# pipa_ctr_sequencer

Figure 1. Routed metal, one colour a layer (pipa_ctr_sequencer).
Only two layers are drawn.
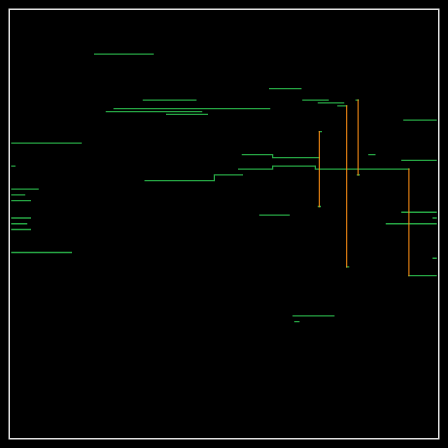
Figure 2. Pin placement (pipa_ctr_sequencer).
Pins as bars across the die edge, other pins in grey.
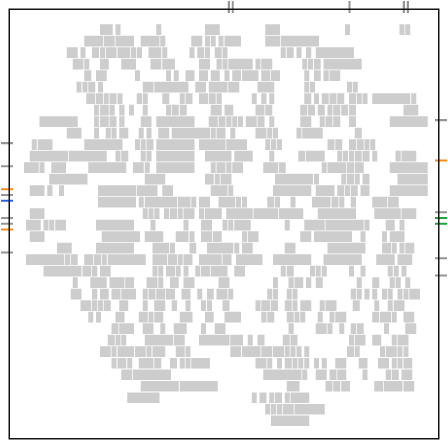
--- config.mk ---
export PLATFORM = sky130hd
export DESIGN_NAME = pipa_ctr_sequencer
export DESIGN_NICKNAME = d
export VERILOG_FILES = /design/src/rtl/pipa_ctr_sequencer.sv
export SDC_FILE = /design/constraint.sdc
export NUM_CORES = 1
export LEC_CHECK = 0
export ABC_AREA = 1
export ABC_CLOCK_PERIOD_IN_PS = 3600
export CAP_MARGIN = 20
export CORE_MARGIN = 2
export CORE_UTILIZATION = 35
export DETAILED_ROUTE_END_ITERATION = 8
export PLACE_DENSITY = 0.53
export SLEW_MARGIN = 25
export SYNTH_ARGS = -nofsm -noshare
export SYNTH_HDL_FRONTEND = slang
export SYNTH_SLANG_ARGS = --single-unit
--- constraint.sdc ---
create_clock -name clk -period 3.6 [get_ports clk]
set_clock_uncertainty 0.2 [all_clocks]
set_input_delay 1.08 -clock clk [delete_from_list [all_inputs] [get_ports clk]]
set_output_delay 1.08 -clock clk [all_outputs]
set_load 0.005 [all_outputs]
--- src/rtl/pipa_ctr_sequencer.sv ---
// pipa_ctr_sequencer: samples NCHAN plus/minus PIPA pulse-line pairs on the
// pipsam strobe and keeps a signed, saturating net pending count per channel.
// It then issues one PINC/MINC request at a time to the counter priority chain,
// using round-robin arbitration and a req/ack handshake.
// Optional build macro: PIPA_FAIL_DETECT_EN enables the both-active and
// repeated-idle PIPA fail detection. Without it, pipa_fail is tied low.
module pipa_ctr_sequencer #(
    parameter int NCHAN       = 3,
    parameter int CNT_W       = 4,
    parameter int SYNC_STAGES = 2,
    parameter int CH_W        = $clog2(NCHAN)
) (
    input  logic             clk,
    input  logic             rst,
    input  logic [NCHAN-1:0] pipp_n,
    input  logic [NCHAN-1:0] pipm_n,
    input  logic             pipsam,
    input  logic             ctr_ack,
    input  logic             clr_flags,
    output logic             ctr_req,
    output logic [CH_W-1:0]  ctr_chan,
    output logic             ctr_minus,
    output logic [NCHAN-1:0] pend_ovf,
    output logic [NCHAN-1:0] pipa_fail
);

    // The sum needs two extra bits so that +MAX+1 and -MAX-1 stay representable
    // before clamping.
    localparam int SUM_W = CNT_W + 2;
    localparam logic signed [SUM_W-1:0] POS_MAX = SUM_W'((1 << (CNT_W - 1)) - 1);
    localparam logic signed [SUM_W-1:0] NEG_MAX = -POS_MAX;

    typedef enum logic {
        IDLE = 1'b0,
        REQ  = 1'b1
    } state_t;

    state_t                              state_q, state_d;
    logic [SYNC_STAGES-1:0][NCHAN-1:0]   plusSync_q, minusSync_q;
    logic [NCHAN-1:0][CNT_W-1:0]         pend_q, pend_d;
    logic [CH_W-1:0]                     chan_q, chan_d;
    logic                                minus_q, minus_d;
    logic [CH_W-1:0]                     rrPtr_q, rrPtr_d;
    logic [NCHAN-1:0]                    pendOvf_q, pendOvf_d, ovfSet;
    logic [NCHAN-1:0]                    sp, sm, deltaPos, deltaNeg;
    logic                                ackFire;
    logic                                found;
    logic [CH_W-1:0]                     pick;

    assign sp      = plusSync_q[SYNC_STAGES-1];
    assign sm      = minusSync_q[SYNC_STAGES-1];
    assign ackFire = (state_q == REQ) && ctr_ack;

    // Active-low, asynchronous pulse lines are inverted into a shift-register synchroniser.
    always_ff @(posedge clk or posedge rst) begin
        if (rst) begin
            plusSync_q  <= '0;
            minusSync_q <= '0;
        end else begin
            plusSync_q  <= {plusSync_q[SYNC_STAGES-2:0], ~pipp_n};
            minusSync_q <= {minusSync_q[SYNC_STAGES-2:0], ~pipm_n};
        end
    end

    // A sample contributes +1 or -1 only when exactly one of the two lines is active.
    always_comb begin
        deltaPos = '0;
        deltaNeg = '0;
        if (pipsam) begin
            deltaPos = sp & ~sm;
            deltaNeg = sm & ~sp;
        end
    end

    // Per-channel pending update: sample delta minus the completed request's
    // committed direction, clamped symmetrically to +/-MAX.
    always_comb begin
        logic signed [CNT_W-1:0] pendCur;
        logic signed [SUM_W-1:0] sum;
        pend_d  = pend_q;
        ovfSet  = '0;
        pendCur = '0;
        sum     = '0;
        for (int c = 0; c < NCHAN; c++) begin
            pendCur = pend_q[c];
            sum     = SUM_W'(pendCur);
            if (deltaPos[c]) sum = sum + SUM_W'(1);
            if (deltaNeg[c]) sum = sum - SUM_W'(1);
            if (ackFire && (chan_q == CH_W'(c))) begin
                if (minus_q) sum = sum + SUM_W'(1);
                else         sum = sum - SUM_W'(1);
            end
            if (sum > POS_MAX) begin
                pend_d[c] = POS_MAX[CNT_W-1:0];
                ovfSet[c] = 1'b1;
            end else if (sum < NEG_MAX) begin
                pend_d[c] = NEG_MAX[CNT_W-1:0];
                ovfSet[c] = 1'b1;
            end else begin
                pend_d[c] = sum[CNT_W-1:0];
            end
        end
    end

    // Round-robin search for the first nonzero channel, starting at rrPtr_q.
    always_comb begin
        int idx;
        found = 1'b0;
        pick  = '0;
        idx   = 0;
        for (int i = 0; i < NCHAN; i++) begin
            idx = int'(rrPtr_q) + i;
            if (idx >= NCHAN) idx = idx - NCHAN;
            if (!found && (pend_q[idx] != '0)) begin
                found = 1'b1;
                pick  = CH_W'(idx);
            end
        end
    end

    // Sequencer next-state: commit channel and direction in IDLE, hold them through REQ.
    always_comb begin
        state_d = state_q;
        chan_d  = chan_q;
        minus_d = minus_q;
        rrPtr_d = rrPtr_q;
        case (state_q)
            IDLE: begin
                if (found) begin
                    chan_d  = pick;
                    minus_d = pend_q[pick][CNT_W-1];
                    state_d = REQ;
                end
            end
            REQ: begin
                if (ctr_ack) begin
                    state_d = IDLE;
                    rrPtr_d = (chan_q == CH_W'(NCHAN - 1)) ? '0 : chan_q + CH_W'(1);
                end
            end
            default: state_d = IDLE;
        endcase
    end

    // Sticky overflow flags; a coincident set beats clr_flags.
    always_comb begin
        pendOvf_d = (clr_flags ? '0 : pendOvf_q) | ovfSet;
    end

    // State, pending counts, arbitration pointer and flag registers.
    always_ff @(posedge clk or posedge rst) begin
        if (rst) begin
            state_q   <= IDLE;
            pend_q    <= '0;
            chan_q    <= '0;
            minus_q   <= 1'b0;
            rrPtr_q   <= '0;
            pendOvf_q <= '0;
        end else begin
            state_q   <= state_d;
            pend_q    <= pend_d;
            chan_q    <= chan_d;
            minus_q   <= minus_d;
            rrPtr_q   <= rrPtr_d;
            pendOvf_q <= pendOvf_d;
        end
    end

    assign ctr_req   = (state_q == REQ);
    assign ctr_chan  = chan_q;
    assign ctr_minus = minus_q;
    assign pend_ovf  = pendOvf_q;

`ifdef PIPA_FAIL_DETECT_EN
    logic [NCHAN-1:0] idleHist_q, idleHist_d, failSet;
    logic [NCHAN-1:0] pipaFail_q, pipaFail_d;

    // Both lines active, or two idle samples in a row, mark the PIPA as failed.
    // Any sample with at least one line active breaks an idle run.
    always_comb begin
        idleHist_d = idleHist_q;
        failSet    = '0;
        for (int c = 0; c < NCHAN; c++) begin
            if (pipsam) begin
                if (sp[c] && sm[c]) begin
                    failSet[c]    = 1'b1;
                    idleHist_d[c] = 1'b0;
                end else if (!sp[c] && !sm[c]) begin
                    failSet[c]    = idleHist_q[c];
                    idleHist_d[c] = 1'b1;
                end else begin
                    idleHist_d[c] = 1'b0;
                end
            end
        end
        pipaFail_d = (clr_flags ? '0 : pipaFail_q) | failSet;
    end

    // Idle-history and sticky fail registers.
    always_ff @(posedge clk or posedge rst) begin
        if (rst) begin
            idleHist_q <= '0;
            pipaFail_q <= '0;
        end else begin
            idleHist_q <= idleHist_d;
            pipaFail_q <= pipaFail_d;
        end
    end

    assign pipa_fail = pipaFail_q;
`else
    assign pipa_fail = '0;
`endif

endmodule
==> flow_summary.yaml <==
# synthesis and place-and-route metrics
timing:
  period_minus_slack_ns: 3.43
  maxSlewViolCount: 0
placed_design:
  dp_slack_ns: -0.689
  finalWeightedCongestion: 0.830
critical_path:
  reg2reg_depth: 17
  crit_end: "pend_q[9]$_DFF_PP0_"
  crit_buf_inv: 5
  required_ns: 3.58
  end_kind: "flop"
  r2r_end: "pend_q[5]$_DFF_PP0_"
  critPathMostFrequentCell: "nand2_1"
pwr:
  p_clk_uw: 266
detailed_routing:
  drt_iter0_drc: 102
  via_per_inst: 4.72
finish:
  layout_top_cell: "nand2_1"
  bufAreaShareNonClock_pct: 15.7
  sh_comb_area_pct: 53.4
clock_tree:
  post_cts_buffers: 1
  htree_levels: 2
synth:
  ys_seq_share_pct: 25.0
  synth_warnings: 0
run_status:
  status: "finished clean"
About Figure 1:
| layer | colour | wire length |
|---|---|---|
| M3 | green | 322 µm |
| M4 | orange | 98.6 µm |
routed len/inst: 11.8 µm
total track usage: 16.7%
via count: 3245
final wirelength: 8100 µm

About Figure 2:
| port | colour | pins | direction | edge |
|---|---|---|---|---|
| `pipm_n` | orange | 3 | input | 2 left, 1 right |
| `ctr_chan` | green | 2 | output | right |
| `clr_flags` | blue | 1 | input | left |
all pins by edge: 9 left, 7 right, 5 top
Die W: 101 µm
Port Buffer Count: 17
Die Height: 101 µm

[sequential cells by signal, indices dropped and copies added, names as in the netlist]
| signal | cells |
|---|---|
| pend_q | 12 |
| minusSync_q | 3 |
| pend_ovf | 3 |
| plusSync_q | 3 |
| sm | 3 |
| sp | 3 |
| ctr_chan | 2 |
| rrPtr_q | 2 |
| ctr_minus | 1 |
| ctr_req | 1 |
[through the flow]
step / hold WS [ns] / cells / util (%) / TNS, ns
floorplan: 0.131 / 489 / - / 0
global placement: 0.135 / 676 / 44.2 / -8.91
detailed placement: 0.135 / 676 / 44.2 / -9.31
CTS: 0.150 / 685 / 45.3 / 0
global route: 0.165 / 688 / 47.5 / -0.176
finish: 0.149 / 688 / 47.5 / 0
[Yosys cell counts (all sizes together)]
cell	number	area, µm²
a21boi	1	7.51
a21oi	5	25.0
a31oi	2	12.5
buf	4	33.8
clkinv	2	7.51
conb	1	3.75
dfrtp	33	826
fa	3	60.1
ha	22	275
inv	77	289
nand2	182	766
nand3	81	505
nand4	12	75.1
nor2	26	138
nor3	4	42.5
o21a	1	7.51
o21ai	15	82.6
o21bai	3	26.3
o31ai	1	21.3
or2	4	25.0
xnor2	3	33.8
xor2	5	43.8

# active_piece_ctrl

Figure 3. Placed cells, one colour a class (active_piece_ctrl).
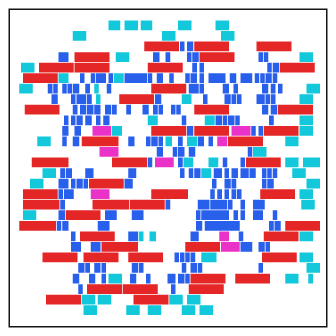
Figure 4. Clock wires, drivers and flops (active_piece_ctrl).
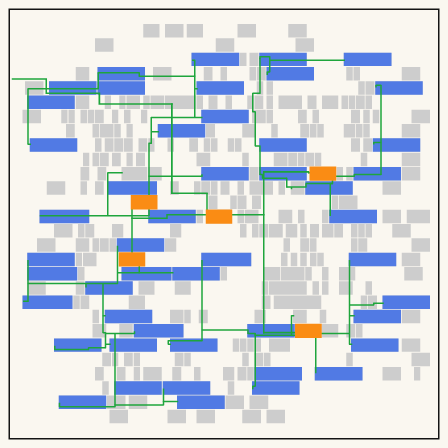
Figure 5. Routing congestion (active_piece_ctrl).
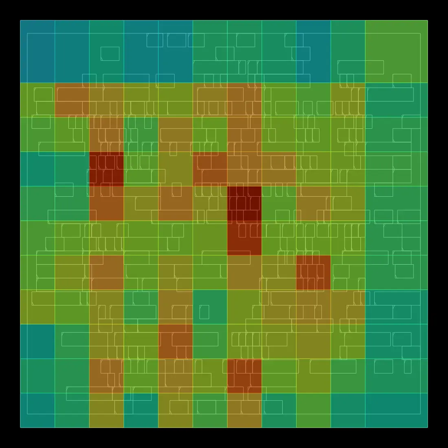
[src/rtl/active_piece_ctrl.sv]
// Falling-piece controller: spawns from an LFSR and checks each move with an external checker; TETRIS_WALL_KICK_EN adds rotation kicks.
// Latency: at least 3 cycles IDLE-to-IDLE per move; cmd_ready is low outside IDLE and while a gravity step is pending.
package tetris_pkg;
    typedef enum logic [2:0] {PIECE_I, PIECE_O, PIECE_T, PIECE_L, PIECE_J, PIECE_S, PIECE_Z} piece_t;
    typedef enum logic [1:0] {ROT_0, ROT_90, ROT_180, ROT_270} rot_t;
    typedef struct packed {
        piece_t     piece;
        rot_t       rot;
        logic [3:0] x;
        logic [4:0] y;
    } active_piece_t;
endpackage

module active_piece_ctrl
    import tetris_pkg::*;
#(
    parameter int unsigned SPAWN_X   = 3,
    parameter int unsigned SPAWN_Y   = 0,
    parameter logic [7:0]  LFSR_SEED = 8'hA5
) (
    input  logic          clk,
    input  logic          rst_n,
    input  logic          cmd_valid,
    output logic          cmd_ready,
    input  logic [1:0]    cmd,
    input  logic          gravity_tick,
    output logic          chk_valid,
    output active_piece_t chk_piece,
    input  logic          chk_done,
    input  logic          chk_collide,
    output active_piece_t active_piece,
    output piece_t        next_piece,
    output logic          lock_valid,
    output logic          game_over
);

    localparam logic [1:0] CMD_LEFT  = 2'd0;
    localparam logic [1:0] CMD_RIGHT = 2'd1;
    localparam logic [1:0] CMD_DOWN  = 2'd2;
    localparam logic [1:0] CMD_ROT   = 2'd3;

    typedef enum logic [2:0] {
        S_SPAWN,
        S_SPAWN_CHK,
        S_IDLE,
        S_MOVE_CHK,
`ifdef TETRIS_WALL_KICK_EN
        S_KICK_CHK,
`endif
        S_LOCK,
        S_OVER
    } state_t;

    function automatic piece_t lfsr_type(input logic [7:0] l);
        lfsr_type = (l[2:0] == 3'd7) ? PIECE_I : piece_t'(l[2:0]);
    endfunction

    function automatic active_piece_t apply_cmd(input active_piece_t p, input logic [1:0] c);
        active_piece_t r;
        r = p;
        case (c)
            CMD_LEFT:  r.x   = p.x - 4'd1;
            CMD_RIGHT: r.x   = p.x + 4'd1;
            CMD_DOWN:  r.y   = p.y + 5'd1;
            default:   r.rot = rot_t'(p.rot + 2'd1);
        endcase
        apply_cmd = r;
    endfunction

    state_t        state_q;
    logic [7:0]    lfsr_q;
    active_piece_t cand_q;
    active_piece_t act_q;
    piece_t        next_q;
    logic          chk_vld_q;
    logic          lock_q;
    logic          over_q;
    logic          grav_pend_q;
    logic [1:0]    mv_q;
`ifdef TETRIS_WALL_KICK_EN
    logic          kick_q;
`endif

    logic          grav_req;
    logic [1:0]    req_cmd_d;
    active_piece_t cand_d;

    // A pending or live gravity step always wins over a player command.
    always_comb begin
        grav_req  = grav_pend_q || gravity_tick;
        req_cmd_d = grav_req ? CMD_DOWN : cmd;
        cand_d    = apply_cmd(act_q, req_cmd_d);
    end

    assign cmd_ready    = (state_q == S_IDLE) && !gravity_tick && !grav_pend_q;
    assign chk_valid    = chk_vld_q;
    assign chk_piece    = cand_q;
    assign active_piece = act_q;
    assign next_piece   = next_q;
    assign lock_valid   = lock_q;
    assign game_over    = over_q;

    always_ff @(posedge clk or negedge rst_n) begin
        if (!rst_n) begin
            state_q     <= S_SPAWN;
            lfsr_q      <= LFSR_SEED;
            cand_q      <= '0;
            act_q       <= '0;
            next_q      <= lfsr_type(LFSR_SEED);
            chk_vld_q   <= 1'b0;
            lock_q      <= 1'b0;
            over_q      <= 1'b0;
            grav_pend_q <= 1'b0;
            mv_q        <= CMD_LEFT;
`ifdef TETRIS_WALL_KICK_EN
            kick_q      <= 1'b0;
`endif
        end else begin
            lfsr_q <= {lfsr_q[6:0], lfsr_q[7] ^ lfsr_q[5] ^ lfsr_q[4] ^ lfsr_q[3]};
            lock_q <= 1'b0;
            if (gravity_tick && state_q != S_IDLE && state_q != S_OVER)
                grav_pend_q <= 1'b1;

            case (state_q)
                S_SPAWN: begin
                    cand_q  <= '{piece: next_q, rot: ROT_0, x: 4'(SPAWN_X), y: 5'(SPAWN_Y)};
                    state_q <= S_SPAWN_CHK;
                end
                S_SPAWN_CHK: begin
                    if (!chk_vld_q) begin
                        chk_vld_q <= 1'b1;
                    end else if (chk_done) begin
                        chk_vld_q <= 1'b0;
                        if (chk_collide) begin
                            over_q  <= 1'b1;
                            state_q <= S_OVER;
                        end else begin
                            act_q   <= cand_q;
                            next_q  <= lfsr_type(lfsr_q);
                            state_q <= S_IDLE;
                        end
                    end
                end
                S_IDLE: begin
                    if (grav_req || (cmd_valid && cmd_ready)) begin
                        grav_pend_q <= 1'b0;
                        cand_q      <= cand_d;
                        mv_q        <= req_cmd_d;
                        state_q     <= S_MOVE_CHK;
                    end
                end
                S_MOVE_CHK: begin
                    if (!chk_vld_q) begin
                        chk_vld_q <= 1'b1;
                    end else if (chk_done) begin
                        chk_vld_q <= 1'b0;
                        if (!chk_collide) begin
                            act_q   <= cand_q;
                            state_q <= S_IDLE;
                        end else if (mv_q == CMD_DOWN) begin
                            lock_q  <= 1'b1;
                            state_q <= S_LOCK;
`ifdef TETRIS_WALL_KICK_EN
                        end else if (mv_q == CMD_ROT) begin
                            cand_q.x <= cand_q.x - 4'd1;
                            kick_q   <= 1'b0;
                            state_q  <= S_KICK_CHK;
`endif
                        end else begin
                            state_q <= S_IDLE;
                        end
                    end
                end
`ifdef TETRIS_WALL_KICK_EN
                // First retry sits at x-1; stepping +2 lands the second at x+1.
                S_KICK_CHK: begin
                    if (!chk_vld_q) begin
                        chk_vld_q <= 1'b1;
                    end else if (chk_done) begin
                        chk_vld_q <= 1'b0;
                        if (!chk_collide) begin
                            act_q   <= cand_q;
                            state_q <= S_IDLE;
                        end else if (!kick_q) begin
                            cand_q.x <= cand_q.x + 4'd2;
                            kick_q   <= 1'b1;
                        end else begin
                            state_q <= S_IDLE;
                        end
                    end
                end
`endif
                S_LOCK:  state_q <= S_SPAWN;
                S_OVER:  state_q <= S_OVER;
                default: state_q <= S_SPAWN;
            endcase
        end
    end

endmodule

[config.mk]
export PLATFORM = sky130hd
export DESIGN_NAME = active_piece_ctrl
export DESIGN_NICKNAME = d
export VERILOG_FILES = /design/src/rtl/active_piece_ctrl.sv
export SDC_FILE = /design/constraint.sdc
export NUM_CORES = 1
export LEC_CHECK = 0
export ABC_AREA = 1
export CORE_MARGIN = 1
export CORE_UTILIZATION = 35
export DETAILED_ROUTE_END_ITERATION = 8
export PLACE_DENSITY_LB_ADDON = 0.15
export RECOVER_POWER = 100
export SYNTH_ARGS = -nofsm -noshare
export SYNTH_HDL_FRONTEND = slang
export SYNTH_SLANG_ARGS = --single-unit
[constraint.sdc]
create_clock -name clk -period 2.05 [get_ports clk]
set_clock_uncertainty 0.2 [all_clocks]
set_input_delay 0.41 -clock clk [delete_from_list [all_inputs] [get_ports clk]]
set_output_delay 0.41 -clock clk [all_outputs]
set_load 0.005 [all_outputs]
==> flow_summary.yaml <==
# synthesis and place-and-route metrics
finish:
  num_antenna_cells: 0
  fillCellCount: 578
timing:
  period_minus_slack_ns: 1.97
  period_used_pct: 95.9
  maxSlewViolCount: 0
  fin_tns_setup_ns: 0
synth:
  floorplan.nets: 258
  ys.flops: 48
  yosys.stat.chipArea_um2: 2210
clock_tree:
  cts_tree: "done"
  hold_buffers: 1
worst_hold_path:
  min_from: "lfsr_q[6]$_DFF_PN0_"
  hp-class: "reg2reg"
critical_path:
  reg2reg_from: "state_q[0]$_DFFE_PN0P_"
  crit_type: "reg2out"
  max_stage_delay_ns: 0.54
die:
  initial_utilization_pct: 36.9
detailed_routing:
  first_pass_iters: 4
  wirelength_um: 4660
  wl_met3_um: 222
placed_design:
  hpwl_um: 3460
run_status:
  status: "finished clean"
Notes on Figure 3 above:
| class | colour | cells | share of their area |
|---|---|---|---|
| registers | red | 48 | 43% |
| remaining buffers and delay cells | cyan | 59 | 19% |
| clock drivers and dummy loads | magenta | 8 | 3.5% |
| remaining logic cells | blue | 194 | 34% |
Final Util: 48.3%
row count: 28

Notes on Figure 4 above:
[clock-net drivers] orange | count: 5
[clock wires] green | length: 597 µm
[flip-flops] blue | count: 48
flops lie: spread over the die
share of power burned in the clock network: 16.4%
Clock Latency Late Sink: 0.30 ns
Power Clock: 594 µW

Notes on Figure 5 above:
GRT Max-Usage Layer: met2
met2 GRT Util: 26.3%
GR Layer Usage met3: 3.44%
total track usage: 16.0%

==> logic make-up (layout without fill, tap and decap cells) <==
family	after synthesis	count (layout)	synth area share (%)
compound gates	49	49	13.6
xor+xnor	6	6	2.38
fa+ha+maj	4	4	2.60
buf+inv	42	105	7.75
flops	48	48	54.7
simple gates	97	97	19.0
==> stage by stage <==
step,hold WS (ns),cells
global placement,0.136,374
floorplan,-0.0856,246
CTS,0.164,384
detailed placement,0.145,374
global route,0.174,384
finish,0.163,384
==> registers in the layout (all words and copies together) (netlist names) <==
name and count:
active_piece 14, chk_piece 14, chk_valid 1, game_over 1, grav_pend_q 1, lfsr_q 8, lock_valid 1, mv_q 2
next_piece 3, state_q 3
==> area by class of cell <==
class / instances / share of cell area [%]
clock buffer: 6 / 2.86
clock inverter: 2 / 0.519
inverter: 38 / 5.02
multi-input combinational: 156 / 28.1
sequential: 48 / 41.8
tap: 75 / 3.25
timing repair buffer: 59 / 18.4
==> power breakdown <==
part	switching, mW	internal (mW)
Sequential	0.238	1.24
Clock	0.321	0.273
Combinational	0.799	0.753

# popcount_cfu_pipe

Figure 6. Routed metal, one colour a layer (popcount_cfu_pipe).
Only two layers are drawn.
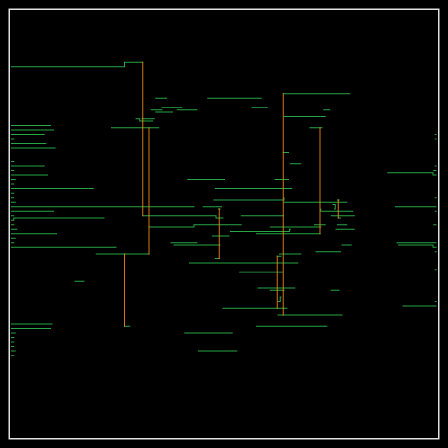
===== src/rtl/cfu_pkg.sv =====
// cfu_pkg: definitions shared by the CFU family.
//   CFU_FUNC_W      default width of req_function_id
//   CFU_POPCNT      plain popcount
//   CFU_POPCNT_ACC  popcount added into the running accumulator
//   CFU_ACC_CLR     return the accumulator and clear it
//   popcnt6()       6-bit population count, the contents of the 64x3 compressor ROM
package cfu_pkg;

  localparam int unsigned CFU_FUNC_W = 2;

  localparam logic [CFU_FUNC_W-1:0] CFU_POPCNT     = 2'd0;
  localparam logic [CFU_FUNC_W-1:0] CFU_POPCNT_ACC = 2'd1;
  localparam logic [CFU_FUNC_W-1:0] CFU_ACC_CLR    = 2'd2;

  function automatic logic [2:0] popcnt6(input logic [5:0] v);
    logic [2:0] c;
    c = '0;
    for (int unsigned i = 0; i < 6; i++) begin
      c = c + {2'b00, v[i]};
    end
    return c;
  endfunction

endpackage


===== src/rtl/popcount_cfu_pipe_compress63.sv =====
// compress63: 6:3 compressor, the number of set bits in a 6-bit group.
// Purely combinational; each output bit depends on all six inputs.
//   in_i   [5:0]  input group
//   cnt_o  [2:0]  number of ones in in_i (0..6)
module compress63
  import cfu_pkg::*;
(
  input  logic [5:0] in_i,
  output logic [2:0] cnt_o
);

  always_comb begin
    cnt_o = popcnt6(in_i);
  end

endmodule


===== src/rtl/popcount_cfu_pipe.sv =====
// popcount_cfu_pipe: two-stage, fully back-pressured popcount CFU with one
// running accumulator.
//   S1 (on accept): operand split into 6-bit groups, each compressed to a 3-bit count.
//   S2: counts summed, function applied, result and accumulator registered.
// Ports:
//   clk, rst                      clock, synchronous active-high reset
//   req_valid/req_ready           request handshake
//   req_function_id               0=POPCNT 1=POPCNT_ACC 2=ACC_CLR 3=reserved
//   req_data                      operand (ignored for ACC_CLR)
//   resp_valid/resp_ready         response handshake
//   resp_data                     result
//   resp_err                      present only when CFU_POPCOUNT_ERR_EN is defined;
//                                 flags a response to a reserved function id
module popcount_cfu_pipe #(
  parameter int unsigned CFU_XLEN   = 32,
  parameter int unsigned CFU_FUNC_W = 2
) (
  input  logic                  clk,
  input  logic                  rst,
  input  logic                  req_valid,
  output logic                  req_ready,
  input  logic [CFU_FUNC_W-1:0] req_function_id,
  input  logic [CFU_XLEN-1:0]   req_data,
  output logic                  resp_valid,
  input  logic                  resp_ready,
  output logic [CFU_XLEN-1:0]   resp_data
`ifdef CFU_POPCOUNT_ERR_EN
  ,
  output logic                  resp_err
`endif
);

  import cfu_pkg::*;

  localparam int unsigned G    = (CFU_XLEN + 5) / 6;
  localparam int unsigned PADW = G * 6;
  localparam int unsigned PCW  = $clog2(CFU_XLEN + 1);

  logic                  stall;
  logic                  accept;
  logic                  s2_fire;

  logic [PADW-1:0]       op_pad;
  logic [G-1:0][2:0]     grp_cnt;

  logic                  s1_valid_q;
  logic [CFU_FUNC_W-1:0] s1_func_q;
  logic [G-1:0][2:0]     s1_cnt_q;

  logic [PCW-1:0]        pc;
  logic [CFU_XLEN-1:0]   pc_ext;

  logic                  resp_valid_q;
  logic [CFU_XLEN-1:0]   resp_data_q, resp_data_d;
  logic [CFU_XLEN-1:0]   acc_q, acc_d;
`ifdef CFU_POPCOUNT_ERR_EN
  logic                  resp_err_q, resp_err_d;
`endif

  // One global stall freezes every stage, so req_ready is just its inverse.
  assign stall     = resp_valid_q && !resp_ready;
  assign req_ready = !stall;
  assign accept    = req_valid && req_ready;
  assign s2_fire   = s1_valid_q && !stall;

  // Zero-pad the operand up to whole 6-bit groups.
  assign op_pad = PADW'(req_data);

  for (genvar g = 0; g < G; g++) begin : g_cmp
    compress63 u_cmp (
      .in_i  (op_pad[g*6 +: 6]),
      .cnt_o (grp_cnt[g])
    );
  end

  always_comb begin
    pc = '0;
    for (int unsigned g = 0; g < G; g++) begin
      pc = pc + PCW'(s1_cnt_q[g]);
    end
  end

  assign pc_ext = CFU_XLEN'(pc);

  always_comb begin
    acc_d       = acc_q;
    resp_data_d = resp_data_q;
`ifdef CFU_POPCOUNT_ERR_EN
    resp_err_d  = resp_err_q;
`endif
    if (s2_fire) begin
`ifdef CFU_POPCOUNT_ERR_EN
      resp_err_d = 1'b0;
`endif
      case (s1_func_q)
        CFU_FUNC_W'(CFU_POPCNT): begin
          resp_data_d = pc_ext;
        end
        CFU_FUNC_W'(CFU_POPCNT_ACC): begin
          acc_d       = acc_q + pc_ext;
          resp_data_d = acc_d;
        end
        CFU_FUNC_W'(CFU_ACC_CLR): begin
          resp_data_d = acc_q;
          acc_d       = '0;
        end
        default: begin
          resp_data_d = '0;
`ifdef CFU_POPCOUNT_ERR_EN
          resp_err_d  = 1'b1;
`endif
        end
      endcase
    end
  end

  always_ff @(posedge clk) begin
    if (rst) begin
      s1_valid_q   <= 1'b0;
      s1_func_q    <= '0;
      s1_cnt_q     <= '0;
      resp_valid_q <= 1'b0;
      resp_data_q  <= '0;
      acc_q        <= '0;
`ifdef CFU_POPCOUNT_ERR_EN
      resp_err_q   <= 1'b0;
`endif
    end else if (!stall) begin
      // An un-stalled cycle always drains S1 into S2, so S1 validity simply
      // follows the accept, and the response slot follows S1.
      s1_valid_q   <= accept;
      if (accept) begin
        s1_func_q <= req_function_id;
        s1_cnt_q  <= grp_cnt;
      end
      resp_valid_q <= s1_valid_q;
      resp_data_q  <= resp_data_d;
      acc_q        <= acc_d;
`ifdef CFU_POPCOUNT_ERR_EN
      resp_err_q   <= resp_err_d;
`endif
    end
  end

  assign resp_valid = resp_valid_q;
  assign resp_data  = resp_data_q;
`ifdef CFU_POPCOUNT_ERR_EN
  assign resp_err   = resp_err_q;
`endif

endmodule


===== config.mk =====
export PLATFORM = sky130hd
export DESIGN_NAME = popcount_cfu_pipe
export DESIGN_NICKNAME = d
export VERILOG_FILES = /design/src/rtl/cfu_pkg.sv /design/src/rtl/popcount_cfu_pipe_compress63.sv /design/src/rtl/popcount_cfu_pipe.sv
export SDC_FILE = /design/constraint.sdc
export NUM_CORES = 1
export LEC_CHECK = 0
export CORE_MARGIN = 10
export CORE_UTILIZATION = 45
export DETAILED_ROUTE_END_ITERATION = 7
export PLACE_DENSITY = 0.66
export RECOVER_POWER = 50
export SETUP_SLACK_MARGIN = 0.2
export SYNTH_ARGS = -nofsm -noshare
export SYNTH_HDL_FRONTEND = slang
export SYNTH_SLANG_ARGS = --single-unit

===== constraint.sdc =====
create_clock -name clk -period 6.8 [get_ports clk]
set_clock_uncertainty 0.15 [all_clocks]
set_input_delay 1.02 -clock clk [delete_from_list [all_inputs] [get_ports clk]]
set_output_delay 1.02 -clock clk [all_outputs]
set_load 0.05 [all_outputs]

==> flow_summary.yaml <==
# synthesis and place-and-route metrics
finish:
  seq_area_share_pct: 26.6
  utilization_pct: 55.5
  inv_count: 64
  bufAreaShareNonClock_pct: 11.5
placed_design:
  placed_area_um2: 6090
  hpwl_um: 9730
  dp_cells: 838
pwr:
  power.total_mw: 1.40
  p_leak_nw: 2.54
  p_sw_uw: 424
detailed_routing:
  vias: 4887
timing:
  maxSlewViolCount: 79
  maxSlewHeadroom_pct: -138
synth:
  top_cell: "dfxtp_1"
  common_cells: "dfxtp_1 (85), nand2_1 (81), a21oi_1 (69)"
  synthDistinctLibCells: 53
  synthArstFlopShare_pct: 0
critical_path:
  crit_start: "s1_cnt_q[1]$_SDFFE_PP0P_"
  critPathMaxFanout: 18
  crit_end: "acc_q[27]$_SDFFE_PP0P_"
  crit_family: "adder cells"
run_status:
  violations: "max-capacitance violations, max-slew violations"
  status: "finished, violations left"
run:
  max-cap-violations: 1
  tool_warnings: 30
die:
  die_area_um2: 16600
clock_tree:
  clk_pin_slew_ns: 0.06
  htree_levels: 3
About Figure 6:
| layer | colour | wire length |
|---|---|---|
| M3 | green | 952 µm |
| M4 | orange | 241 µm |
total track usage: 16.9%
final wirelength: 13900 µm

[power groups by stage]
stage	sequential (mW)	clock, mW	combinational, mW
2_1_floorplan	0.553	0	0.250
3_5_place_dp	0.540	0	0.361
3_3_place_gp	0.539	0	0.348
6_report	0.528	0.519	0.358
5_1_grt	0.531	0.550	0.408
4_1_cts	0.529	0.530	0.363
[per-layer routing]
metal  vias to the layer above  track usage, %
met2                       164            29.2
li1                       2400               -
met4                         0            6.02
met3                        19            4.52
met1                      2304            19.9
met5                         -               0
[flip-flops by register name, summed over array words and instances (netlist names)]
signal / cells
s1_func_q: 2
acc_q: 32
resp_data: 32
s1_cnt_q: 17
resp_valid: 1
s1_valid_q: 1
[cell families (layout without fill, tap and decap cells)]
kind of cell,after synthesis,after routing,synth area share [%]
AND/OR/NAND/NOR,214,214,19.9
AND-OR/OR-AND,189,189,22.5
buffers and inverters,109,156,7.82
adder cells (fa/ha/maj),48,48,14.9
flip-flops,85,85,31.9
XOR/XNOR,19,19,3.11

# prco_core_ctrl

==> config.mk <==
export PLATFORM = sky130hd
export DESIGN_NAME = prco_core_ctrl
export DESIGN_NICKNAME = d
export VERILOG_FILES = /design/src/rtl/prco_core_ctrl.sv
export SDC_FILE = /design/constraint.sdc
export NUM_CORES = 1
export LEC_CHECK = 0
export ABC_AREA = 0
export CAP_MARGIN = 20
export CELL_PAD_IN_SITES_DETAIL_PLACEMENT = 0
export CELL_PAD_IN_SITES_GLOBAL_PLACEMENT = 1
export CORE_MARGIN = 10
export CORE_UTILIZATION = 32
export DETAILED_ROUTE_END_ITERATION = 10
export GPL_ROUTABILITY_DRIVEN = 0
export MAX_ROUTING_LAYER = met4
export PLACE_DENSITY = 0.76
export REMOVE_ABC_BUFFERS = 1
export SLEW_MARGIN = 30
export SYNTH_ARGS = -nofsm -noshare
export SYNTH_HDL_FRONTEND = slang
export SYNTH_SLANG_ARGS = --single-unit
==> constraint.sdc <==
create_clock -name i_clk -period 2.6 [get_ports i_clk]
set_clock_uncertainty 0.05 [all_clocks]
set_input_delay 0.78 -clock i_clk [delete_from_list [all_inputs] [get_ports i_clk]]
set_output_delay 0.78 -clock i_clk [all_outputs]
set_load 0.01 [all_outputs]
==> src/rtl/prco_core_ctrl.sv <==
// -----------------------------------------------------------------------------
// prco_core_ctrl
//
// Multi-cycle control unit for the prco core. Owns the program counter and the
// instruction register and walks every instruction through
// FETCH -> DECODE -> EXEC -> [MEM] -> WB over a single shared memory port that
// uses a req/ack handshake, so memories of any latency can be attached.
//
// Optional feature:
//   `define PRCO_CTRL_PERF_EN  adds two free-running 32-bit performance
//   counters (q_perf_cycles, q_perf_retired). Without the macro those ports
//   and counters do not exist and the behaviour is otherwise identical.
//
// Reset is asynchronous assert / synchronous release (active-low i_reset_n).
// The memory strobes are decoded combinationally from the state register, so
// asserting reset drops q_mem_req in the same cycle and abandons any pending
// access.
// -----------------------------------------------------------------------------
module prco_core_ctrl #(
    parameter int                DATA_W    = 16,
    parameter int                ADDR_W    = 16,
    parameter logic [ADDR_W-1:0] RESET_VEC = '0
) (
    input  logic              i_clk,
    input  logic              i_reset_n,
    input  logic              i_en,

    // shared memory port
    output logic              q_mem_req,
    output logic              q_mem_we,
    output logic [ADDR_W-1:0] q_mem_addr,
    output logic [DATA_W-1:0] q_mem_wdata,
    input  logic              i_mem_ack,
    input  logic [DATA_W-1:0] i_mem_rdata,

    // decoder
    output logic [DATA_W-1:0] q_instr,
    input  logic              i_dec_mem,
    input  logic              i_dec_mem_we,
    input  logic              i_dec_reg_we,
    input  logic              i_dec_halt,

    // register file / ALU
    input  logic [DATA_W-1:0] i_st_data,
    output logic              q_alu_ce,
    input  logic [DATA_W-1:0] i_alu_result,
    input  logic              i_alu_branch,
    output logic              q_reg_we,
    output logic [DATA_W-1:0] q_reg_wdata,

    // status / debug
    output logic [ADDR_W-1:0] q_pc,
    output logic              q_retire,
    output logic              q_halted,
`ifdef PRCO_CTRL_PERF_EN
    output logic [31:0]       q_perf_cycles,
    output logic [31:0]       q_perf_retired,
`endif
    output logic [2:0]        q_state
);

    // -------------------------------------------------------------------------
    // State encoding (visible on q_state for debug, so values are fixed)
    // -------------------------------------------------------------------------
    localparam logic [2:0] ST_IDLE   = 3'd0;
    localparam logic [2:0] ST_FETCH  = 3'd1;
    localparam logic [2:0] ST_DECODE = 3'd2;
    localparam logic [2:0] ST_EXEC   = 3'd3;
    localparam logic [2:0] ST_MEM    = 3'd4;
    localparam logic [2:0] ST_WB     = 3'd5;
    localparam logic [2:0] ST_HALT   = 3'd6;

    localparam logic [ADDR_W-1:0] PC_STEP = {{(ADDR_W-1){1'b0}}, 1'b1};

    // -------------------------------------------------------------------------
    // Architectural and pipeline-internal registers
    // -------------------------------------------------------------------------
    logic [2:0]        state_q,  state_d;
    logic [ADDR_W-1:0] pc_q,     pc_d;
    logic [DATA_W-1:0] instr_q,  instr_d;
    logic [DATA_W-1:0] result_q, result_d;   // ALU result captured in EXEC
    logic              branch_q, branch_d;   // branch decision captured in EXEC
    logic [DATA_W-1:0] load_q,   load_d;     // load data captured in MEM

    // ALU result viewed as an address (truncated or zero-extended to ADDR_W)
    logic [ADDR_W-1:0] result_addr;

    // Decoder says this is a load: memory access without write strobe
    logic              is_load;

    // Combinational output strobes
    logic              mem_req;
    logic              mem_we;
    logic [ADDR_W-1:0] mem_addr;
    logic [DATA_W-1:0] mem_wdata;
    logic              alu_ce;
    logic              reg_we;
    logic [DATA_W-1:0] reg_wdata;
    logic              retire;
    logic              halted;

    assign is_load = i_dec_mem & ~i_dec_mem_we;

    // The result register may be wider or narrower than an address; pick the
    // matching conversion once here so the rest of the logic is width-agnostic.
    generate
        if (ADDR_W <= DATA_W) begin : g_addr_trunc
            assign result_addr = result_q[ADDR_W-1:0];
        end else begin : g_addr_zext
            assign result_addr = {{(ADDR_W-DATA_W){1'b0}}, result_q};
        end
    endgenerate

    // -------------------------------------------------------------------------
    // Next-state and datapath register updates
    // -------------------------------------------------------------------------
    // Sequencer: computes the next state and which internal register captures.
    always_comb begin
        state_d  = state_q;
        pc_d     = pc_q;
        instr_d  = instr_q;
        result_d = result_q;
        branch_d = branch_q;
        load_d   = load_q;

        case (state_q)
            ST_IDLE: begin
                // Run enable only matters when a new fetch could begin.
                if (i_en) begin
                    state_d = ST_FETCH;
                end
            end

            ST_FETCH: begin
                // Hold the request until the memory accepts it.
                if (i_mem_ack) begin
                    instr_d = i_mem_rdata;
                    state_d = ST_DECODE;
                end
            end

            ST_DECODE: begin
                // One cycle for decoder and register file outputs to settle.
                state_d = ST_EXEC;
            end

            ST_EXEC: begin
                result_d = i_alu_result;
                branch_d = i_alu_branch;
                state_d  = i_dec_mem ? ST_MEM : ST_WB;
            end

            ST_MEM: begin
                if (i_mem_ack) begin
                    if (is_load) begin
                        load_d = i_mem_rdata;
                    end
                    state_d = ST_WB;
                end
            end

            ST_WB: begin
                // PC wraps naturally at 2^ADDR_W.
                pc_d = branch_q ? result_addr : (pc_q + PC_STEP);
                if (i_dec_halt) begin
                    state_d = ST_HALT;
                end else if (i_en) begin
                    state_d = ST_FETCH;
                end else begin
                    state_d = ST_IDLE;
                end
            end

            ST_HALT: begin
                // Terminal until reset.
                state_d = ST_HALT;
            end

            default: begin
                // Unused encoding: recover to a safe, quiet state.
                state_d = ST_IDLE;
            end
        endcase
    end

    // State and datapath registers, asynchronously reset.
    always_ff @(posedge i_clk or negedge i_reset_n) begin
        if (!i_reset_n) begin
            state_q  <= ST_IDLE;
            pc_q     <= RESET_VEC;
            instr_q  <= '0;
            result_q <= '0;
            branch_q <= 1'b0;
            load_q   <= '0;
        end else begin
            state_q  <= state_d;
            pc_q     <= pc_d;
            instr_q  <= instr_d;
            result_q <= result_d;
            branch_q <= branch_d;
            load_q   <= load_d;
        end
    end

    // -------------------------------------------------------------------------
    // Output decode
    // -------------------------------------------------------------------------
    // Strobes and port values decoded purely from the current state; the
    // address and write data follow registered/held sources, so they stay
    // stable for as long as a request waits for its ack.
    always_comb begin
        mem_req   = 1'b0;
        mem_we    = 1'b0;
        mem_addr  = '0;
        mem_wdata = '0;
        alu_ce    = 1'b0;
        reg_we    = 1'b0;
        reg_wdata = '0;
        retire    = 1'b0;
        halted    = 1'b0;

        case (state_q)
            ST_FETCH: begin
                mem_req  = 1'b1;
                mem_addr = pc_q;
            end

            ST_EXEC: begin
                alu_ce = 1'b1;
            end

            ST_MEM: begin
                mem_req   = 1'b1;
                mem_we    = i_dec_mem_we;
                mem_addr  = result_addr;
                mem_wdata = i_st_data;
            end

            ST_WB: begin
                reg_we    = i_dec_reg_we;
                reg_wdata = is_load ? load_q : result_q;
                retire    = 1'b1;
            end

            ST_HALT: begin
                halted = 1'b1;
            end

            default: begin
                // IDLE, DECODE and unused encodings drive nothing.
            end
        endcase
    end

    assign q_mem_req   = mem_req;
    assign q_mem_we    = mem_we;
    assign q_mem_addr  = mem_addr;
    assign q_mem_wdata = mem_wdata;
    assign q_alu_ce    = alu_ce;
    assign q_reg_we    = reg_we;
    assign q_reg_wdata = reg_wdata;
    assign q_retire    = retire;
    assign q_halted    = halted;
    assign q_instr     = instr_q;
    assign q_pc        = pc_q;
    assign q_state     = state_q;

`ifdef PRCO_CTRL_PERF_EN
    // -------------------------------------------------------------------------
    // Performance counters
    // -------------------------------------------------------------------------
    logic [31:0] perf_cycles_q,  perf_cycles_d;
    logic [31:0] perf_retired_q, perf_retired_d;
    logic        core_busy;

    assign core_busy = (state_q != ST_IDLE) && (state_q != ST_HALT);

    // Busy cycles and retired instructions; both wrap at 2^32.
    always_comb begin
        perf_cycles_d  = perf_cycles_q;
        perf_retired_d = perf_retired_q;
        if (core_busy) begin
            perf_cycles_d = perf_cycles_q + 32'd1;
        end
        if (retire) begin
            perf_retired_d = perf_retired_q + 32'd1;
        end
    end

    // Counter registers, asynchronously reset.
    always_ff @(posedge i_clk or negedge i_reset_n) begin
        if (!i_reset_n) begin
            perf_cycles_q  <= '0;
            perf_retired_q <= '0;
        end else begin
            perf_cycles_q  <= perf_cycles_d;
            perf_retired_q <= perf_retired_d;
        end
    end

    assign q_perf_cycles  = perf_cycles_q;
    assign q_perf_retired = perf_retired_q;
`endif

endmodule

Figure 7. Pin placement (prco_core_ctrl).
Pins as bars across the die edge, other pins in grey.
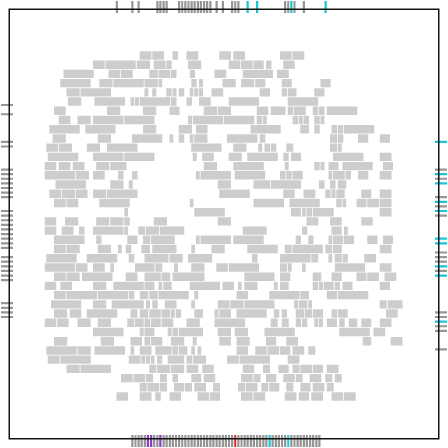
| port | colour | pins | direction | edge |
|---|---|---|---|---|
| `i_alu_branch` | red | 1 | input | bottom |
| `q_mem_addr` | cyan | 16 | output | 10 right, 4 top, 2 bottom |
| `q_state` | purple | 3 | output | bottom |
all pins by edge: 61 bottom, 31 top, 30 left, 24 right
Die W: 126 µm
Die Height: 126 µm
Port Buffer Count: 145

Figure 8. Routing congestion (prco_core_ctrl).
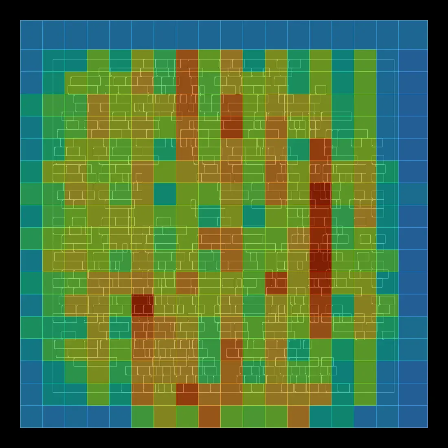
Final Util: 51.0%
routed len/inst: 18.3 µm

==> flow_summary.yaml <==
# synthesis and place-and-route metrics
run_status:
  status: "finished clean"
timing:
  period_minus_slack_ns: 2.53
  final-hold-violation-count: 0
  maxSlewViolCount: 0
detailed_routing:
  drt_iter0_drc: 191
synth:
  common_cells: "dfrtp_1 (68), nand2_1 (41), mux2_2 (39)"
  ff_type: "dfrtp_1"
finish:
  clock_buffers: 13
  drive_above_1_share_pct: 21.7
  stdcell_count: 643
  regArea_um2: 1700
  layout_top_cells: "clkdlybuf4s50_1 (90), dfrtp_1 (66), nand2_1 (41), mux2_2 (39), a21oi_1 (29)"
pwr:
  power.total_mw: 6.31
  p_per_area_nw_per_um2: 1130
die:
  taps: 140
critical_path:
  critPathMaxFanout: 17
  r2r_slack_ns: 0.82
## where the power goes
part	switching, mW	internal (mW)	leakage (nW)
sequential	0.542	1.58	0.824
combinational	1.38	1.69	1.50
clock	0.436	0.690	0.135
total	2.36	3.95	2.45
## repair_timing
item | CTS | global route
gates cloned | 1 | 0
resized | 100 | 31
buffers inserted | 2 | 2
setup endpoints to repair | 53 | 38
pin swaps | 0 | 1
## worst max-delay path, cell delays in order, from the launching register on
cell and delay, ns:
dfrtp_1 0.42, nand2b_4 0.18, nor2_4 0.05, buf_12 0.15
or2_2 0.28, dlygate4sd2_1 0.29
## registers in the layout, indices dropped and copies added (netlist names)
name	count
load_q	16
q_instr	16
q_pc	16
result_addr	16
q_state	3
branch_q	1
## cells by family after synthesis
logic type      after synthesis  share of synthesized area, %
mux                          53                          16.4
compound gates               82                          14.8
fa+ha+maj                     1                         0.346
flops                        68                          47.1
simple gates                113                          16.9
buf+inv                      31                          4.53
## metal layers
| metal | share of wire, % | wire (µm) | track usage (%) |
|---|---|---|---|
| met1 | 43 | 5080 | 17.4 |
| met3 | 5.1 | 594 | 4.41 |
| met4 | 0.85 | 100 | 3.22 |
| met2 | 51 | 5970 | 24.4 |
| met5 | 0 | 0 | - |

# result_unloader_flat

Figure 9. Routed metal, one colour a layer (result_unloader_flat).
Only two layers are drawn.
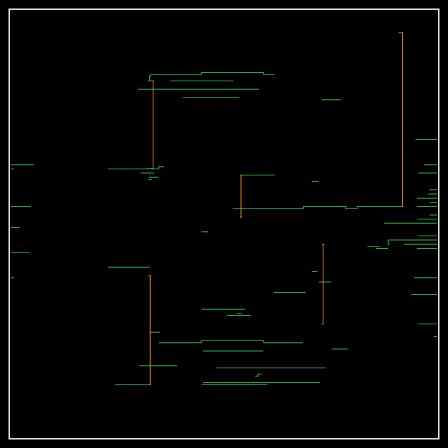
Figure 10. Clock wires, drivers and flops (result_unloader_flat).
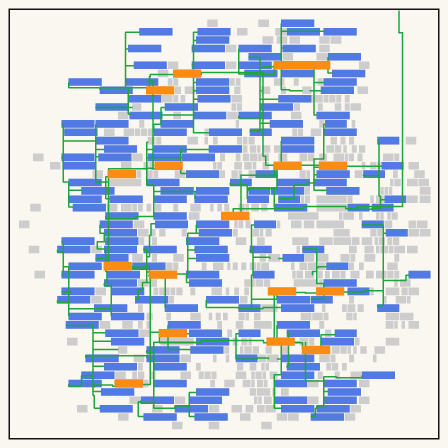
Figure 11. Routing congestion (result_unloader_flat).
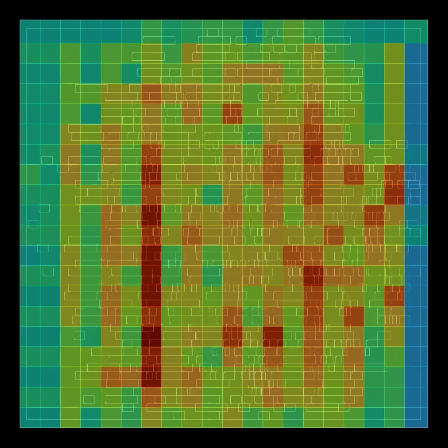
### src/rtl/result_unloader_pkg.sv
// Shared definitions for the result unloader.
//   - Default matrix dimensions, so the top-level controller and the
//     unloader agree on element width and result shape.
//   - FSM state encoding (IDLE / PRIME / STREAM, 2 bits).
//   - width_of(): counter/index width helper that never returns zero, so
//     degenerate 1-row or 1-column shapes still get a legal 1-bit field.
package result_unloader_pkg;

    localparam int DEF_BIT_W = 16;
    localparam int DEF_ROWS  = 3;
    localparam int DEF_COLS  = 3;

    typedef logic [1:0] state_t;

    localparam state_t ST_IDLE   = 2'd0;
    localparam state_t ST_PRIME  = 2'd1;
    localparam state_t ST_STREAM = 2'd2;

    function automatic int width_of(input int n);
        return (n > 1) ? $clog2(n) : 1;
    endfunction

endpackage

### src/rtl/result_unloader_if.sv
// Output stream of the result unloader: one matrix element per beat over a
// valid/ready handshake, tagged with its row/column and a last flag.
//   out_data   element value
//   out_valid  out_data is valid
//   out_ready  sink accepts the current element
//   out_last   current element is the final one of the matrix
//   out_row    row of the current element
//   out_col    column of the current element
// master = the unloader (source), slave = the sink.
interface result_unloader_if #(
    parameter int BIT_W = 16,
    parameter int ROW_W = 2,
    parameter int COL_W = 2
);
    logic [BIT_W-1:0] out_data;
    logic             out_valid;
    logic             out_ready;
    logic             out_last;
    logic [ROW_W-1:0] out_row;
    logic [COL_W-1:0] out_col;

    modport master (
        output out_data, out_valid, out_last, out_row, out_col,
        input  out_ready
    );

    modport slave (
        input  out_data, out_valid, out_last, out_row, out_col,
        output out_ready
    );
endinterface

### src/rtl/result_unloader.sv
// result_unloader: owns the result matrix buffer and streams it out.
// The store phase writes elements by linear address (row*COLS+col) while the
// unit is idle; on start the whole matrix is emitted in row-major order over
// the valid/ready stream, and done pulses once the final element is taken.
// Ports:
//   clk, rst      clock and synchronous active-high reset
//   wr_en/addr/data  element write port (honoured only while idle)
//   start         begin streaming (sampled only while idle)
//   out           stream master (data/valid/ready/last/row/col)
//   busy          high while priming or streaming
//   done          one-cycle pulse after the final handshake
module result_unloader
    import result_unloader_pkg::*;
#(
    parameter int BIT_W = DEF_BIT_W,
    parameter int ROWS  = DEF_ROWS,
    parameter int COLS  = DEF_COLS,
    parameter int DEPTH = ROWS * COLS,
    parameter int AW    = width_of(DEPTH)
) (
    input  logic             clk,
    input  logic             rst,
    input  logic             wr_en,
    input  logic [AW-1:0]    wr_addr,
    input  logic [BIT_W-1:0] wr_data,
    input  logic             start,
    result_unloader_if.master out,
    output logic             busy,
    output logic             done
);

    localparam int ROW_W = width_of(ROWS);
    localparam int COL_W = width_of(COLS);

    // Element storage; not cleared by reset, read asynchronously.
    logic [BIT_W-1:0] mem [DEPTH];

    state_t           state_reg;
    logic [AW-1:0]    idx_reg;
    logic [BIT_W-1:0] data_reg;
    logic             valid_reg;
    logic             last_reg;
    logic             done_reg;
    logic [ROW_W-1:0] row_reg;
    logic [COL_W-1:0] col_reg;

    logic             wr_ok;
    logic             handshake;
    logic [AW-1:0]    idx_next;
    logic             last_next;

    // Writes only land while idle and in range; anything addressed past the
    // matrix is silently ignored so it cannot alias onto a real element.
    assign wr_ok = wr_en && (state_reg == ST_IDLE)
                   && ({1'b0, wr_addr} < (AW + 1)'(DEPTH));

    always_ff @(posedge clk) begin
        if (wr_ok) begin
            mem[wr_addr] <= wr_data;
        end
    end

    assign handshake = valid_reg && out.out_ready;
    assign idx_next  = idx_reg + 1'b1;
    assign last_next = (idx_next == AW'(DEPTH - 1));

    always_ff @(posedge clk) begin
        if (rst) begin
            state_reg <= ST_IDLE;
            idx_reg   <= '0;
            data_reg  <= '0;
            valid_reg <= 1'b0;
            last_reg  <= 1'b0;
            done_reg  <= 1'b0;
            row_reg   <= '0;
            col_reg   <= '0;
        end else begin
            done_reg <= 1'b0;
            case (state_reg)
                ST_IDLE: begin
                    if (start) begin
                        state_reg <= ST_PRIME;
                        idx_reg   <= '0;
                    end
                end
                ST_PRIME: begin
                    data_reg  <= mem[0];
                    row_reg   <= '0;
                    col_reg   <= '0;
                    valid_reg <= 1'b1;
                    last_reg  <= (DEPTH == 1);
                    state_reg <= ST_STREAM;
                end
                ST_STREAM: begin
                    // Without a handshake every output register simply
                    // holds, which gives the stall behaviour for free.
                    if (handshake) begin
                        if (last_reg) begin
                            valid_reg <= 1'b0;
                            last_reg  <= 1'b0;
                            done_reg  <= 1'b1;
                            state_reg <= ST_IDLE;
                        end else begin
                            idx_reg  <= idx_next;
                            data_reg <= mem[idx_next];
                            last_reg <= last_next;
                            // Incremental row/col tracking avoids a divider.
                            if (col_reg == COL_W'(COLS - 1)) begin
                                col_reg <= '0;
                                row_reg <= row_reg + 1'b1;
                            end else begin
                                col_reg <= col_reg + 1'b1;
                            end
                        end
                    end
                end
                default: begin
                    state_reg <= ST_IDLE;
                end
            endcase
        end
    end

    assign out.out_data  = data_reg;
    assign out.out_valid = valid_reg;
    assign out.out_last  = last_reg;
    assign out.out_row   = row_reg;
    assign out.out_col   = col_reg;
    assign busy          = (state_reg != ST_IDLE);
    assign done          = done_reg;

endmodule

### src/flat_wrapper.sv
// flat-port wrapper written by rule: the top's interface ports become plain ports
module result_unloader_flat import result_unloader_pkg::*;
#(
    parameter int BIT_W = DEF_BIT_W,
    parameter int ROWS  = DEF_ROWS,
    parameter int COLS  = DEF_COLS,
    parameter int DEPTH = ROWS * COLS,
    parameter int AW    = width_of(DEPTH)
)
  (clk, rst, wr_en, wr_addr, wr_data, start, busy, done, out_out_data, out_out_valid, out_out_last, out_out_row, out_out_col, out_out_ready);
  result_unloader_if #(.BIT_W(BIT_W), .ROW_W(2), .COL_W(2)) out_i ();
  input  logic clk;
  input  logic rst;
  input  logic wr_en;
  input  logic [AW-1:0] wr_addr;
  input  logic [BIT_W-1:0] wr_data;
  input  logic start;
  output logic busy;
  output logic done;
  output wire logic [$bits(out_i.out_data)-1:0] out_out_data;
  output wire logic [$bits(out_i.out_valid)-1:0] out_out_valid;
  output wire logic [$bits(out_i.out_last)-1:0] out_out_last;
  output wire logic [$bits(out_i.out_row)-1:0] out_out_row;
  output wire logic [$bits(out_i.out_col)-1:0] out_out_col;
  input wire logic [$bits(out_i.out_ready)-1:0] out_out_ready;
  assign out_out_data = out_i.out_data;
  assign out_out_valid = out_i.out_valid;
  assign out_out_last = out_i.out_last;
  assign out_out_row = out_i.out_row;
  assign out_out_col = out_i.out_col;
  assign out_i.out_ready = out_out_ready;
  result_unloader #(.BIT_W(BIT_W), .ROWS(ROWS), .COLS(COLS), .DEPTH(DEPTH), .AW(AW)) u_core (.clk(clk), .rst(rst), .wr_en(wr_en), .wr_addr(wr_addr), .wr_data(wr_data), .start(start), .out(out_i), .busy(busy), .done(done));
endmodule
### config.mk
export PLATFORM = sky130hd
export DESIGN_NAME = result_unloader_flat
export DESIGN_NICKNAME = d
export VERILOG_FILES = /design/src/rtl/result_unloader_pkg.sv /design/src/rtl/result_unloader_if.sv /design/src/rtl/result_unloader.sv /design/src/flat_wrapper.sv
export SDC_FILE = /design/constraint.sdc
export NUM_CORES = 1
export LEC_CHECK = 0
export CAP_MARGIN = 40
export CORE_MARGIN = 2
export CORE_UTILIZATION = 40
export DETAILED_ROUTE_END_ITERATION = 12
export SLEW_MARGIN = 0
export SYNTH_ARGS = -nofsm -noshare
export SYNTH_HDL_FRONTEND = slang
export SYNTH_SLANG_ARGS = --single-unit
### constraint.sdc
create_clock -name clk -period 6.2 [get_ports clk]
set_input_delay 0.62 -clock clk [delete_from_list [all_inputs] [get_ports clk]]
set_output_delay 0.62 -clock clk [all_outputs]
set_load 0.01 [all_outputs]
==> flow_summary.yaml <==
# synthesis and place-and-route metrics
synth:
  yosysTopAreaCell: "edfxtp_1"
  synthDistinctLibCells: 38
  synth.area.mux_share_pct: 9.51
  synth_warnings: 0
pwr:
  share_seq_of_total_power_pct: 45.7
  swShare_pct: 27.3
  combPwrFrac_pct: 18.4
finish:
  utilization_pct: 48.9
  stdcell_count: 846
  largest_reg_flops: 144
timing:
  final-hold-violation-count: 0
  maxSlewViolCount: 0
clock_tree:
  root_buffer: "clkbuf_16"
critical_path:
  end_kind: "flop"
  cp.depth: 7
  crit_buf_inv: 2
die:
  initial_utilization_pct: 40.7
  die_h_um: 139
detailed_routing:
  wl_met3_um: 626
run_status:
  status: "finished clean"
placed_design:
  numPortBuffers: 48
About Figure 9:
| layer | colour | wire length |
|---|---|---|
| M3 | green | 627 µm |
| M4 | orange | 160 µm |
via count: 4534
final wirelength: 16300 µm

About Figure 10:
[clock wires] green | length: 1860 µm
[clock-net drivers] orange | count: 17
[flip-flops] blue | count: 173
routed clock nets: 18
Clock Latency Late Sink: 0.44 ns
share of power burned in the clock network: 36.0%

About Figure 11:
GR Layer Usage met3: 4.25%
total track usage: 17.2%
met1 Usage GRT: 23.3%
met2 GRT Util: 27.6%

-- layout make-up --
cell class	count	area, µm²	area share (%)
clock buffers	17	425	4.86
repair buffers	66	678	7.75
inverters	6	22.5	0.257
multi-input cells	340	2260	25.9
flip-flops and latches	173	4900	56.0
well taps	229	287	3.27
clock inverters	15	174	1.99
-- worst paths after layout --
| kind | start | end | slack [ns] |
|---|---|---|---|
| setup / recovery | u_core.state_reg[0]$_SDFFE_PP0P_ | u_core.out.out_last$_SDFFE_PP0P_ | 3.70 |
| setup reg to reg | u_core.state_reg[0]$_SDFFE_PP0P_ | u_core.out.out_last$_SDFFE_PP0P_ | 3.70 |
| hold / removal | u_core.out.out_row[1]$_SDFFE_PP0P_ | u_core.out.out_row[1]$_SDFFE_PP0P_ | 0.51 |
| hold reg to reg | u_core.out.out_row[1]$_SDFFE_PP0P_ | u_core.out.out_row[1]$_SDFFE_PP0P_ | 0.51 |
-- worst register-to-register path: stages, from the launching register on --
cell	delay, ns
dfxtp_1	0.34
inv_1	0.11
ha_1	0.16
buf_4	0.43
nand2_1	0.18
mux2i_4	0.55
or4b_1	0.50
a21oi_1	0.14

# mic_filter_sequencer_flat

Figure 12. Routing congestion (mic_filter_sequencer_flat).
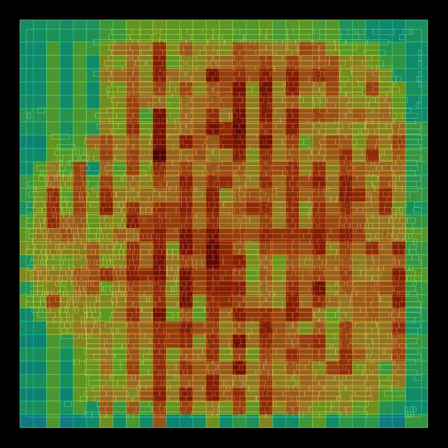
<file path="src/rtl/mic_filter_sequencer_if.sv">
// Avalon-MM slave bus bundle for the mic filter sequencer register file.
interface mic_filter_sequencer_if;
    logic [2:0]  address;
    logic        chipselect;
    logic        write_n;
    logic [31:0] writedata;
    logic [31:0] readdata;

    modport master (output address, chipselect, write_n, writedata, input readdata);
    modport slave  (input address, chipselect, write_n, writedata, output readdata);
endinterface

</file>
<file path="src/rtl/mic_filter_sequencer.sv">
// Stages FIR coefficients from Avalon writes and streams them into the mic filter;
// also divides the sample strobe. Define MIC_SEQ_WATCHDOG_EN for the coef_ack watchdog.
module mic_filter_sequencer #(
    parameter int NUM_TAPS = 32,
    parameter int ADDR_W   = 5,
    parameter int COEF_W   = 18,
    parameter int DIV_W    = 16
) (
    input  logic                  clk,
    input  logic                  reset_n,
    mic_filter_sequencer_if.slave bus,
    output logic [ADDR_W-1:0]     coef_addr,
    output logic [COEF_W-1:0]     coef_data,
    output logic                  coef_we,
    input  logic                  coef_ack,
    output logic                  filter_en,
    output logic                  filter_clr,
    output logic                  sample_tick,
    output logic                  irq
);
    localparam int FILL_W = $clog2(NUM_TAPS + 1);

    typedef enum logic [1:0] {IDLE, CLEAR, WRITE, DONE} state_t;
    state_t state, state_nxt;

    logic [COEF_W-1:0] coef_mem [NUM_TAPS];
    logic [FILL_W-1:0] fill;
    logic [ADDR_W-1:0] idx;
    logic [DIV_W-1:0]  div_q, cnt;
    logic ctrl_en, ctrl_irq_en, sts_done, sts_ovf, sts_tmo;
    logic wr_strobe, wr_ctrl, wr_status, wr_coef, wr_load, wr_div;
    logic busy, full, last, abort, abort_sw, timeout, push_ok;
    logic unused_wdata;

    assign wr_strobe = bus.chipselect & ~bus.write_n;
    assign wr_ctrl   = wr_strobe && (bus.address == 3'd0);
    assign wr_status = wr_strobe && (bus.address == 3'd1);
    assign wr_coef   = wr_strobe && (bus.address == 3'd2);
    assign wr_load   = wr_strobe && (bus.address == 3'd3);
    assign wr_div    = wr_strobe && (bus.address == 3'd4);
    assign unused_wdata = ^bus.writedata;

    assign busy     = (state != IDLE);
    assign full     = (fill == FILL_W'(NUM_TAPS));
    assign last     = (FILL_W'(idx) == fill - FILL_W'(1));
    assign push_ok  = wr_coef && !busy && !full;
    assign abort_sw = wr_ctrl && bus.writedata[2] && busy;
    assign abort    = abort_sw | timeout;

`ifdef MIC_SEQ_WATCHDOG_EN
    // 255th consecutive stalled WRITE cycle forces an abort
    logic [7:0] wd_cnt;
    assign timeout = (state == WRITE) && !coef_ack && (wd_cnt == 8'd254);

    always_ff @(posedge clk or negedge reset_n) begin
        if (!reset_n)                         wd_cnt <= '0;
        else if (state == WRITE && !coef_ack) wd_cnt <= timeout ? 8'd0 : wd_cnt + 8'd1;
        else                                  wd_cnt <= '0;
    end

    always_ff @(posedge clk or negedge reset_n) begin
        if (!reset_n)                             sts_tmo <= 1'b0;
        else if (timeout)                         sts_tmo <= 1'b1;
        else if (wr_status && bus.writedata[3])   sts_tmo <= 1'b0;
    end
`else
    assign timeout = 1'b0;
    assign sts_tmo = 1'b0;
`endif

    always_ff @(posedge clk or negedge reset_n) begin
        if (!reset_n) state <= IDLE;
        else          state <= state_nxt;
    end

    always_comb begin
        state_nxt  = state;
        coef_we    = 1'b0;
        filter_clr = 1'b0;
        filter_en  = 1'b0;
        case (state)
            IDLE: begin
                filter_en = ctrl_en;
                if (wr_load && fill != '0) state_nxt = CLEAR;
            end
            CLEAR: begin
                filter_clr = 1'b1;
                state_nxt  = WRITE;
            end
            WRITE: begin
                coef_we = 1'b1;
                if (coef_ack && last) state_nxt = DONE;
            end
            DONE:    state_nxt = IDLE;
            default: state_nxt = IDLE;
        endcase
        if (abort) state_nxt = IDLE;
    end

    // Outputs are gated so they read 0 outside WRITE, including in reset
    assign coef_addr   = coef_we ? idx : '0;
    assign coef_data   = coef_we ? coef_mem[idx] : '0;
    assign sample_tick = filter_en && (cnt == div_q);

    always_ff @(posedge clk or negedge reset_n) begin
        if (!reset_n)                            idx <= '0;
        else if (state == CLEAR)                 idx <= '0;
        else if (state == WRITE && coef_ack && !last) idx <= idx + ADDR_W'(1);
    end

    always_ff @(posedge clk) begin
        if (push_ok) coef_mem[ADDR_W'(fill)] <= bus.writedata[COEF_W-1:0];
    end

    always_ff @(posedge clk or negedge reset_n) begin
        if (!reset_n) begin
            fill        <= '0;
            sts_done    <= 1'b0;
            sts_ovf     <= 1'b0;
            ctrl_en     <= 1'b0;
            ctrl_irq_en <= 1'b0;
            div_q       <= '0;
            irq         <= 1'b0;
        end else begin
            if (abort || state == DONE) fill <= '0;
            else if (push_ok)           fill <= fill + FILL_W'(1);

            // Set beats a same-cycle W1C on both sticky flags
            if (state == DONE && !abort)            sts_done <= 1'b1;
            else if (wr_status && bus.writedata[1]) sts_done <= 1'b0;

            if (wr_coef && (busy || full))          sts_ovf <= 1'b1;
            else if (wr_status && bus.writedata[2]) sts_ovf <= 1'b0;

            if (wr_ctrl) begin
                ctrl_en     <= bus.writedata[0];
                ctrl_irq_en <= bus.writedata[1];
            end
            if (wr_div) div_q <= bus.writedata[DIV_W-1:0];

            irq <= (sts_done | sts_tmo) & ctrl_irq_en;
        end
    end

    always_ff @(posedge clk or negedge reset_n) begin
        if (!reset_n)                   cnt <= '0;
        else if (wr_div || !filter_en)  cnt <= '0;
        else if (cnt == div_q)          cnt <= '0;
        else                            cnt <= cnt + DIV_W'(1);
    end

    always_comb begin
        bus.readdata = '0;
        case (bus.address)
            3'd0:    bus.readdata = {30'd0, ctrl_irq_en, ctrl_en};
            3'd1:    bus.readdata = {28'd0, sts_tmo, sts_ovf, sts_done, busy};
            3'd2:    bus.readdata = 32'(fill);
            3'd4:    bus.readdata = 32'(div_q);
            default: bus.readdata = '0;
        endcase
    end
endmodule
</file>
<file path="src/flat_wrapper.sv">
// flat-port wrapper written by rule: the top's interface ports become plain ports
module mic_filter_sequencer_flat 
#(
    parameter int NUM_TAPS = 32,
    parameter int ADDR_W   = 5,
    parameter int COEF_W   = 18,
    parameter int DIV_W    = 16
)
  (clk, reset_n, coef_addr, coef_data, coef_we, coef_ack, filter_en, filter_clr, sample_tick, irq, bus_address, bus_chipselect, bus_write_n, bus_writedata, bus_readdata);
  mic_filter_sequencer_if bus_i ();
  input  logic clk;
  input  logic reset_n;
  output logic [ADDR_W-1:0] coef_addr;
  output logic [COEF_W-1:0] coef_data;
  output logic coef_we;
  input  logic coef_ack;
  output logic filter_en;
  output logic filter_clr;
  output logic sample_tick;
  output logic irq;
  input wire logic [$bits(bus_i.address)-1:0] bus_address;
  input wire logic [$bits(bus_i.chipselect)-1:0] bus_chipselect;
  input wire logic [$bits(bus_i.write_n)-1:0] bus_write_n;
  input wire logic [$bits(bus_i.writedata)-1:0] bus_writedata;
  output wire logic [$bits(bus_i.readdata)-1:0] bus_readdata;
  assign bus_i.address = bus_address;
  assign bus_i.chipselect = bus_chipselect;
  assign bus_i.write_n = bus_write_n;
  assign bus_i.writedata = bus_writedata;
  assign bus_readdata = bus_i.readdata;
  mic_filter_sequencer #(.NUM_TAPS(NUM_TAPS), .ADDR_W(ADDR_W), .COEF_W(COEF_W), .DIV_W(DIV_W)) u_core (.clk(clk), .reset_n(reset_n), .bus(bus_i), .coef_addr(coef_addr), .coef_data(coef_data), .coef_we(coef_we), .coef_ack(coef_ack), .filter_en(filter_en), .filter_clr(filter_clr), .sample_tick(sample_tick), .irq(irq));
endmodule
</file>
<file path="config.mk">
export PLATFORM = sky130hd
export DESIGN_NAME = mic_filter_sequencer_flat
export DESIGN_NICKNAME = d
export VERILOG_FILES = /design/src/rtl/mic_filter_sequencer_if.sv /design/src/rtl/mic_filter_sequencer.sv /design/src/flat_wrapper.sv
export SDC_FILE = /design/constraint.sdc
export NUM_CORES = 1
export LEC_CHECK = 0
export ABC_CLOCK_PERIOD_IN_PS = 3100
export CORE_MARGIN = 3
export CORE_UTILIZATION = 60
export CTS_CLUSTER_SIZE = 20
export DETAILED_ROUTE_END_ITERATION = 8
export HOLD_SLACK_MARGIN = 0.08
export PLACE_DENSITY = 0.79
export SLEW_MARGIN = 20
export SYNTH_ARGS = -nofsm -noshare
export SYNTH_HDL_FRONTEND = slang
export SYNTH_SLANG_ARGS = --single-unit
</file>
<file path="constraint.sdc">
create_clock -name clk -period 3.1 [get_ports clk]
set_input_delay 0.31 -clock clk [delete_from_list [all_inputs] [get_ports clk]]
set_output_delay 0.31 -clock clk [all_outputs]
set_load 0.01 [all_outputs]
</file>
==> flow_summary.yaml <==
# synthesis and place-and-route metrics
global_routing:
  met3_usage_pct: 7.19
  grt_overflow: 0
finish:
  num_antenna_cells: 0
  fin_nets: 1545
run_status:
  status: "finished, violations left"
  violations: "negative setup slack"
detailed_routing:
  wl_met1_um: 23900
  wl_met2_um: 32300
die:
  num_rows: 74
synth:
  yosysTopAreaCell: "edfxtp_1"
  synthDistinctLibCells: 50
timing:
  fin_ws_ns: -0.181
  setup_viol: 17
  period_minus_slack_ns: 3.28
worst_hold_path:
  min_from: "bus_writedata[17]"
clock_tree:
  post_cts_buffers: 31
Notes on Figure 12 above:
Final Util: 73.6%
routed len/inst: 32.0 µm

## worst max-delay path, cell delays in order (launching register included)
cell and delay (ns):
dfrtp_4 0.51, buf_6 0.16, buf_12 0.14, mux4_2 0.51
mux4_2 0.53, nor2b_1 0.16, buf_4 0.15, a211oi_2 0.03
buf_2 0.15
## worst max path at each step
stage	startpoint	to	slack, ns	depth (start not counted)
floorplan	u_core.fill[0]$_DFFE_PN0P_	u_core.coef_mem[25][0]$_DFFE_PP_	0.49	8
global placement	u_core.idx[0]$_DFFE_PN0P_	coef_data[17]	0.08	6
detailed placement	u_core.idx[0]$_DFFE_PN0P_	coef_data[16]	0.03	7
CTS	u_core.idx[0]$_DFFE_PN0P_	coef_data[4]	-0.18	9
global route	u_core.idx[0]$_DFFE_PN0P_	coef_data[16]	-0.25	8
finish	u_core.idx[0]$_DFFE_PN0P_	coef_data[16]	-0.18	8
## per-stage QoR
stage | hold slack (ns) | utilization, % | cells
3_3_place_gp | 0.465 | 66.2 | 1909
4_1_cts | 0.358 | 72.8 | 2054
2_1_floorplan | 0.0144 | - | 1280
3_5_place_dp | 0.475 | 66.2 | 1909
6_report | 0.270 | 73.6 | 2075
5_1_grt | 0.257 | 73.6 | 2075

# vend_controller

$ cat src/rtl/vend_controller.sv
// vend_controller: vending transaction sequencer owning the price/supply table and machine account.
// Accepts one request at a time, checks it, then dispenses with change or rejects with a full refund.
module vend_controller #(
    parameter int N_SLOTS  = 4,
    parameter int VAL_W    = 4,
    parameter int ACC_W    = 5,
    parameter int DISP_CYC = 2,
    parameter int SLOT_W   = (N_SLOTS > 1) ? $clog2(N_SLOTS) : 1
) (
    input  logic              clk,
    input  logic              rst_n,
    input  logic              cfg_we,
    input  logic [SLOT_W-1:0] cfg_slot,
    input  logic [VAL_W-1:0]  cfg_price,
    input  logic [VAL_W-1:0]  cfg_supply,
    input  logic              req_valid,
    output logic              req_ready,
    input  logic [SLOT_W-1:0] req_slot,
    input  logic [VAL_W-1:0]  req_amount,
    input  logic [VAL_W-1:0]  req_money,
    output logic              vend_pulse,
    output logic              change_valid,
    output logic [VAL_W-1:0]  change_out,
    output logic              done,
    output logic              red_light,
    output logic [ACC_W-1:0]  machine_acc
);
    localparam int SUM_W = ((ACC_W > 2*VAL_W) ? ACC_W : 2*VAL_W) + 1;
    localparam int CYC_W = (DISP_CYC > 1) ? $clog2(DISP_CYC) : 1;
    typedef enum logic [2:0] {IDLE, CHECK, DISPENSE, CHANGE, REJECT} state_t;
    state_t              r_state, w_next;
    logic [VAL_W-1:0]    r_price  [N_SLOTS];
    logic [VAL_W-1:0]    r_supply [N_SLOTS];
    logic [SLOT_W-1:0]   r_slot;
    logic [VAL_W-1:0]    r_amount, r_money, r_unit, r_change, r_cost;
    logic [ACC_W-1:0]    r_acc;
    logic [CYC_W-1:0]    r_cyc;
    logic                r_red;
    logic [2*VAL_W-1:0]  w_cost;
    logic [SUM_W-1:0]    w_sum;
    logic                w_accept, w_reject, w_unit_end, w_last;

    assign w_cost     = {{VAL_W{1'b0}}, r_price[r_slot]} * {{VAL_W{1'b0}}, r_amount};
    assign w_sum      = SUM_W'(r_acc) + SUM_W'(w_cost);
    // The cash box is full when the sum spills past ACC_W bits.
    assign w_reject   = (r_amount == '0) || (r_amount > r_supply[r_slot]) ||
                        (w_cost > {{VAL_W{1'b0}}, r_money}) || (w_sum[SUM_W-1:ACC_W] != '0);
    assign w_accept   = req_valid && (r_state == IDLE);
    assign w_unit_end = (r_state == DISPENSE) && (r_cyc == CYC_W'(DISP_CYC - 1));
    assign w_last     = w_unit_end && (r_unit == r_amount - 1'b1);

    assign req_ready    = (r_state == IDLE);
    assign vend_pulse   = w_unit_end;
    assign change_valid = (r_state == CHANGE) || (r_state == REJECT);
    assign done         = change_valid;
    assign change_out   = r_change;
    assign red_light    = r_red;
    assign machine_acc  = r_acc;

    always_ff @(posedge clk or negedge rst_n) begin
        if (!rst_n) r_state <= IDLE;
        else        r_state <= w_next;
    end

    always_comb begin
        w_next = r_state;
        case (r_state)
            IDLE:     w_next = req_valid ? CHECK : IDLE;
            CHECK:    w_next = w_reject ? REJECT : DISPENSE;
            DISPENSE: w_next = w_last ? CHANGE : DISPENSE;
            default:  w_next = IDLE;
        endcase
    end

    always_ff @(posedge clk or negedge rst_n) begin
        if (!rst_n) begin
            for (int i = 0; i < N_SLOTS; i++) begin
                r_price[i]  <= '0;
                r_supply[i] <= '0;
            end
            r_slot   <= '0;
            r_amount <= '0;
            r_money  <= '0;
            r_unit   <= '0;
            r_change <= '0;
            r_cost   <= '0;
            r_acc    <= '0;
            r_cyc    <= '0;
            r_red    <= 1'b0;
        end else begin
            if (r_state == IDLE && cfg_we) begin
                r_price[cfg_slot]  <= cfg_price;
                r_supply[cfg_slot] <= cfg_supply;
            end
            if (w_accept) begin
                r_slot   <= req_slot;
                r_amount <= req_amount;
                r_money  <= req_money;
                r_red    <= 1'b0;
            end
            if (r_state == CHECK && w_reject) begin
                r_red    <= 1'b1;
                r_change <= r_money;
            end
            if (r_state == CHECK && !w_reject) begin
                r_acc            <= w_sum[ACC_W-1:0];
                r_supply[r_slot] <= r_supply[r_slot] - r_amount;
                r_cost           <= w_cost[VAL_W-1:0];
                r_unit           <= '0;
                r_cyc            <= '0;
            end
            if (r_state == DISPENSE) begin
                r_cyc  <= w_unit_end ? '0 : r_cyc + 1'b1;
                r_unit <= w_unit_end ? r_unit + 1'b1 : r_unit;
            end
            if (w_last) r_change <= r_money - r_cost;
        end
    end
endmodule

$ cat config.mk
export PLATFORM = sky130hd
export DESIGN_NAME = vend_controller
export DESIGN_NICKNAME = d
export VERILOG_FILES = /design/src/rtl/vend_controller.sv
export SDC_FILE = /design/constraint.sdc
export NUM_CORES = 1
export LEC_CHECK = 0
export ABC_AREA = 1
export CORE_ASPECT_RATIO = 0.5
export CORE_MARGIN = 2
export CORE_UTILIZATION = 45
export DETAILED_ROUTE_END_ITERATION = 8
export DONT_BUFFER_PORTS = 1
export PLACE_DENSITY = 0.61
export SYNTH_ARGS = -nofsm -noshare
export SYNTH_HDL_FRONTEND = slang
export SYNTH_SLANG_ARGS = --single-unit
$ cat constraint.sdc
create_clock -name clk -period 12.4 [get_ports clk]
set_input_delay 2.48 -clock clk [delete_from_list [all_inputs] [get_ports clk]]
set_output_delay 2.48 -clock clk [all_outputs]
set_load 0.01 [all_outputs]
Figure 13. Routing congestion (vend_controller).
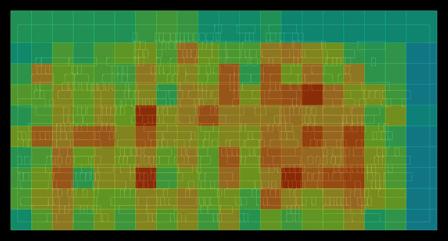
met2 GRT Util: 30.2%
GR Layer Usage met3: 6.63%
total track usage: 20.2%
Final Util: 51.7%

==> flow_summary.yaml <==
# synthesis and place-and-route metrics
run_status:
  status: "finished clean"
synth:
  synthArstFlopShare_pct: 100
  synthDistinctLibCells: 37
  common_cells: "nand2_1 (142), inv_1 (77), dfrtp_1 (64)"
critical_path:
  r2r_slack_ns: 6.81
global_routing:
  met1_usage_pct: 28.4
  antenna_found_initial: 0
  grt_max_degree: 65
detailed_routing:
  antenna_left: 0
worst_hold_path:
  hold_end: "r_cost[2]$_DFFE_PN0P_"
finish:
  synthToLayoutAreaGrowth_pct: 8.58
  final_area_um2: 4610
run:
  tool_warnings: 26
clock_tree:
  cts_sinks: 64
timing:
  period_minus_slack_ns: 5.59
==> logic make-up (layout without fill, tap and decap cells) <==
kind of cell,Yosys count,in the layout,share of synthesized area [%]
AND/OR/NAND/NOR,236,236,25.9
buffers and inverters,91,95,8.61
AND-OR/OR-AND,72,72,9.67
flip-flops,64,64,37.7
adder cells (fa/ha/maj),37,37,12.1
XOR/XNOR,16,16,3.30
multiplexers,10,10,2.65
==> final cells by class <==
class / instances / area (µm²)
clock buffers: 14 / 274
clock inverters: 2 / 12.5
fillers: 857 / 4310
inverters: 79 / 297
multi-input cells: 371 / 2280
flip-flops and latches: 64 / 1600
well taps: 117 / 146
==> state kept, by name, indices dropped and copies added, names as in the netlist <==
name and cells:
r_slot 2, r_state 3, r_money 4, machine_acc 5, r_cost 4, red_light 1, r_supply 16, r_unit 4
r_amount 4, r_price 16, r_cyc 1, change_out 4
==> layer usage <==
metal  wire length [µm]  vias to the layer above
li1                   -                     1700
met1               4730                     1549
met2               3890                       86
met3                693                       12
met4                122                        0
met5                  0                        -

# clk_div_ctrl

Figure 14. Clock wires, drivers and flops (clk_div_ctrl).
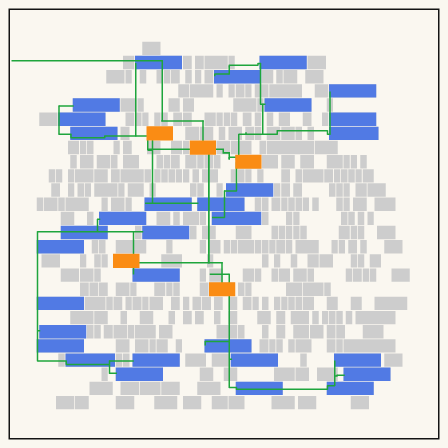
Figure 15. Pin placement (clk_div_ctrl).
Pins as bars across the die edge, other pins in grey.
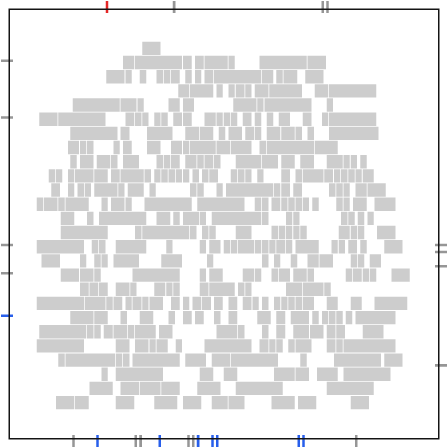
Figure 16. Routing congestion (clk_div_ctrl).
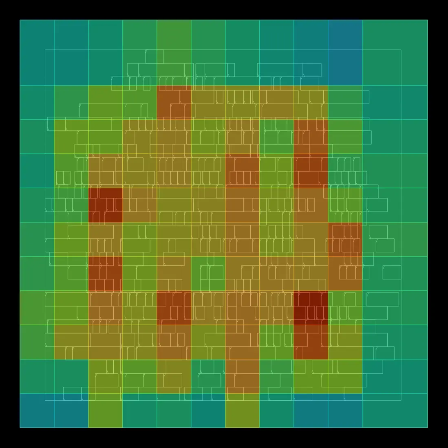
### config.mk
export PLATFORM = sky130hd
export DESIGN_NAME = clk_div_ctrl
export DESIGN_NICKNAME = d
export VERILOG_FILES = /design/src/rtl/clk_div_ctrl.sv
export SDC_FILE = /design/constraint.sdc
export NUM_CORES = 1
export LEC_CHECK = 0
export ABC_AREA = 1
export CAP_MARGIN = 0
export CORE_MARGIN = 5
export CORE_UTILIZATION = 45
export CTS_CLUSTER_SIZE = 28
export DETAILED_ROUTE_END_ITERATION = 12
export PLACE_DENSITY_LB_ADDON = 0.12
export RECOVER_POWER = 50
export SYNTH_ARGS = -nofsm -noshare
export SYNTH_HDL_FRONTEND = slang
export SYNTH_SLANG_ARGS = --single-unit
### constraint.sdc
create_clock -name clk_in -period 3.2 [get_ports clk_in]
set_clock_uncertainty 0.15 [all_clocks]
set_input_delay 0.96 -clock clk_in [delete_from_list [all_inputs] [get_ports clk_in]]
set_output_delay 0.96 -clock clk_in [all_outputs]
set_load 0.01 [all_outputs]
### src/rtl/clk_div_ctrl.sv
// Run-time programmable clock divider: divided clock, aligned tick strobe,
// valid/ready ratio reprogramming applied only at output period boundaries.
module clk_div_ctrl #(
  parameter int unsigned CNT_W     = 8,
  parameter int unsigned DIV_RESET = 4
) (
  input  logic             clk_in,
  input  logic             reset_n,
  input  logic             en,
  input  logic             cfg_valid,
  input  logic [CNT_W-1:0] cfg_div,
  output logic             cfg_ready,
  output logic             cfg_done,
  output logic             cfg_err,
  output logic             clk_out,
  output logic             tick,
  output logic             running,
  output logic [CNT_W-1:0] div_active
);

  typedef enum logic {
    IDLE = 1'b0,
    RUN  = 1'b1
  } state_e;

  state_e           state_q, state_d;
  logic [CNT_W-1:0] cnt_q, cnt_d;
  logic [CNT_W-1:0] div_q, div_d;
  logic [CNT_W-1:0] pend_div_q, pend_div_d;
  logic             pend_q, pend_d;
  logic             clk_out_q, clk_out_d;
  logic             tick_q, tick_d;
  logic             done_q, done_d;
  logic             err_q, err_d;
  logic             ready_q, ready_d;

  logic             accept;
  logic             legal;
  logic             boundary;

  // State and datapath registers; reset discards any pending ratio.
  always_ff @(posedge clk_in or negedge reset_n) begin
    if (!reset_n) begin
      state_q    <= IDLE;
      cnt_q      <= '0;
      div_q      <= CNT_W'(DIV_RESET);
      pend_div_q <= '0;
      pend_q     <= 1'b0;
      clk_out_q  <= 1'b0;
      tick_q     <= 1'b0;
      done_q     <= 1'b0;
      err_q      <= 1'b0;
      ready_q    <= 1'b1;
    end else begin
      state_q    <= state_d;
      cnt_q      <= cnt_d;
      div_q      <= div_d;
      pend_div_q <= pend_div_d;
      pend_q     <= pend_d;
      clk_out_q  <= clk_out_d;
      tick_q     <= tick_d;
      done_q     <= done_d;
      err_q      <= err_d;
      ready_q    <= ready_d;
    end
  end

  // Next-state logic; clk_out/tick derive from next-state counter and ratio.
  always_comb begin
    state_d    = state_q;
    cnt_d      = cnt_q;
    div_d      = div_q;
    pend_div_d = pend_div_q;
    pend_d     = pend_q;
    done_d     = 1'b0;
    err_d      = 1'b0;

    accept   = cfg_valid && ready_q;
    legal    = (cfg_div >= CNT_W'(2));
    boundary = (state_q == RUN) && (cnt_q == (div_q - CNT_W'(1)));

    if (accept && !legal) begin
      err_d = 1'b1;
    end

    case (state_q)
      IDLE: begin
        cnt_d = '0;
        // A ratio left pending by a stop at the boundary is applied here.
        if (pend_q) begin
          div_d  = pend_div_q;
          pend_d = 1'b0;
          done_d = 1'b1;
        end else if (accept && legal) begin
          div_d  = cfg_div;
          done_d = 1'b1;
        end
        if (en) begin
          state_d = RUN;
        end
      end
      RUN: begin
        if (boundary) begin
          cnt_d = '0;
          if (pend_q) begin
            div_d  = pend_div_q;
            pend_d = 1'b0;
            done_d = 1'b1;
          end
          if (!en) begin
            state_d = IDLE;
          end
        end else begin
          cnt_d = cnt_q + CNT_W'(1);
        end
        // Accepted after the pending check, so a ratio taken on a
        // boundary edge waits for the following boundary.
        if (accept && legal) begin
          pend_d     = 1'b1;
          pend_div_d = cfg_div;
        end
      end
      default: begin
        state_d = IDLE;
        cnt_d   = '0;
      end
    endcase

    clk_out_d = (state_d == RUN) && (cnt_d < (div_d >> 1));
    tick_d    = (state_d == RUN) && (cnt_d == (div_d - CNT_W'(1)));
    ready_d   = !pend_d;
  end

  assign cfg_ready  = ready_q;
  assign cfg_done   = done_q;
  assign cfg_err    = err_q;
  assign clk_out    = clk_out_q;
  assign tick       = tick_q;
  assign running    = (state_q == RUN);
  assign div_active = div_q;

endmodule

==> flow_summary.yaml <==
# synthesis and place-and-route metrics
finish:
  inv_count: 49
  sh_comb_area_pct: 46.5
  final_area_um2: 3040
  num_antenna_cells: 0
  seq_area_share_pct: 25.6
  top_area_cell_class: "multi-input combinational cells"
critical_path:
  cpMaxStageDelayCell: "clkdlybuf4s50_1"
  startpoint_type: "input port"
  crit_arrival_ns: 3.08
  critPathMaxFanout: 8
timing:
  holdWs_ns: 0.344
  maxSlewHeadroom_pct: 60.6
  fin_ws_ns: 0.148
  period_minus_slack_ns: 3.05
synth:
  synth-edff-count: 0
  avgSynthCellArea_um2: 7.06
clock_tree:
  cts_sinks: 31
  numCtsBuffers: 5
pwr:
  ir_worst_vdd_mv: 0.177
placed_design:
  dp_slack_ns: -0.451
  hpwl_um: 4580
global_routing:
  met3_usage_pct: 3.69
  grt_max_degree: 32
run_status:
  status: "finished clean"
detailed_routing:
  maxUsedRoutingLayer: "met4"
  drt_iter0_drc: 167
die:
  taps: 70
worst_hold_path:
  hold_end: "pend_div_q[1]$_DFFE_PN0P_"
About Figure 14:
[clock wires] green | length: 414 µm
[clock-net drivers] orange | count: 5
[flip-flops] blue | count: 31
flops lie: spread over the die
routed clock nets: 6
share of power burned in the clock network: 41.8%
Power Clock: 303 µW

About Figure 15:
| port | colour | pins | direction | edge |
|---|---|---|---|---|
| `cfg_div` | blue | 8 | input | 7 bottom, 1 left |
| `en` | red | 1 | input | top |
Die Height: 82.2 µm
Port Buffer Count: 25
Die W: 82.2 µm

About Figure 16:
total track usage: 19.5%
Final Util: 59.9%
met1 Usage GRT: 27.5%
GRT Max-Usage Layer: met2

[synthesized netlist by cell type, types with 3 or more instances]
cell | n | share of area [%]
o211ai_1 | 3 | 0.96
nor3_1 | 3 | 0.64
dfrtp_1 | 29 | 31
xnor2_1 | 4 | 1.5
mux2_2 | 6 | 2.9
nor2_1 | 34 | 5.4
nand2_2 | 9 | 2.4
clkbuf_1 | 3 | 0.48
o21ai_0 | 12 | 2.6
nand3_1 | 27 | 5.8
nand2_1 | 98 | 16
a21oi_1 | 11 | 2.3
inv_1 | 43 | 6.9
nor2_2 | 8 | 2.1
nand4_1 | 3 | 0.80
nand2_4 | 4 | 1.9
xor2_1 | 4 | 1.5
ha_1 | 9 | 4.8
inv_2 | 5 | 0.80
[timing repair]
item                                    CTS  global route
endpoints found under the setup margin    2             2
gates resized                             7            21
pin swaps                                 6            14
buffers inserted                          2             6
[worst max-delay path: cells and delay by family]
| kind | cells | cell delay [ns] |
|---|---|---|
| buf+inv | 5 | 0.84 |
| compound gates | 4 | 0.52 |
| simple gates | 4 | 0.44 |
| fa+ha+maj | 1 | 0.30 |

# axis_diff_scheduler

<file path="config.mk">
export PLATFORM = sky130hd
export DESIGN_NAME = axis_diff_scheduler
export DESIGN_NICKNAME = d
export VERILOG_FILES = /design/src/rtl/axis_diff_scheduler.sv
export SDC_FILE = /design/constraint.sdc
export NUM_CORES = 1
export LEC_CHECK = 0
export CORE_MARGIN = 5
export CORE_UTILIZATION = 50
export DETAILED_ROUTE_END_ITERATION = 12
export PLACE_DENSITY = 0.77
export SYNTH_ARGS = -nofsm -noshare
export SYNTH_HDL_FRONTEND = slang
export SYNTH_SLANG_ARGS = --single-unit
export TNS_END_PERCENT = 10
</file>
<file path="constraint.sdc">
create_clock -name aclk -period 4.7 [get_ports aclk]
set_input_delay 1.175 -clock aclk [delete_from_list [all_inputs] [get_ports aclk]]
set_output_delay 1.175 -clock aclk [all_outputs]
set_load 0.01 [all_outputs]
</file>
<file path="src/rtl/axis_diff_scheduler.sv">
// Feeds a decimated AXI-Stream into an external differentiator, drops warm-up results and
// buffers the rest in a 2-deep output FIFO. Define AXIS_DIFF_SCHED_COUNT_EN to add sample_count.
module axis_diff_scheduler #(
  parameter int AXIS_TDATA_WIDTH = 16,
  parameter int DECIM_WIDTH      = 16,
  parameter int WARMUP           = 6
) (
  input  logic                        aclk,
  input  logic                        areset,
  input  logic                        enable,
  input  logic [DECIM_WIDTH-1:0]      decimation,
  input  logic                        S_AXIS_tvalid,
  input  logic [AXIS_TDATA_WIDTH-1:0] S_AXIS_tdata,
  output logic                        S_AXIS_tready,
  output logic                        D_AXIS_tvalid,
  output logic [AXIS_TDATA_WIDTH-1:0] D_AXIS_tdata,
  input  logic                        R_AXIS_tvalid,
  input  logic [AXIS_TDATA_WIDTH-1:0] R_AXIS_tdata,
  output logic                        M_AXIS_tvalid,
  output logic [AXIS_TDATA_WIDTH-1:0] M_AXIS_tdata,
  input  logic                        M_AXIS_tready,
  output logic                        busy
`ifdef AXIS_DIFF_SCHED_COUNT_EN
  ,
  output logic [31:0]                 sample_count
`endif
);
  localparam int WW = (WARMUP < 1) ? 1 : $clog2(WARMUP + 1);

  typedef enum logic [1:0] {IDLE, PRIME, RUN, DRAIN} state_t;

  state_t                      state_q, state_d;
  logic [DECIM_WIDTH-1:0]      dec_q, dec_d, dec_cnt_q, dec_cnt_d;
  logic [1:0]                  inflight_q, inflight_d, fifo_cnt_q, fifo_cnt_d;
  logic [WW-1:0]               warm_q, warm_d;
  logic [AXIS_TDATA_WIDTH-1:0] mem0_q, mem0_d, mem1_q, mem1_d;
  logic [AXIS_TDATA_WIDTH-1:0] d_tdata_q, d_tdata_d;
  logic                        d_tvalid_q, d_tvalid_d;
  logic                        s_tready_q, s_tready_d;
  logic                        busy_q, busy_d;
  logic                        acc, push, pop, r_take;
  logic [2:0]                  occ;
`ifdef AXIS_DIFF_SCHED_COUNT_EN
  logic [31:0]                 cnt_q, cnt_d;
`endif

  always_comb begin
    state_d    = state_q;
    dec_d      = dec_q;
    dec_cnt_d  = dec_cnt_q;
    inflight_d = inflight_q;
    fifo_cnt_d = fifo_cnt_q;
    warm_d     = warm_q;
    mem0_d     = mem0_q;
    mem1_d     = mem1_q;
    d_tdata_d  = d_tdata_q;
    d_tvalid_d = 1'b0;
    acc        = S_AXIS_tvalid && s_tready_q;
    push       = 1'b0;
    pop        = (fifo_cnt_q != 2'd0) && M_AXIS_tready;
    r_take     = 1'b0;
`ifdef AXIS_DIFF_SCHED_COUNT_EN
    cnt_d      = cnt_q + {31'd0, pop};
`endif

    // A result with nothing outstanding is stray (e.g. left over from before a reset).
    if (state_q != IDLE) begin
      r_take = R_AXIS_tvalid && ((inflight_q != 2'd0) || d_tvalid_q);
      case ({d_tvalid_q, r_take})
        2'b10:   inflight_d = inflight_q + 2'd1;
        2'b01:   inflight_d = inflight_q - 2'd1;
        default: ;
      endcase
    end

    case (state_q)
      IDLE: begin
        if (enable) begin
          state_d    = PRIME;
          dec_d      = (decimation == '0) ? DECIM_WIDTH'(1) : decimation;
          dec_cnt_d  = '0;
          inflight_d = '0;
          warm_d     = '0;
`ifdef AXIS_DIFF_SCHED_COUNT_EN
          cnt_d      = '0;
`endif
        end
      end
      PRIME, RUN: begin
        if (acc) begin
          d_tvalid_d = (dec_cnt_q == '0);
          if (dec_cnt_q == '0) d_tdata_d = S_AXIS_tdata;
          dec_cnt_d = (dec_cnt_q == dec_q - 1'b1) ? '0 : dec_cnt_q + 1'b1;
        end
        if (state_q == RUN) begin
          push = R_AXIS_tvalid;
        end else if (WARMUP == 0) begin
          state_d = RUN;
        end else if (R_AXIS_tvalid) begin
          warm_d = warm_q + 1'b1;
          if (warm_q == WW'(WARMUP - 1)) state_d = RUN;
        end
        if (!enable) state_d = DRAIN;
      end
      DRAIN: begin
        push = R_AXIS_tvalid;
        if (inflight_q == 2'd0 && fifo_cnt_q == 2'd0 && !d_tvalid_q) state_d = IDLE;
      end
      default: state_d = IDLE;
    endcase

    // Head lives in mem0; a push while popping a single entry goes straight to the head.
    case ({push, pop})
      2'b10: begin
        if (fifo_cnt_q == 2'd0) mem0_d = R_AXIS_tdata;
        else                    mem1_d = R_AXIS_tdata;
        fifo_cnt_d = fifo_cnt_q + 2'd1;
      end
      2'b01: begin
        mem0_d     = mem1_q;
        fifo_cnt_d = fifo_cnt_q - 2'd1;
      end
      2'b11: begin
        if (fifo_cnt_q == 2'd1) mem0_d = R_AXIS_tdata;
        else begin
          mem0_d = mem1_q;
          mem1_d = R_AXIS_tdata;
        end
      end
      default: ;
    endcase

    // Ready is registered, so count the D pulse about to be issued as already in flight.
    occ = {1'b0, fifo_cnt_d} + {1'b0, inflight_d} + {2'b00, d_tvalid_d};
    case (state_d)
      IDLE:    s_tready_d = 1'b1;
      DRAIN:   s_tready_d = 1'b0;
      default: s_tready_d = (occ < 3'd2);
    endcase
    busy_d = (state_d != IDLE);
  end

  always_ff @(posedge aclk or posedge areset) begin
    if (areset) begin
      state_q    <= IDLE;
      dec_q      <= DECIM_WIDTH'(1);
      dec_cnt_q  <= '0;
      inflight_q <= '0;
      fifo_cnt_q <= '0;
      warm_q     <= '0;
      mem0_q     <= '0;
      mem1_q     <= '0;
      d_tdata_q  <= '0;
      d_tvalid_q <= 1'b0;
      s_tready_q <= 1'b0;
      busy_q     <= 1'b0;
`ifdef AXIS_DIFF_SCHED_COUNT_EN
      cnt_q      <= '0;
`endif
    end else begin
      state_q    <= state_d;
      dec_q      <= dec_d;
      dec_cnt_q  <= dec_cnt_d;
      inflight_q <= inflight_d;
      fifo_cnt_q <= fifo_cnt_d;
      warm_q     <= warm_d;
      mem0_q     <= mem0_d;
      mem1_q     <= mem1_d;
      d_tdata_q  <= d_tdata_d;
      d_tvalid_q <= d_tvalid_d;
      s_tready_q <= s_tready_d;
      busy_q     <= busy_d;
`ifdef AXIS_DIFF_SCHED_COUNT_EN
      cnt_q      <= cnt_d;
`endif
    end
  end

  assign S_AXIS_tready = s_tready_q;
  assign D_AXIS_tvalid = d_tvalid_q;
  assign D_AXIS_tdata  = d_tdata_q;
  assign M_AXIS_tvalid = (fifo_cnt_q != 2'd0);
  assign M_AXIS_tdata  = mem0_q;
  assign busy          = busy_q;
`ifdef AXIS_DIFF_SCHED_COUNT_EN
  assign sample_count  = cnt_q;
`endif

endmodule
</file>
Figure 17. Pin placement (axis_diff_scheduler).
Pins as bars across the die edge, other pins in grey.
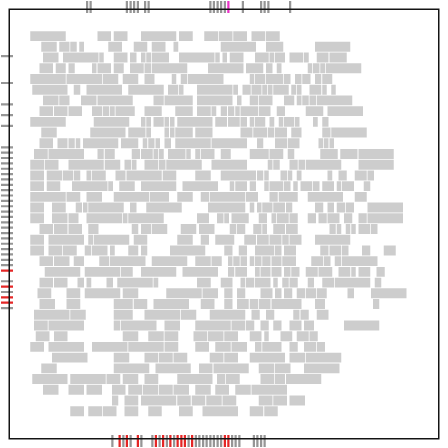
| port | colour | pins | direction | edge |
|---|---|---|---|---|
| `S_AXIS_tdata` | red | 16 | input | 12 bottom, 4 left |
| `D_AXIS_tvalid` | magenta | 1 | output | top |
Die Height: 109 µm
Die W: 109 µm
Port Buffer Count: 89

==> flow_summary.yaml <==
# synthesis and place-and-route metrics
clock_tree:
  hold_buffers: 0
  post_cts_buffers: 0
  clk_pin_slew_ns: 0.10
die:
  die_area_um2: 11800
synth:
  yosys.stat.chipArea_um2: 4860
  syn_inst: 464
placed_design:
  dp_cells: 670
  hpwl_um: 8350
timing:
  fin_ws_ns: 1.10
  period_used_pct: 76.5
  clock.fmax_mhz: 278
  setup_viol: 0
pwr:
  p_per_area_nw_per_um2: 581
  intPower_mw: 2.14
  share_seq_of_total_power_pct: 40.5
run_status:
  status: "finished clean"
finish:
  synthToLayoutAreaGrowth_pct: 24.2
  regArea_um2: 2300
  fin_nets: 620
critical_path:
  crit_family: "adder cells"
  startpoint_type: "input port"
global_routing:
  met3_usage_pct: 3.79
Figure 18. Clock wires, drivers and flops (axis_diff_scheduler).
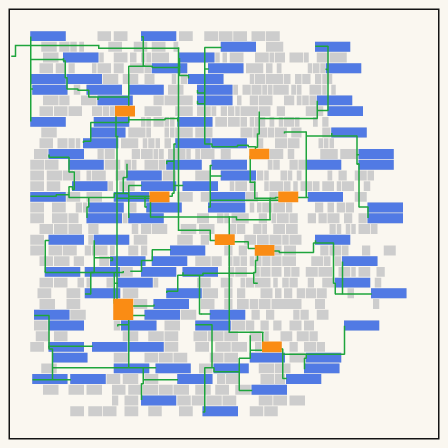
[clock wires] green | length: 1110 µm
[clock-net drivers] orange | count: 9
[flip-flops] blue | count: 92
routed clock nets: 10
Post-Route Skew: 0.00897 ns
share of power burned in the clock network: 14.2%

kinds of logic after synthesis:
| logic type | synth area share, % |
|---|---|
| adder cells (fa/ha/maj) | 4.79 |
| buffers and inverters | 3.86 |
| multiplexers | 11.5 |
| AND/OR/NAND/NOR | 16.4 |
| AND-OR/OR-AND | 10.5 |
| XOR/XNOR | 5.58 |
| flip-flops | 47.4 |
synthesized netlist by cell type, types with 2 or more instances:
cell and instances:
or4_1 2, ha_1 17, a31oi_1 2, nor4_1 13, buf_6 3, nor3_1 19
a22oi_1 17, mux2_2 47, buf_1 3, or3_1 2, mux2i_1 3, nor2b_1 6
nand3_1 10, inv_1 19, dfrtp_1 91, xor2_1 14, nor3_2 2, nand2_1 46
a21oi_1 8, xnor2_1 17, a211oi_1 2, o21ai_0 30, a21o_1 3, clkbuf_1 15
nor2_1 19, nor4b_1 3, and3_1 4, o22ai_1 2, nand4_1 10, nand2b_1 6
cell usage in the layout (no fill, tap or decap), drive strengths merged, types with 19 or more instances in the layout:
cell | netlist | layout
o21ai | 31 | 31
clkdlybuf4s50 | 0 | 89
nand2 | 46 | 46
dfrtp | 91 | 91
nor2 | 19 | 19
mux2 | 47 | 47
nor3 | 21 | 21
inv | 19 | 21

# calc_req_queue_flat

===== config.mk =====
export PLATFORM = sky130hd
export DESIGN_NAME = calc_req_queue_flat
export DESIGN_NICKNAME = d
export VERILOG_FILES = /design/src/rtl/calc_req_queue_if.sv /design/src/rtl/calc_req_queue.sv /design/src/flat_wrapper.sv
export SDC_FILE = /design/constraint.sdc
export NUM_CORES = 1
export LEC_CHECK = 0
export ABC_AREA = 1
export CAP_MARGIN = 20
export CORE_UTILIZATION = 25
export CTS_BUF_LIST = sky130_fd_sc_hd__clkbuf_8 sky130_fd_sc_hd__clkbuf_16
export CTS_CLUSTER_DIAMETER = 120
export DETAILED_ROUTE_END_ITERATION = 6
export PLACE_DENSITY_LB_ADDON = 0.15
export SLEW_MARGIN = 20
export SYNTH_ARGS = -nofsm -noshare
export SYNTH_HDL_FRONTEND = slang
export SYNTH_SLANG_ARGS = --single-unit

===== constraint.sdc =====
create_clock -name clk -period 6.2 [get_ports clk]
set_clock_uncertainty 0.2 [all_clocks]
set_input_delay 0.62 -clock clk [delete_from_list [all_inputs] [get_ports clk]]
set_output_delay 0.62 -clock clk [all_outputs]
set_load 0.005 [all_outputs]

===== src/rtl/calc_req_queue_if.sv =====
// Request/issue/response/error bundle of the calculator request front-end.
// The slave modport is the queue side; the master modport is its environment.
interface calc_req_queue_if #(
  parameter int DEPTH = 4
);
  localparam int CW = $clog2(DEPTH) + 1;

  logic [3:0]    req_cmd_in;
  logic [31:0]   req_data_in;
  logic [3:0]    req_d1;
  logic [3:0]    req_d2;
  logic [3:0]    req_r1;
  logic [1:0]    req_tag_in;

  logic          iss_valid;
  logic          iss_ready;
  logic [3:0]    iss_cmd;
  logic [31:0]   iss_data;
  logic [3:0]    iss_d1;
  logic [3:0]    iss_d2;
  logic [3:0]    iss_r1;
  logic [1:0]    iss_tag;

  logic [1:0]    out_resp;
  logic [1:0]    out_tag;

  logic          err_valid;
  logic [1:0]    err_tag;
  logic [1:0]    err_code;
  logic [CW-1:0] count;

  modport master (
    output req_cmd_in, req_data_in, req_d1, req_d2, req_r1, req_tag_in,
    output iss_ready, out_resp, out_tag,
    input  iss_valid, iss_cmd, iss_data, iss_d1, iss_d2, iss_r1, iss_tag,
    input  err_valid, err_tag, err_code, count
  );

  modport slave (
    input  req_cmd_in, req_data_in, req_d1, req_d2, req_r1, req_tag_in,
    input  iss_ready, out_resp, out_tag,
    output iss_valid, iss_cmd, iss_data, iss_d1, iss_d2, iss_r1, iss_tag,
    output err_valid, err_tag, err_code, count
  );
endinterface


===== src/rtl/calc_req_queue.sv =====
// Per-port request queue: tag scoreboard, in-order FIFO and issue handshake.
// Define CALC_REQ_HAZARD_EN to stall issue on register read-after-write hazards.
module calc_req_queue #(
  parameter int DEPTH = 4
) (
  input  logic             clk,
  input  logic             rst,
  calc_req_queue_if.slave  bus
);
  localparam int PW   = $clog2(DEPTH);
  localparam int CW   = PW + 1;
  localparam int NTAG = 4;
  localparam logic [CW-1:0] DEPTH_C = CW'(DEPTH);

  typedef struct packed {
    logic [3:0]  cmd;
    logic [31:0] data;
    logic [3:0]  d1;
    logic [3:0]  d2;
    logic [3:0]  r1;
    logic [1:0]  tag;
  } entry_t;

  entry_t          mem_r [DEPTH];
  entry_t          head_r;
  entry_t          head_nxt_s;
  entry_t          req_s;
  logic [PW-1:0]   wr_ptr_r;
  logic [PW-1:0]   rd_ptr_r;
  logic [PW-1:0]   wr_ptr_nxt_s;
  logic [PW-1:0]   rd_ptr_nxt_s;
  logic [CW-1:0]   count_r;
  logic [CW-1:0]   count_nxt_s;
  logic [NTAG-1:0] busy_r;
  logic [NTAG-1:0] issued_r;
  logic [NTAG-1:0] busy_nxt_s;
  logic [NTAG-1:0] issued_nxt_s;
  logic            iss_valid_r;
  logic            iss_valid_nxt_s;
  logic            stall_nxt_s;
  logic            err_valid_r;
  logic [1:0]      err_tag_r;
  logic [1:0]      err_code_r;
  logic            req_valid_s;
  logic            retire_s;
  logic            dup_s;
  logic            full_s;
  logic            push_s;
  logic            pop_s;

`ifdef CALC_REQ_HAZARD_EN
  logic [NTAG-1:0][3:0] dst_r;
  logic [NTAG-1:0][3:0] dst_nxt_s;

  function automatic logic raw_hazard(
    input logic [3:0]           src1,
    input logic [3:0]           src2,
    input logic [NTAG-1:0]      live,
    input logic [NTAG-1:0][3:0] dst
  );
    logic hit;
    hit = 1'b0;
    for (int t = 0; t < NTAG; t++) begin
      hit = hit | (live[t] & ((dst[t] == src1) | (dst[t] == src2)));
    end
    return hit;
  endfunction
`endif

  // Pack the incoming request into a FIFO entry.
  always_comb begin
    req_s = {bus.req_cmd_in, bus.req_data_in, bus.req_d1, bus.req_d2, bus.req_r1, bus.req_tag_in};
  end

  // Scoreboard update: retire first so a same-edge request may reuse the tag.
  always_comb begin
    req_valid_s  = (bus.req_cmd_in != 4'h0);
    pop_s        = iss_valid_r & bus.iss_ready;
    retire_s     = (bus.out_resp != 2'b00) & busy_r[bus.out_tag] & issued_r[bus.out_tag];
    busy_nxt_s   = busy_r;
    issued_nxt_s = issued_r;
`ifdef CALC_REQ_HAZARD_EN
    dst_nxt_s    = dst_r;
`endif
    if (retire_s) begin
      busy_nxt_s[bus.out_tag]   = 1'b0;
      issued_nxt_s[bus.out_tag] = 1'b0;
    end else begin
      busy_nxt_s[bus.out_tag]   = busy_r[bus.out_tag];
    end
    dup_s  = req_valid_s & busy_nxt_s[bus.req_tag_in];
    // Full is judged on the pre-edge count; a same-edge pop does not help.
    full_s = req_valid_s & ~dup_s & (count_r == DEPTH_C);
    push_s = req_valid_s & ~dup_s & ~full_s;
    if (pop_s) begin
      issued_nxt_s[head_r.tag] = 1'b1;
`ifdef CALC_REQ_HAZARD_EN
      dst_nxt_s[head_r.tag]    = head_r.r1;
`endif
    end else begin
      issued_nxt_s[head_r.tag] = issued_nxt_s[head_r.tag];
    end
    if (push_s) begin
      busy_nxt_s[bus.req_tag_in]   = 1'b1;
      issued_nxt_s[bus.req_tag_in] = 1'b0;
    end else begin
      busy_nxt_s[bus.req_tag_in]   = busy_nxt_s[bus.req_tag_in];
    end
  end

  // FIFO pointer, occupancy and next-head selection.
  always_comb begin
    wr_ptr_nxt_s = push_s ? (wr_ptr_r + PW'(1)) : wr_ptr_r;
    rd_ptr_nxt_s = pop_s  ? (rd_ptr_r + PW'(1)) : rd_ptr_r;
    case ({push_s, pop_s})
      2'b10:   count_nxt_s = count_r + CW'(1);
      2'b01:   count_nxt_s = count_r - CW'(1);
      default: count_nxt_s = count_r;
    endcase
    // A push into a queue that will hold only that entry bypasses the memory.
    if (count_nxt_s == {CW{1'b0}}) begin
      head_nxt_s = head_r;
    end else if (push_s && (wr_ptr_r == rd_ptr_nxt_s)) begin
      head_nxt_s = req_s;
    end else begin
      head_nxt_s = mem_r[rd_ptr_nxt_s];
    end
  end

  // Issue qualification for the next cycle, including the optional RAW stall.
  always_comb begin
`ifdef CALC_REQ_HAZARD_EN
    stall_nxt_s = raw_hazard(head_nxt_s.d1, head_nxt_s.d2, busy_nxt_s & issued_nxt_s, dst_nxt_s);
`else
    stall_nxt_s = 1'b0;
`endif
    iss_valid_nxt_s = (count_nxt_s != {CW{1'b0}}) & ~stall_nxt_s;
  end

  // FIFO storage; entries are only read while valid, so no reset is needed.
  always_ff @(posedge clk) begin
    if (push_s) begin
      mem_r[wr_ptr_r] <= req_s;
    end
  end

  // Control state, scoreboard and registered outputs.
  always_ff @(posedge clk or negedge rst) begin
    if (!rst) begin
      wr_ptr_r    <= {PW{1'b0}};
      rd_ptr_r    <= {PW{1'b0}};
      count_r     <= {CW{1'b0}};
      busy_r      <= {NTAG{1'b0}};
      issued_r    <= {NTAG{1'b0}};
`ifdef CALC_REQ_HAZARD_EN
      dst_r       <= '0;
`endif
      head_r      <= '0;
      iss_valid_r <= 1'b0;
      err_valid_r <= 1'b0;
      err_tag_r   <= 2'b00;
      err_code_r  <= 2'b00;
    end else begin
      wr_ptr_r    <= wr_ptr_nxt_s;
      rd_ptr_r    <= rd_ptr_nxt_s;
      count_r     <= count_nxt_s;
      busy_r      <= busy_nxt_s;
      issued_r    <= issued_nxt_s;
`ifdef CALC_REQ_HAZARD_EN
      dst_r       <= dst_nxt_s;
`endif
      head_r      <= head_nxt_s;
      iss_valid_r <= iss_valid_nxt_s;
      err_valid_r <= dup_s | full_s;
      err_tag_r   <= (dup_s | full_s) ? bus.req_tag_in : 2'b00;
      err_code_r  <= dup_s ? 2'b01 : (full_s ? 2'b10 : 2'b00);
    end
  end

  assign bus.iss_valid = iss_valid_r;
  assign bus.iss_cmd   = head_r.cmd;
  assign bus.iss_data  = head_r.data;
  assign bus.iss_d1    = head_r.d1;
  assign bus.iss_d2    = head_r.d2;
  assign bus.iss_r1    = head_r.r1;
  assign bus.iss_tag   = head_r.tag;
  assign bus.err_valid = err_valid_r;
  assign bus.err_tag   = err_tag_r;
  assign bus.err_code  = err_code_r;
  assign bus.count     = count_r;
endmodule


===== src/flat_wrapper.sv =====
// flat-port wrapper written by rule: the top's interface ports become plain ports
module calc_req_queue_flat 
#(
  parameter int DEPTH = 4
)
  (clk, rst, bus_req_cmd_in, bus_req_data_in, bus_req_d1, bus_req_d2, bus_req_r1, bus_req_tag_in, bus_iss_ready, bus_out_resp, bus_out_tag, bus_iss_valid, bus_iss_cmd, bus_iss_data, bus_iss_d1, bus_iss_d2, bus_iss_r1, bus_iss_tag, bus_err_valid, bus_err_tag, bus_err_code, bus_count);
  calc_req_queue_if #(.DEPTH(DEPTH)) bus_i ();
  input  logic clk;
  input  logic rst;
  input wire logic [$bits(bus_i.req_cmd_in)-1:0] bus_req_cmd_in;
  input wire logic [$bits(bus_i.req_data_in)-1:0] bus_req_data_in;
  input wire logic [$bits(bus_i.req_d1)-1:0] bus_req_d1;
  input wire logic [$bits(bus_i.req_d2)-1:0] bus_req_d2;
  input wire logic [$bits(bus_i.req_r1)-1:0] bus_req_r1;
  input wire logic [$bits(bus_i.req_tag_in)-1:0] bus_req_tag_in;
  input wire logic [$bits(bus_i.iss_ready)-1:0] bus_iss_ready;
  input wire logic [$bits(bus_i.out_resp)-1:0] bus_out_resp;
  input wire logic [$bits(bus_i.out_tag)-1:0] bus_out_tag;
  output wire logic [$bits(bus_i.iss_valid)-1:0] bus_iss_valid;
  output wire logic [$bits(bus_i.iss_cmd)-1:0] bus_iss_cmd;
  output wire logic [$bits(bus_i.iss_data)-1:0] bus_iss_data;
  output wire logic [$bits(bus_i.iss_d1)-1:0] bus_iss_d1;
  output wire logic [$bits(bus_i.iss_d2)-1:0] bus_iss_d2;
  output wire logic [$bits(bus_i.iss_r1)-1:0] bus_iss_r1;
  output wire logic [$bits(bus_i.iss_tag)-1:0] bus_iss_tag;
  output wire logic [$bits(bus_i.err_valid)-1:0] bus_err_valid;
  output wire logic [$bits(bus_i.err_tag)-1:0] bus_err_tag;
  output wire logic [$bits(bus_i.err_code)-1:0] bus_err_code;
  output wire logic [$bits(bus_i.count)-1:0] bus_count;
  assign bus_i.req_cmd_in = bus_req_cmd_in;
  assign bus_i.req_data_in = bus_req_data_in;
  assign bus_i.req_d1 = bus_req_d1;
  assign bus_i.req_d2 = bus_req_d2;
  assign bus_i.req_r1 = bus_req_r1;
  assign bus_i.req_tag_in = bus_req_tag_in;
  assign bus_i.iss_ready = bus_iss_ready;
  assign bus_i.out_resp = bus_out_resp;
  assign bus_i.out_tag = bus_out_tag;
  assign bus_iss_valid = bus_i.iss_valid;
  assign bus_iss_cmd = bus_i.iss_cmd;
  assign bus_iss_data = bus_i.iss_data;
  assign bus_iss_d1 = bus_i.iss_d1;
  assign bus_iss_d2 = bus_i.iss_d2;
  assign bus_iss_r1 = bus_i.iss_r1;
  assign bus_iss_tag = bus_i.iss_tag;
  assign bus_err_valid = bus_i.err_valid;
  assign bus_err_tag = bus_i.err_tag;
  assign bus_err_code = bus_i.err_code;
  assign bus_count = bus_i.count;
  calc_req_queue #(.DEPTH(DEPTH)) u_core (.clk(clk), .rst(rst), .bus(bus_i));
endmodule

Figure 19. Pin placement (calc_req_queue_flat).
Pins as bars across the die edge, other pins in grey.
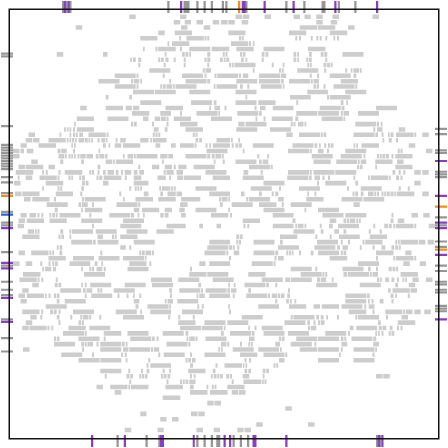
| port | colour | pins | direction | edge |
|---|---|---|---|---|
| `bus_iss_valid` | blue | 1 | output | left |
| `bus_req_cmd_in` | orange | 4 | input | 2 right, 1 top, 1 left |
| `bus_req_data_in` | purple | 32 | input | 12 bottom, 9 top, 6 right, 5 left |
Port Buffer Count: 115
Die W: 217 µm

Figure 20. Routing congestion (calc_req_queue_flat).
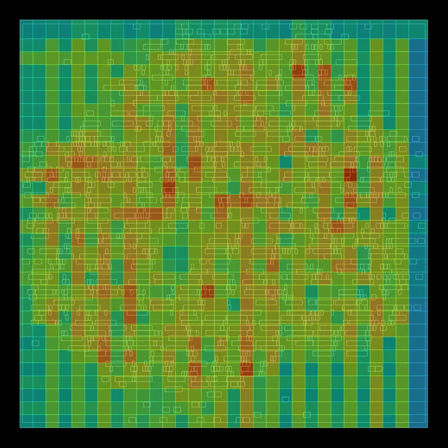
total track usage: 13.3%
GR Layer Usage met3: 2.32%
met2 GRT Util: 21.4%
Final Util: 31.4%
met1 Usage GRT: 18.7%

==> flow_summary.yaml <==
# synthesis and place-and-route metrics
critical_path:
  r2r_slack_ns: 2.41
  end_kind: "flop"
pwr:
  p_sw_mw: 3.26
  share_seq_of_total_power_pct: 34.0
  pg_seq_mw: 2.79
detailed_routing:
  antenna_left: 0
finish:
  multi_input_comb_cells: 595
  inv_count: 126
  top_area_cell_class: "registers"
run_status:
  status: "finished clean"
worst_hold_path:
  hp-class: "reg2reg"
timing:
  fin_ws_ns: 1.85
synth:
  synth-edff-count: 200
  syn_inst: 1051
run:
  max-cap-violations: 0
placed_design:
  finalWeightedCongestion: 0.753
clock_tree:
  clk_pin_slew_ns: 0.06
Figure 21. Clock wires, drivers and flops (calc_req_queue_flat).
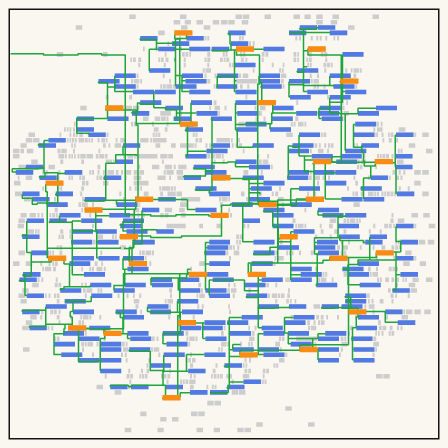
[flip-flops] blue | count: 271
[clock-net drivers] orange | count: 31
[clock wires] green | length: 3880 µm
routed clock nets: 32
flops lie: spread over the die
Clock Latency Late Sink: 0.57 ns
Power Clock: 1.75 mW
share of power burned in the clock network: 21.3%

## worst paths after layout
| check | endpoint | cells past startpoint |
|---|---|---|
| worst max-delay path | u_core.bus.iss_data[28]$_DFFE_PN0P_ | 17 |
| worst min-delay path | u_core.bus.iss_data[14]$_DFFE_PN0P_ | 2 |
| worst max register to register | u_core.bus.iss_data[28]$_DFFE_PN0P_ | 22 |
| worst min register to register | u_core.bus.iss_data[14]$_DFFE_PN0P_ | 2 |
| max in group asynchronous | u_core.bus.iss_valid$_DFF_PN0_ | 3 |
| min in group asynchronous | u_core.bus.iss_data[13]$_DFFE_PN0P_ | 2 |
## per-layer routing
layer	share of wire, %	up-vias
met5	0.039	-
met4	1.8	2
met3	3.8	37
met2	45	143
met1	49	3769
li1	-	3777
## logic make-up after synthesis
group	synth area share [%]
AOI/OAI and AO/OA	6.95
and+or+nand+nor	17.3
DFF	67.4
buffers and inverters	7.13
adders and majority gates	0.715
xor gates and xnor gates	0.520

# seg7_scan_ctrl_flat

$ cat src/rtl/seg7_scan_ctrl_if.sv
// seg7_scan_ctrl_if: user-side write/enable signals and display-side scan outputs
interface seg7_scan_ctrl_if;
    logic       en;
    logic       wr;
    logic [1:0] waddr;
    logic [2:0] wdata;
    logic [3:0] digit_mask;
    logic [2:0] val;
    logic [3:0] bits;
    logic [1:0] slot;
    logic       frame;
    modport master (output en, wr, waddr, wdata, digit_mask, input val, bits, slot, frame);
    modport slave (input en, wr, waddr, wdata, digit_mask, output val, bits, slot, frame);
endinterface

$ cat src/rtl/seg7_scan_ctrl.sv
// seg7_scan_ctrl: 4-digit seven-segment scan with dead time between digits
module seg7_scan_ctrl #(
    parameter int DIV       = 50000,
    parameter int BLANK_CYC = 16
) (
    input logic clk,
    input logic rst,
    seg7_scan_ctrl_if.slave bus
);
    localparam int MX = (DIV > BLANK_CYC) ? DIV : BLANK_CYC;
    localparam int CW = (MX > 1) ? $clog2(MX) : 1;
    typedef enum logic [1:0] {OFF, BLANK, ON} state_t;
    state_t state, state_nxt;
    logic [CW-1:0] cnt;
    logic [2:0] regs [4];
    logic [2:0] val;
    logic [1:0] slot;
    logic frame, blank_last, on_last;
    assign blank_last = cnt == CW'(BLANK_CYC - 1);
    assign on_last = cnt == CW'(DIV - 1);
    assign bus.val = val;
    assign bus.slot = slot;
    assign bus.frame = frame;
    // state register
    always_ff @(posedge clk) begin
        if (rst) state <= OFF;
        else state <= state_nxt;
    end
    // next state: enable drop always wins, otherwise alternate BLANK/ON phases
    always_comb begin
        state_nxt = !bus.en ? OFF :
                    state == OFF ? BLANK :
                    (state == BLANK && blank_last) ? ON :
                    (state == ON && on_last) ? BLANK : state;
    end
    // digit drive: only the scanned digit may go low, and only if unmasked
    always_comb begin
        bus.bits = (state == ON && bus.digit_mask[slot]) ? ~(4'b0001 << slot) : 4'b1111;
    end
    // register file, phase counter, slot and value capture; VAL moves only at BLANK entry
    always_ff @(posedge clk) begin
        if (rst) begin
            for (int i = 0; i < 4; i++) regs[i] <= '0;
            cnt <= '0;
            slot <= '0;
            val <= '0;
            frame <= 1'b0;
        end else begin
            if (bus.wr) regs[bus.waddr] <= bus.wdata;
            frame <= bus.en && state == ON && on_last && slot == 2'd3;
            if (!bus.en) begin
                slot <= '0;
                cnt <= '0;
            end else if (state == OFF) begin
                slot <= '0;
                cnt <= '0;
                val <= regs[0];
            end else if (state == BLANK) begin
                cnt <= blank_last ? '0 : cnt + 1'b1;
            end else if (on_last) begin
                cnt <= '0;
                slot <= slot + 2'd1;
                val <= regs[slot + 2'd1];
            end else begin
                cnt <= cnt + 1'b1;
            end
        end
    end
endmodule

$ cat src/flat_wrapper.sv
// flat-port wrapper written by rule: the top's interface ports become plain ports
module seg7_scan_ctrl_flat 
#(
    parameter int DIV       = 50000,
    parameter int BLANK_CYC = 16
)
  (clk, rst, bus_en, bus_wr, bus_waddr, bus_wdata, bus_digit_mask, bus_val, bus_bits, bus_slot, bus_frame);
  seg7_scan_ctrl_if bus_i ();
  input logic clk;
  input logic rst;
  input wire logic [$bits(bus_i.en)-1:0] bus_en;
  input wire logic [$bits(bus_i.wr)-1:0] bus_wr;
  input wire logic [$bits(bus_i.waddr)-1:0] bus_waddr;
  input wire logic [$bits(bus_i.wdata)-1:0] bus_wdata;
  input wire logic [$bits(bus_i.digit_mask)-1:0] bus_digit_mask;
  output wire logic [$bits(bus_i.val)-1:0] bus_val;
  output wire logic [$bits(bus_i.bits)-1:0] bus_bits;
  output wire logic [$bits(bus_i.slot)-1:0] bus_slot;
  output wire logic [$bits(bus_i.frame)-1:0] bus_frame;
  assign bus_i.en = bus_en;
  assign bus_i.wr = bus_wr;
  assign bus_i.waddr = bus_waddr;
  assign bus_i.wdata = bus_wdata;
  assign bus_i.digit_mask = bus_digit_mask;
  assign bus_val = bus_i.val;
  assign bus_bits = bus_i.bits;
  assign bus_slot = bus_i.slot;
  assign bus_frame = bus_i.frame;
  seg7_scan_ctrl #(.DIV(DIV), .BLANK_CYC(BLANK_CYC)) u_core (.clk(clk), .rst(rst), .bus(bus_i));
endmodule
$ cat config.mk
export PLATFORM = sky130hd
export DESIGN_NAME = seg7_scan_ctrl_flat
export DESIGN_NICKNAME = d
export VERILOG_FILES = /design/src/rtl/seg7_scan_ctrl_if.sv /design/src/rtl/seg7_scan_ctrl.sv /design/src/flat_wrapper.sv
export SDC_FILE = /design/constraint.sdc
export NUM_CORES = 1
export LEC_CHECK = 0
export ABC_AREA = 1
export CAP_MARGIN = 20
export CORE_MARGIN = 5
export CORE_UTILIZATION = 55
export DETAILED_ROUTE_END_ITERATION = 8
export PLACE_DENSITY = 0.78
export SETUP_SLACK_MARGIN = 0.3
export SKIP_LAST_GASP = 1
export SLEW_MARGIN = 20
export SYNTH_ARGS = -nofsm -noshare
export SYNTH_HDL_FRONTEND = slang
export SYNTH_SLANG_ARGS = --single-unit
export TNS_END_PERCENT = 30
$ cat constraint.sdc
create_clock -name clk -period 1.9 [get_ports clk]
set_input_delay 0.57 -clock clk [delete_from_list [all_inputs] [get_ports clk]]
set_output_delay 0.57 -clock clk [all_outputs]
set_load 0.02 [all_outputs]
Figure 22. Routed metal, one colour a layer (seg7_scan_ctrl_flat).
Only two layers are drawn.
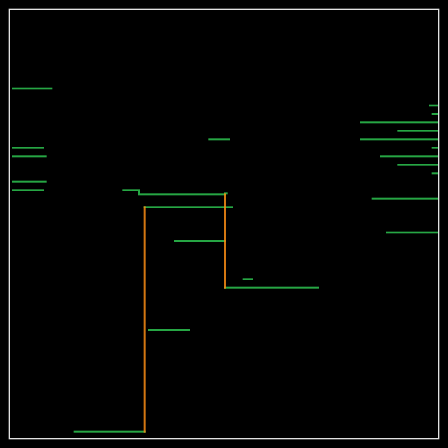
| layer | colour | wire length |
|---|---|---|
| M3 | green | 171 µm |
| M4 | orange | 51.0 µm |
total track usage: 17.2%
via count: 1657

==> flow_summary.yaml <==
# synthesis and place-and-route metrics
timing:
  setup_viol: 4
  period_minus_slack_ns: 1.96
  fin_ws_ns: -0.0632
detailed_routing:
  via_per_inst: 4.89
  drc: 0
finish:
  layout_top_cells: "nor2_1 (54), nand2_1 (35), inv_1 (31), dfxtp_1 (22), buf_4 (14)"
worst_hold_path:
  hold_end: "u_core.cnt[0]$_SDFF_PP0_"
synth:
  synth.area.mux_share_pct: 0
  area_leaders: "dfxtp_1 (25%), edfxtp_1 (19%), nor2_1 (11%), nand2_1 (7.7%), inv_1 (6.1%)"
pwr:
  share_seq_of_total_power_pct: 61.4
global_routing:
  grt_overflow: 0
critical_path:
  crit_start: "bus_digit_mask[2]"
  path_cells: "clkdlybuf4s15_1 > nor2_4 > nor2_1 > o21ai_1 > a21boi_2 > buf_6 > nand2_2 > buf_6"
  cpMaxStageDelayCell: "clkdlybuf4s15_1"
run_status:
  violations: "negative setup slack"
  status: "finished, violations left"
-- power by group through the flow --
| stage | Combinational [mW] | Sequential [mW] | Clock [mW] |
|---|---|---|---|
| floorplan | 0.0594 | 0.851 | 0 |
| global placement | 0.125 | 0.846 | 0 |
| detailed placement | 0.127 | 0.846 | 0 |
| CTS | 0.126 | 0.828 | 0.405 |
| global route | 0.138 | 0.831 | 0.436 |
| finish | 0.124 | 0.828 | 0.396 |
-- worst register-to-register path, stage by stage (launching register included) --
cell and delay [ns]:
dfxtp_2 0.37, inv_1 0.06, buf_4 0.14, ha_1 0.36, inv_1 0.10, a21oi_1 0.20, inv_2 0.06, nand2_1 0.06
nand2_1 0.05, nand3_1 0.06, nand2_1 0.05, nor2_1 0.08
-- sequential cells by signal (all words and copies together) (netlist names) --
register	count
u_core.cnt	16
u_core.bus.frame	1
u_core.bus.val	3
u_core.bus.slot	2
u_core.state	2
u_core.regs	12
-- layout make-up --
class | instances | area, µm²
tap | 46 | 57.6
inverter | 37 | 141
clock inverter | 3 | 18.8
clock buffer | 5 | 37.5
sequential | 36 | 846
timing repair buffer | 37 | 347
multi-input combinational | 175 | 935
fill | 270 | 955

# adc_channel_scheduler

Figure 23. Pin placement (adc_channel_scheduler).
Pins as bars across the die edge, other pins in grey.
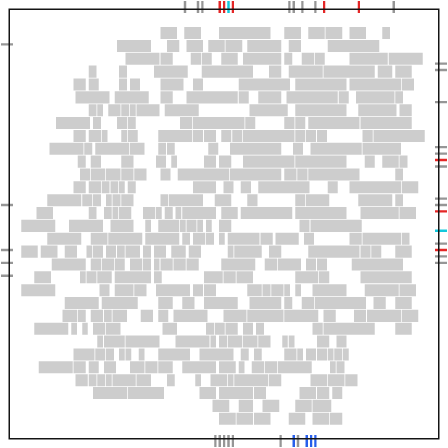
Figure 24. Routed metal, one colour a layer (adc_channel_scheduler).
Only two layers are drawn.
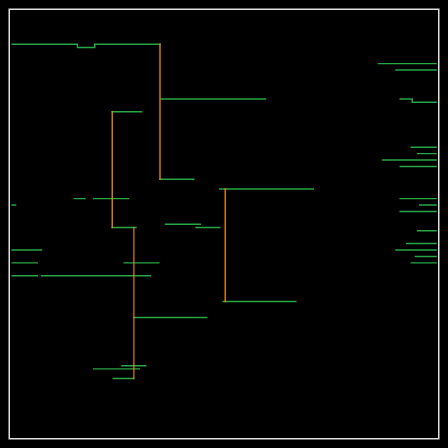
### src/rtl/adc_sched_pkg.sv
// ---------------------------------------------------------------------------
// adc_sched_pkg
// Shared types and default parameters for the ADC channel scheduler.
//   state_e          : scheduler FSM state encoding
//   DEF_NUM_CH       : default number of analog channels
//   DEF_DATA_W       : default ADC result width
//   DEF_SETTLE_CYC   : default mux settling delay in clk cycles
//   DEF_TIMEOUT_CYC  : default ADC valid timeout in clk cycles
// ---------------------------------------------------------------------------
package adc_sched_pkg;

  localparam int DEF_NUM_CH      = 4;
  localparam int DEF_DATA_W      = 8;
  localparam int DEF_SETTLE_CYC  = 64;
  localparam int DEF_TIMEOUT_CYC = 4096;

  typedef enum logic [2:0] {
    ST_IDLE    = 3'd0,
    ST_SETTLE  = 3'd1,
    ST_DISCARD = 3'd2,
    ST_CAPTURE = 3'd3,
    ST_EMIT    = 3'd4
  } state_e;

endpackage : adc_sched_pkg

### src/rtl/adc_channel_scheduler_rr_next_channel.sv
// ---------------------------------------------------------------------------
// rr_next_channel
// Combinational round-robin search: finds the first set bit of mask strictly
// after position ptr, wrapping modulo NUM_CH. If ptr is the only set bit it
// is found again after a full wrap.
//   mask  in  NUM_CH  candidate channels
//   ptr   in  CH_W    last served channel
//   found out 1       at least one mask bit is set
//   idx   out CH_W    chosen channel (0 when found==0)
// ---------------------------------------------------------------------------
module rr_next_channel
  import adc_sched_pkg::*;
#(
  parameter int NUM_CH = DEF_NUM_CH,
  parameter int CH_W   = $clog2(NUM_CH)
) (
  input  logic [NUM_CH-1:0] mask,
  input  logic [CH_W-1:0]   ptr,
  output logic              found,
  output logic [CH_W-1:0]   idx
);

  logic [CH_W:0] pos;

  // NOTE: combinational blocks use blocking assignments and give every output
  // a default first, so the loop reads its own updates and no latch appears.
  always_comb begin
    found = 1'b0;
    idx   = '0;
    pos   = '0;
    // Walk from the farthest offset to the nearest so the nearest hit wins.
    for (int k = NUM_CH; k >= 1; k--) begin
      pos = {1'b0, ptr} + (CH_W+1)'(k);
      if (pos >= (CH_W+1)'(NUM_CH)) begin
        pos = pos - (CH_W+1)'(NUM_CH);
      end
      if (mask[pos[CH_W-1:0]]) begin
        found = 1'b1;
        idx   = pos[CH_W-1:0];
      end
    end
  end

endmodule : rr_next_channel

### src/rtl/adc_channel_scheduler.sv
// ---------------------------------------------------------------------------
// adc_channel_scheduler
// Time-shares one SAR conversion path among NUM_CH analog inputs. Each slot:
// select mux channel, wait SETTLE_CYC, enable the ADC, drop the first valid,
// capture the second, write the result bank and emit a tagged strobe.
// Pending one-shot requests take priority over the masked round-robin scan.
//   clk          in   system clock
//   reset        in   synchronous active-low reset
//   scan_en      in   enable continuous round-robin scan
//   ch_mask      in   channels included in the scan
//   single_req   in   one-shot request pulse for single_ch
//   single_ch    in   channel of the one-shot request
//   adc_valid    in   SAR conversion-complete strobe
//   adc_result   in   SAR result, qualified by adc_valid
//   mux_sel      out  analog mux select
//   adc_en       out  SAR controller enable
//   res_valid    out  one-cycle new-sample strobe
//   res_ch       out  channel tag of res_data
//   res_data     out  captured sample
//   rd_ch        in   result bank read index
//   rd_data      out  bank[rd_ch], combinational
//   busy         out  FSM not idle
//   timeout_err  out  sticky ADC timeout flag
// ---------------------------------------------------------------------------
module adc_channel_scheduler
  import adc_sched_pkg::*;
#(
  parameter int NUM_CH      = DEF_NUM_CH,
  parameter int CH_W        = $clog2(NUM_CH),
  parameter int DATA_W      = DEF_DATA_W,
  parameter int SETTLE_CYC  = DEF_SETTLE_CYC,
  parameter int TIMEOUT_CYC = DEF_TIMEOUT_CYC
) (
  input  logic              clk,
  input  logic              reset,
  input  logic              scan_en,
  input  logic [NUM_CH-1:0] ch_mask,
  input  logic              single_req,
  input  logic [CH_W-1:0]   single_ch,
  input  logic              adc_valid,
  input  logic [DATA_W-1:0] adc_result,
  output logic [CH_W-1:0]   mux_sel,
  output logic              adc_en,
  output logic              res_valid,
  output logic [CH_W-1:0]   res_ch,
  output logic [DATA_W-1:0] res_data,
  input  logic [CH_W-1:0]   rd_ch,
  output logic [DATA_W-1:0] rd_data,
  output logic              busy,
  output logic              timeout_err
);

  localparam int SET_W = $clog2(SETTLE_CYC + 1);
  localparam int TMO_W = $clog2(TIMEOUT_CYC);

  state_e              state_q, state_d;
  logic [CH_W-1:0]     mux_sel_q, mux_sel_d;
  logic                adc_en_q, adc_en_d;
  logic                res_valid_q, res_valid_d;
  logic [CH_W-1:0]     res_ch_q, res_ch_d;
  logic [DATA_W-1:0]   res_data_q, res_data_d;
  logic                busy_q, busy_d;
  logic                timeout_err_q, timeout_err_d;
  logic [SET_W-1:0]    settle_cnt_q, settle_cnt_d;
  logic [TMO_W-1:0]    tmo_cnt_q, tmo_cnt_d;
  logic [CH_W-1:0]     rr_ptr_q, rr_ptr_d;
  logic                pend_q, pend_d;
  logic [CH_W-1:0]     pend_ch_q, pend_ch_d;

  logic [DATA_W-1:0]   bank_q [NUM_CH];
  logic                bank_we;

  logic                rr_found;
  logic [CH_W-1:0]     rr_idx;
  logic                single_ch_ok;
  logic                tmo_last;
  logic                slot_go;
  logic [CH_W-1:0]     slot_ch;

  rr_next_channel #(
    .NUM_CH (NUM_CH),
    .CH_W   (CH_W)
  ) u_rr (
    .mask  (ch_mask),
    .ptr   (rr_ptr_q),
    .found (rr_found),
    .idx   (rr_idx)
  );

  // Requests naming a channel that does not exist are dropped.
  assign single_ch_ok = (32'(single_ch) < NUM_CH);
  // Last cycle of the shared DISCARD+CAPTURE window.
  assign tmo_last     = (tmo_cnt_q == TMO_W'(TIMEOUT_CYC - 1));

  always_comb begin
    state_d       = state_q;
    mux_sel_d     = mux_sel_q;
    res_ch_d      = res_ch_q;
    res_data_d    = res_data_q;
    timeout_err_d = timeout_err_q;
    settle_cnt_d  = settle_cnt_q;
    tmo_cnt_d     = tmo_cnt_q;
    rr_ptr_d      = rr_ptr_q;
    pend_d        = pend_q;
    pend_ch_d     = pend_ch_q;
    bank_we       = 1'b0;
    slot_go       = 1'b0;
    slot_ch       = '0;

    unique case (state_q)
      ST_IDLE: begin
        if (pend_q) begin
          slot_go = 1'b1;
          slot_ch = pend_ch_q;
          pend_d  = 1'b0;
        end else if (scan_en && rr_found) begin
          slot_go  = 1'b1;
          slot_ch  = rr_idx;
          rr_ptr_d = rr_idx;
        end
        if (slot_go) begin
          mux_sel_d    = slot_ch;
          settle_cnt_d = SET_W'(SETTLE_CYC);
          state_d      = ST_SETTLE;
        end
      end

      ST_SETTLE: begin
        if (settle_cnt_q == SET_W'(1)) begin
          tmo_cnt_d = '0;
          state_d   = ST_DISCARD;
        end else begin
          settle_cnt_d = settle_cnt_q - SET_W'(1);
        end
      end

      // The first valid may belong to a conversion started before the mux
      // settled, so it only advances the state.
      ST_DISCARD: begin
        tmo_cnt_d = tmo_cnt_q + TMO_W'(1);
        if (tmo_last) begin
          timeout_err_d = 1'b1;
          state_d       = ST_IDLE;
        end else if (adc_valid) begin
          state_d = ST_CAPTURE;
        end
      end

      // A capturing valid on the final timeout cycle still counts.
      ST_CAPTURE: begin
        tmo_cnt_d = tmo_cnt_q + TMO_W'(1);
        if (adc_valid) begin
          res_data_d = adc_result;
          res_ch_d   = mux_sel_q;
          bank_we    = 1'b1;
          state_d    = ST_EMIT;
        end else if (tmo_last) begin
          timeout_err_d = 1'b1;
          state_d       = ST_IDLE;
        end
      end

      ST_EMIT: begin
        state_d = ST_IDLE;
      end

      default: begin
        state_d = ST_IDLE;
      end
    endcase

    // A request arriving in the same cycle the old one is consumed survives.
    if (single_req && single_ch_ok) begin
      pend_d    = 1'b1;
      pend_ch_d = single_ch;
    end

    // Outputs are decoded from the next state so they are registered.
    adc_en_d    = (state_d == ST_DISCARD) || (state_d == ST_CAPTURE);
    res_valid_d = (state_d == ST_EMIT);
    busy_d      = (state_d != ST_IDLE);
  end

  // NOTE: sequential state uses non-blocking assignments only, so every flop
  // samples the pre-edge value of every other flop.
  always_ff @(posedge clk) begin
    if (!reset) begin
      state_q       <= ST_IDLE;
      mux_sel_q     <= '0;
      adc_en_q      <= 1'b0;
      res_valid_q   <= 1'b0;
      res_ch_q      <= '0;
      res_data_q    <= '0;
      busy_q        <= 1'b0;
      timeout_err_q <= 1'b0;
      settle_cnt_q  <= '0;
      tmo_cnt_q     <= '0;
      rr_ptr_q      <= CH_W'(NUM_CH - 1);
      pend_q        <= 1'b0;
      pend_ch_q     <= '0;
    end else begin
      state_q       <= state_d;
      mux_sel_q     <= mux_sel_d;
      adc_en_q      <= adc_en_d;
      res_valid_q   <= res_valid_d;
      res_ch_q      <= res_ch_d;
      res_data_q    <= res_data_d;
      busy_q        <= busy_d;
      timeout_err_q <= timeout_err_d;
      settle_cnt_q  <= settle_cnt_d;
      tmo_cnt_q     <= tmo_cnt_d;
      rr_ptr_q      <= rr_ptr_d;
      pend_q        <= pend_d;
      pend_ch_q     <= pend_ch_d;
    end
  end

  // NOTE: the result bank is a small flop array that must read as zero after
  // reset, so it is cleared explicitly; this also keeps it out of RAM macros.
  always_ff @(posedge clk) begin
    if (!reset) begin
      for (int i = 0; i < NUM_CH; i++) begin
        bank_q[i] <= '0;
      end
    end else if (bank_we) begin
      bank_q[mux_sel_q] <= adc_result;
    end
  end

  // Reads see the pre-write contents during the capture cycle.
  assign rd_data     = bank_q[rd_ch];

  assign mux_sel     = mux_sel_q;
  assign adc_en      = adc_en_q;
  assign res_valid   = res_valid_q;
  assign res_ch      = res_ch_q;
  assign res_data    = res_data_q;
  assign busy        = busy_q;
  assign timeout_err = timeout_err_q;

endmodule : adc_channel_scheduler

### config.mk
export PLATFORM = sky130hd
export DESIGN_NAME = adc_channel_scheduler
export DESIGN_NICKNAME = d
export VERILOG_FILES = /design/src/rtl/adc_sched_pkg.sv /design/src/rtl/adc_channel_scheduler_rr_next_channel.sv /design/src/rtl/adc_channel_scheduler.sv
export SDC_FILE = /design/constraint.sdc
export NUM_CORES = 1
export LEC_CHECK = 0
export CAP_MARGIN = 5
export CORE_MARGIN = 2
export CORE_UTILIZATION = 45
export DETAILED_ROUTE_END_ITERATION = 10
export PLACE_DENSITY = 0.7
export SYNTH_ARGS = -nofsm -noshare
export SYNTH_HDL_FRONTEND = slang
export SYNTH_SLANG_ARGS = --single-unit
### constraint.sdc
create_clock -name clk -period 2 [get_ports clk]
set_clock_uncertainty 0.1 [all_clocks]
set_input_delay 0.3 -clock clk [delete_from_list [all_inputs] [get_ports clk]]
set_output_delay 0.3 -clock clk [all_outputs]
set_load 0.02 [all_outputs]
==> flow_summary.yaml <==
# synthesis and place-and-route metrics
clock_tree:
  post_cts_resized: 35
  hold_buffers: 0
  clkLatencyLatePin_ns: 0.36
global_routing:
  grt_max_degree: 17
  grt_pass1_vias: 2451
  antenna_found_initial: 0
detailed_routing:
  first_pass_iters: 4
  wl_per_cell_um: 15.2
pwr:
  p_leak_nw: 1.70
timing:
  setup_viol: 0
finish:
  num_antenna_cells: 0
  seq_area_share_pct: 42.1
synth:
  avgSynthCellArea_um2: 11.5
  synthDistinctLibCells: 55
  top_area_share_pct: 28.5
  ys.flops: 75
run_status:
  status: "finished clean"
die:
  taps: 99
Notes on Figure 23 above:
| port | colour | pins | direction | edge |
|---|---|---|---|---|
| `adc_result` | red | 8 | input | 5 top, 3 right |
| `ch_mask` | blue | 4 | input | bottom |
| `res_ch` | cyan | 2 | output | 1 right, 1 top |
Die Height: 90.6 µm
Port Buffer Count: 44
Die W: 90.6 µm

Notes on Figure 24 above:
| layer | colour | wire length |
|---|---|---|
| M4 | orange | 109 µm |
| M3 | green | 316 µm |
final wirelength: 7250 µm
via count: 2521
total track usage: 18.4%

[per-layer routing]
layer	GRT usage [%]	vias up	routed length (µm)
li1	-	1260	-
met1	22.1	1204	3170
met2	31.5	48	3650
met3	4.92	9	316
met4	6.92	0	108
met5	0	-	0
[through the flow]
step,utilization [%],hold WS [ns],std cells,instance area (µm²)
floorplan,-,0.317,294,3390
global placement,57.6,0.336,462,4180
detailed placement,57.6,0.341,462,4180
CTS,59.5,0.360,478,4320
global route,59.7,0.377,478,4330
finish,59.7,0.356,478,4330
[path summary, 6_finish.rpt]
path	from	end	slack [ns]	depth (start not counted)
max reg2reg	state_q[0]$_SDFF_PN0_	settle_cnt_q[3]$_SDFFE_PN0P_	0.14	5
min reg2reg	res_data[3]$_SDFFE_PN0P_	res_data[3]$_SDFFE_PN0P_	0.36	1
max	state_q[0]$_SDFF_PN0_	settle_cnt_q[3]$_SDFFE_PN0P_	0.14	5
min	res_data[3]$_SDFFE_PN0P_	res_data[3]$_SDFFE_PN0P_	0.36	1

# expr_ctrl

**config.mk**
```make
export PLATFORM = sky130hd
export DESIGN_NAME = expr_ctrl
export DESIGN_NICKNAME = d
export VERILOG_FILES = /design/src/rtl/expr_ctrl.sv
export SDC_FILE = /design/constraint.sdc
export NUM_CORES = 1
export LEC_CHECK = 0
export CORE_UTILIZATION = 60
export DETAILED_ROUTE_END_ITERATION = 8
export PLACE_DENSITY = 0.74
export SLEW_MARGIN = 20
export SYNTH_ARGS = -nofsm -noshare
export SYNTH_HDL_FRONTEND = slang
export SYNTH_SLANG_ARGS = --single-unit
```
**constraint.sdc**
```tcl
create_clock -name clk -period 4.61 [get_ports clk]
set_clock_uncertainty 0.05 [all_clocks]
set_input_delay 0.922 -clock clk [delete_from_list [all_inputs] [get_ports clk]]
set_output_delay 0.922 -clock clk [all_outputs]
set_load 0.1 [all_outputs]
```
**src/rtl/expr_ctrl.sv**
```systemverilog
// expr_ctrl: stream front-end for the single-digit '+'/'*' expression recognizer (expr).
// Collects one expression from a valid/ready byte stream that may contain gaps. Clears the
// recognizer, then replays the expression on consecutive cycles. Samples the verdict and
// returns it over a valid/ready result handshake.
//
// Ports:
//   clk, clr               clock; synchronous active-low reset
//   in_valid/in_ready      input char handshake; in_data = ASCII char, in_last = end of expr
//   rec_clr, rec_in        clear and char stream driven into the recognizer
//   rec_out                recognizer verdict (Moore, chars captured so far)
//   res_valid/res_ready    result handshake
//   res_ok, res_ovf        accepted / overflowed (res_ok forced 0 on overflow)
//   res_len                chars stored (saturates at DEPTH)
module expr_ctrl #(
   parameter int unsigned DEPTH = 16,
   parameter int unsigned LEN_W = 5
) (
   input  logic             clk,
   input  logic             clr,
   input  logic             in_valid,
   output logic             in_ready,
   input  logic [7:0]       in_data,
   input  logic             in_last,
   output logic             rec_clr,
   output logic [7:0]       rec_in,
   input  logic             rec_out,
   output logic             res_valid,
   input  logic             res_ready,
   output logic             res_ok,
   output logic             res_ovf,
   output logic [LEN_W-1:0] res_len
);

   localparam int unsigned      IDX_W   = (DEPTH > 1) ? $clog2(DEPTH) : 1;
   localparam logic [LEN_W-1:0] DEPTH_L = LEN_W'(DEPTH);

   typedef enum logic [2:0] {
      StCollect,
      StClear,
      StFeed,
      StSample,
      StReport
   } state_e;

   state_e           state_q, state_d;
   logic [LEN_W-1:0] len_q, len_d;
   logic [LEN_W-1:0] rp_q, rp_d;
   logic             ovf_q, ovf_d;
   logic             res_ok_q, res_ok_d;
   logic             res_ovf_q, res_ovf_d;
   logic [LEN_W-1:0] res_len_q, res_len_d;

   // All handshake/recognizer outputs are registered so that their reset values are
   // well defined and the recognizer sees a glitch-free, cycle-exact char stream.
   logic             in_ready_q, in_ready_d;
   logic             rec_clr_q, rec_clr_d;
   logic [7:0]       rec_in_q, rec_in_d;
   logic             res_valid_q, res_valid_d;

   logic [7:0]       buf_mem [DEPTH];

   logic             accept;
   logic             has_room;
   logic             buf_we;

   // in_ready_q is only high in COLLECT, so it doubles as the state qualifier.
   assign accept   = in_valid && in_ready_q;
   assign has_room = (len_q < DEPTH_L);
   assign buf_we   = accept && has_room;

   always_comb begin
      state_d   = state_q;
      len_d     = len_q;
      rp_d      = rp_q;
      ovf_d     = ovf_q;
      res_ok_d  = res_ok_q;
      res_ovf_d = res_ovf_q;
      res_len_d = res_len_q;

      unique case (state_q)
         StCollect: begin
            if (accept) begin
               if (has_room) begin
                  len_d = len_q + LEN_W'(1);
               end else begin
                  ovf_d = 1'b1;
               end
               if (in_last) begin
                  // ovf_d already includes this beat's own overflow effect.
                  if (ovf_d) begin
                     state_d   = StReport;
                     res_ok_d  = 1'b0;
                     res_ovf_d = 1'b1;
                     res_len_d = DEPTH_L;
                  end else begin
                     state_d = StClear;
                  end
               end
            end
         end
         StClear: begin
            rp_d    = '0;
            state_d = StFeed;
         end
         StFeed: begin
            rp_d = rp_q + LEN_W'(1);
            // len is at least 1 here: the closing beat always fits when ovf is clear.
            if (rp_q == len_q - LEN_W'(1)) begin
               state_d = StSample;
            end
         end
         StSample: begin
            // The last char was captured at the end of the final FEED cycle.
            res_ok_d  = rec_out;
            res_len_d = len_q;
            res_ovf_d = 1'b0;
            state_d   = StReport;
         end
         StReport: begin
            if (res_ready) begin
               len_d   = '0;
               ovf_d   = 1'b0;
               state_d = StCollect;
            end
         end
         default: begin
            state_d = StCollect;
         end
      endcase

      // Registered outputs are decoded from the next state.
      in_ready_d  = (state_d == StCollect);
      rec_clr_d   = (state_d == StClear);
      res_valid_d = (state_d == StReport);
      rec_in_d    = (state_d == StFeed) ? buf_mem[rp_d[IDX_W-1:0]] : 8'h00;
   end

   always_ff @(posedge clk) begin
      if (!clr) begin
         state_q     <= StCollect;
         len_q       <= '0;
         rp_q        <= '0;
         ovf_q       <= 1'b0;
         res_ok_q    <= 1'b0;
         res_ovf_q   <= 1'b0;
         res_len_q   <= '0;
         in_ready_q  <= 1'b0;
         rec_clr_q   <= 1'b1;
         rec_in_q    <= 8'h00;
         res_valid_q <= 1'b0;
      end else begin
         state_q     <= state_d;
         len_q       <= len_d;
         rp_q        <= rp_d;
         ovf_q       <= ovf_d;
         res_ok_q    <= res_ok_d;
         res_ovf_q   <= res_ovf_d;
         res_len_q   <= res_len_d;
         in_ready_q  <= in_ready_d;
         rec_clr_q   <= rec_clr_d;
         rec_in_q    <= rec_in_d;
         res_valid_q <= res_valid_d;
      end
   end

   // Buffer storage needs no reset: len_q alone decides which entries are live.
   always_ff @(posedge clk) begin
      if (buf_we) begin
         buf_mem[len_q[IDX_W-1:0]] <= in_data;
      end
   end

   assign in_ready  = in_ready_q;
   assign rec_clr   = rec_clr_q;
   assign rec_in    = rec_in_q;
   assign res_valid = res_valid_q;
   assign res_ok    = res_ok_q;
   assign res_ovf   = res_ovf_q;
   assign res_len   = res_len_q;

endmodule

```
Figure 25. Routing congestion (expr_ctrl).
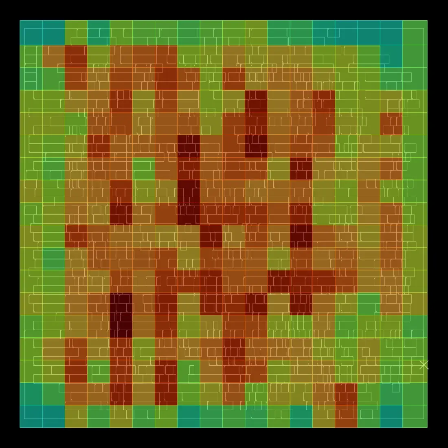
met1 Usage GRT: 45.9%
total track usage: 33.0%
GR Layer Usage met3: 6.74%
Final Util: 68.2%
GRT Max-Usage Layer: met2

Figure 26. Placed cells, one colour a class (expr_ctrl).
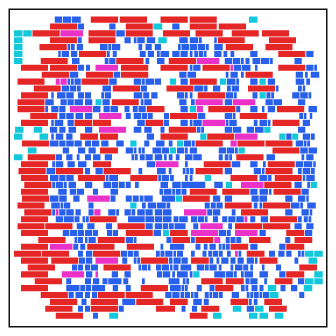
| class | colour | cells | share of their area |
|---|---|---|---|
| registers | red | 160 | 46% |
| remaining logic cells | blue | 599 | 43% |
| remaining buffers and delay cells | cyan | 52 | 4.8% |
| clock drivers and dummy loads | magenta | 31 | 5.9% |
fin area: 9980 µm²
Seq/total area: 45.0%

==> flow_summary.yaml <==
# synthesis and place-and-route metrics
timing:
  fin_tns_setup_ns: 0
  period_minus_slack_ns: 3.33
  maxSlewHeadroom_pct: 22.2
detailed_routing:
  drt_iter0_drc: 928
  drc: 2
synth:
  ys.flops: 160
  ff_type: "edfxtp_1"
  ys_seq_share_pct: 49.5
  syn_inst: 841
  top_area_share_pct: 42.5
  synth_warnings: 0
critical_path:
  cp.depth: 7
  startpoint_type: "flop"
  r2r_end: "rec_in[1]$_SDFF_PN0_"
run:
  max-cap-violations: 0
pwr:
  p_sw_uw: 779
  share_seq_of_total_power_pct: 48.3
placed_design:
  hpwl_um: 15600
run_status:
  status: "finished, violations left"
  violations: "design-rule violations"
finish:
  fin_nets: 850
die:
  num_rows: 44
clock_tree:
  numCtsBuffers: 17
  post_cts_buffers: 0
Figure 27. Routed metal, one colour a layer (expr_ctrl).
Only two layers are drawn.
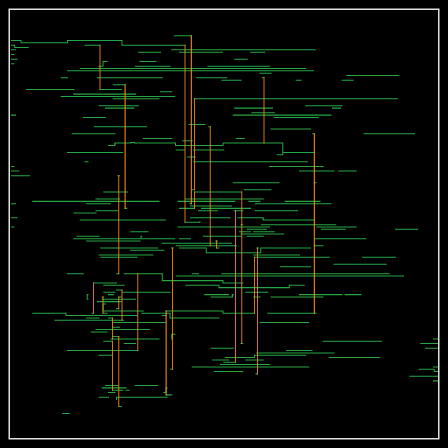
| layer | colour | wire length |
|---|---|---|
| M3 | green | 2330 µm |
| M4 | orange | 608 µm |
routed len/inst: 24.6 µm
final wirelength: 25200 µm
via count: 7402

## area by class of cell
| class | instances | area, µm² | share of cell area (%) |
|---|---|---|---|
| Timing Repair Buffer | 52 | 468 | 4.69 |
| Sequential cell | 160 | 4490 | 45.0 |
| Tap cell | 184 | 230 | 2.31 |
| Multi-Input combinational cell | 566 | 4090 | 41.0 |
| Clock inverter | 12 | 144 | 1.44 |
| Clock buffer | 19 | 433 | 4.34 |
| Inverter | 33 | 124 | 1.24 |
## sequential cells by signal, summed over array words and instances (netlist names)
| name | count |
|---|---|
| len_q | 5 |
| buf_mem | 128 |
| rec_clr | 1 |
| in_ready | 1 |
| res_ovf | 1 |
| res_valid | 1 |
| state_q | 3 |
| res_len | 5 |
| rec_in | 8 |
| rp_q | 5 |
| ovf_q | 1 |
| res_ok | 1 |
## metal layers
metal	vias to the layer above	global-route usage (%)	wire (µm)
li1	3333	-	-
met5	-	0	0
met4	0	10.8	607
met1	3605	45.9	10400
met2	408	51.9	11900
met3	56	6.74	2330
## worst min-delay path, cell delays in order (launching register included)
cell and delay, ns:
dfxtp_1 0.31, inv_1 0.05, a21oi_1 0.05

# pipe_buf_stage

**config.mk**
```make
export PLATFORM = sky130hd
export DESIGN_NAME = pipe_buf_stage
export DESIGN_NICKNAME = d
export VERILOG_FILES = /design/src/rtl/pipe_buf_stage_pkg.sv /design/src/rtl/pipe_buf_stage.sv
export SDC_FILE = /design/constraint.sdc
export NUM_CORES = 1
export LEC_CHECK = 0
export ABC_CLOCK_PERIOD_IN_PS = 5640
export CORE_MARGIN = 1
export CORE_UTILIZATION = 40
export DETAILED_ROUTE_END_ITERATION = 10
export GPL_ROUTABILITY_DRIVEN = 0
export HOLD_SLACK_MARGIN = 0.12
export MAX_ROUTING_LAYER = met4
export PLACE_DENSITY_LB_ADDON = 0.15
export SLEW_MARGIN = 20
export SYNTH_ARGS = -nofsm -noshare
export SYNTH_HDL_FRONTEND = slang
export SYNTH_SLANG_ARGS = --single-unit
```
**constraint.sdc**
```tcl
create_clock -name clk -period 5.64 [get_ports clk]
set_clock_uncertainty 0.1 [all_clocks]
set_input_delay 0.846 -clock clk [delete_from_list [all_inputs] [get_ports clk]]
set_output_delay 0.846 -clock clk [all_outputs]
set_load 0.01 [all_outputs]
```
**src/rtl/pipe_buf_stage_pkg.sv**
```systemverilog
// Stage payload structs for the RV32I pipeline registers, their widths and
// the all-zero bubble value shared by every pipe_buf_stage instance.
package pipe_buf_stage_pkg;

    // IF/ID: fetched instruction and its address.
    typedef struct packed {
        logic [31:0] pc;
        logic [31:0] instr;
    } if_id_reg_t;

    // ID/EX: decoded operands plus the control bundle for EX/MEM/WB.
    typedef struct packed {
        logic [31:0] pc;
        logic [31:0] rs1_data;
        logic [31:0] rs2_data;
        logic [31:0] imm;
        logic [4:0]  rs1;
        logic [4:0]  rs2;
        logic [4:0]  rd;
        logic [2:0]  funct3;
        logic [3:0]  alu_op;
        logic        alu_src;
        logic        reg_write;
        logic        mem_read;
        logic        mem_write;
        logic        mem_to_reg;
        logic        branch;
        logic        jump;
        logic        jalr;
    } id_ex_reg_t;

    // EX/MEM: ALU result and store data with memory/writeback control.
    typedef struct packed {
        logic [31:0] pc_plus4;
        logic [31:0] alu_result;
        logic [31:0] rs2_data;
        logic [4:0]  rd;
        logic [2:0]  funct3;
        logic        reg_write;
        logic        mem_read;
        logic        mem_write;
        logic        mem_to_reg;
    } ex_mem_reg_t;

    // MEM/WB: candidate writeback values and destination.
    typedef struct packed {
        logic [31:0] alu_result;
        logic [31:0] mem_data;
        logic [4:0]  rd;
        logic        reg_write;
        logic        mem_to_reg;
    } mem_wb_reg_t;

    localparam int unsigned IF_ID_W  = $bits(if_id_reg_t);
    localparam int unsigned ID_EX_W  = $bits(id_ex_reg_t);
    localparam int unsigned EX_MEM_W = $bits(ex_mem_reg_t);
    localparam int unsigned MEM_WB_W = $bits(mem_wb_reg_t);

    // Widest stage payload, so one bubble constant covers every stage.
    localparam int unsigned MAX_STAGE_W = ID_EX_W;

    // All-zero payload: every control bit deasserted, i.e. a NOP.
    localparam logic [MAX_STAGE_W-1:0] BUBBLE = '0;

endpackage

```
**src/rtl/pipe_buf_stage.sv**
```systemverilog
// Parametrised pipeline buffer stage with valid/ready handshake and flush.
// DEPTH=1 is a classic pipeline register with a combinational ready
// pass-through; DEPTH>=2 is an elastic FIFO whose in_ready is a pure
// function of registered occupancy.
//
// Ports:
//   clk       rising-edge clock
//   reset     asynchronous active-low reset
//   flush     synchronous squash of all entries (priority over push/pop)
//   in_valid  / in_ready  / in_data   upstream handshake and payload
//   out_valid / out_ready / out_data  downstream handshake and payload
//   count     current occupancy
module pipe_buf_stage
    import pipe_buf_stage_pkg::*;
#(
    parameter int unsigned DATA_W = 32,
    parameter int unsigned DEPTH  = 1,
    parameter int unsigned CNT_W  = $clog2(DEPTH + 1)
) (
    input  logic              clk,
    input  logic              reset,
    input  logic              flush,
    input  logic              in_valid,
    output logic              in_ready,
    input  logic [DATA_W-1:0] in_data,
    output logic              out_valid,
    input  logic              out_ready,
    output logic [DATA_W-1:0] out_data,
    output logic [CNT_W-1:0]  count
);

    localparam int unsigned PTR_W = (DEPTH > 1) ? $clog2(DEPTH) : 1;
    localparam logic [PTR_W-1:0] LAST_PTR = PTR_W'(DEPTH - 1);
    localparam logic [CNT_W-1:0] FULL_CNT = CNT_W'(DEPTH);

    if ((DEPTH < 1) || (DEPTH > 8)) begin : g_bad_depth
        $fatal(1, "pipe_buf_stage: DEPTH=%0d outside 1..8", DEPTH);
    end

    logic [CNT_W-1:0]  count_q, count_d;
    logic [PTR_W-1:0]  rd_ptr, rd_ptr_d;
    logic [PTR_W-1:0]  wr_ptr, wr_ptr_d;
    logic [DATA_W-1:0] head;
    logic              push, pop;

    // Modulo-DEPTH increment; DEPTH need not be a power of two.
    function automatic logic [PTR_W-1:0] ptr_inc(input logic [PTR_W-1:0] p);
        return (p == LAST_PTR) ? '0 : p + PTR_W'(1);
    endfunction

    assign out_valid = (count_q != '0);
    assign push      = in_valid & in_ready;
    assign pop       = out_valid & out_ready;
    assign out_data  = out_valid ? head : '0;
    assign count     = count_q;

    // Next pointers/occupancy; flush wins over any push or pop.
    always_comb begin
        count_d  = count_q;
        rd_ptr_d = rd_ptr;
        wr_ptr_d = wr_ptr;
        if (flush) begin
            count_d  = '0;
            rd_ptr_d = '0;
            wr_ptr_d = '0;
        end else begin
            if (push) wr_ptr_d = ptr_inc(wr_ptr);
            if (pop)  rd_ptr_d = ptr_inc(rd_ptr);
            count_d = count_q + CNT_W'(push) - CNT_W'(pop);
        end
    end

    // Control state register.
    always_ff @(posedge clk or negedge reset) begin
        if (!reset) begin
            count_q <= '0;
            rd_ptr  <= '0;
            wr_ptr  <= '0;
        end else begin
            count_q <= count_d;
            rd_ptr  <= rd_ptr_d;
            wr_ptr  <= wr_ptr_d;
        end
    end

    if (DEPTH == 1) begin : g_single
        logic [DATA_W-1:0] entry;

        // Ready passes through when the slot is being drained this cycle.
        assign in_ready = (count_q == '0) | out_ready;
        assign head     = entry;

        // Payload storage is not reset; out_valid masks it.
        always_ff @(posedge clk) begin
            if (push && !flush) entry <= in_data;
        end
    end else begin : g_multi
        logic [DATA_W-1:0] mem [DEPTH];

        // Registered-only ready: no out_ready -> in_ready timing path.
        assign in_ready = (count_q < FULL_CNT);
        assign head     = mem[rd_ptr];

        // Payload storage is not reset; out_valid masks it.
        always_ff @(posedge clk) begin
            if (push && !flush) mem[wr_ptr] <= in_data;
        end
    end

endmodule

```
Figure 28. Routing congestion (pipe_buf_stage).
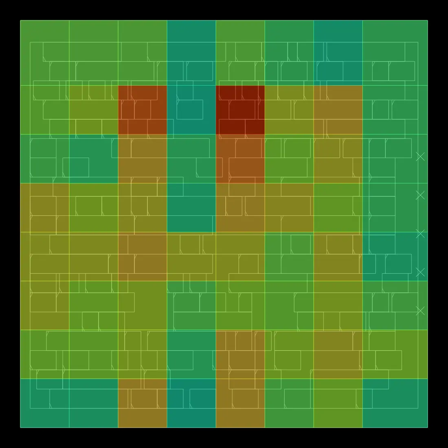
GR Layer Usage met3: 7.26%
Final Util: 71.5%

==> flow_summary.yaml <==
# synthesis and place-and-route metrics
critical_path:
  reg2reg_from: "count$_DFF_PN0_"
  crit_type: "in2out"
timing:
  holdWs_ns: 0.570
  maxSlewViolCount: 0
pwr:
  swShare_pct: 20.8
  combPwrFrac_pct: 14.0
finish:
  layout_top_cell: "clkdlybuf4s50_1"
  fin_nets: 185
die:
  io_pins: 72
  die_area_um2: 3300
  initial_utilization_pct: 43.5
synth:
  synth.area.mux_share_pct: 0
  top_area_share_pct: 78.0
  ff_type: "edfxtp_1"
  yosysTopAreaCell: "edfxtp_1"
clock_tree:
  numCtsBuffers: 5
  htree_levels: 2
  clk_pin_slew_ns: 0.09
detailed_routing:
  drc: 5
  maxUsedRoutingLayer: "met4"
  antenna_left: 0
run_status:
  violations: "design-rule violations"
  status: "finished, violations left"
-- state kept, by name, indices dropped and copies added (netlist names) --
name / flops
count: 1
g_single.entry: 32
-- metrics by stage --
| step | utilization (%) | setup slack (ns) | power [mW] | instances | cell area [µm²] |
|---|---|---|---|---|---|
| after floorplan | - | 1.63 | 0.310 | 73 | 1230 |
| after global placement | 69.7 | 2.72 | 0.356 | 172 | 1970 |
| after detailed placement | 69.7 | 2.69 | 0.358 | 172 | 1970 |
| after CTS | 71.5 | 2.69 | 0.480 | 180 | 2020 |
| after global routing | 71.5 | 2.57 | 0.492 | 180 | 2020 |
| final | 71.5 | 2.70 | 0.472 | 180 | 2020 |
-- cell type report --
cell class / instances / area, µm² / area share, %
sequential: 33 / 986 / 48.8
timing repair buffer: 72 / 718 / 35.5
multi-input combinational: 35 / 224 / 11.1
clock buffer: 6 / 41.3 / 2.04
tap: 31 / 38.8 / 1.92
clock inverter: 2 / 10.0 / 0.495
inverter: 1 / 3.75 / 0.186
-- worst max-delay path, cell delays in order --
cell             delay [ns]
clkdlybuf4s50_1        0.46
nand2b_1               0.14
clkdlybuf4s50_1        0.56

# lsu_mem_ctrl

Figure 29. Clock wires, drivers and flops (lsu_mem_ctrl).
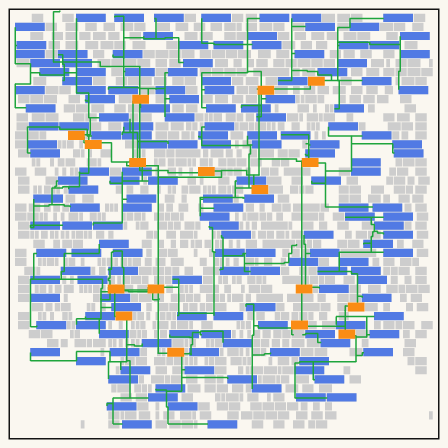
Figure 30. Routing congestion (lsu_mem_ctrl).
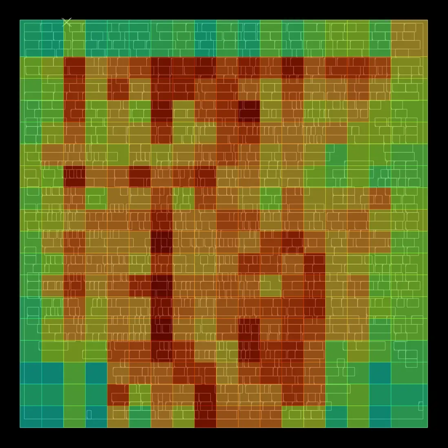
Figure 31. Pin placement (lsu_mem_ctrl).
Pins as bars across the die edge, other pins in grey.
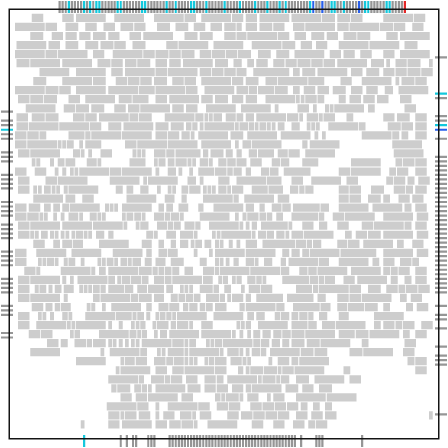
`config.mk`:
```
export PLATFORM = sky130hd
export DESIGN_NAME = lsu_mem_ctrl
export DESIGN_NICKNAME = d
export VERILOG_FILES = /design/src/rtl/lsu_mem_ctrl_pkg.sv /design/src/rtl/lsu_mem_ctrl_align.sv /design/src/rtl/lsu_mem_ctrl.sv
export SDC_FILE = /design/constraint.sdc
export NUM_CORES = 1
export LEC_CHECK = 0
export CAP_MARGIN = 30
export CORE_UTILIZATION = 53
export CTS_BUF_LIST = sky130_fd_sc_hd__clkbuf_2 sky130_fd_sc_hd__clkbuf_4 sky130_fd_sc_hd__clkbuf_8
export CTS_CLUSTER_DIAMETER = 40
export DETAILED_ROUTE_END_ITERATION = 16
export PLACE_DENSITY = 0.9
export REMOVE_ABC_BUFFERS = 1
export SYNTH_ARGS = -nofsm -noshare
export SYNTH_HDL_FRONTEND = slang
export SYNTH_SLANG_ARGS = --single-unit
```
`constraint.sdc`:
```
create_clock -name clk -period 12.3 [get_ports clk]
set_input_delay 3.69 -clock clk [delete_from_list [all_inputs] [get_ports clk]]
set_output_delay 3.69 -clock clk [all_outputs]
set_load 0.1 [all_outputs]
```
`src/rtl/lsu_mem_ctrl_pkg.sv`:
```
// Shared definitions for the load/store memory controller: funct3
// encodings, controller states, default tag width and access legality.
package lsu_mem_ctrl_pkg;

    localparam int LSU_TAG_W = 4;

    // Load funct3 encodings
    localparam logic [2:0] F3_LB  = 3'b000;
    localparam logic [2:0] F3_LH  = 3'b001;
    localparam logic [2:0] F3_LW  = 3'b010;
    localparam logic [2:0] F3_LBU = 3'b100;
    localparam logic [2:0] F3_LHU = 3'b101;

    // Store funct3 encodings
    localparam logic [2:0] F3_SB = 3'b000;
    localparam logic [2:0] F3_SH = 3'b001;
    localparam logic [2:0] F3_SW = 3'b010;

    typedef enum logic [2:0] {
        S_IDLE,
        S_LD_RD,
        S_LD_RSP,
        S_ST_RD,
        S_ST_WR,
        S_ERR
    } lsu_state_t;

    // True when the access cannot be performed: unknown width, unsigned
    // store, or a halfword/word that does not sit on its natural boundary.
    function automatic logic access_bad(input logic       is_store,
                                        input logic [2:0] funct3,
                                        input logic [1:0] addr_lo);
        logic bad;
        bad = 1'b1;
        case (funct3)
            F3_LB:   bad = 1'b0;
            F3_LH:   bad = addr_lo[0];
            F3_LW:   bad = (addr_lo != 2'b00);
            F3_LBU:  bad = is_store;
            F3_LHU:  bad = is_store | addr_lo[0];
            default: bad = 1'b1;
        endcase
        return bad;
    endfunction

endpackage

```
`src/rtl/lsu_mem_ctrl_align.sv`:
```
// Combinational lane logic: load extract/extend, store byte/half merge into
// the old RAM word, and detection of misaligned or illegal accesses.
module lsu_lane_align
    import lsu_mem_ctrl_pkg::*;
(
    input  logic        chk_is_store,
    input  logic [2:0]  chk_funct3,
    input  logic [1:0]  chk_addr_lo,
    output logic        chk_bad,
    input  logic [2:0]  op_funct3,
    input  logic [1:0]  op_addr_lo,
    input  logic [31:0] rdata,
    input  logic [31:0] wdata,
    output logic [31:0] ld_data,
    output logic [31:0] st_word
);

    logic [7:0]  byte_sel;
    logic [15:0] half_sel;

    assign chk_bad = access_bad(chk_is_store, chk_funct3, chk_addr_lo);

    // Pick the addressed lane out of the read word and extend it to 32 bits.
    always_comb begin
        byte_sel = 8'h00;
        half_sel = 16'h0000;
        ld_data  = 32'h0;
        case (op_addr_lo)
            2'd0:    byte_sel = rdata[7:0];
            2'd1:    byte_sel = rdata[15:8];
            2'd2:    byte_sel = rdata[23:16];
            default: byte_sel = rdata[31:24];
        endcase
        half_sel = op_addr_lo[1] ? rdata[31:16] : rdata[15:0];
        case (op_funct3)
            F3_LB:   ld_data = {{24{byte_sel[7]}}, byte_sel};
            F3_LH:   ld_data = {{16{half_sel[15]}}, half_sel};
            F3_LW:   ld_data = rdata;
            F3_LBU:  ld_data = {24'h0, byte_sel};
            F3_LHU:  ld_data = {16'h0, half_sel};
            default: ld_data = 32'h0;
        endcase
    end

    // Overlay the store byte/half onto the old word; a full word replaces it.
    always_comb begin
        st_word = rdata;
        case (op_funct3)
            F3_SB: begin
                case (op_addr_lo)
                    2'd0:    st_word[7:0]   = wdata[7:0];
                    2'd1:    st_word[15:8]  = wdata[7:0];
                    2'd2:    st_word[23:16] = wdata[7:0];
                    default: st_word[31:24] = wdata[7:0];
                endcase
            end
            F3_SH: begin
                if (op_addr_lo[1]) begin
                    st_word[31:16] = wdata[15:0];
                end else begin
                    st_word[15:0] = wdata[15:0];
                end
            end
            default: st_word = wdata;
        endcase
    end

endmodule

```
`src/rtl/lsu_mem_ctrl.sv`:
```
// Load/store memory-access initiator: one request at a time, word RAM
// access with read-modify-write for sub-word stores, load results on the CDB.
module lsu_mem_ctrl
    import lsu_mem_ctrl_pkg::*;
#(
    parameter int TAG_W  = LSU_TAG_W,
    parameter int ADDR_W = 32
) (
    input  logic              clk,
    input  logic              rst,
    input  logic              flush,
    input  logic              req_valid,
    output logic              req_ready,
    input  logic              req_is_store,
    input  logic [2:0]        req_funct3,
    input  logic [ADDR_W-1:0] req_addr,
    input  logic [31:0]       req_wdata,
    input  logic [TAG_W-1:0]  req_tag,
    output logic [ADDR_W-1:0] mem_raddr,
    input  logic [31:0]       mem_rdata,
    output logic              mem_we,
    output logic [ADDR_W-1:0] mem_waddr,
    output logic [31:0]       mem_wdata,
    output logic              cdb_valid,
    input  logic              cdb_ready,
    output logic [TAG_W-1:0]  cdb_tag,
    output logic [31:0]       cdb_data,
    output logic              cdb_exc,
    output logic              st_done,
    output logic [TAG_W-1:0]  st_tag,
    output logic              st_exc
);

    lsu_state_t state, next_state;

    logic              is_store_q;
    logic [2:0]        funct3_q;
    logic [1:0]        addr_lo_q;
    logic [31:0]       wdata_q;
    logic [TAG_W-1:0]  tag_q;
    logic [ADDR_W-1:0] raddr_q;
    logic [ADDR_W-1:0] waddr_q;
    logic [31:0]       wword_q;
    logic [31:0]       ld_data_q;
    logic              ld_exc_q;

    logic              accept;
    logic              req_bad;
    logic [ADDR_W-1:0] req_aligned;
    logic [31:0]       ld_ext;
    logic [31:0]       st_merged;

    assign req_ready   = (state == S_IDLE) && !flush && !rst;
    assign accept      = req_valid && req_ready;
    assign req_aligned = {req_addr[ADDR_W-1:2], 2'b00};

    assign mem_raddr = raddr_q;
    assign mem_waddr = waddr_q;
    assign mem_wdata = wword_q;

    lsu_lane_align u_align (
        .chk_is_store (req_is_store),
        .chk_funct3   (req_funct3),
        .chk_addr_lo  (req_addr[1:0]),
        .chk_bad      (req_bad),
        .op_funct3    (funct3_q),
        .op_addr_lo   (addr_lo_q),
        .rdata        (mem_rdata),
        .wdata        (wdata_q),
        .ld_data      (ld_ext),
        .st_word      (st_merged)
    );

    // State register; reset aborts any in-flight access.
    always_ff @(posedge clk or posedge rst) begin
        if (rst) begin
            state <= S_IDLE;
        end else begin
            state <= next_state;
        end
    end

    // Next-state decode and per-state strobes; flush only affects loads.
    always_comb begin
        next_state = state;
        mem_we     = 1'b0;
        cdb_valid  = 1'b0;
        cdb_tag    = '0;
        cdb_data   = 32'h0;
        cdb_exc    = 1'b0;
        st_done    = 1'b0;
        st_tag     = '0;
        st_exc     = 1'b0;
        case (state)
            S_IDLE: begin
                if (accept) begin
                    if (req_bad) begin
                        next_state = S_ERR;
                    end else if (!req_is_store) begin
                        next_state = S_LD_RD;
                    end else if (req_funct3 == F3_SW) begin
                        next_state = S_ST_WR;
                    end else begin
                        next_state = S_ST_RD;
                    end
                end
            end
            S_LD_RD: begin
                next_state = flush ? S_IDLE : S_LD_RSP;
            end
            S_LD_RSP: begin
                cdb_valid = 1'b1;
                cdb_tag   = tag_q;
                cdb_data  = ld_data_q;
                cdb_exc   = ld_exc_q;
                if (flush || cdb_ready) begin
                    next_state = S_IDLE;
                end
            end
            S_ST_RD: begin
                next_state = S_ST_WR;
            end
            S_ST_WR: begin
                mem_we     = 1'b1;
                st_done    = 1'b1;
                st_tag     = tag_q;
                next_state = S_IDLE;
            end
            S_ERR: begin
                if (is_store_q) begin
                    st_done    = 1'b1;
                    st_tag     = tag_q;
                    st_exc     = 1'b1;
                    next_state = S_IDLE;
                end else begin
                    next_state = flush ? S_IDLE : S_LD_RSP;
                end
            end
            default: next_state = S_IDLE;
        endcase
    end

    // Hold the accepted request for the duration of the access.
    always_ff @(posedge clk or posedge rst) begin
        if (rst) begin
            is_store_q <= 1'b0;
            funct3_q   <= 3'b000;
            addr_lo_q  <= 2'b00;
            wdata_q    <= 32'h0;
            tag_q      <= '0;
        end else if (accept) begin
            is_store_q <= req_is_store;
            funct3_q   <= req_funct3;
            addr_lo_q  <= req_addr[1:0];
            wdata_q    <= req_wdata;
            tag_q      <= req_tag;
        end
    end

    // RAM address/data registers; they only move for accesses that touch RAM.
    always_ff @(posedge clk or posedge rst) begin
        if (rst) begin
            raddr_q <= '0;
            waddr_q <= '0;
            wword_q <= 32'h0;
        end else begin
            if (accept && !req_bad) begin
                if (!req_is_store) begin
                    raddr_q <= req_aligned;
                end else begin
                    waddr_q <= req_aligned;
                    if (req_funct3 == F3_SW) begin
                        wword_q <= req_wdata;
                    end else begin
                        raddr_q <= req_aligned;
                    end
                end
            end
            if (state == S_ST_RD) begin
                wword_q <= st_merged;
            end
        end
    end

    // Load result register, filled from the RAM read or forced to an exception.
    always_ff @(posedge clk or posedge rst) begin
        if (rst) begin
            ld_data_q <= 32'h0;
            ld_exc_q  <= 1'b0;
        end else if (state == S_LD_RD) begin
            ld_data_q <= ld_ext;
            ld_exc_q  <= 1'b0;
        end else if (state == S_ERR && !is_store_q) begin
            ld_data_q <= 32'h0;
            ld_exc_q  <= 1'b1;
        end
    end

endmodule

```
==> flow_summary.yaml <==
# synthesis and place-and-route metrics
critical_path:
  critPathMostFrequentCell: "clkdlybuf4s50_1"
  r2r_end: "ld_data_q[24]$_DFFE_PP0P_"
  reg2reg_depth: 4
synth:
  ys_cells: 832
  synthDistinctLibCells: 55
  synth-edff-count: 0
pwr:
  p_sw_mw: 1.26
  swShare_pct: 49.9
clock_tree:
  numCtsBuffers: 17
  htree_levels: 4
  root_buffer: "clkbuf_8"
  hold_buffers: 0
global_routing:
  grt_busiest_layer: "met2"
  antenna_found_initial: 0
  grt_pass1_wl_um: 39000
die:
  core_um2: 15800
  num_rows: 46
finish:
  regArea_um2: 4250
  fillCellCount: 1156
run_status:
  status: "finished, violations left"
  violations: "design-rule violations"
timing:
  fin_ws_ns: 3.01
  maxSlewHeadroom_pct: 27.1
worst_hold_path:
  min_from: "wdata_q[25]$_DFFE_PP0P_"
detailed_routing:
  drc: 2
placed_design:
  finalWeightedCongestion: 0.901
## Picture notes: Figure 29
[flip-flops] blue | count: 170
[clock-net drivers] orange | count: 17
[clock wires] green | length: 1920 µm
flops lie: spread over the die
routed clock nets: 18
Clock Latency Late Sink: 0.46 ns
Post-Route Skew: 0.0115 ns
share of power burned in the clock network: 15.8%
Power Clock: 399 µW

## Picture notes: Figure 30
routed len/inst: 20.1 µm
met2 GRT Util: 49.2%
GR Layer Usage met3: 5.86%
total track usage: 30.9%

## Picture notes: Figure 31
| port | colour | pins | direction | edge |
|---|---|---|---|---|
| `cdb_exc` | red | 1 | output | top |
| `mem_waddr` | cyan | 32 | output | 28 top, 2 right, 1 bottom, 1 left |
| `st_tag` | blue | 4 | output | 3 top, 1 right |
all pins by edge: 114 top, 55 bottom, 48 right, 34 left
Port Buffer Count: 246
Die Height: 129 µm

-- stage by stage --
step / instances / cell area [µm²] / total power, mW / hold slack (ns)
2_1_floorplan: 762 / 8220 / 1.78 / 0.446
3_3_place_gp: 1237 / 11100 / 2.11 / 0.457
3_5_place_dp: 1237 / 11100 / 2.14 / 0.462
4_1_cts: 1268 / 11500 / 2.53 / 0.484
5_1_grt: 1269 / 11500 / 2.62 / 0.499
6_report: 1269 / 11500 / 2.53 / 0.484
-- worst reg2reg max path, stage by stage (launching register included) --
cell and delay, ns:
dfrtp_1 0.64, o21ai_0 0.30, or3b_1 0.54, a2111oi_4 0.89
a221o_2 0.24
-- cell families (layout without fill, tap and decap cells) --
family	after synthesis	after routing	synth area share, %
DFF	170	170	49.9
AOI/OAI and AO/OA	180	180	15.6
buffers and inverters	78	296	4.05
other	1	4	0.0440
and+or+nand+nor	309	309	17.2
muxes	94	94	13.3

# cpu_cycle_sequencer

File: src/rtl/cpu_cycle_sequencer_pkg.sv
// Shared control-unit definitions for the T-state / M-cycle sequencer:
// one-hot step constants, fetch M-cycle code, state encoding and NOP opcode.
package cpu_cycle_sequencer_pkg;

    localparam logic [3:0] T1 = 4'b0001;
    localparam logic [3:0] T2 = 4'b0010;
    localparam logic [3:0] T3 = 4'b0100;
    localparam logic [3:0] T4 = 4'b1000;

    localparam logic [7:0] MC_FETCH   = 8'h01;
    localparam logic [7:0] NOP_OPCODE = 8'h00;

    typedef enum logic [1:0] {
        ST_RUN  = 2'd0,
        ST_WAIT = 2'd1,
        ST_HALT = 2'd2
    } seq_state_e;

endpackage

File: src/rtl/one_hot_ring.sv
// One-hot rotating register with synchronous reset, load-first, hold and shift.
// Priority: reset, load_first, hold, shift; otherwise the value is kept.
module one_hot_ring #(
    parameter int                 P_WIDTH = 4,
    parameter logic [P_WIDTH-1:0] P_FIRST = {{(P_WIDTH-1){1'b0}}, 1'b1}
) (
    input  logic               clk,
    input  logic               reset,
    input  logic               shift,
    input  logic               load_first,
    input  logic               hold,
    output logic [P_WIDTH-1:0] ring
);

    logic [P_WIDTH-1:0] ring_r;

    function automatic logic [P_WIDTH-1:0] rotate_left(input logic [P_WIDTH-1:0] v);
        return {v[P_WIDTH-2:0], v[P_WIDTH-1]};
    endfunction

    // Ring register update
    always_ff @(posedge clk) begin
        if (reset) begin
            ring_r <= P_FIRST;
        end else if (load_first) begin
            ring_r <= P_FIRST;
        end else if (hold) begin
            ring_r <= ring_r;
        end else if (shift) begin
            ring_r <= rotate_left(ring_r);
        end else begin
            ring_r <= ring_r;
        end
    end

    assign ring = ring_r;

endmodule

File: src/rtl/cpu_cycle_sequencer.sv
// T-state / M-cycle timing generator for the microcode control unit, with
// opcode latch, bus wait stretching, HALT/wake and sticky M-cycle overrun fault.
module cpu_cycle_sequencer
    import cpu_cycle_sequencer_pkg::*;
#(
    parameter int         P_MAX_MCYCLES  = 8,
    parameter logic [7:0] P_RESET_OPCODE = NOP_OPCODE
) (
    input  logic                     i_Clk,
    input  logic                     i_Reset,
    input  logic                     i_IR_Fetch,
    input  logic                     i_Wait,
    input  logic                     i_Halt_Req,
    input  logic                     i_Wake,
    input  logic [7:0]               i_Data_Bus,
    output logic [3:0]               o_Cycle_Step,
    output logic [P_MAX_MCYCLES-1:0] o_Cycle_Count,
    output logic [7:0]               o_Opcode,
    output logic                     o_Halted,
    output logic                     o_Fault
);

    localparam logic [P_MAX_MCYCLES-1:0] COUNT_FIRST = P_MAX_MCYCLES'(MC_FETCH);

    seq_state_e                state_r;
    seq_state_e                state_nxt_s;
    logic [7:0]                opcode_r;
    logic                      halted_r;
    logic                      fault_r;
    logic [3:0]                step_s;
    logic [P_MAX_MCYCLES-1:0]  count_s;

    logic step_shift_s, step_load_s, step_hold_s;
    logic cnt_shift_s, cnt_load_s, cnt_hold_s;
    logic fault_set_s, opc_latch_s;
    logic step_t2_s, step_t3_s, step_t4_s, cnt_fetch_s, cnt_last_s;

    assign step_t2_s   = |(step_s & T2);
    assign step_t3_s   = |(step_s & T3);
    assign step_t4_s   = |(step_s & T4);
    assign cnt_fetch_s = |(count_s & COUNT_FIRST);
    assign cnt_last_s  = count_s[P_MAX_MCYCLES-1];

    one_hot_ring #(
        .P_WIDTH (4),
        .P_FIRST (T1)
    ) u_step_ring (
        .clk        (i_Clk),
        .reset      (i_Reset),
        .shift      (step_shift_s),
        .load_first (step_load_s),
        .hold       (step_hold_s),
        .ring       (step_s)
    );

    one_hot_ring #(
        .P_WIDTH (P_MAX_MCYCLES),
        .P_FIRST (COUNT_FIRST)
    ) u_count_ring (
        .clk        (i_Clk),
        .reset      (i_Reset),
        .shift      (cnt_shift_s),
        .load_first (cnt_load_s),
        .hold       (cnt_hold_s),
        .ring       (count_s)
    );

    // Next-state and ring control decode
    always_comb begin
        state_nxt_s  = state_r;
        step_shift_s = 1'b0;
        step_load_s  = 1'b0;
        step_hold_s  = 1'b0;
        cnt_shift_s  = 1'b0;
        cnt_load_s   = 1'b0;
        cnt_hold_s   = 1'b0;
        fault_set_s  = 1'b0;
        opc_latch_s  = 1'b0;
        case (state_r)
            ST_RUN: begin
                if (step_t2_s && i_Wait) begin
                    state_nxt_s = ST_WAIT;
                    step_hold_s = 1'b1;
                    cnt_hold_s  = 1'b1;
                end else begin
                    step_shift_s = 1'b1;
                    opc_latch_s  = step_t3_s && cnt_fetch_s;
                    // Fetch boundary: restart, halt, overrun or next M-cycle
                    if (step_t4_s) begin
                        if (i_IR_Fetch) begin
                            cnt_load_s = 1'b1;
                            if (i_Halt_Req) begin
                                state_nxt_s = ST_HALT;
                                step_load_s = 1'b1;
                            end else begin
                                state_nxt_s = ST_RUN;
                            end
                        end else if (cnt_last_s) begin
                            cnt_load_s  = 1'b1;
                            fault_set_s = 1'b1;
                        end else begin
                            cnt_shift_s = 1'b1;
                        end
                    end else begin
                        cnt_hold_s = 1'b1;
                    end
                end
            end
            ST_WAIT: begin
                if (i_Wait) begin
                    step_hold_s = 1'b1;
                    cnt_hold_s  = 1'b1;
                end else begin
                    state_nxt_s  = ST_RUN;
                    step_shift_s = 1'b1;
                    cnt_hold_s   = 1'b1;
                end
            end
            ST_HALT: begin
                if (i_Wake) begin
                    state_nxt_s = ST_RUN;
                    step_load_s = 1'b1;
                    cnt_load_s  = 1'b1;
                end else begin
                    step_hold_s = 1'b1;
                    cnt_hold_s  = 1'b1;
                end
            end
            default: begin
                state_nxt_s = ST_RUN;
                step_load_s = 1'b1;
                cnt_load_s  = 1'b1;
            end
        endcase
    end

    // State register, opcode latch, halt flag and sticky fault
    always_ff @(posedge i_Clk) begin
        if (i_Reset) begin
            state_r  <= ST_RUN;
            opcode_r <= P_RESET_OPCODE;
            halted_r <= 1'b0;
            fault_r  <= 1'b0;
        end else begin
            state_r  <= state_nxt_s;
            halted_r <= (state_nxt_s == ST_HALT);
            fault_r  <= fault_r | fault_set_s;
            if (opc_latch_s) begin
                opcode_r <= i_Data_Bus;
            end else begin
                opcode_r <= opcode_r;
            end
        end
    end

    assign o_Cycle_Step  = step_s;
    assign o_Cycle_Count = count_s;
    assign o_Opcode      = opcode_r;
    assign o_Halted      = halted_r;
    assign o_Fault       = fault_r;

endmodule

File: config.mk
export PLATFORM = sky130hd
export DESIGN_NAME = cpu_cycle_sequencer
export DESIGN_NICKNAME = d
export VERILOG_FILES = /design/src/rtl/cpu_cycle_sequencer_pkg.sv /design/src/rtl/one_hot_ring.sv /design/src/rtl/cpu_cycle_sequencer.sv
export SDC_FILE = /design/constraint.sdc
export NUM_CORES = 1
export LEC_CHECK = 0
export CORE_ASPECT_RATIO = 0.8
export CORE_MARGIN = 2
export CORE_UTILIZATION = 46
export DETAILED_ROUTE_END_ITERATION = 6
export PLACE_DENSITY = 0.93
export SETUP_SLACK_MARGIN = 0.2
export SYNTH_ARGS = -nofsm -noshare
export SYNTH_HDL_FRONTEND = slang
export SYNTH_HIERARCHICAL = 1
export SYNTH_SLANG_ARGS = --single-unit
File: constraint.sdc
create_clock -name i_Clk -period 2.9 [get_ports i_Clk]
set_input_delay 0.29 -clock i_Clk [delete_from_list [all_inputs] [get_ports i_Clk]]
set_output_delay 0.29 -clock i_Clk [all_outputs]
set_load 0.01 [all_outputs]
==> flow_summary.yaml <==
# synthesis and place-and-route metrics
pwr:
  ir_worst_vdd_mv: 0.448
  power.total_uw: 655
  intPower_uw: 493
  p_leak_nw: 0.499
  p_comb_uw: 121
  p_sw_uw: 162
placed_design:
  dp_cells: 168
  hpwl_um: 1610
run_status:
  status: "finished clean"
global_routing:
  grt_overflow: 0
  grt_pass1_wl_um: 3480
critical_path:
  critPathMostFrequentCell: "nand2_1"
  r2r_slack_ns: 1.10
  crit_buf_inv: 1
  crit_type: "in2reg"
  max_stage_delay_ns: 0.47
  crit_family: "simple AND/OR/NAND/NOR gates"
  crit_end: "u_count_ring/ring[4]$_SDFFE_PP0P_"
synth:
  ff_type: "dfxtp_1"
  top_cell: "dfxtp_1"
  common_cells: "dfxtp_1 (24), nand2_1 (21), nand2b_1 (17)"
  synth_warnings: 6
  top_area_share_pct: 47.5
  simple_gate_area_share_pct: 29.3
  ys_cells: 114
timing:
  finClkSkew_ns: 0.00736
  final-hold-violation-count: 0
detailed_routing:
  antenna_left: 0
clock_tree:
  clkLatencyLatePin_ns: 0.32
finish:
  drive_above_1_share_pct: 4.76
==> cell type report <==
cell class / instances / area, µm² / area share (%)
multi-input combinational: 83 / 493 / 35.3
sequential: 24 / 480 / 34.4
timing repair buffer: 35 / 350 / 25.1
clock buffer: 4 / 36.3 / 2.60
tap: 25 / 31.3 / 2.24
inverter: 1 / 3.75 / 0.269
==> flip-flops by register name, indices dropped and copies added, names as in the netlist <==
register and count:
o_Fault 1, o_Halted 1, o_Opcode 8, u_count_ring/ring 8, u_step_ring/ring 4, state_r 2
==> cells in the final DEF (no fill, tap or decap) <==
master / count
a211oi_2: 1
a21oi_1: 9
a41oi_1: 1
and2_1: 1
and2b_1: 1
and3_1: 1
clkbuf_4: 3
clkbuf_8: 1
clkdlybuf4s50_1: 35
dfxtp_1: 24
inv_1: 1
mux2i_1: 11
nand2_1: 21
nand2b_1: 17
nand2b_2: 1
nand3_1: 1
nand3b_1: 1
nand4_1: 1
nor2_1: 4
nor2b_1: 2
nor3_1: 4
nor3_2: 1
o21ai_0: 4
or2_1: 1
Figure 32. Routed metal, one colour a layer (cpu_cycle_sequencer).
Only two layers are drawn.
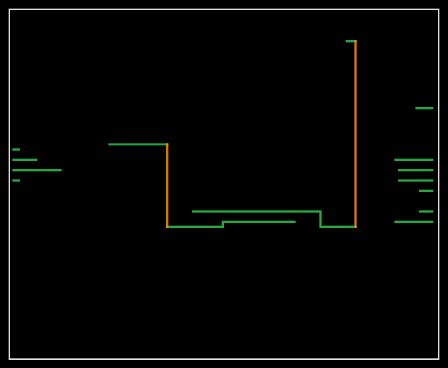
| layer | colour | wire length |
|---|---|---|
| M3 | green | 83.9 µm |
| M4 | orange | 35.4 µm |
via count: 875
total track usage: 18.0%
final wirelength: 2140 µm
routed len/inst: 12.4 µm

Figure 33. Routing congestion (cpu_cycle_sequencer).
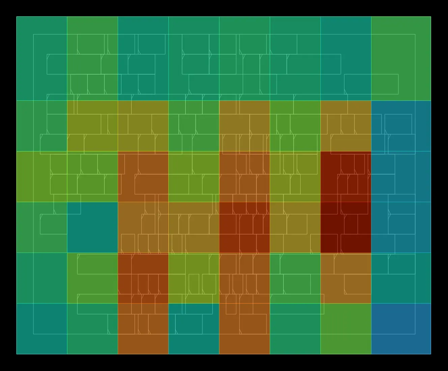
GRT Max-Usage Layer: met2
met1 Usage GRT: 20.6%
GR Layer Usage met3: 5.97%

Figure 34. Sub-block map (cpu_cycle_sequencer).
Other cells in grey.
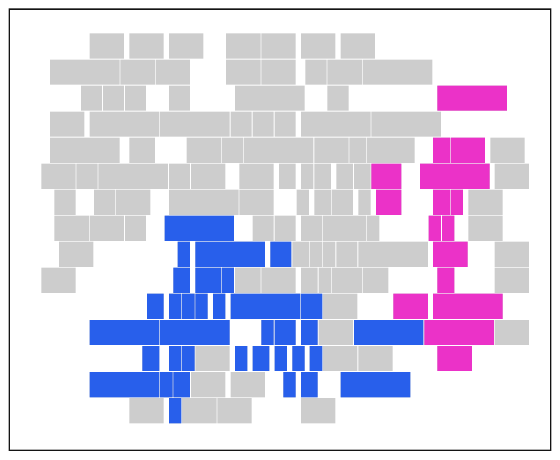
| instance | colour | cells |
|---|---|---|
| `u_count_ring` | blue | 35 |
| `u_step_ring` | magenta | 16 |
not coloured: 96
fin cells: 172
Die Area: 2590 µm²
Final Util: 65.8%


# csr_trap_seq

===== src/rtl/csr_trap_seq.sv =====
// ----------------------------------------------------------------------------
// csr_trap_seq
//
// Purpose:
//   Owns the single write port of the CSR file. Ordinary CSR-instruction
//   writes from write-back pass straight through with zero latency. A trap
//   seen in WB starts a multi-cycle save sequence (mepc, mcause, optionally
//   mtval). During that sequence the pipeline is frozen. The sequence ends
//   with a one-cycle fetch redirect to the trap vector. An mret redirects
//   fetch to mepc in the same cycle it is seen.
//
// Configuration:
//   WRITE_MTVAL       : 1 -> the mtval save cycle is included,
//                       0 -> WR_CAUSE goes directly to REDIRECT.
//   TRAP_VECTORED_EN  : when defined, an interrupt cause taken with
//                       mtvec.MODE == 1 is vectored to base + 4*cause[4:0].
//                       When undefined, the direct base is always used.
//
// Ports:
//   clk_i, rst_i        clock, synchronous active-high reset
//   wb_valid_i          WB holds a valid instruction
//   wb_csr_we_i         WB instruction writes a CSR
//   wb_csr_waddr_i      CSR write address from WB
//   wb_csr_wdata_i      CSR write data from WB
//   wb_trap_valid_i     WB instruction traps
//   wb_trap_pc_i        PC of the trapping instruction
//   wb_trap_mcause_i    trap cause
//   wb_trap_mtval_i     trap value
//   wb_mret_i           WB instruction is mret
//   mtvec_i, mepc_i     current mtvec / mepc from the CSR file
//   csr_we_o            CSR file write enable
//   csr_waddr_o         CSR file write address
//   csr_wdata_o         CSR file write data
//   stall_o             freeze all pipeline stages
//   flush_o             kill IF/ID/EX/MEM contents
//   redirect_valid_o    fetch redirect strobe
//   redirect_pc_o       fetch redirect target (0 when no redirect)
//   busy_o              trap sequence in progress
// ----------------------------------------------------------------------------
module csr_trap_seq #(
  parameter bit WRITE_MTVAL = 1'b1
) (
  input  logic        clk_i,
  input  logic        rst_i,
  input  logic        wb_valid_i,
  input  logic        wb_csr_we_i,
  input  logic [11:0] wb_csr_waddr_i,
  input  logic [31:0] wb_csr_wdata_i,
  input  logic        wb_trap_valid_i,
  input  logic [31:0] wb_trap_pc_i,
  input  logic [31:0] wb_trap_mcause_i,
  input  logic [31:0] wb_trap_mtval_i,
  input  logic        wb_mret_i,
  input  logic [31:0] mtvec_i,
  input  logic [31:0] mepc_i,
  output logic        csr_we_o,
  output logic [11:0] csr_waddr_o,
  output logic [31:0] csr_wdata_o,
  output logic        stall_o,
  output logic        flush_o,
  output logic        redirect_valid_o,
  output logic [31:0] redirect_pc_o,
  output logic        busy_o
);

  localparam logic [11:0] CSR_ADDR_MEPC   = 12'h341;
  localparam logic [11:0] CSR_ADDR_MCAUSE = 12'h342;
  localparam logic [11:0] CSR_ADDR_MTVAL  = 12'h343;

  typedef enum logic [2:0] {
    IDLE     = 3'd0,
    WR_EPC   = 3'd1,
    WR_CAUSE = 3'd2,
    WR_TVAL  = 3'd3,
    REDIRECT = 3'd4
  } state_e;

  state_e      state_q, state_d;
  logic [31:0] pc_q, pc_d;
  logic [31:0] cause_q, cause_d;
  logic [31:0] tval_q, tval_d;

  // WB qualifiers only count when the WB slot is valid; a trap always
  // wins over mret and over the instruction's own CSR write.
  logic trap_take;
  logic mret_take;
  logic csr_take;

  assign trap_take = wb_valid_i & wb_trap_valid_i;
  assign mret_take = wb_valid_i & wb_mret_i & ~wb_trap_valid_i;
  assign csr_take  = wb_valid_i & wb_csr_we_i & ~wb_trap_valid_i;

  // Trap vector target, computed from mtvec as it stands in REDIRECT so a
  // mtvec write that retired just before the trap is honoured.
  logic [31:0] vec_base;
  logic [31:0] vec_target;

  assign vec_base = {mtvec_i[31:2], 2'b00};

`ifdef TRAP_VECTORED_EN
  always_comb begin
    vec_target = vec_base;
    if ((mtvec_i[1:0] == 2'b01) && cause_q[31]) begin
      // Natural 32-bit wrap on overflow.
      vec_target = vec_base + {25'd0, cause_q[4:0], 2'b00};
    end
  end
`else
  // mtvec MODE bits are irrelevant for direct-only trapping.
  logic unused_mtvec_mode;
  assign unused_mtvec_mode = ^mtvec_i[1:0];
  assign vec_target        = vec_base;
`endif

  // Next-state and capture logic.
  always_comb begin
    state_d = state_q;
    pc_d    = pc_q;
    cause_d = cause_q;
    tval_d  = tval_q;
    case (state_q)
      IDLE: begin
        if (trap_take) begin
          pc_d    = wb_trap_pc_i;
          cause_d = wb_trap_mcause_i;
          tval_d  = wb_trap_mtval_i;
          state_d = WR_EPC;
        end
      end
      WR_EPC:   state_d = WR_CAUSE;
      WR_CAUSE: state_d = WRITE_MTVAL ? WR_TVAL : REDIRECT;
      WR_TVAL:  state_d = REDIRECT;
      REDIRECT: state_d = IDLE;
      default:  state_d = IDLE;
    endcase
  end

  always_ff @(posedge clk_i) begin
    if (rst_i) begin
      state_q <= IDLE;
      pc_q    <= '0;
      cause_q <= '0;
      tval_q  <= '0;
    end else begin
      state_q <= state_d;
      pc_q    <= pc_d;
      cause_q <= cause_d;
      tval_q  <= tval_d;
    end
  end

  // Output decode. In IDLE the outputs follow WB combinationally so a
  // plain CSR write, a trap flush or an mret redirect costs no cycle; in
  // the save states they depend only on registered state and captures.
  always_comb begin
    csr_we_o         = 1'b0;
    csr_waddr_o      = '0;
    csr_wdata_o      = '0;
    flush_o          = 1'b0;
    redirect_valid_o = 1'b0;
    redirect_pc_o    = '0;
    case (state_q)
      IDLE: begin
        if (trap_take) begin
          // Trapping instruction does not retire: its CSR write is dropped.
          flush_o = 1'b1;
        end else begin
          if (mret_take) begin
            flush_o          = 1'b1;
            redirect_valid_o = 1'b1;
            redirect_pc_o    = mepc_i;
          end
          if (csr_take) begin
            csr_we_o    = 1'b1;
            csr_waddr_o = wb_csr_waddr_i;
            csr_wdata_o = wb_csr_wdata_i;
          end
        end
      end
      WR_EPC: begin
        csr_we_o    = 1'b1;
        csr_waddr_o = CSR_ADDR_MEPC;
        csr_wdata_o = {pc_q[31:2], 2'b00};
      end
      WR_CAUSE: begin
        csr_we_o    = 1'b1;
        csr_waddr_o = CSR_ADDR_MCAUSE;
        csr_wdata_o = cause_q;
      end
      WR_TVAL: begin
        csr_we_o    = 1'b1;
        csr_waddr_o = CSR_ADDR_MTVAL;
        csr_wdata_o = tval_q;
      end
      REDIRECT: begin
        redirect_valid_o = 1'b1;
        redirect_pc_o    = vec_target;
      end
      default: ;
    endcase
  end

  assign busy_o  = (state_q != IDLE);
  assign stall_o = busy_o;

endmodule


===== config.mk =====
export PLATFORM = sky130hd
export DESIGN_NAME = csr_trap_seq
export DESIGN_NICKNAME = d
export VERILOG_FILES = /design/src/rtl/csr_trap_seq.sv
export SDC_FILE = /design/constraint.sdc
export NUM_CORES = 1
export LEC_CHECK = 0
export CORE_MARGIN = 2
export CORE_UTILIZATION = 30
export CTS_CLUSTER_SIZE = 30
export DETAILED_ROUTE_END_ITERATION = 12
export SETUP_SLACK_MARGIN = 0.1
export SYNTH_ARGS = -nofsm -noshare
export SYNTH_HDL_FRONTEND = slang
export SYNTH_SLANG_ARGS = --single-unit
export TNS_END_PERCENT = 50

===== constraint.sdc =====
create_clock -name clk_i -period 2.1 [get_ports clk_i]
set_input_delay 0.42 -clock clk_i [delete_from_list [all_inputs] [get_ports clk_i]]
set_output_delay 0.42 -clock clk_i [all_outputs]
set_load 0.03 [all_outputs]

Figure 35. Pin placement (csr_trap_seq).
Pins as bars across the die edge, other pins in grey.
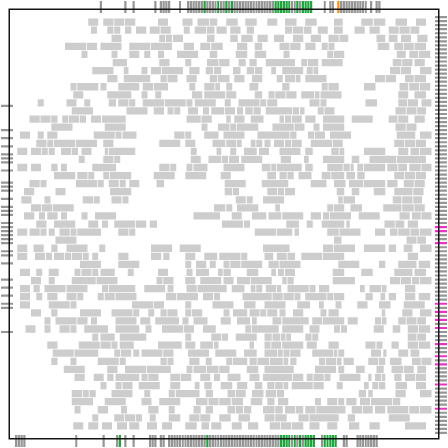
| port | colour | pins | direction | edge |
|---|---|---|---|---|
| `wb_valid_i` | orange | 1 | input | top |
| `csr_waddr_o` | magenta | 12 | output | right |
| `wb_trap_mcause_i` | green | 32 | input | 17 bottom, 15 top |
Die Height: 144 µm
Die W: 144 µm
Port Buffer Count: 286

Figure 36. Clock wires, drivers and flops (csr_trap_seq).
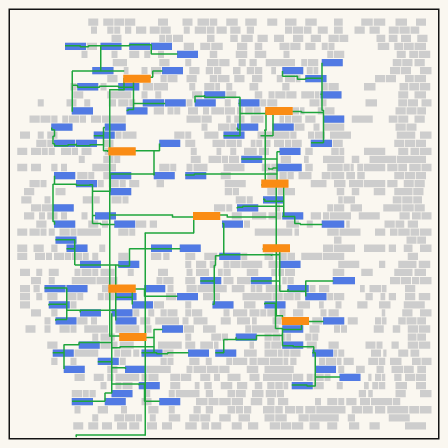
[flip-flops] blue | count: 97
[clock wires] green | length: 1370 µm
[clock-net drivers] orange | count: 9
routed clock nets: 10
Power Clock: 1.72 mW
Post-Route Skew: 0.00695 ns
share of power burned in the clock network: 29.6%

==> flow_summary.yaml <==
# synthesis and place-and-route metrics
placed_design:
  finalWeightedCongestion: 0.787
global_routing:
  grt_overflow: 0
  grt_busiest_layer: "met2"
timing:
  maxSlewHeadroom_pct: 61.7
  fin_ws_ns: -0.126
  rsz0062_at_grt: "true"
  setup_viol: 54
critical_path:
  required_ns: 1.68
  crit_end: "csr_wdata_o[17]"
  cp.depth: 6
synth:
  aoi_share_pct: 15.5
  top_area_share_pct: 32.9
  avgSynthCellArea_um2: 9.21
clock_tree:
  clk_pin_slew_ns: 0.07
  post_cts_resized: 133
run_status:
  status: "finished, violations left"
  violations: "negative setup slack"
die:
  die_area_um2: 20800
worst_hold_path:
  holdPathStages: 2
[kinds of logic (layout without fill, tap and decap cells)]
kind of cell / Yosys count / after routing
XOR/XNOR: 1 / 1
flip-flops: 97 / 97
buffers and inverters: 68 / 355
multiplexers: 126 / 126
AND-OR/OR-AND: 129 / 129
other: 0 / 1
AND/OR/NAND/NOR: 219 / 219
[synthesized netlist by cell type, types with 2 or more instances]
| master | instances |
|---|---|
| nand2b_1 | 189 |
| mux2i_1 | 126 |
| dfxtp_1 | 97 |
| a21oi_1 | 33 |
| clkbuf_1 | 32 |
| a211oi_1 | 30 |
| a21o_1 | 30 |
| a22o_1 | 30 |
| buf_2 | 19 |
| and3_1 | 8 |
| buf_4 | 8 |
| buf_12 | 5 |
| nand2_1 | 5 |
| and2_1 | 4 |
| o21ai_1 | 4 |
| nor3_1 | 3 |
| inv_1 | 2 |
| nor2b_1 | 2 |
| o2bb2ai_1 | 2 |
[final cells by class]
class	instances	area (µm²)	share of cell area, %
clock inverter	5	61.3	0.591
multi-input combinational	475	4010	38.7
inverter	2	7.51	0.0724
antenna	1	2.50	0.0241
timing repair buffer	337	3770	36.3
tap	265	332	3.20
sequential	97	1950	18.8
clock buffer	11	243	2.34

# word_uart_serializer_flat

### config.mk
export PLATFORM = sky130hd
export DESIGN_NAME = word_uart_serializer_flat
export DESIGN_NICKNAME = d
export VERILOG_FILES = /design/src/rtl/word_uart_serializer_pkg.sv /design/src/rtl/word_uart_serializer_if.sv /design/src/rtl/word_uart_serializer_byte_select.sv /design/src/rtl/word_uart_serializer.sv /design/src/flat_wrapper.sv
export SDC_FILE = /design/constraint.sdc
export NUM_CORES = 1
export LEC_CHECK = 0
export ABC_AREA = 0
export CORE_MARGIN = 2
export CORE_UTILIZATION = 45
export DETAILED_ROUTE_END_ITERATION = 8
export PLACE_DENSITY = 0.74
export SLEW_MARGIN = 20
export SYNTH_ARGS = -nofsm -noshare
export SYNTH_HDL_FRONTEND = slang
export SYNTH_SLANG_ARGS = --single-unit
### constraint.sdc
create_clock -name i_clk -period 1.7 [get_ports i_clk]
set_input_delay 0.425 -clock i_clk [delete_from_list [all_inputs] [get_ports i_clk]]
set_output_delay 0.425 -clock i_clk [all_outputs]
set_load 0.03 [all_outputs]
### src/rtl/word_uart_serializer_pkg.sv
// Shared definitions for the debug UART word serializer: state encoding,
// default byte width and checksum byte width.
// Optional checksum byte after each word: define SERIALIZER_CHECKSUM_EN.
package debug_uart_pkg;

  localparam int NB_BYTE_DEF = 8;
  localparam int CHK_W       = NB_BYTE_DEF;

  localparam logic [2:0] S_IDLE     = 3'd0;
  localparam logic [2:0] S_FETCH    = 3'd1;
  localparam logic [2:0] S_SEND     = 3'd2;
  localparam logic [2:0] S_WAIT     = 3'd3;
  localparam logic [2:0] S_CHK_SEND = 3'd4;
  localparam logic [2:0] S_CHK_WAIT = 3'd5;

`ifdef SERIALIZER_CHECKSUM_EN
  typedef enum logic [2:0] {
    ST_IDLE     = S_IDLE,
    ST_FETCH    = S_FETCH,
    ST_SEND     = S_SEND,
    ST_WAIT     = S_WAIT,
    ST_CHK_SEND = S_CHK_SEND,
    ST_CHK_WAIT = S_CHK_WAIT
  } state_e;
`else
  typedef enum logic [2:0] {
    ST_IDLE  = S_IDLE,
    ST_FETCH = S_FETCH,
    ST_SEND  = S_SEND,
    ST_WAIT  = S_WAIT
  } state_e;
`endif

  // Byte index width; a single-byte word still gets a 1-bit index.
  function automatic int idx_w(input int nbytes);
    return (nbytes > 1) ? $clog2(nbytes) : 1;
  endfunction

endpackage

### src/rtl/word_uart_serializer_if.sv
// FIFO-side and UART-side handshake bundle of the word serializer.
// master: the serializer; slave: FIFO + UART environment.
interface word_uart_serializer_if #(
  parameter int DATA_WIDTH = 32,
  parameter int NB_BYTE    = 8
);
  logic                  i_fifo_empty;
  logic [DATA_WIDTH-1:0] i_fifo_data;
  logic                  o_fifo_rd_en;
  logic [NB_BYTE-1:0]    o_tx_data;
  logic                  o_tx_start;
  logic                  i_tx_done;
  logic                  o_busy;
  logic                  o_word_done;

  modport master (
    input  i_fifo_empty, i_fifo_data, i_tx_done,
    output o_fifo_rd_en, o_tx_data, o_tx_start, o_busy, o_word_done
  );

  modport slave (
    output i_fifo_empty, i_fifo_data, i_tx_done,
    input  o_fifo_rd_en, o_tx_data, o_tx_start, o_busy, o_word_done
  );
endinterface

### src/rtl/word_uart_serializer_byte_select.sv
// Picks one byte out of a word by send position; MSB_FIRST reverses order.
module word_byte_select #(
  parameter int DATA_WIDTH = 32,
  parameter int NB_BYTE    = 8,
  parameter bit MSB_FIRST  = 1'b0,
  parameter int IDXW       = 2
) (
  input  logic [DATA_WIDTH-1:0] word_i,
  input  logic [IDXW-1:0]       idx_i,
  output logic [NB_BYTE-1:0]    byte_o
);
  localparam int NBYTES = DATA_WIDTH / NB_BYTE;

  logic [IDXW-1:0] k;

  assign k = MSB_FIRST ? (IDXW'(NBYTES - 1) - idx_i) : idx_i;

  // Constant-index mux over all byte lanes.
  always_comb begin
    byte_o = '0;
    for (int b = 0; b < NBYTES; b++)
      if (k == IDXW'(b)) byte_o = word_i[b*NB_BYTE +: NB_BYTE];
  end
endmodule

### src/rtl/word_uart_serializer.sv
// Word-to-byte serializer between the debug TX FIFO and the UART transmitter.
// Pops a word, sends its bytes with a start/done handshake, then fetches the next.
// Optional: SERIALIZER_CHECKSUM_EN appends an XOR checksum byte per word.
module word_uart_serializer
  import debug_uart_pkg::*;
#(
  parameter int DATA_WIDTH = 32,
  parameter int NB_BYTE    = NB_BYTE_DEF,
  parameter bit MSB_FIRST  = 1'b0
) (
  input  logic                   i_clk,
  input  logic                   i_reset,
  word_uart_serializer_if.master bus
);
  localparam int              NBYTES = DATA_WIDTH / NB_BYTE;
  localparam int              IDXW   = idx_w(NBYTES);
  localparam logic [IDXW-1:0] LAST   = IDXW'(NBYTES - 1);

  state_e                state_q, state_d;
  logic [IDXW-1:0]       idx_q, idx_d;
  logic [DATA_WIDTH-1:0] word_q, word_d;
  logic [NB_BYTE-1:0]    tx_data_q, tx_data_d;
  logic                  word_done_q, word_done_d;
`ifdef SERIALIZER_CHECKSUM_EN
  logic [NB_BYTE-1:0]    chk_q, chk_d;
`endif

  // The byte for the upcoming SEND: from FIFO data while fetching, else next index.
  logic [DATA_WIDTH-1:0] sel_word;
  logic [IDXW-1:0]       sel_idx;
  logic [NB_BYTE-1:0]    sel_byte;

  assign sel_word = (state_q == ST_FETCH) ? bus.i_fifo_data : word_q;
  assign sel_idx  = (state_q == ST_FETCH) ? '0 : idx_q + IDXW'(1);

  word_byte_select #(
    .DATA_WIDTH (DATA_WIDTH),
    .NB_BYTE    (NB_BYTE),
    .MSB_FIRST  (MSB_FIRST),
    .IDXW       (IDXW)
  ) u_sel (
    .word_i (sel_word),
    .idx_i  (sel_idx),
    .byte_o (sel_byte)
  );

  // Next-state logic; tx data is loaded on the edge into SEND so it is valid with start.
  always_comb begin
    state_d     = state_q;
    idx_d       = idx_q;
    word_d      = word_q;
    tx_data_d   = tx_data_q;
    word_done_d = 1'b0;
`ifdef SERIALIZER_CHECKSUM_EN
    chk_d       = chk_q;
`endif
    case (state_q)
      ST_IDLE:  if (!bus.i_fifo_empty) state_d = ST_FETCH;
      ST_FETCH: begin
        word_d    = bus.i_fifo_data;
        idx_d     = '0;
        tx_data_d = sel_byte;
`ifdef SERIALIZER_CHECKSUM_EN
        chk_d     = '0;
`endif
        state_d   = ST_SEND;
      end
      ST_SEND: begin
`ifdef SERIALIZER_CHECKSUM_EN
        chk_d   = chk_q ^ tx_data_q;
`endif
        state_d = ST_WAIT;
      end
      ST_WAIT: begin
        if (bus.i_tx_done) begin
          if (idx_q != LAST) begin
            idx_d     = idx_q + IDXW'(1);
            tx_data_d = sel_byte;
            state_d   = ST_SEND;
          end else begin
`ifdef SERIALIZER_CHECKSUM_EN
            tx_data_d   = chk_q;
            state_d     = ST_CHK_SEND;
`else
            word_done_d = 1'b1;
            state_d     = ST_IDLE;
`endif
          end
        end
      end
`ifdef SERIALIZER_CHECKSUM_EN
      ST_CHK_SEND: state_d = ST_CHK_WAIT;
      ST_CHK_WAIT: begin
        if (bus.i_tx_done) begin
          word_done_d = 1'b1;
          state_d     = ST_IDLE;
        end
      end
`endif
      default: state_d = ST_IDLE;
    endcase
  end

  // State and datapath registers with synchronous active-low reset.
  always_ff @(posedge i_clk) begin
    if (!i_reset) begin
      state_q     <= ST_IDLE;
      idx_q       <= '0;
      word_q      <= '0;
      tx_data_q   <= '0;
      word_done_q <= 1'b0;
`ifdef SERIALIZER_CHECKSUM_EN
      chk_q       <= '0;
`endif
    end else begin
      state_q     <= state_d;
      idx_q       <= idx_d;
      word_q      <= word_d;
      tx_data_q   <= tx_data_d;
      word_done_q <= word_done_d;
`ifdef SERIALIZER_CHECKSUM_EN
      chk_q       <= chk_d;
`endif
    end
  end

  assign bus.o_fifo_rd_en = (state_q == ST_FETCH);
`ifdef SERIALIZER_CHECKSUM_EN
  assign bus.o_tx_start   = (state_q == ST_SEND) || (state_q == ST_CHK_SEND);
`else
  assign bus.o_tx_start   = (state_q == ST_SEND);
`endif
  assign bus.o_busy       = (state_q != ST_IDLE);
  assign bus.o_tx_data    = tx_data_q;
  assign bus.o_word_done  = word_done_q;
endmodule

### src/flat_wrapper.sv
// flat-port wrapper written by rule: the top's interface ports become plain ports
module word_uart_serializer_flat import debug_uart_pkg::*;
#(
  parameter int DATA_WIDTH = 32,
  parameter int NB_BYTE    = NB_BYTE_DEF,
  parameter bit MSB_FIRST  = 1'b0
)
  (i_clk, i_reset, bus_i_fifo_empty, bus_i_fifo_data, bus_i_tx_done, bus_o_fifo_rd_en, bus_o_tx_data, bus_o_tx_start, bus_o_busy, bus_o_word_done);
  word_uart_serializer_if #(.DATA_WIDTH(DATA_WIDTH), .NB_BYTE(NB_BYTE)) bus_i ();
  input  logic i_clk;
  input  logic i_reset;
  input wire logic [$bits(bus_i.i_fifo_empty)-1:0] bus_i_fifo_empty;
  input wire logic [$bits(bus_i.i_fifo_data)-1:0] bus_i_fifo_data;
  input wire logic [$bits(bus_i.i_tx_done)-1:0] bus_i_tx_done;
  output wire logic [$bits(bus_i.o_fifo_rd_en)-1:0] bus_o_fifo_rd_en;
  output wire logic [$bits(bus_i.o_tx_data)-1:0] bus_o_tx_data;
  output wire logic [$bits(bus_i.o_tx_start)-1:0] bus_o_tx_start;
  output wire logic [$bits(bus_i.o_busy)-1:0] bus_o_busy;
  output wire logic [$bits(bus_i.o_word_done)-1:0] bus_o_word_done;
  assign bus_i.i_fifo_empty = bus_i_fifo_empty;
  assign bus_i.i_fifo_data = bus_i_fifo_data;
  assign bus_i.i_tx_done = bus_i_tx_done;
  assign bus_o_fifo_rd_en = bus_i.o_fifo_rd_en;
  assign bus_o_tx_data = bus_i.o_tx_data;
  assign bus_o_tx_start = bus_i.o_tx_start;
  assign bus_o_busy = bus_i.o_busy;
  assign bus_o_word_done = bus_i.o_word_done;
  word_uart_serializer #(.DATA_WIDTH(DATA_WIDTH), .NB_BYTE(NB_BYTE), .MSB_FIRST(MSB_FIRST)) u_core (.i_clk(i_clk), .i_reset(i_reset), .bus(bus_i));
endmodule
Figure 37. Pin placement (word_uart_serializer_flat).
Pins as bars across the die edge, other pins in grey.
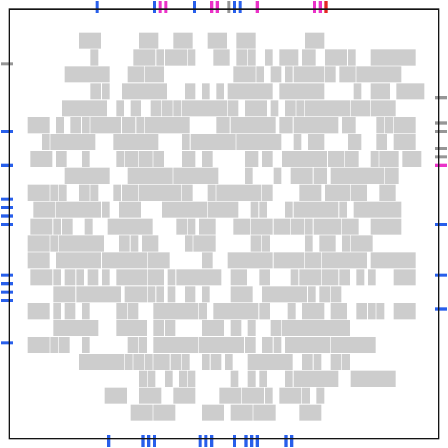
| port | colour | pins | direction | edge |
|---|---|---|---|---|
| `bus_i_fifo_data` | blue | 32 | input | 13 bottom, 11 left, 5 top, 3 right |
| `i_reset` | red | 1 | input | top |
| `bus_o_tx_data` | magenta | 8 | output | 7 top, 1 right |
all pins by edge: 14 top, 13 bottom, 12 left, 9 right
Die Height: 68.8 µm
Port Buffer Count: 47
Die W: 68.8 µm

==> flow_summary.yaml <==
# synthesis and place-and-route metrics
critical_path:
  crit_end: "bus_o_fifo_rd_en"
timing:
  fin_ws_ns: 0.0690
  finClkSkew_ns: 0.00398
  period_minus_slack_ns: 1.63
finish:
  layout_top_cell: "nand2_1"
  final_area_um2: 2570
placed_design:
  dp_cells: 332
  placed_area_um2: 2450
clock_tree:
  cts_sinks: 45
  htree_levels: 2
  clk_pin_slew_ns: 0.08
  clkLatencyLatePin_ns: 0.30
run_status:
  status: "finished clean"
global_routing:
  antenna_found_initial: 0
  grt_busiest_layer: "met2"
  grt_pass1_vias: 1624
  grt_max_degree: 50
detailed_routing:
  wl_met2_um: 2130
  wl_met3_um: 198
synth:
  common_cells: "nand2_1 (82), dfxtp_1 (45), a21oi_1 (33)"
  ys_cells: 240
  area_leaders: "dfxtp_1 (48%), nand2_1 (16%), a21oi_1 (8.7%), a32o_1 (4.2%), o211ai_1 (3.2%)"
run:
  tool_warnings: 26
die:
  initial_utilization_pct: 47.0
  io_pins: 48
pwr:
  p_leak_nw: 0.962
-- cell type report --
class | instances | area share (%)
Clock buffer | 7 | 3.36
Tap cell | 50 | 2.43
Multi-Input combinational cell | 175 | 34.7
Sequential cell | 45 | 35.2
Timing Repair Buffer | 60 | 22.7
Inverter | 2 | 0.486
Clock inverter | 1 | 1.17
-- report_power, final --
part | total [mW] | leakage (nW) | internal, mW | switching (mW)
registers | 1.16 | 0.368 | 1.12 | 0.0367
clock network | 0.824 | 0.0585 | 0.479 | 0.345
logic | 0.421 | 0.535 | 0.201 | 0.220
total | 2.40 | 0.962 | 1.80 | 0.601
-- kinds of logic after synthesis --
kind of cell | Yosys count | share of synthesized area, %
simple gates | 106 | 23.8
compound gates | 66 | 21.5
fa+ha+maj | 1 | 0.661
flops | 45 | 47.6
buf+inv | 20 | 5.36
mux | 2 | 1.06
-- registers in the layout, indices dropped and copies added, names as in the netlist --
signal                  cells
u_core.bus.o_tx_data        8
u_core.idx_q                2
u_core.word_q              32
u_core.bus.o_word_done      1
u_core.state_q              2
-- worst max-delay path, stage by stage (launching register included) --
cell	delay [ns]
dfxtp_4	0.36
nand2b_4	0.17
inv_6	0.16
buf_4	0.20

# pkt_width_down_gearbox

`src/rtl/pkt_width_down_gearbox.sv`:
```
// Wide-to-narrow packet gearbox: one held wide beat is emitted as up to RATIO
// narrow beats with sop/eop/empty, under full ready/valid backpressure.
module pkt_width_down_gearbox #(
  parameter int NARROW_W = 64,
  parameter int RATIO    = 4,
  localparam int NB = NARROW_W / 8,
  localparam int WB = RATIO * NB,
  localparam int CW = $clog2(WB) + 1,
  localparam int EW = $clog2(NB)
) (
  input  logic                      clock,
  input  logic                      realResetN,
  input  logic                      inValid,
  output logic                      inReady,
  input  logic                      inSop,
  input  logic                      inEop,
  input  logic [CW-1:0]             inByteCount,
  input  logic [RATIO*NARROW_W-1:0] inData,
  output logic                      outValid,
  input  logic                      outReady,
  output logic                      outSop,
  output logic                      outEop,
  output logic [EW-1:0]             outEmpty,
  output logic [NARROW_W-1:0]       outData,
  output logic                      outError,
  output logic [31:0]               pktCount,
  output logic [15:0]               errCount
);

  localparam int IW = $clog2(RATIO);
  localparam int SW = IW + 1;

  logic [RATIO*NARROW_W-1:0] hold_data;
  logic                      hold_valid;
  logic                      hold_sop;
  logic                      hold_eop;
  logic                      hold_err;
  logic [SW-1:0]             n_sl;
  logic [EW-1:0]             last_empty;
  logic [IW-1:0]             s_idx;
  logic                      in_pkt;
  logic                      live;

  logic                      last_sl;
  logic                      accept;
  logic                      out_hs;
  logic                      bc_bad;
  logic                      frame_err;
  logic                      beat_err;
  logic [CW-1:0]             bc_eff;
  logic [CW-1:0]             bc_round;
  logic [SW-1:0]             n_sl_new;
  logic [EW-1:0]             last_empty_new;
  logic [NARROW_W-1:0]       slices [RATIO];

  // Slice 0 sits in the MSBs of the wide word.
  for (genvar g = 0; g < RATIO; g++) begin : g_slice
    assign slices[g] = hold_data[(RATIO-1-g)*NARROW_W +: NARROW_W];
  end

  assign last_sl  = ({1'b0, s_idx} == (n_sl - SW'(1)));
  assign inReady  = live & (~hold_valid | (outReady & last_sl));
  assign accept   = inValid & inReady;
  assign out_hs   = hold_valid & outReady;

  assign outValid = hold_valid;
  assign outData  = slices[s_idx];
  assign outSop   = hold_valid & hold_sop & (s_idx == '0);
  assign outEop   = hold_valid & hold_eop & last_sl;
  assign outEmpty = outEop ? last_empty : '0;
  assign outError = hold_valid & hold_err & last_sl;

  // Decode the incoming beat: bad eop byte counts are treated as a full beat.
  always_comb begin
    bc_bad         = inEop & ((inByteCount == '0) | (inByteCount > CW'(WB)));
    bc_eff         = (~inEop | bc_bad) ? CW'(WB) : inByteCount;
    bc_round       = bc_eff + CW'(NB - 1);
    n_sl_new       = SW'(bc_round >> EW);
    last_empty_new = EW'(~bc_eff + CW'(1));
    frame_err      = inSop ? in_pkt : ~in_pkt;
    beat_err       = bc_bad | frame_err;
  end

  // NOTE: every register here is updated with <= so all state samples the
  // pre-edge values together; the held data word is reset too so outData
  // reads 0 after reset rather than stale payload.
  always_ff @(posedge clock or negedge realResetN) begin
    if (!realResetN) begin
      hold_data  <= '0;
      hold_valid <= 1'b0;
      hold_sop   <= 1'b0;
      hold_eop   <= 1'b0;
      hold_err   <= 1'b0;
      n_sl       <= '0;
      last_empty <= '0;
      s_idx      <= '0;
      in_pkt     <= 1'b0;
      live       <= 1'b0;
      pktCount   <= '0;
      errCount   <= '0;
    end else begin
      live <= 1'b1;
      if (accept) begin
        hold_valid <= 1'b1;
        hold_data  <= inData;
        hold_sop   <= inSop;
        hold_eop   <= inEop;
        hold_err   <= beat_err;
        n_sl       <= n_sl_new;
        last_empty <= last_empty_new;
        s_idx      <= '0;
        if (inEop)      in_pkt <= 1'b0;
        else if (inSop) in_pkt <= 1'b1;
        if (beat_err && (errCount != 16'hFFFF)) errCount <= errCount + 16'd1;
      end else if (out_hs) begin
        if (last_sl) hold_valid <= 1'b0;
        else         s_idx      <= s_idx + 1'b1;
      end
      if (out_hs && hold_eop && last_sl) pktCount <= pktCount + 32'd1;
    end
  end

endmodule
```
`config.mk`:
```
export PLATFORM = sky130hd
export DESIGN_NAME = pkt_width_down_gearbox
export DESIGN_NICKNAME = d
export VERILOG_FILES = /design/src/rtl/pkt_width_down_gearbox.sv
export SDC_FILE = /design/constraint.sdc
export NUM_CORES = 1
export LEC_CHECK = 0
export CORE_MARGIN = 2
export CORE_UTILIZATION = 50
export CTS_CLUSTER_SIZE = 12
export DETAILED_ROUTE_END_ITERATION = 16
export GPL_TIMING_DRIVEN = 0
export PLACE_DENSITY = 0.83
export SETUP_SLACK_MARGIN = 0.02
export SLEW_MARGIN = 30
export SYNTH_ARGS = -nofsm -noshare
export SYNTH_HDL_FRONTEND = slang
export SYNTH_SLANG_ARGS = --single-unit
```
`constraint.sdc`:
```
create_clock -name clock -period 5.8 [get_ports clock]
set_clock_uncertainty 0.15 [all_clocks]
set_input_delay 1.45 -clock clock [delete_from_list [all_inputs] [get_ports clock]]
set_output_delay 1.45 -clock clock [all_outputs]
set_load 0.01 [all_outputs]
```
Figure 38. Routed metal, one colour a layer (pkt_width_down_gearbox).
Only two layers are drawn.
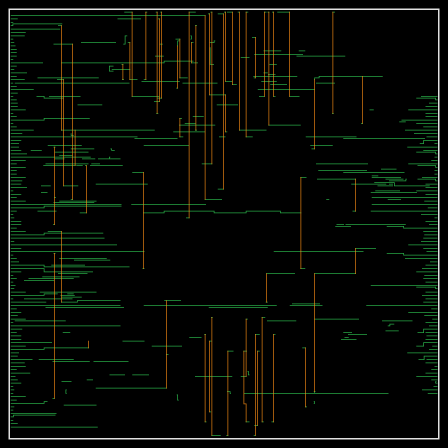
| layer | colour | wire length |
|---|---|---|
| M3 | green | 3720 µm |
| M4 | orange | 1890 µm |
routed len/inst: 19.8 µm
total track usage: 30.7%
via count: 12400
final wirelength: 45300 µm

Figure 39. Routing congestion (pkt_width_down_gearbox).
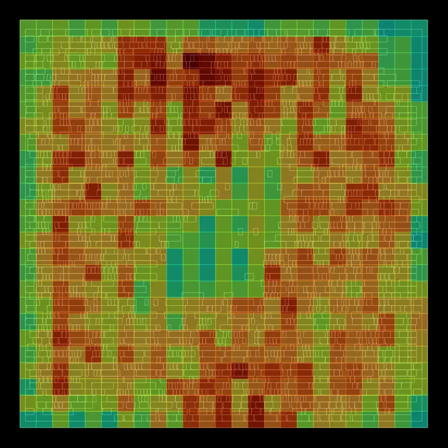
met1 Usage GRT: 38.3%
Final Util: 70.8%

==> flow_summary.yaml <==
# synthesis and place-and-route metrics
synth:
  top_cell: "nand2_1"
  yosys.stat.chipArea_um2: 14200
  synth_warnings: 0
die:
  die_area_um2: 29800
timing:
  rsz0062_at_grt: "false"
  final-hold-violation-count: 0
  period_minus_slack_ns: 4.90
  holdWs_ns: 0.315
critical_path:
  required_ns: 4.20
  reg2reg_from: "n_sl[0]$_DFFE_PN0P_"
  reg2reg_depth: 10
  startpoint_type: "input port"
finish:
  seq_area_share_pct: 40.3
  regArea_um2: 7960
  n_all_buffers: 472
clock_tree:
  clockBufferDepth: 3
  post_cts_buffers: 0
global_routing:
  antenna_found_initial: 5
run_status:
  status: "finished clean"
metal layers:
layer | track usage (%) | vias to the layer above | share of wire (%)
met5 | 0 | - | 0.029
met4 | 12.9 | 2 | 4.2
met3 | 6.62 | 122 | 8.2
met2 | 52.0 | 599 | 49
li1 | - | 5559 | -
met1 | 38.3 | 6112 | 38
per-stage QoR:
stage / setup WS, ns / setup TNS [ns]
6_report: 0.903 / 0
5_1_grt: 0.789 / 0
4_1_cts: 0.906 / 0
3_5_place_dp: 0.912 / 0
3_3_place_gp: -10.27 / -3256.47
2_1_floorplan: 2.11 / 0
power by group through the flow:
stage	sequential (mW)	clock, mW	combinational, mW
6_report	3.61	2.08	3.88
3_5_place_dp	3.62	0	3.87
4_1_cts	3.60	2.10	3.91
2_1_floorplan	3.46	0	2.17
5_1_grt	3.70	2.19	4.20
3_3_place_gp	3.58	0	3.77
worst max-delay path, stage by stage:
cell and delay (ns):
clkdlybuf4s50_1 0.51, inv_1 0.06, o41ai_2 0.51, and2_1 0.19, clkdlybuf4s50_1 0.58
state kept, by name, summed over array words and instances, names as in the netlist, 2 cells and up:
name,flops
errCount,16
last_empty,3
pktCount,32
s_idx,2
n_sl,3
hold_data,256

# tt_sweep_capture

Figure 40. Clock wires, drivers and flops (tt_sweep_capture).
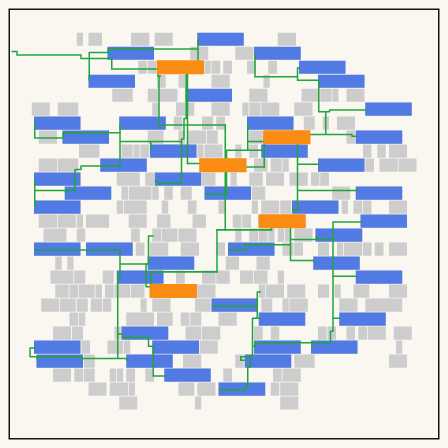
Figure 41. Pin placement (tt_sweep_capture).
Pins as bars across the die edge, other pins in grey.
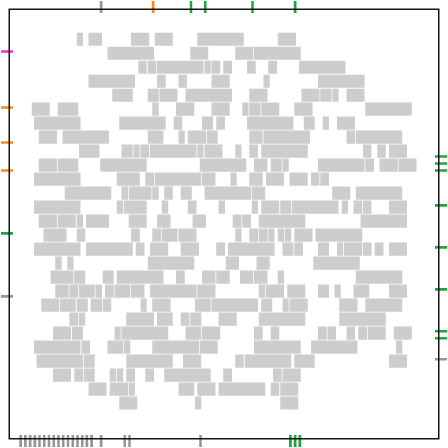
===== config.mk =====
export PLATFORM = sky130hd
export DESIGN_NAME = tt_sweep_capture
export DESIGN_NICKNAME = d
export VERILOG_FILES = /design/src/rtl/tt_sweep_capture.sv
export SDC_FILE = /design/constraint.sdc
export NUM_CORES = 1
export LEC_CHECK = 0
export CELL_PAD_IN_SITES_DETAIL_PLACEMENT = 0
export CELL_PAD_IN_SITES_GLOBAL_PLACEMENT = 1
export CORE_MARGIN = 4
export CORE_UTILIZATION = 43
export CTS_BUF_LIST = sky130_fd_sc_hd__clkbuf_16
export CTS_CLUSTER_SIZE = 25
export DETAILED_ROUTE_END_ITERATION = 7
export GPL_TIMING_DRIVEN = 0
export PLACE_DENSITY_LB_ADDON = 0.3
export SLEW_MARGIN = 20
export SYNTH_ARGS = -nofsm -noshare
export SYNTH_HDL_FRONTEND = slang
export SYNTH_SLANG_ARGS = --single-unit

===== constraint.sdc =====
create_clock -name clk -period 2.45 [get_ports clk]
set_input_delay 0.49 -clock clk [delete_from_list [all_inputs] [get_ports clk]]
set_output_delay 0.49 -clock clk [all_outputs]
set_load 0.005 [all_outputs]

===== src/rtl/tt_sweep_capture.sv =====
// Sweeps a 4-input gate through all 16 vectors and captures its output as a 16-bit truth-table word.
// Optional compare/miscompare counter is enabled with `define TT_COMPARE_EN.
module tt_sweep_capture #(
   parameter int SETTLE_CYCLES = 2,
   parameter int TT_W          = 16
) (
   input  logic            clk,
   input  logic            rst,
   input  logic            start,
   output logic [3:0]      dut_in,
   input  logic            dut_out,
   output logic            busy,
   output logic            tt_valid,
   input  logic            tt_ready,
   output logic [TT_W-1:0] tt_data,
   input  logic [TT_W-1:0] expected,
   output logic            match
);

   // state  | meaning
   // IDLE   | waiting for start
   // APPLY  | drive vector k onto dut_in, load settle counter
   // SETTLE | hold dut_in while the gate output settles
   // SAMPLE | capture dut_out into bit 15-k
   // OUT    | present tt_data until the consumer accepts it
   typedef enum logic [2:0] {IDLE, APPLY, SETTLE, SAMPLE, OUT} state_t;

   localparam logic [3:0] SETTLE_LOAD = 4'(SETTLE_CYCLES - 1);

   state_t          r_state;
   state_t          w_state_nxt;
   logic [3:0]      r_k;
   logic [3:0]      r_cnt;
   logic [3:0]      r_dut_in;
   logic [TT_W-1:0] r_sr;
   logic [TT_W-1:0] r_tt_data;
   logic [TT_W-1:0] w_sr_smp;
   logic            w_last;

   assign w_last = (r_k == 4'd15);

   always_comb begin
      w_sr_smp = r_sr;
      w_sr_smp[4'd15 - r_k] = dut_out;
   end

   always_ff @(posedge clk or posedge rst) begin
      if (rst) r_state <= IDLE;
      else     r_state <= w_state_nxt;
   end

   always_comb begin
      w_state_nxt = r_state;
      case (r_state)
         IDLE:    if (start) w_state_nxt = APPLY;
         APPLY:   w_state_nxt = SETTLE;
         SETTLE:  if (r_cnt == 4'd0) w_state_nxt = SAMPLE;
         SAMPLE:  w_state_nxt = w_last ? OUT : APPLY;
         OUT:     if (tt_ready) w_state_nxt = IDLE;
         default: w_state_nxt = IDLE;
      endcase
   end

   always_ff @(posedge clk or posedge rst) begin
      if (rst) begin
         r_k       <= 4'd0;
         r_cnt     <= 4'd0;
         r_dut_in  <= 4'd0;
         r_sr      <= '0;
         r_tt_data <= '0;
      end else begin
         case (r_state)
            IDLE: begin
               // clearing here keeps stale bits of an earlier sweep out of the result
               if (start) begin
                  r_k  <= 4'd0;
                  r_sr <= '0;
               end
            end
            APPLY: begin
               r_dut_in <= r_k;
               r_cnt    <= SETTLE_LOAD;
            end
            SETTLE: if (r_cnt != 4'd0) r_cnt <= r_cnt - 4'd1;
            SAMPLE: begin
               r_sr <= w_sr_smp;
               if (w_last) r_tt_data <= w_sr_smp;
               else        r_k       <= r_k + 4'd1;
            end
            default: ;
         endcase
      end
   end

   assign dut_in   = r_dut_in;
   assign busy     = (r_state != IDLE);
   assign tt_valid = (r_state == OUT);
   assign tt_data  = r_tt_data;

`ifdef TT_COMPARE_EN
   logic       r_match;
   logic [3:0] r_miscmp;

   always_ff @(posedge clk or posedge rst) begin
      if (rst) begin
         r_match  <= 1'b0;
         r_miscmp <= 4'd0;
      end else begin
         if (r_state == SAMPLE && w_last) r_match <= (w_sr_smp == expected);
         if (r_state == OUT && tt_ready && !r_match && r_miscmp != 4'd15)
            r_miscmp <= r_miscmp + 4'd1;
      end
   end

   assign match = r_match & tt_valid;
`else
   logic w_unused_expected;
   assign w_unused_expected = ^expected;
   assign match = 1'b0;
`endif

endmodule


==> flow_summary.yaml <==
# synthesis and place-and-route metrics
run_status:
  status: "finished clean"
pwr:
  power.total_mw: 2.85
  swShare_pct: 37.3
placed_design:
  hpwl_um: 3810
  finalWeightedCongestion: 0.790
  placed_area_um2: 2790
timing:
  fin_ws_ns: 0.151
  maxSlewHeadroom_pct: 45.9
finish:
  num_antenna_cells: 0
  synthToLayoutAreaGrowth_pct: 20.5
  seq_area_share_pct: 39.3
  multi_input_comb_cells: 153
clock_tree:
  clk_pin_slew_ns: 0.06
critical_path:
  reg2reg_from: "r_state[2]$_DFFE_PP0P_"
  crit_arrival_ns: 1.81
global_routing:
  antenna_found_initial: 0
detailed_routing:
  wl_per_cell_um: 16.2
  drc: 0
synth:
  yosysTopAreaCell: "dfrtp_1"
## Picture notes: Figure 40
[clock wires] green | length: 630 µm
[flip-flops] blue | count: 46
[clock-net drivers] orange | count: 5
routed clock nets: 6
flops lie: spread over the die
Post-Route Skew: 0.00474 ns
Power Clock: 655 µW
share of power burned in the clock network: 23.0%
Clock Latency Late Sink: 0.29 ns

## Picture notes: Figure 41
| port | colour | pins | direction | edge |
|---|---|---|---|---|
| `tt_data` | green | 16 | output | 8 right, 4 top, 3 bottom, 1 left |
| `clk` | magenta | 1 | input | left |
| `dut_in` | orange | 4 | output | 3 left, 1 top |
all pins by edge: 23 bottom, 9 right, 6 left, 6 top
Port Buffer Count: 25
Die W: 83.2 µm

## kinds of logic (layout without fill, tap and decap cells)
group | count (synthesis) | after routing | share of synthesized area (%)
DFF | 46 | 46 | 47.3
xor gates and xnor gates | 1 | 1 | 0.360
buffers and inverters | 38 | 72 | 6.74
muxes | 39 | 39 | 16.3
other | 1 | 1 | 0.154
and+or+nand+nor | 49 | 49 | 12.7
AOI/OAI and AO/OA | 57 | 57 | 13.4
adders and majority gates | 6 | 6 | 3.09
## power by group through the flow
| stage | clock, mW | combinational [mW] | sequential (mW) |
|---|---|---|---|
| after floorplan | 0 | 0.867 | 1.01 |
| after global placement | 0 | 1.15 | 1.03 |
| final | 0.655 | 1.17 | 1.03 |
| after global routing | 0.698 | 1.29 | 1.05 |
| after detailed placement | 0 | 1.16 | 1.04 |
| after CTS | 0.663 | 1.17 | 1.03 |
## critical path, cell delays in order, from the launching register on
cell,delay [ns]
dfrtp_1,0.45
clkbuf_1,0.24
or3_1,0.38
clkdlybuf4s50_1,0.45
## state kept, by name, indices dropped and copies added, names as in the netlist
name	count
dut_in	4
r_cnt	4
r_k	4
tt_data	16
r_sr	15
r_state	3

# cordic_post

Figure 42. Pin placement (cordic_post).
Pins as bars across the die edge, other pins in grey.
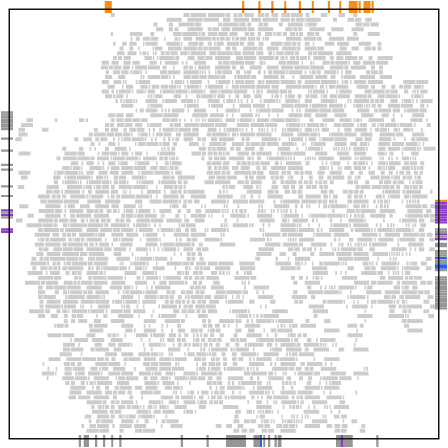
<file path="config.mk">
export PLATFORM = sky130hd
export DESIGN_NAME = cordic_post
export DESIGN_NICKNAME = d
export VERILOG_FILES = /design/src/rtl/cordic_post.sv
export SDC_FILE = /design/constraint.sdc
export NUM_CORES = 1
export LEC_CHECK = 0
export CORE_UTILIZATION = 38
export CTS_CLUSTER_DIAMETER = 50
export CTS_CLUSTER_SIZE = 25
export DETAILED_ROUTE_END_ITERATION = 7
export HOLD_SLACK_MARGIN = 0.08
export PLACE_DENSITY_LB_ADDON = 0.3
export SYNTH_ARGS = -nofsm -noshare
export SYNTH_HDL_FRONTEND = slang
export SYNTH_SLANG_ARGS = --single-unit
</file>
<file path="constraint.sdc">
create_clock -name clk -period 5.2 [get_ports clk]
set_input_delay 1.04 -clock clk [delete_from_list [all_inputs] [get_ports clk]]
set_output_delay 1.04 -clock clk [all_outputs]
set_load 0.005 [all_outputs]
</file>
<file path="src/rtl/cordic_post.sv">
// cordic_post: CORDIC output stage. Removes the CORDIC gain, rounds/saturates to Q7.8
// and presents results on a valid/ready interface. Macro CORDIC_POST_ROUND_EN selects rounding.
module cordic_post #(
    parameter logic [16:0] GAIN_K = 17'h09B75,
    parameter int          DW_IN  = 24,
    parameter int          DW_OUT = 16,
    parameter int          CNT_W  = 8
) (
    input  logic              clk,
    input  logic              rst,
    input  logic [DW_IN-1:0]  x_in,
    input  logic [DW_IN-1:0]  y_in,
    input  logic [DW_IN-1:0]  z_in,
    input  logic [3:0]        select_in,
    input  logic              in_valid,
    output logic              in_ready,
    output logic [DW_OUT-1:0] res_a,
    output logic [DW_OUT-1:0] res_b,
    output logic [3:0]        select_out,
    output logic              out_valid,
    input  logic              out_ready,
    output logic [CNT_W-1:0]  sat_count
);

    localparam int PW = DW_IN + 18;
`ifdef CORDIC_POST_ROUND_EN
    // Keep one extra fraction bit so S2 can add the half-LSB before dropping it.
    localparam int LSB = 15;
`else
    localparam int LSB = 16;
`endif
    localparam int QW = PW - LSB;
    localparam int RW = PW - 16;

    localparam logic signed [RW-1:0] MAX_R = $signed({{(RW-DW_OUT+1){1'b0}}, {(DW_OUT-1){1'b1}}});
    localparam logic signed [RW-1:0] MIN_R = $signed({{(RW-DW_OUT+1){1'b1}}, {(DW_OUT-1){1'b0}}});

    function automatic logic signed [RW-1:0] descale(input logic [QW-1:0] q);
`ifdef CORDIC_POST_ROUND_EN
        logic [QW-1:0] t;
        t = q + {{(QW-1){1'b0}}, 1'b1};
        return $signed(t[QW-1:1]);
`else
        return $signed(q);
`endif
    endfunction

    // Returns {saturated_flag, clipped_word}.
    function automatic logic [DW_OUT:0] clip(input logic signed [RW-1:0] r);
        if (r > MAX_R)
            return {1'b1, 1'b0, {(DW_OUT-1){1'b1}}};
        else if (r < MIN_R)
            return {1'b1, 1'b1, {(DW_OUT-1){1'b0}}};
        else
            return {1'b0, r[DW_OUT-1:0]};
    endfunction

    logic                     advance;
    logic signed [PW-1:0]     x_ext;
    logic signed [PW-1:0]     y_ext;
    logic signed [PW-1:0]     k_ext;
    logic signed [PW-1:0]     prod_x;
    logic signed [PW-1:0]     prod_y;

    logic                     v1;
    logic [3:0]               sel1;
    logic [QW-1:0]            qx1;
    logic [QW-1:0]            qy1;
    logic [DW_IN-1:0]         z1;

    logic signed [RW-1:0]     rx;
    logic signed [RW-1:0]     ry;
    logic signed [RW-1:0]     rz;
    logic signed [RW-1:0]     rb;
    logic [DW_OUT:0]          clip_a;
    logic [DW_OUT:0]          clip_b;

    logic                     v2;
    logic [3:0]               sel2;
    logic [DW_OUT-1:0]        a2;
    logic [DW_OUT-1:0]        b2;
    logic                     sat2;

    // The whole pipe moves in lockstep; a stalled output freezes every stage.
    assign advance  = !out_valid || out_ready;
    assign in_ready = advance;

    assign x_ext  = $signed({{(PW-DW_IN){x_in[DW_IN-1]}}, x_in});
    assign y_ext  = $signed({{(PW-DW_IN){y_in[DW_IN-1]}}, y_in});
    assign k_ext  = $signed({{(PW-17){1'b0}}, GAIN_K});
    assign prod_x = x_ext * k_ext;
    assign prod_y = y_ext * k_ext;

    always_ff @(posedge clk or posedge rst) begin
        if (rst) begin
            v1   <= 1'b0;
            sel1 <= '0;
            qx1  <= '0;
            qy1  <= '0;
            z1   <= '0;
        end else if (advance) begin
            v1   <= in_valid;
            sel1 <= select_in;
            qx1  <= QW'(prod_x >>> LSB);
            qy1  <= QW'(prod_y >>> LSB);
            z1   <= z_in;
        end
    end

    // Vectoring reports the residual angle directly, without gain compensation.
    always_comb begin
        rx     = descale(qx1);
        ry     = descale(qy1);
        rz     = $signed({{(RW-DW_IN){z1[DW_IN-1]}}, z1});
        rb     = sel1[3] ? rz : ry;
        clip_a = clip(rx);
        clip_b = clip(rb);
    end

    always_ff @(posedge clk or posedge rst) begin
        if (rst) begin
            v2   <= 1'b0;
            sel2 <= '0;
            a2   <= '0;
            b2   <= '0;
            sat2 <= 1'b0;
        end else if (advance) begin
            v2   <= v1;
            sel2 <= sel1;
            a2   <= clip_a[DW_OUT-1:0];
            b2   <= clip_b[DW_OUT-1:0];
            sat2 <= clip_a[DW_OUT] || clip_b[DW_OUT];
        end
    end

    always_ff @(posedge clk or posedge rst) begin
        if (rst) begin
            out_valid  <= 1'b0;
            select_out <= '0;
            res_a      <= '0;
            res_b      <= '0;
        end else if (advance) begin
            out_valid  <= v2;
            select_out <= sel2;
            res_a      <= a2;
            res_b      <= b2;
        end
    end

    // One count per saturated word as it enters the output register; sticks at all-ones.
    always_ff @(posedge clk or posedge rst) begin
        if (rst)
            sat_count <= '0;
        else if (advance && v2 && sat2 && !(&sat_count))
            sat_count <= sat_count + {{(CNT_W-1){1'b0}}, 1'b1};
    end

endmodule

</file>
==> flow_summary.yaml <==
# synthesis and place-and-route metrics
run_status:
  status: "finished, violations left"
  violations: "negative setup slack"
synth:
  yosys.stat.chipArea_um2: 22200
  ys_cells: 2272
  simple_gate_area_share_pct: 7.90
  synth.area.mux_share_pct: 0.773
timing:
  period_used_pct: 113
  maxSlewViolCount: 0
  fin_ws_ns: -0.654
  setup_viol: 48
finish:
  regArea_um2: 4050
  bufAreaShareNonClock_pct: 15.3
  layout_top_cell: "inv_1"
placed_design:
  finalWeightedCongestion: 0.878
clock_tree:
  hold_buffers: 0
About Figure 42:
| port | colour | pins | direction | edge |
|---|---|---|---|---|
| `x_in` | orange | 24 | input | 23 top, 1 right |
| `res_a` | purple | 16 | output | 11 right, 4 left, 1 bottom |
| `select_in` | blue | 4 | input | 3 right, 1 bottom |
all pins by edge: 43 bottom, 40 right, 23 top, 20 left
Die W: 244 µm
Port Buffer Count: 125
Die Height: 244 µm

==> routing by layer <==
metal	vias to the layer above	share of wire, %	wire length, µm	global-route usage (%)
li1	8110	-	-	-
met3	45	2.3	1320	1.74
met5	-	0.030	17	0
met4	2	0.99	565	2.79
met1	8344	47	27000	27.0
met2	179	50	28400	33.7
==> per-stage QoR <==
stage / utilization [%] / setup slack, ns
after global routing: 54.0 / -0.819
final: 54.0 / -0.654
after CTS: 52.4 / -0.762
after floorplan: - / -0.646
after global placement: 48.1 / -1.56
after detailed placement: 48.1 / -1.66
==> path summary, 6_finish.rpt <==
kind / depth (start not counted) / end / slack, ns
min: 2 / z1[13]$_DFFE_PP0N_ / 0.47
max: 20 / qy1[13]$_DFFE_PP0N_ / -0.65
min in group asynchronous: 2 / res_b[12]$_DFFE_PP0N_ / 1.04
max reg2reg: 4 / sat2$_DFFE_PP0N_ / 2.41
max in group asynchronous: 3 / qy1[0]$_DFFE_PP0N_ / 3.08
min reg2reg: 2 / z1[13]$_DFFE_PP0N_ / 0.47

# burst_seq_fsm

<file path="src/rtl/burst_seq_fsm.sv">
// burst_seq_fsm
// Burst sequencer between a requester (do_req/hold) and a datapath that
// consumes r/cnt. A start captures the last beat index, the burst then
// counts beats in RUN, can be paused (PAUSE) or aborted early, always
// finishes with a one-cycle LAST, and is followed by an optional fixed
// idle gap (GAP) before the next start is accepted.
// Output timing classes:
//   g, x, busy : combinational, decoded from state and inputs
//   f, r, cnt, trunc : registered
// The start request is named do_req because "do" is a reserved word.
module burst_seq_fsm #(
   parameter int unsigned CNT_W   = 8,
   parameter int unsigned GAP_CYC = 2
) (
   input  logic             clk,
   input  logic             rst_n,
   input  logic             do_req,
   input  logic             hold,
   input  logic [CNT_W-1:0] len,
   output logic             g,
   output logic             x,
   output logic             f,
   output logic             r,
   output logic [CNT_W-1:0] cnt,
   output logic             busy,
   output logic             trunc
);

   // Gap length is limited to 15 cycles, so a 4-bit down-counter suffices.
   localparam bit         HAS_GAP  = (GAP_CYC > 0);
   localparam logic [3:0] GAP_LOAD = HAS_GAP ? 4'(GAP_CYC - 1) : 4'd0;

   typedef enum logic [2:0] {
      S_IDLE  = 3'd0,
      S_RUN   = 3'd1,
      S_PAUSE = 3'd2,
      S_LAST  = 3'd3,
      S_GAP   = 3'd4
   } state_t;

   state_t           state_r;
   state_t           nxt_state_s;
   logic [CNT_W-1:0] cnt_r;
   logic [CNT_W-1:0] len_q_r;
   logic [3:0]       gap_cnt_r;
   logic             trunc_r;
   logic             f_r;
   logic             r_r;

   logic             g_s;
   logic             x_s;
   logic             busy_s;
   logic             start_s;
   logic             inc_s;
   logic             trunc_wr_s;
   logic             trunc_val_s;
   logic             gap_load_s;
   logic             gap_dec_s;
   logic             nx_r_s;

   // Next-state decode, transition pulses and datapath strobes.
   always_comb begin
      nxt_state_s = S_IDLE;
      g_s         = 1'b0;
      x_s         = 1'b0;
      busy_s      = 1'b0;
      start_s     = 1'b0;
      inc_s       = 1'b0;
      trunc_wr_s  = 1'b0;
      trunc_val_s = 1'b0;
      gap_load_s  = 1'b0;
      gap_dec_s   = 1'b0;
      nx_r_s      = 1'b0;
      case (state_r)
         S_IDLE: begin
            if (do_req) begin
               nxt_state_s = S_RUN;
               g_s         = 1'b1;
               start_s     = 1'b1;
            end else begin
               nxt_state_s = S_IDLE;
            end
         end
         S_RUN: begin
            busy_s = 1'b1;
            if (!do_req) begin
               // Early abort: truncated unless this was the final beat anyway.
               nxt_state_s = S_LAST;
               x_s         = 1'b1;
               trunc_wr_s  = 1'b1;
               trunc_val_s = (cnt_r != len_q_r);
            end else if (cnt_r == len_q_r) begin
               nxt_state_s = S_LAST;
               x_s         = 1'b1;
            end else if (hold) begin
               // The current beat is not consumed; it is replayed on resume.
               nxt_state_s = S_PAUSE;
            end else begin
               nxt_state_s = S_RUN;
               inc_s       = 1'b1;
            end
         end
         S_PAUSE: begin
            busy_s = 1'b1;
            if (!do_req) begin
               nxt_state_s = S_LAST;
               x_s         = 1'b1;
               trunc_wr_s  = 1'b1;
               trunc_val_s = 1'b1;
            end else if (!hold) begin
               nxt_state_s = S_RUN;
            end else begin
               nxt_state_s = S_PAUSE;
            end
         end
         S_LAST: begin
            busy_s = 1'b1;
            g_s    = 1'b1;
            nx_r_s = 1'b1;
            if (HAS_GAP) begin
               nxt_state_s = S_GAP;
               gap_load_s  = 1'b1;
            end else begin
               nxt_state_s = S_IDLE;
            end
         end
         S_GAP: begin
            busy_s = 1'b1;
            if (gap_cnt_r == 4'd0) begin
               nxt_state_s = S_IDLE;
            end else begin
               nxt_state_s = S_GAP;
               gap_dec_s   = 1'b1;
            end
         end
         default: begin
            // Unused codes recover to IDLE with all pulses low.
            nxt_state_s = S_IDLE;
         end
      endcase
   end

   // State register.
   always_ff @(posedge clk or negedge rst_n) begin
      if (!rst_n) begin
         state_r <= S_IDLE;
      end else begin
         state_r <= nxt_state_s;
      end
   end

   // Beat counter, captured burst length and sticky truncation flag.
   always_ff @(posedge clk or negedge rst_n) begin
      if (!rst_n) begin
         cnt_r   <= {CNT_W{1'b0}};
         len_q_r <= {CNT_W{1'b0}};
         trunc_r <= 1'b0;
      end else if (start_s) begin
         cnt_r   <= {CNT_W{1'b0}};
         len_q_r <= len;
         trunc_r <= 1'b0;
      end else begin
         if (inc_s) begin
            cnt_r <= cnt_r + CNT_W'(1);
         end
         if (trunc_wr_s) begin
            trunc_r <= trunc_val_s;
         end
      end
   end

   // Inter-burst gap down-counter.
   always_ff @(posedge clk or negedge rst_n) begin
      if (!rst_n) begin
         gap_cnt_r <= 4'd0;
      end else if (gap_load_s) begin
         gap_cnt_r <= GAP_LOAD;
      end else if (gap_dec_s) begin
         gap_cnt_r <= gap_cnt_r - 4'd1;
      end
   end

   // Registered status: f marks the cycle after LAST, r marks RUN or a LAST exit.
   always_ff @(posedge clk or negedge rst_n) begin
      if (!rst_n) begin
         f_r <= 1'b0;
         r_r <= 1'b0;
      end else begin
         f_r <= (state_r == S_LAST);
         r_r <= (state_r == S_RUN) | nx_r_s;
      end
   end

   // Transition pulses are suppressed while reset is asserted.
   assign g     = g_s & rst_n;
   assign x     = x_s & rst_n;
   assign busy  = busy_s;
   assign f     = f_r;
   assign r     = r_r;
   assign cnt   = cnt_r;
   assign trunc = trunc_r;

endmodule

</file>
<file path="config.mk">
export PLATFORM = sky130hd
export DESIGN_NAME = burst_seq_fsm
export DESIGN_NICKNAME = d
export VERILOG_FILES = /design/src/rtl/burst_seq_fsm.sv
export SDC_FILE = /design/constraint.sdc
export NUM_CORES = 1
export LEC_CHECK = 0
export CORE_MARGIN = 4
export CORE_UTILIZATION = 49
export CTS_BUF_LIST = sky130_fd_sc_hd__clkbuf_8
export CTS_CLUSTER_DIAMETER = 30
export DETAILED_ROUTE_END_ITERATION = 8
export MAX_ROUTING_LAYER = met4
export PLACE_DENSITY = 0.75
export SLEW_MARGIN = 0
export SYNTH_ARGS = -nofsm -noshare
export SYNTH_HDL_FRONTEND = slang
export SYNTH_SLANG_ARGS = --single-unit
export TNS_END_PERCENT = 30
</file>
<file path="constraint.sdc">
create_clock -name clk -period 2.4 [get_ports clk]
set_input_delay 0.48 -clock clk [delete_from_list [all_inputs] [get_ports clk]]
set_output_delay 0.48 -clock clk [all_outputs]
set_load 0.02 [all_outputs]
</file>
Figure 43. Routing congestion (burst_seq_fsm).
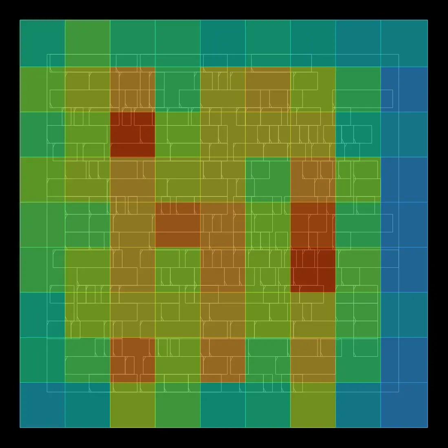
met2 GRT Util: 26.8%
GR Layer Usage met3: 3.42%
total track usage: 18.1%
Final Util: 70.6%

Figure 44. Placed cells, one colour a class (burst_seq_fsm).
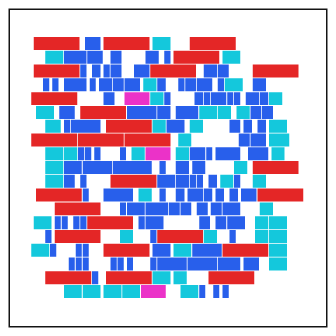
| class | colour | cells | share of their area |
|---|---|---|---|
| remaining logic cells | blue | 120 | 42% |
| clock-net drivers | magenta | 3 | 2.1% |
| remaining buffers and delay cells | cyan | 47 | 22% |
| registers | red | 26 | 34% |
Seq/total area: 33.1%
row count: 19
core area: 2780 µm²
fin area: 1960 µm²

Figure 45. Clock wires, drivers and flops (burst_seq_fsm).
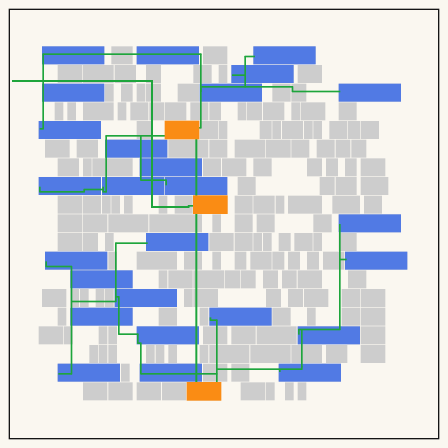
[flip-flops] blue | count: 26
[clock wires] green | length: 332 µm
[clock-net drivers] orange | count: 3
routed clock nets: 4
share of power burned in the clock network: 12.0%
Clock Latency Late Sink: 0.27 ns

==> flow_summary.yaml <==
# synthesis and place-and-route metrics
placed_design:
  hpwl_um: 2460
  dp_cells: 224
detailed_routing:
  drt_iter0_drc: 90
  wl_met1_um: 1550
  drc: 0
  maxUsedRoutingLayer: "met4"
synth:
  synthDistinctLibCells: 37
  floorplan.nets: 166
  ys_seq_share_pct: 44.9
  syn-cell-area_um2: 1450
  synthArstFlopShare_pct: 100
run:
  max-cap-violations: 0
timing:
  fin_ws_ns: 0.0887
  maxSlewHeadroom_pct: 80.7
critical_path:
  reg2reg_from: "gap_cnt_r[0]$_DFFE_PN0P_"
  crit_end: "x"
clock_tree:
  clockBufferDepth: 2
  htree_levels: 1
  clk_pin_slew_ns: 0.08
global_routing:
  grt_pass1_vias: 1277
pwr:
  p_leak_nw: 0.946
run_status:
  status: "finished clean"
==> registers in the layout, summed over array words and instances (netlist names) <==
signal,count
cnt,8
f,1
gap_cnt_r,4
len_q_r,8
r,1
state_r,3
trunc,1
==> how the worst min path moves through the flow <==
| stage | start | endpoint | depth (start not counted) |
|---|---|---|---|
| final | len_q_r[5]$_DFFE_PN0N_ | len_q_r[5]$_DFFE_PN0N_ | 2 |
| after global routing | len_q_r[5]$_DFFE_PN0N_ | len_q_r[5]$_DFFE_PN0N_ | 2 |
| after CTS | len_q_r[5]$_DFFE_PN0N_ | len_q_r[5]$_DFFE_PN0N_ | 2 |
| after detailed placement | len_q_r[5]$_DFFE_PN0N_ | len_q_r[5]$_DFFE_PN0N_ | 2 |
| after global placement | len_q_r[5]$_DFFE_PN0N_ | len_q_r[5]$_DFFE_PN0N_ | 2 |
| after floorplan | rst_n | cnt[0]$_DFFE_PN0P_ | 0 |
==> power breakdown <==
group / switching, mW / leakage, nW / internal (mW) / total (mW)
sequential: 0.145 / 0.336 / 0.590 / 0.735
combinational: 0.543 / 0.589 / 0.528 / 1.07
clock: 0.133 / 0.0216 / 0.113 / 0.245
total: 0.820 / 0.946 / 1.23 / 2.05

# morse_sequencer

### src/rtl/morse_sequencer.sv
`default_nettype none
// ============================================================================
//  Module      : morse_sequencer
//  Description : Keys one Morse letter at a time. A symbol (element pattern
//                plus length) is accepted over a valid/ready handshake, and
//                each dot (1 unit), dash (3 units), inter-element gap
//                (1 unit) and letter gap (3 units) is timed by one shared
//                unit/cycle counter pair.
//  Ports       : clock        - system clock, rising edge
//                reset        - asynchronous, active-high reset
//                sym_valid    - symbol offered
//                sym_ready    - sequencer idle, symbol can be taken
//                sym_pattern  - bit i = element i (1=dash, 0=dot), bit 0 first
//                sym_len      - element count 1..MAX_LEN, 0 = word-space request
//                key          - registered tone gate, 1 = tone on
//                busy         - 1 while a symbol is in progress
//                letter_done  - one-cycle pulse when a symbol completes
//  Options     : MORSE_WORD_GAP_EN - when defined, a word-space request holds
//                the line quiet for 4 units; otherwise it completes at once.
//  Revision    : 1.0 - initial release
// ============================================================================
module morse_sequencer #(
    parameter int MAX_LEN  = 5,
    parameter int UNIT_CYC = 4
) (
    input  logic               clock,
    input  logic               reset,
    input  logic               sym_valid,
    output logic               sym_ready,
    input  logic [MAX_LEN-1:0] sym_pattern,
    input  logic [2:0]         sym_len,
    output logic               key,
    output logic               busy,
    output logic               letter_done
);

    localparam int CW = $clog2(7 * UNIT_CYC + 1);

    // Counters hold "remaining minus one": a phase of N units loads N-1 into
    // the unit counter and UNIT_CYC-1 into the cycle counter, exiting at 0/0.
    localparam logic [CW-1:0] c_cyc_load  = CW'(UNIT_CYC - 1);
    localparam logic [CW-1:0] c_unit_dot  = CW'(0);
    localparam logic [CW-1:0] c_unit_dash = CW'(2);
    localparam logic [CW-1:0] c_unit_gap  = CW'(0);
    localparam logic [CW-1:0] c_unit_lgap = CW'(2);
`ifdef MORSE_WORD_GAP_EN
    localparam logic [CW-1:0] c_unit_wgap = CW'(3);
    localparam logic [CW-1:0] c_cyc_wgap  = c_cyc_load;
`else
    // A single-cycle WGAP: busy for one cycle, then letter_done.
    localparam logic [CW-1:0] c_unit_wgap = CW'(0);
    localparam logic [CW-1:0] c_cyc_wgap  = CW'(0);
`endif
    localparam logic [2:0]    c_max_len   = 3'(MAX_LEN);

    typedef enum logic [2:0] {
        S_IDLE = 3'd0,
        S_MARK = 3'd1,
        S_GAP  = 3'd2,
        S_LGAP = 3'd3,
        S_WGAP = 3'd4
    } state_t;

    state_t             r_state, w_state_nxt;
    logic [CW-1:0]      r_unit_cnt, w_unit_nxt;
    logic [CW-1:0]      r_cyc_cnt, w_cyc_nxt;
    logic [MAX_LEN-1:0] r_pat, w_pat_nxt;
    logic [2:0]         r_remain, w_remain_nxt;   // elements left after current
    logic               w_key_nxt;
    logic               w_done_nxt;

    logic               w_fire;
    logic               w_cnt_zero;
    logic [2:0]         w_len_clamped;
    logic [MAX_LEN-1:0] w_pat_shift;

    assign sym_ready     = (r_state == S_IDLE);
    assign busy          = (r_state != S_IDLE);
    assign w_fire        = sym_valid & sym_ready;
    assign w_cnt_zero    = (r_unit_cnt == '0) && (r_cyc_cnt == '0);
    assign w_len_clamped = (sym_len > c_max_len) ? c_max_len : sym_len;
    assign w_pat_shift   = r_pat >> 1;

    always_comb begin
        w_state_nxt  = r_state;
        w_unit_nxt   = r_unit_cnt;
        w_cyc_nxt    = r_cyc_cnt;
        w_pat_nxt    = r_pat;
        w_remain_nxt = r_remain;
        w_done_nxt   = 1'b0;

        // Free-running countdown within a phase; saturates at 0/0 so it never wraps.
        if (r_cyc_cnt != '0) begin
            w_cyc_nxt = r_cyc_cnt - CW'(1);
        end else if (r_unit_cnt != '0) begin
            w_unit_nxt = r_unit_cnt - CW'(1);
            w_cyc_nxt  = c_cyc_load;
        end

        case (r_state)
            S_IDLE: begin
                if (w_fire) begin
                    if (w_len_clamped == 3'd0) begin
                        w_state_nxt = S_WGAP;
                        w_unit_nxt  = c_unit_wgap;
                        w_cyc_nxt   = c_cyc_wgap;
                        w_pat_nxt   = '0;
                        w_remain_nxt = 3'd0;
                    end else begin
                        w_state_nxt  = S_MARK;
                        w_pat_nxt    = sym_pattern;
                        w_remain_nxt = w_len_clamped - 3'd1;
                        w_unit_nxt   = sym_pattern[0] ? c_unit_dash : c_unit_dot;
                        w_cyc_nxt    = c_cyc_load;
                    end
                end
            end
            S_MARK: begin
                if (w_cnt_zero) begin
                    w_cyc_nxt = c_cyc_load;
                    if (r_remain == 3'd0) begin
                        w_state_nxt = S_LGAP;
                        w_unit_nxt  = c_unit_lgap;
                    end else begin
                        w_state_nxt = S_GAP;
                        w_unit_nxt  = c_unit_gap;
                    end
                end
            end
            S_GAP: begin
                if (w_cnt_zero) begin
                    // Advance to the next element: its type is the new bit 0.
                    w_state_nxt  = S_MARK;
                    w_pat_nxt    = w_pat_shift;
                    w_remain_nxt = r_remain - 3'd1;
                    w_unit_nxt   = w_pat_shift[0] ? c_unit_dash : c_unit_dot;
                    w_cyc_nxt    = c_cyc_load;
                end
            end
            S_LGAP, S_WGAP: begin
                if (w_cnt_zero) begin
                    w_state_nxt  = S_IDLE;
                    w_done_nxt   = 1'b1;
                    w_pat_nxt    = '0;
                    w_remain_nxt = 3'd0;
                end
            end
            default: begin
                w_state_nxt = S_IDLE;
                w_unit_nxt  = '0;
                w_cyc_nxt   = '0;
            end
        endcase

        // Key is registered alongside the state so it tracks MARK exactly.
        w_key_nxt = (w_state_nxt == S_MARK);
    end

    always_ff @(posedge clock or posedge reset) begin
        if (reset) begin
            r_state     <= S_IDLE;
            r_unit_cnt  <= '0;
            r_cyc_cnt   <= '0;
            r_pat       <= '0;
            r_remain    <= 3'd0;
            key         <= 1'b0;
            letter_done <= 1'b0;
        end else begin
            r_state     <= w_state_nxt;
            r_unit_cnt  <= w_unit_nxt;
            r_cyc_cnt   <= w_cyc_nxt;
            r_pat       <= w_pat_nxt;
            r_remain    <= w_remain_nxt;
            key         <= w_key_nxt;
            letter_done <= w_done_nxt;
        end
    end

endmodule
`default_nettype wire

### config.mk
export PLATFORM = sky130hd
export DESIGN_NAME = morse_sequencer
export DESIGN_NICKNAME = d
export VERILOG_FILES = /design/src/rtl/morse_sequencer.sv
export SDC_FILE = /design/constraint.sdc
export NUM_CORES = 1
export LEC_CHECK = 0
export ABC_AREA = 0
export CORE_AREA = 2 2 72 74
export CTS_CLUSTER_DIAMETER = 100
export DETAILED_ROUTE_END_ITERATION = 8
export DIE_AREA = 0 0 74 76
export PLACE_DENSITY = 0.51
export REMOVE_ABC_BUFFERS = 1
export SYNTH_ARGS = -nofsm -noshare
export SYNTH_HDL_FRONTEND = slang
export SYNTH_SLANG_ARGS = --single-unit
### constraint.sdc
create_clock -name clock -period 3.55 [get_ports clock]
set_input_delay 0.71 -clock clock [delete_from_list [all_inputs] [get_ports clock]]
set_output_delay 0.71 -clock clock [all_outputs]
set_load 0.005 [all_outputs]
Figure 46. Routed metal, one colour a layer (morse_sequencer).
Only two layers are drawn.
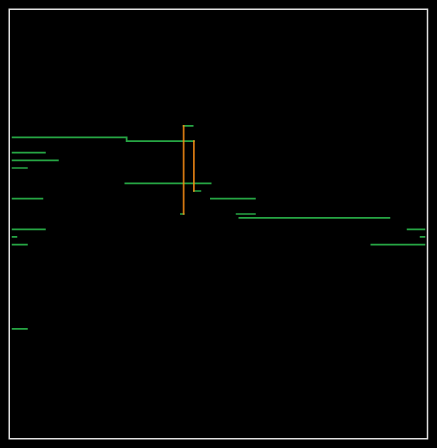
| layer | colour | wire length |
|---|---|---|
| M4 | orange | 24.5 µm |
| M3 | green | 135 µm |
final wirelength: 2890 µm
routed len/inst: 12.3 µm
total track usage: 11.4%
via count: 1102

==> flow_summary.yaml <==
# synthesis and place-and-route metrics
run_status:
  status: "finished clean"
timing:
  fin_tns_setup_ns: 0
  holdWs_ns: 0.493
  worst_pin_slew_ns: 0.869
  finClkSkew_ns: 0.00377
  setup_viol: 0
  clock.fmax_mhz: 389
pwr:
  combPwrFrac_pct: 6.8
  power_leader: "sequential cells"
  pg_seq_uw: 257
  intPower_uw: 346
clock_tree:
  post_cts_resized: 0
  cts_tree: "done"
  hold_buffers: 0
  htree_levels: 1
critical_path:
  required_ns: 2.84
  crit_buf_inv: 1
placed_design:
  numPortBuffers: 14
  hpwl_um: 2160
synth:
  area_leaders: "dfrtp_1 (39%), ha_1 (6.3%), nor2_1 (5.4%), nand2_1 (4.3%), a21oi_1 (3.9%)"
  syn-cell-area_um2: 1400
  ys_seq_share_pct: 39.4
run:
  max-cap-violations: 0
finish:
  synthToLayoutAreaGrowth_pct: 16.6
Figure 47. Routing congestion (morse_sequencer).
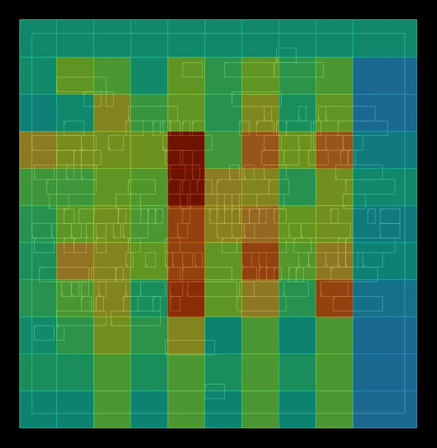
GRT Max-Usage Layer: met2
Final Util: 33.1%
met1 Usage GRT: 15.0%

-- metal layers --
layer / part of all wire, % / vias up / GRT usage [%] / wire length [µm]
met5: 0 / - / 0 / 0
li1: - / 548 / - / -
met4: 0.83 / 0 / 1.27 / 24
met3: 4.7 / 4 / 3.31 / 135
met2: 48 / 23 / 18.8 / 1400
met1: 46 / 527 / 15.0 / 1330
-- flip-flops by register name (all words and copies together), names as in the netlist --
register	flops
key	1
r_unit_cnt	5
r_cyc_cnt	5
r_remain	3
r_pat	4
letter_done	1
r_state	3
-- stage by stage --
stage | worst slack (ns) | power, mW | instance area (µm²)
4_1_cts | 0.981 | 0.457 | 1630
3_3_place_gp | 1.16 | 0.292 | 1590
2_1_floorplan | 1.65 | 0.276 | 1360
5_1_grt | 0.856 | 0.469 | 1630
6_report | 0.979 | 0.448 | 1630
3_5_place_dp | 1.10 | 0.293 | 1590
-- cells by family after synthesis --
kind of cell / share of synthesized area (%)
mux: 0.717
flops: 39.4
xor+xnor: 2.51
fa+ha+maj: 6.27
simple gates: 25.8
compound gates: 19.1
buf+inv: 6.18


## Gallery

Pin placement.
Pins as bars across the die edge, other pins in grey.
(a)
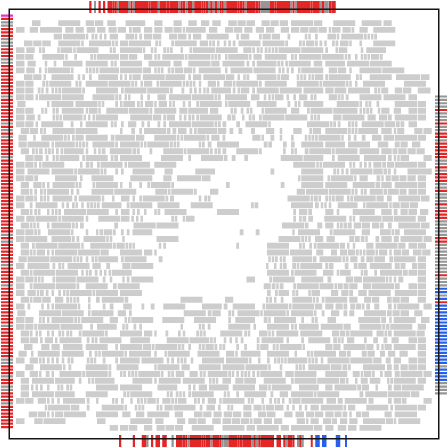
(b)
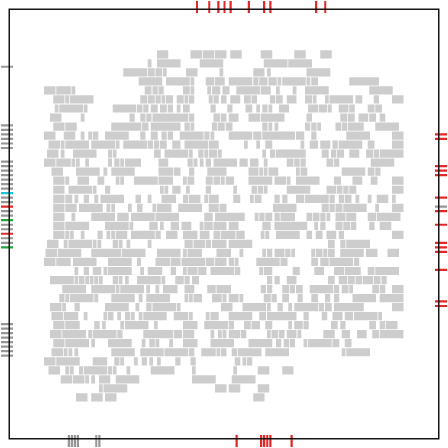
(c)
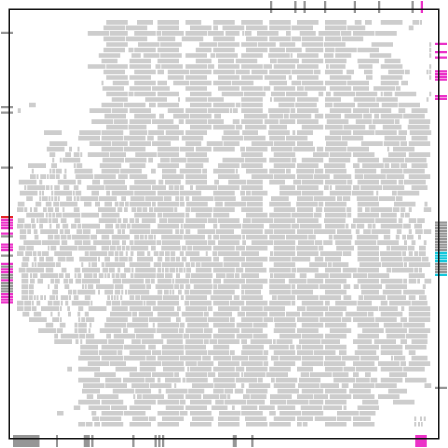
(d)
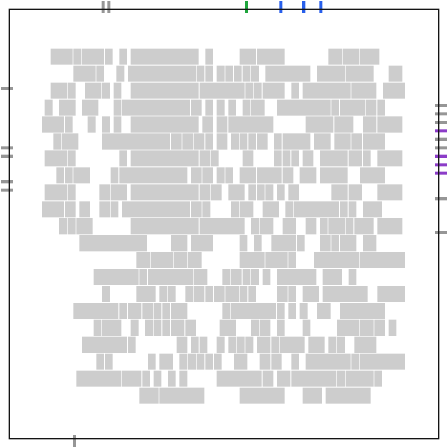
(e)
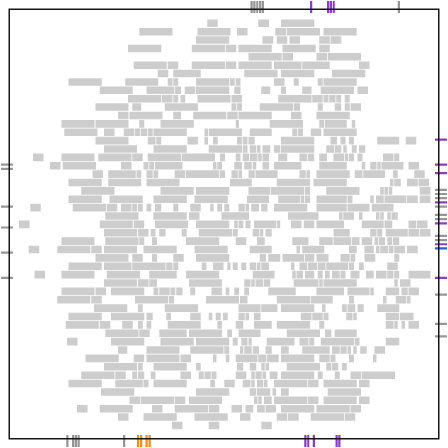
(f)
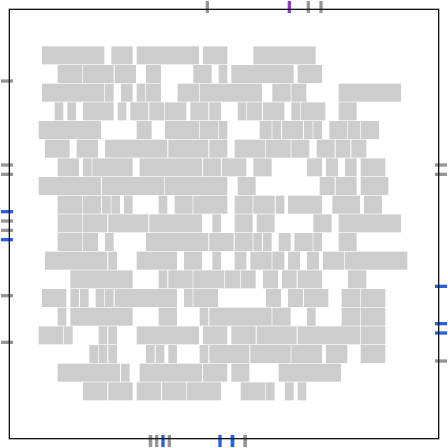
| from | picture |
|---|---|
| seg7_scan_ctrl_flat | (d) |
| mic_filter_sequencer_flat | (c) |
| pkt_width_down_gearbox | (a) |
| popcount_cfu_pipe | (b) |
| result_unloader_flat | (e) |
| burst_seq_fsm | (f) |

Key to (f):
| port | colour | pins | direction | edge |
|---|---|---|---|---|
| `cnt` | blue | 8 | output | 3 bottom, 3 right, 2 left |
| `r` | purple | 1 | output | top |


## Gallery

Pin placement.
Pins as bars across the die edge, other pins in grey.
shot_01.png
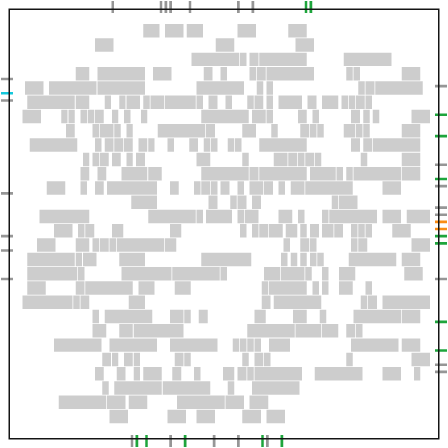
shot_02.png
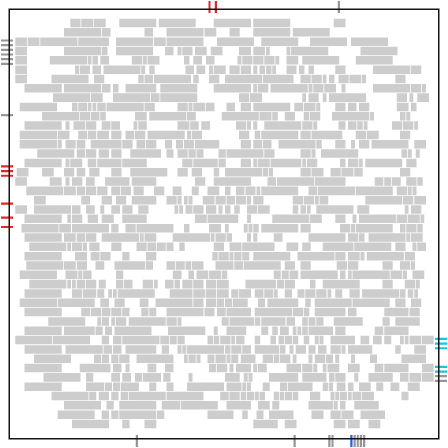
shot_03.png
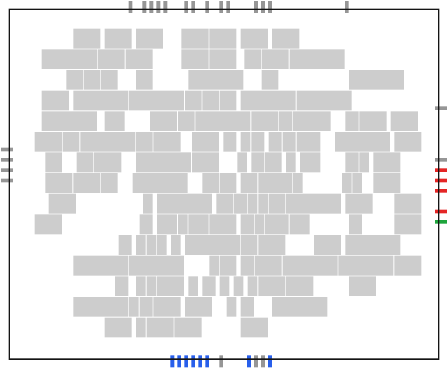
shot_04.png
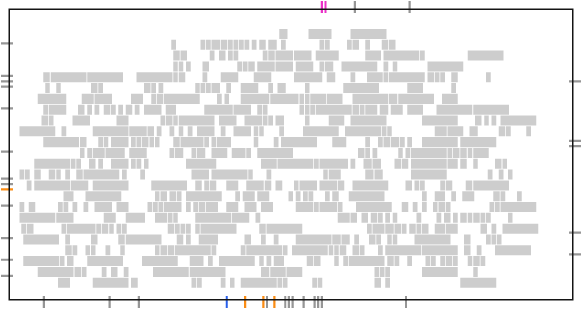
shot_05.png
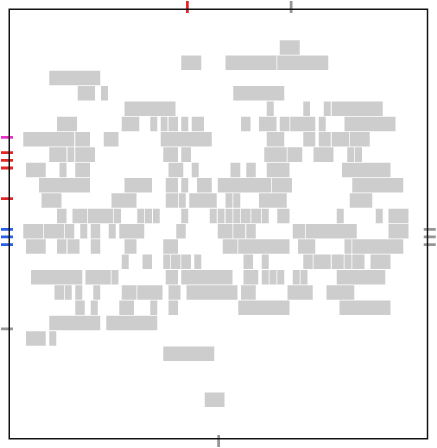
shot_06.png
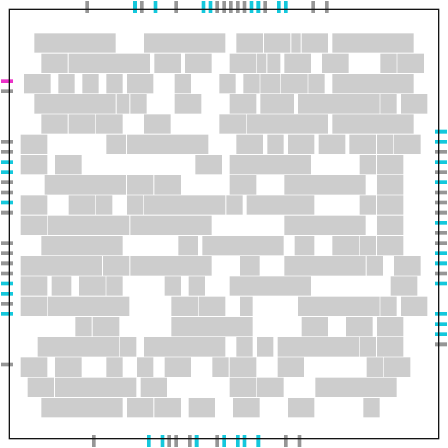
active_piece_ctrl: shot_01.png
cpu_cycle_sequencer: shot_03.png
expr_ctrl: shot_02.png
morse_sequencer: shot_05.png
vend_controller: shot_04.png
pipe_buf_stage: shot_06.png

Key to shot_04.png:
| port | colour | pins | direction | edge |
|---|---|---|---|---|
| `vend_pulse` | blue | 1 | output | bottom |
| `req_amount` | orange | 4 | input | 3 bottom, 1 left |
| `cfg_slot` | magenta | 2 | input | top |

Power and IR drop assume default switching activity.
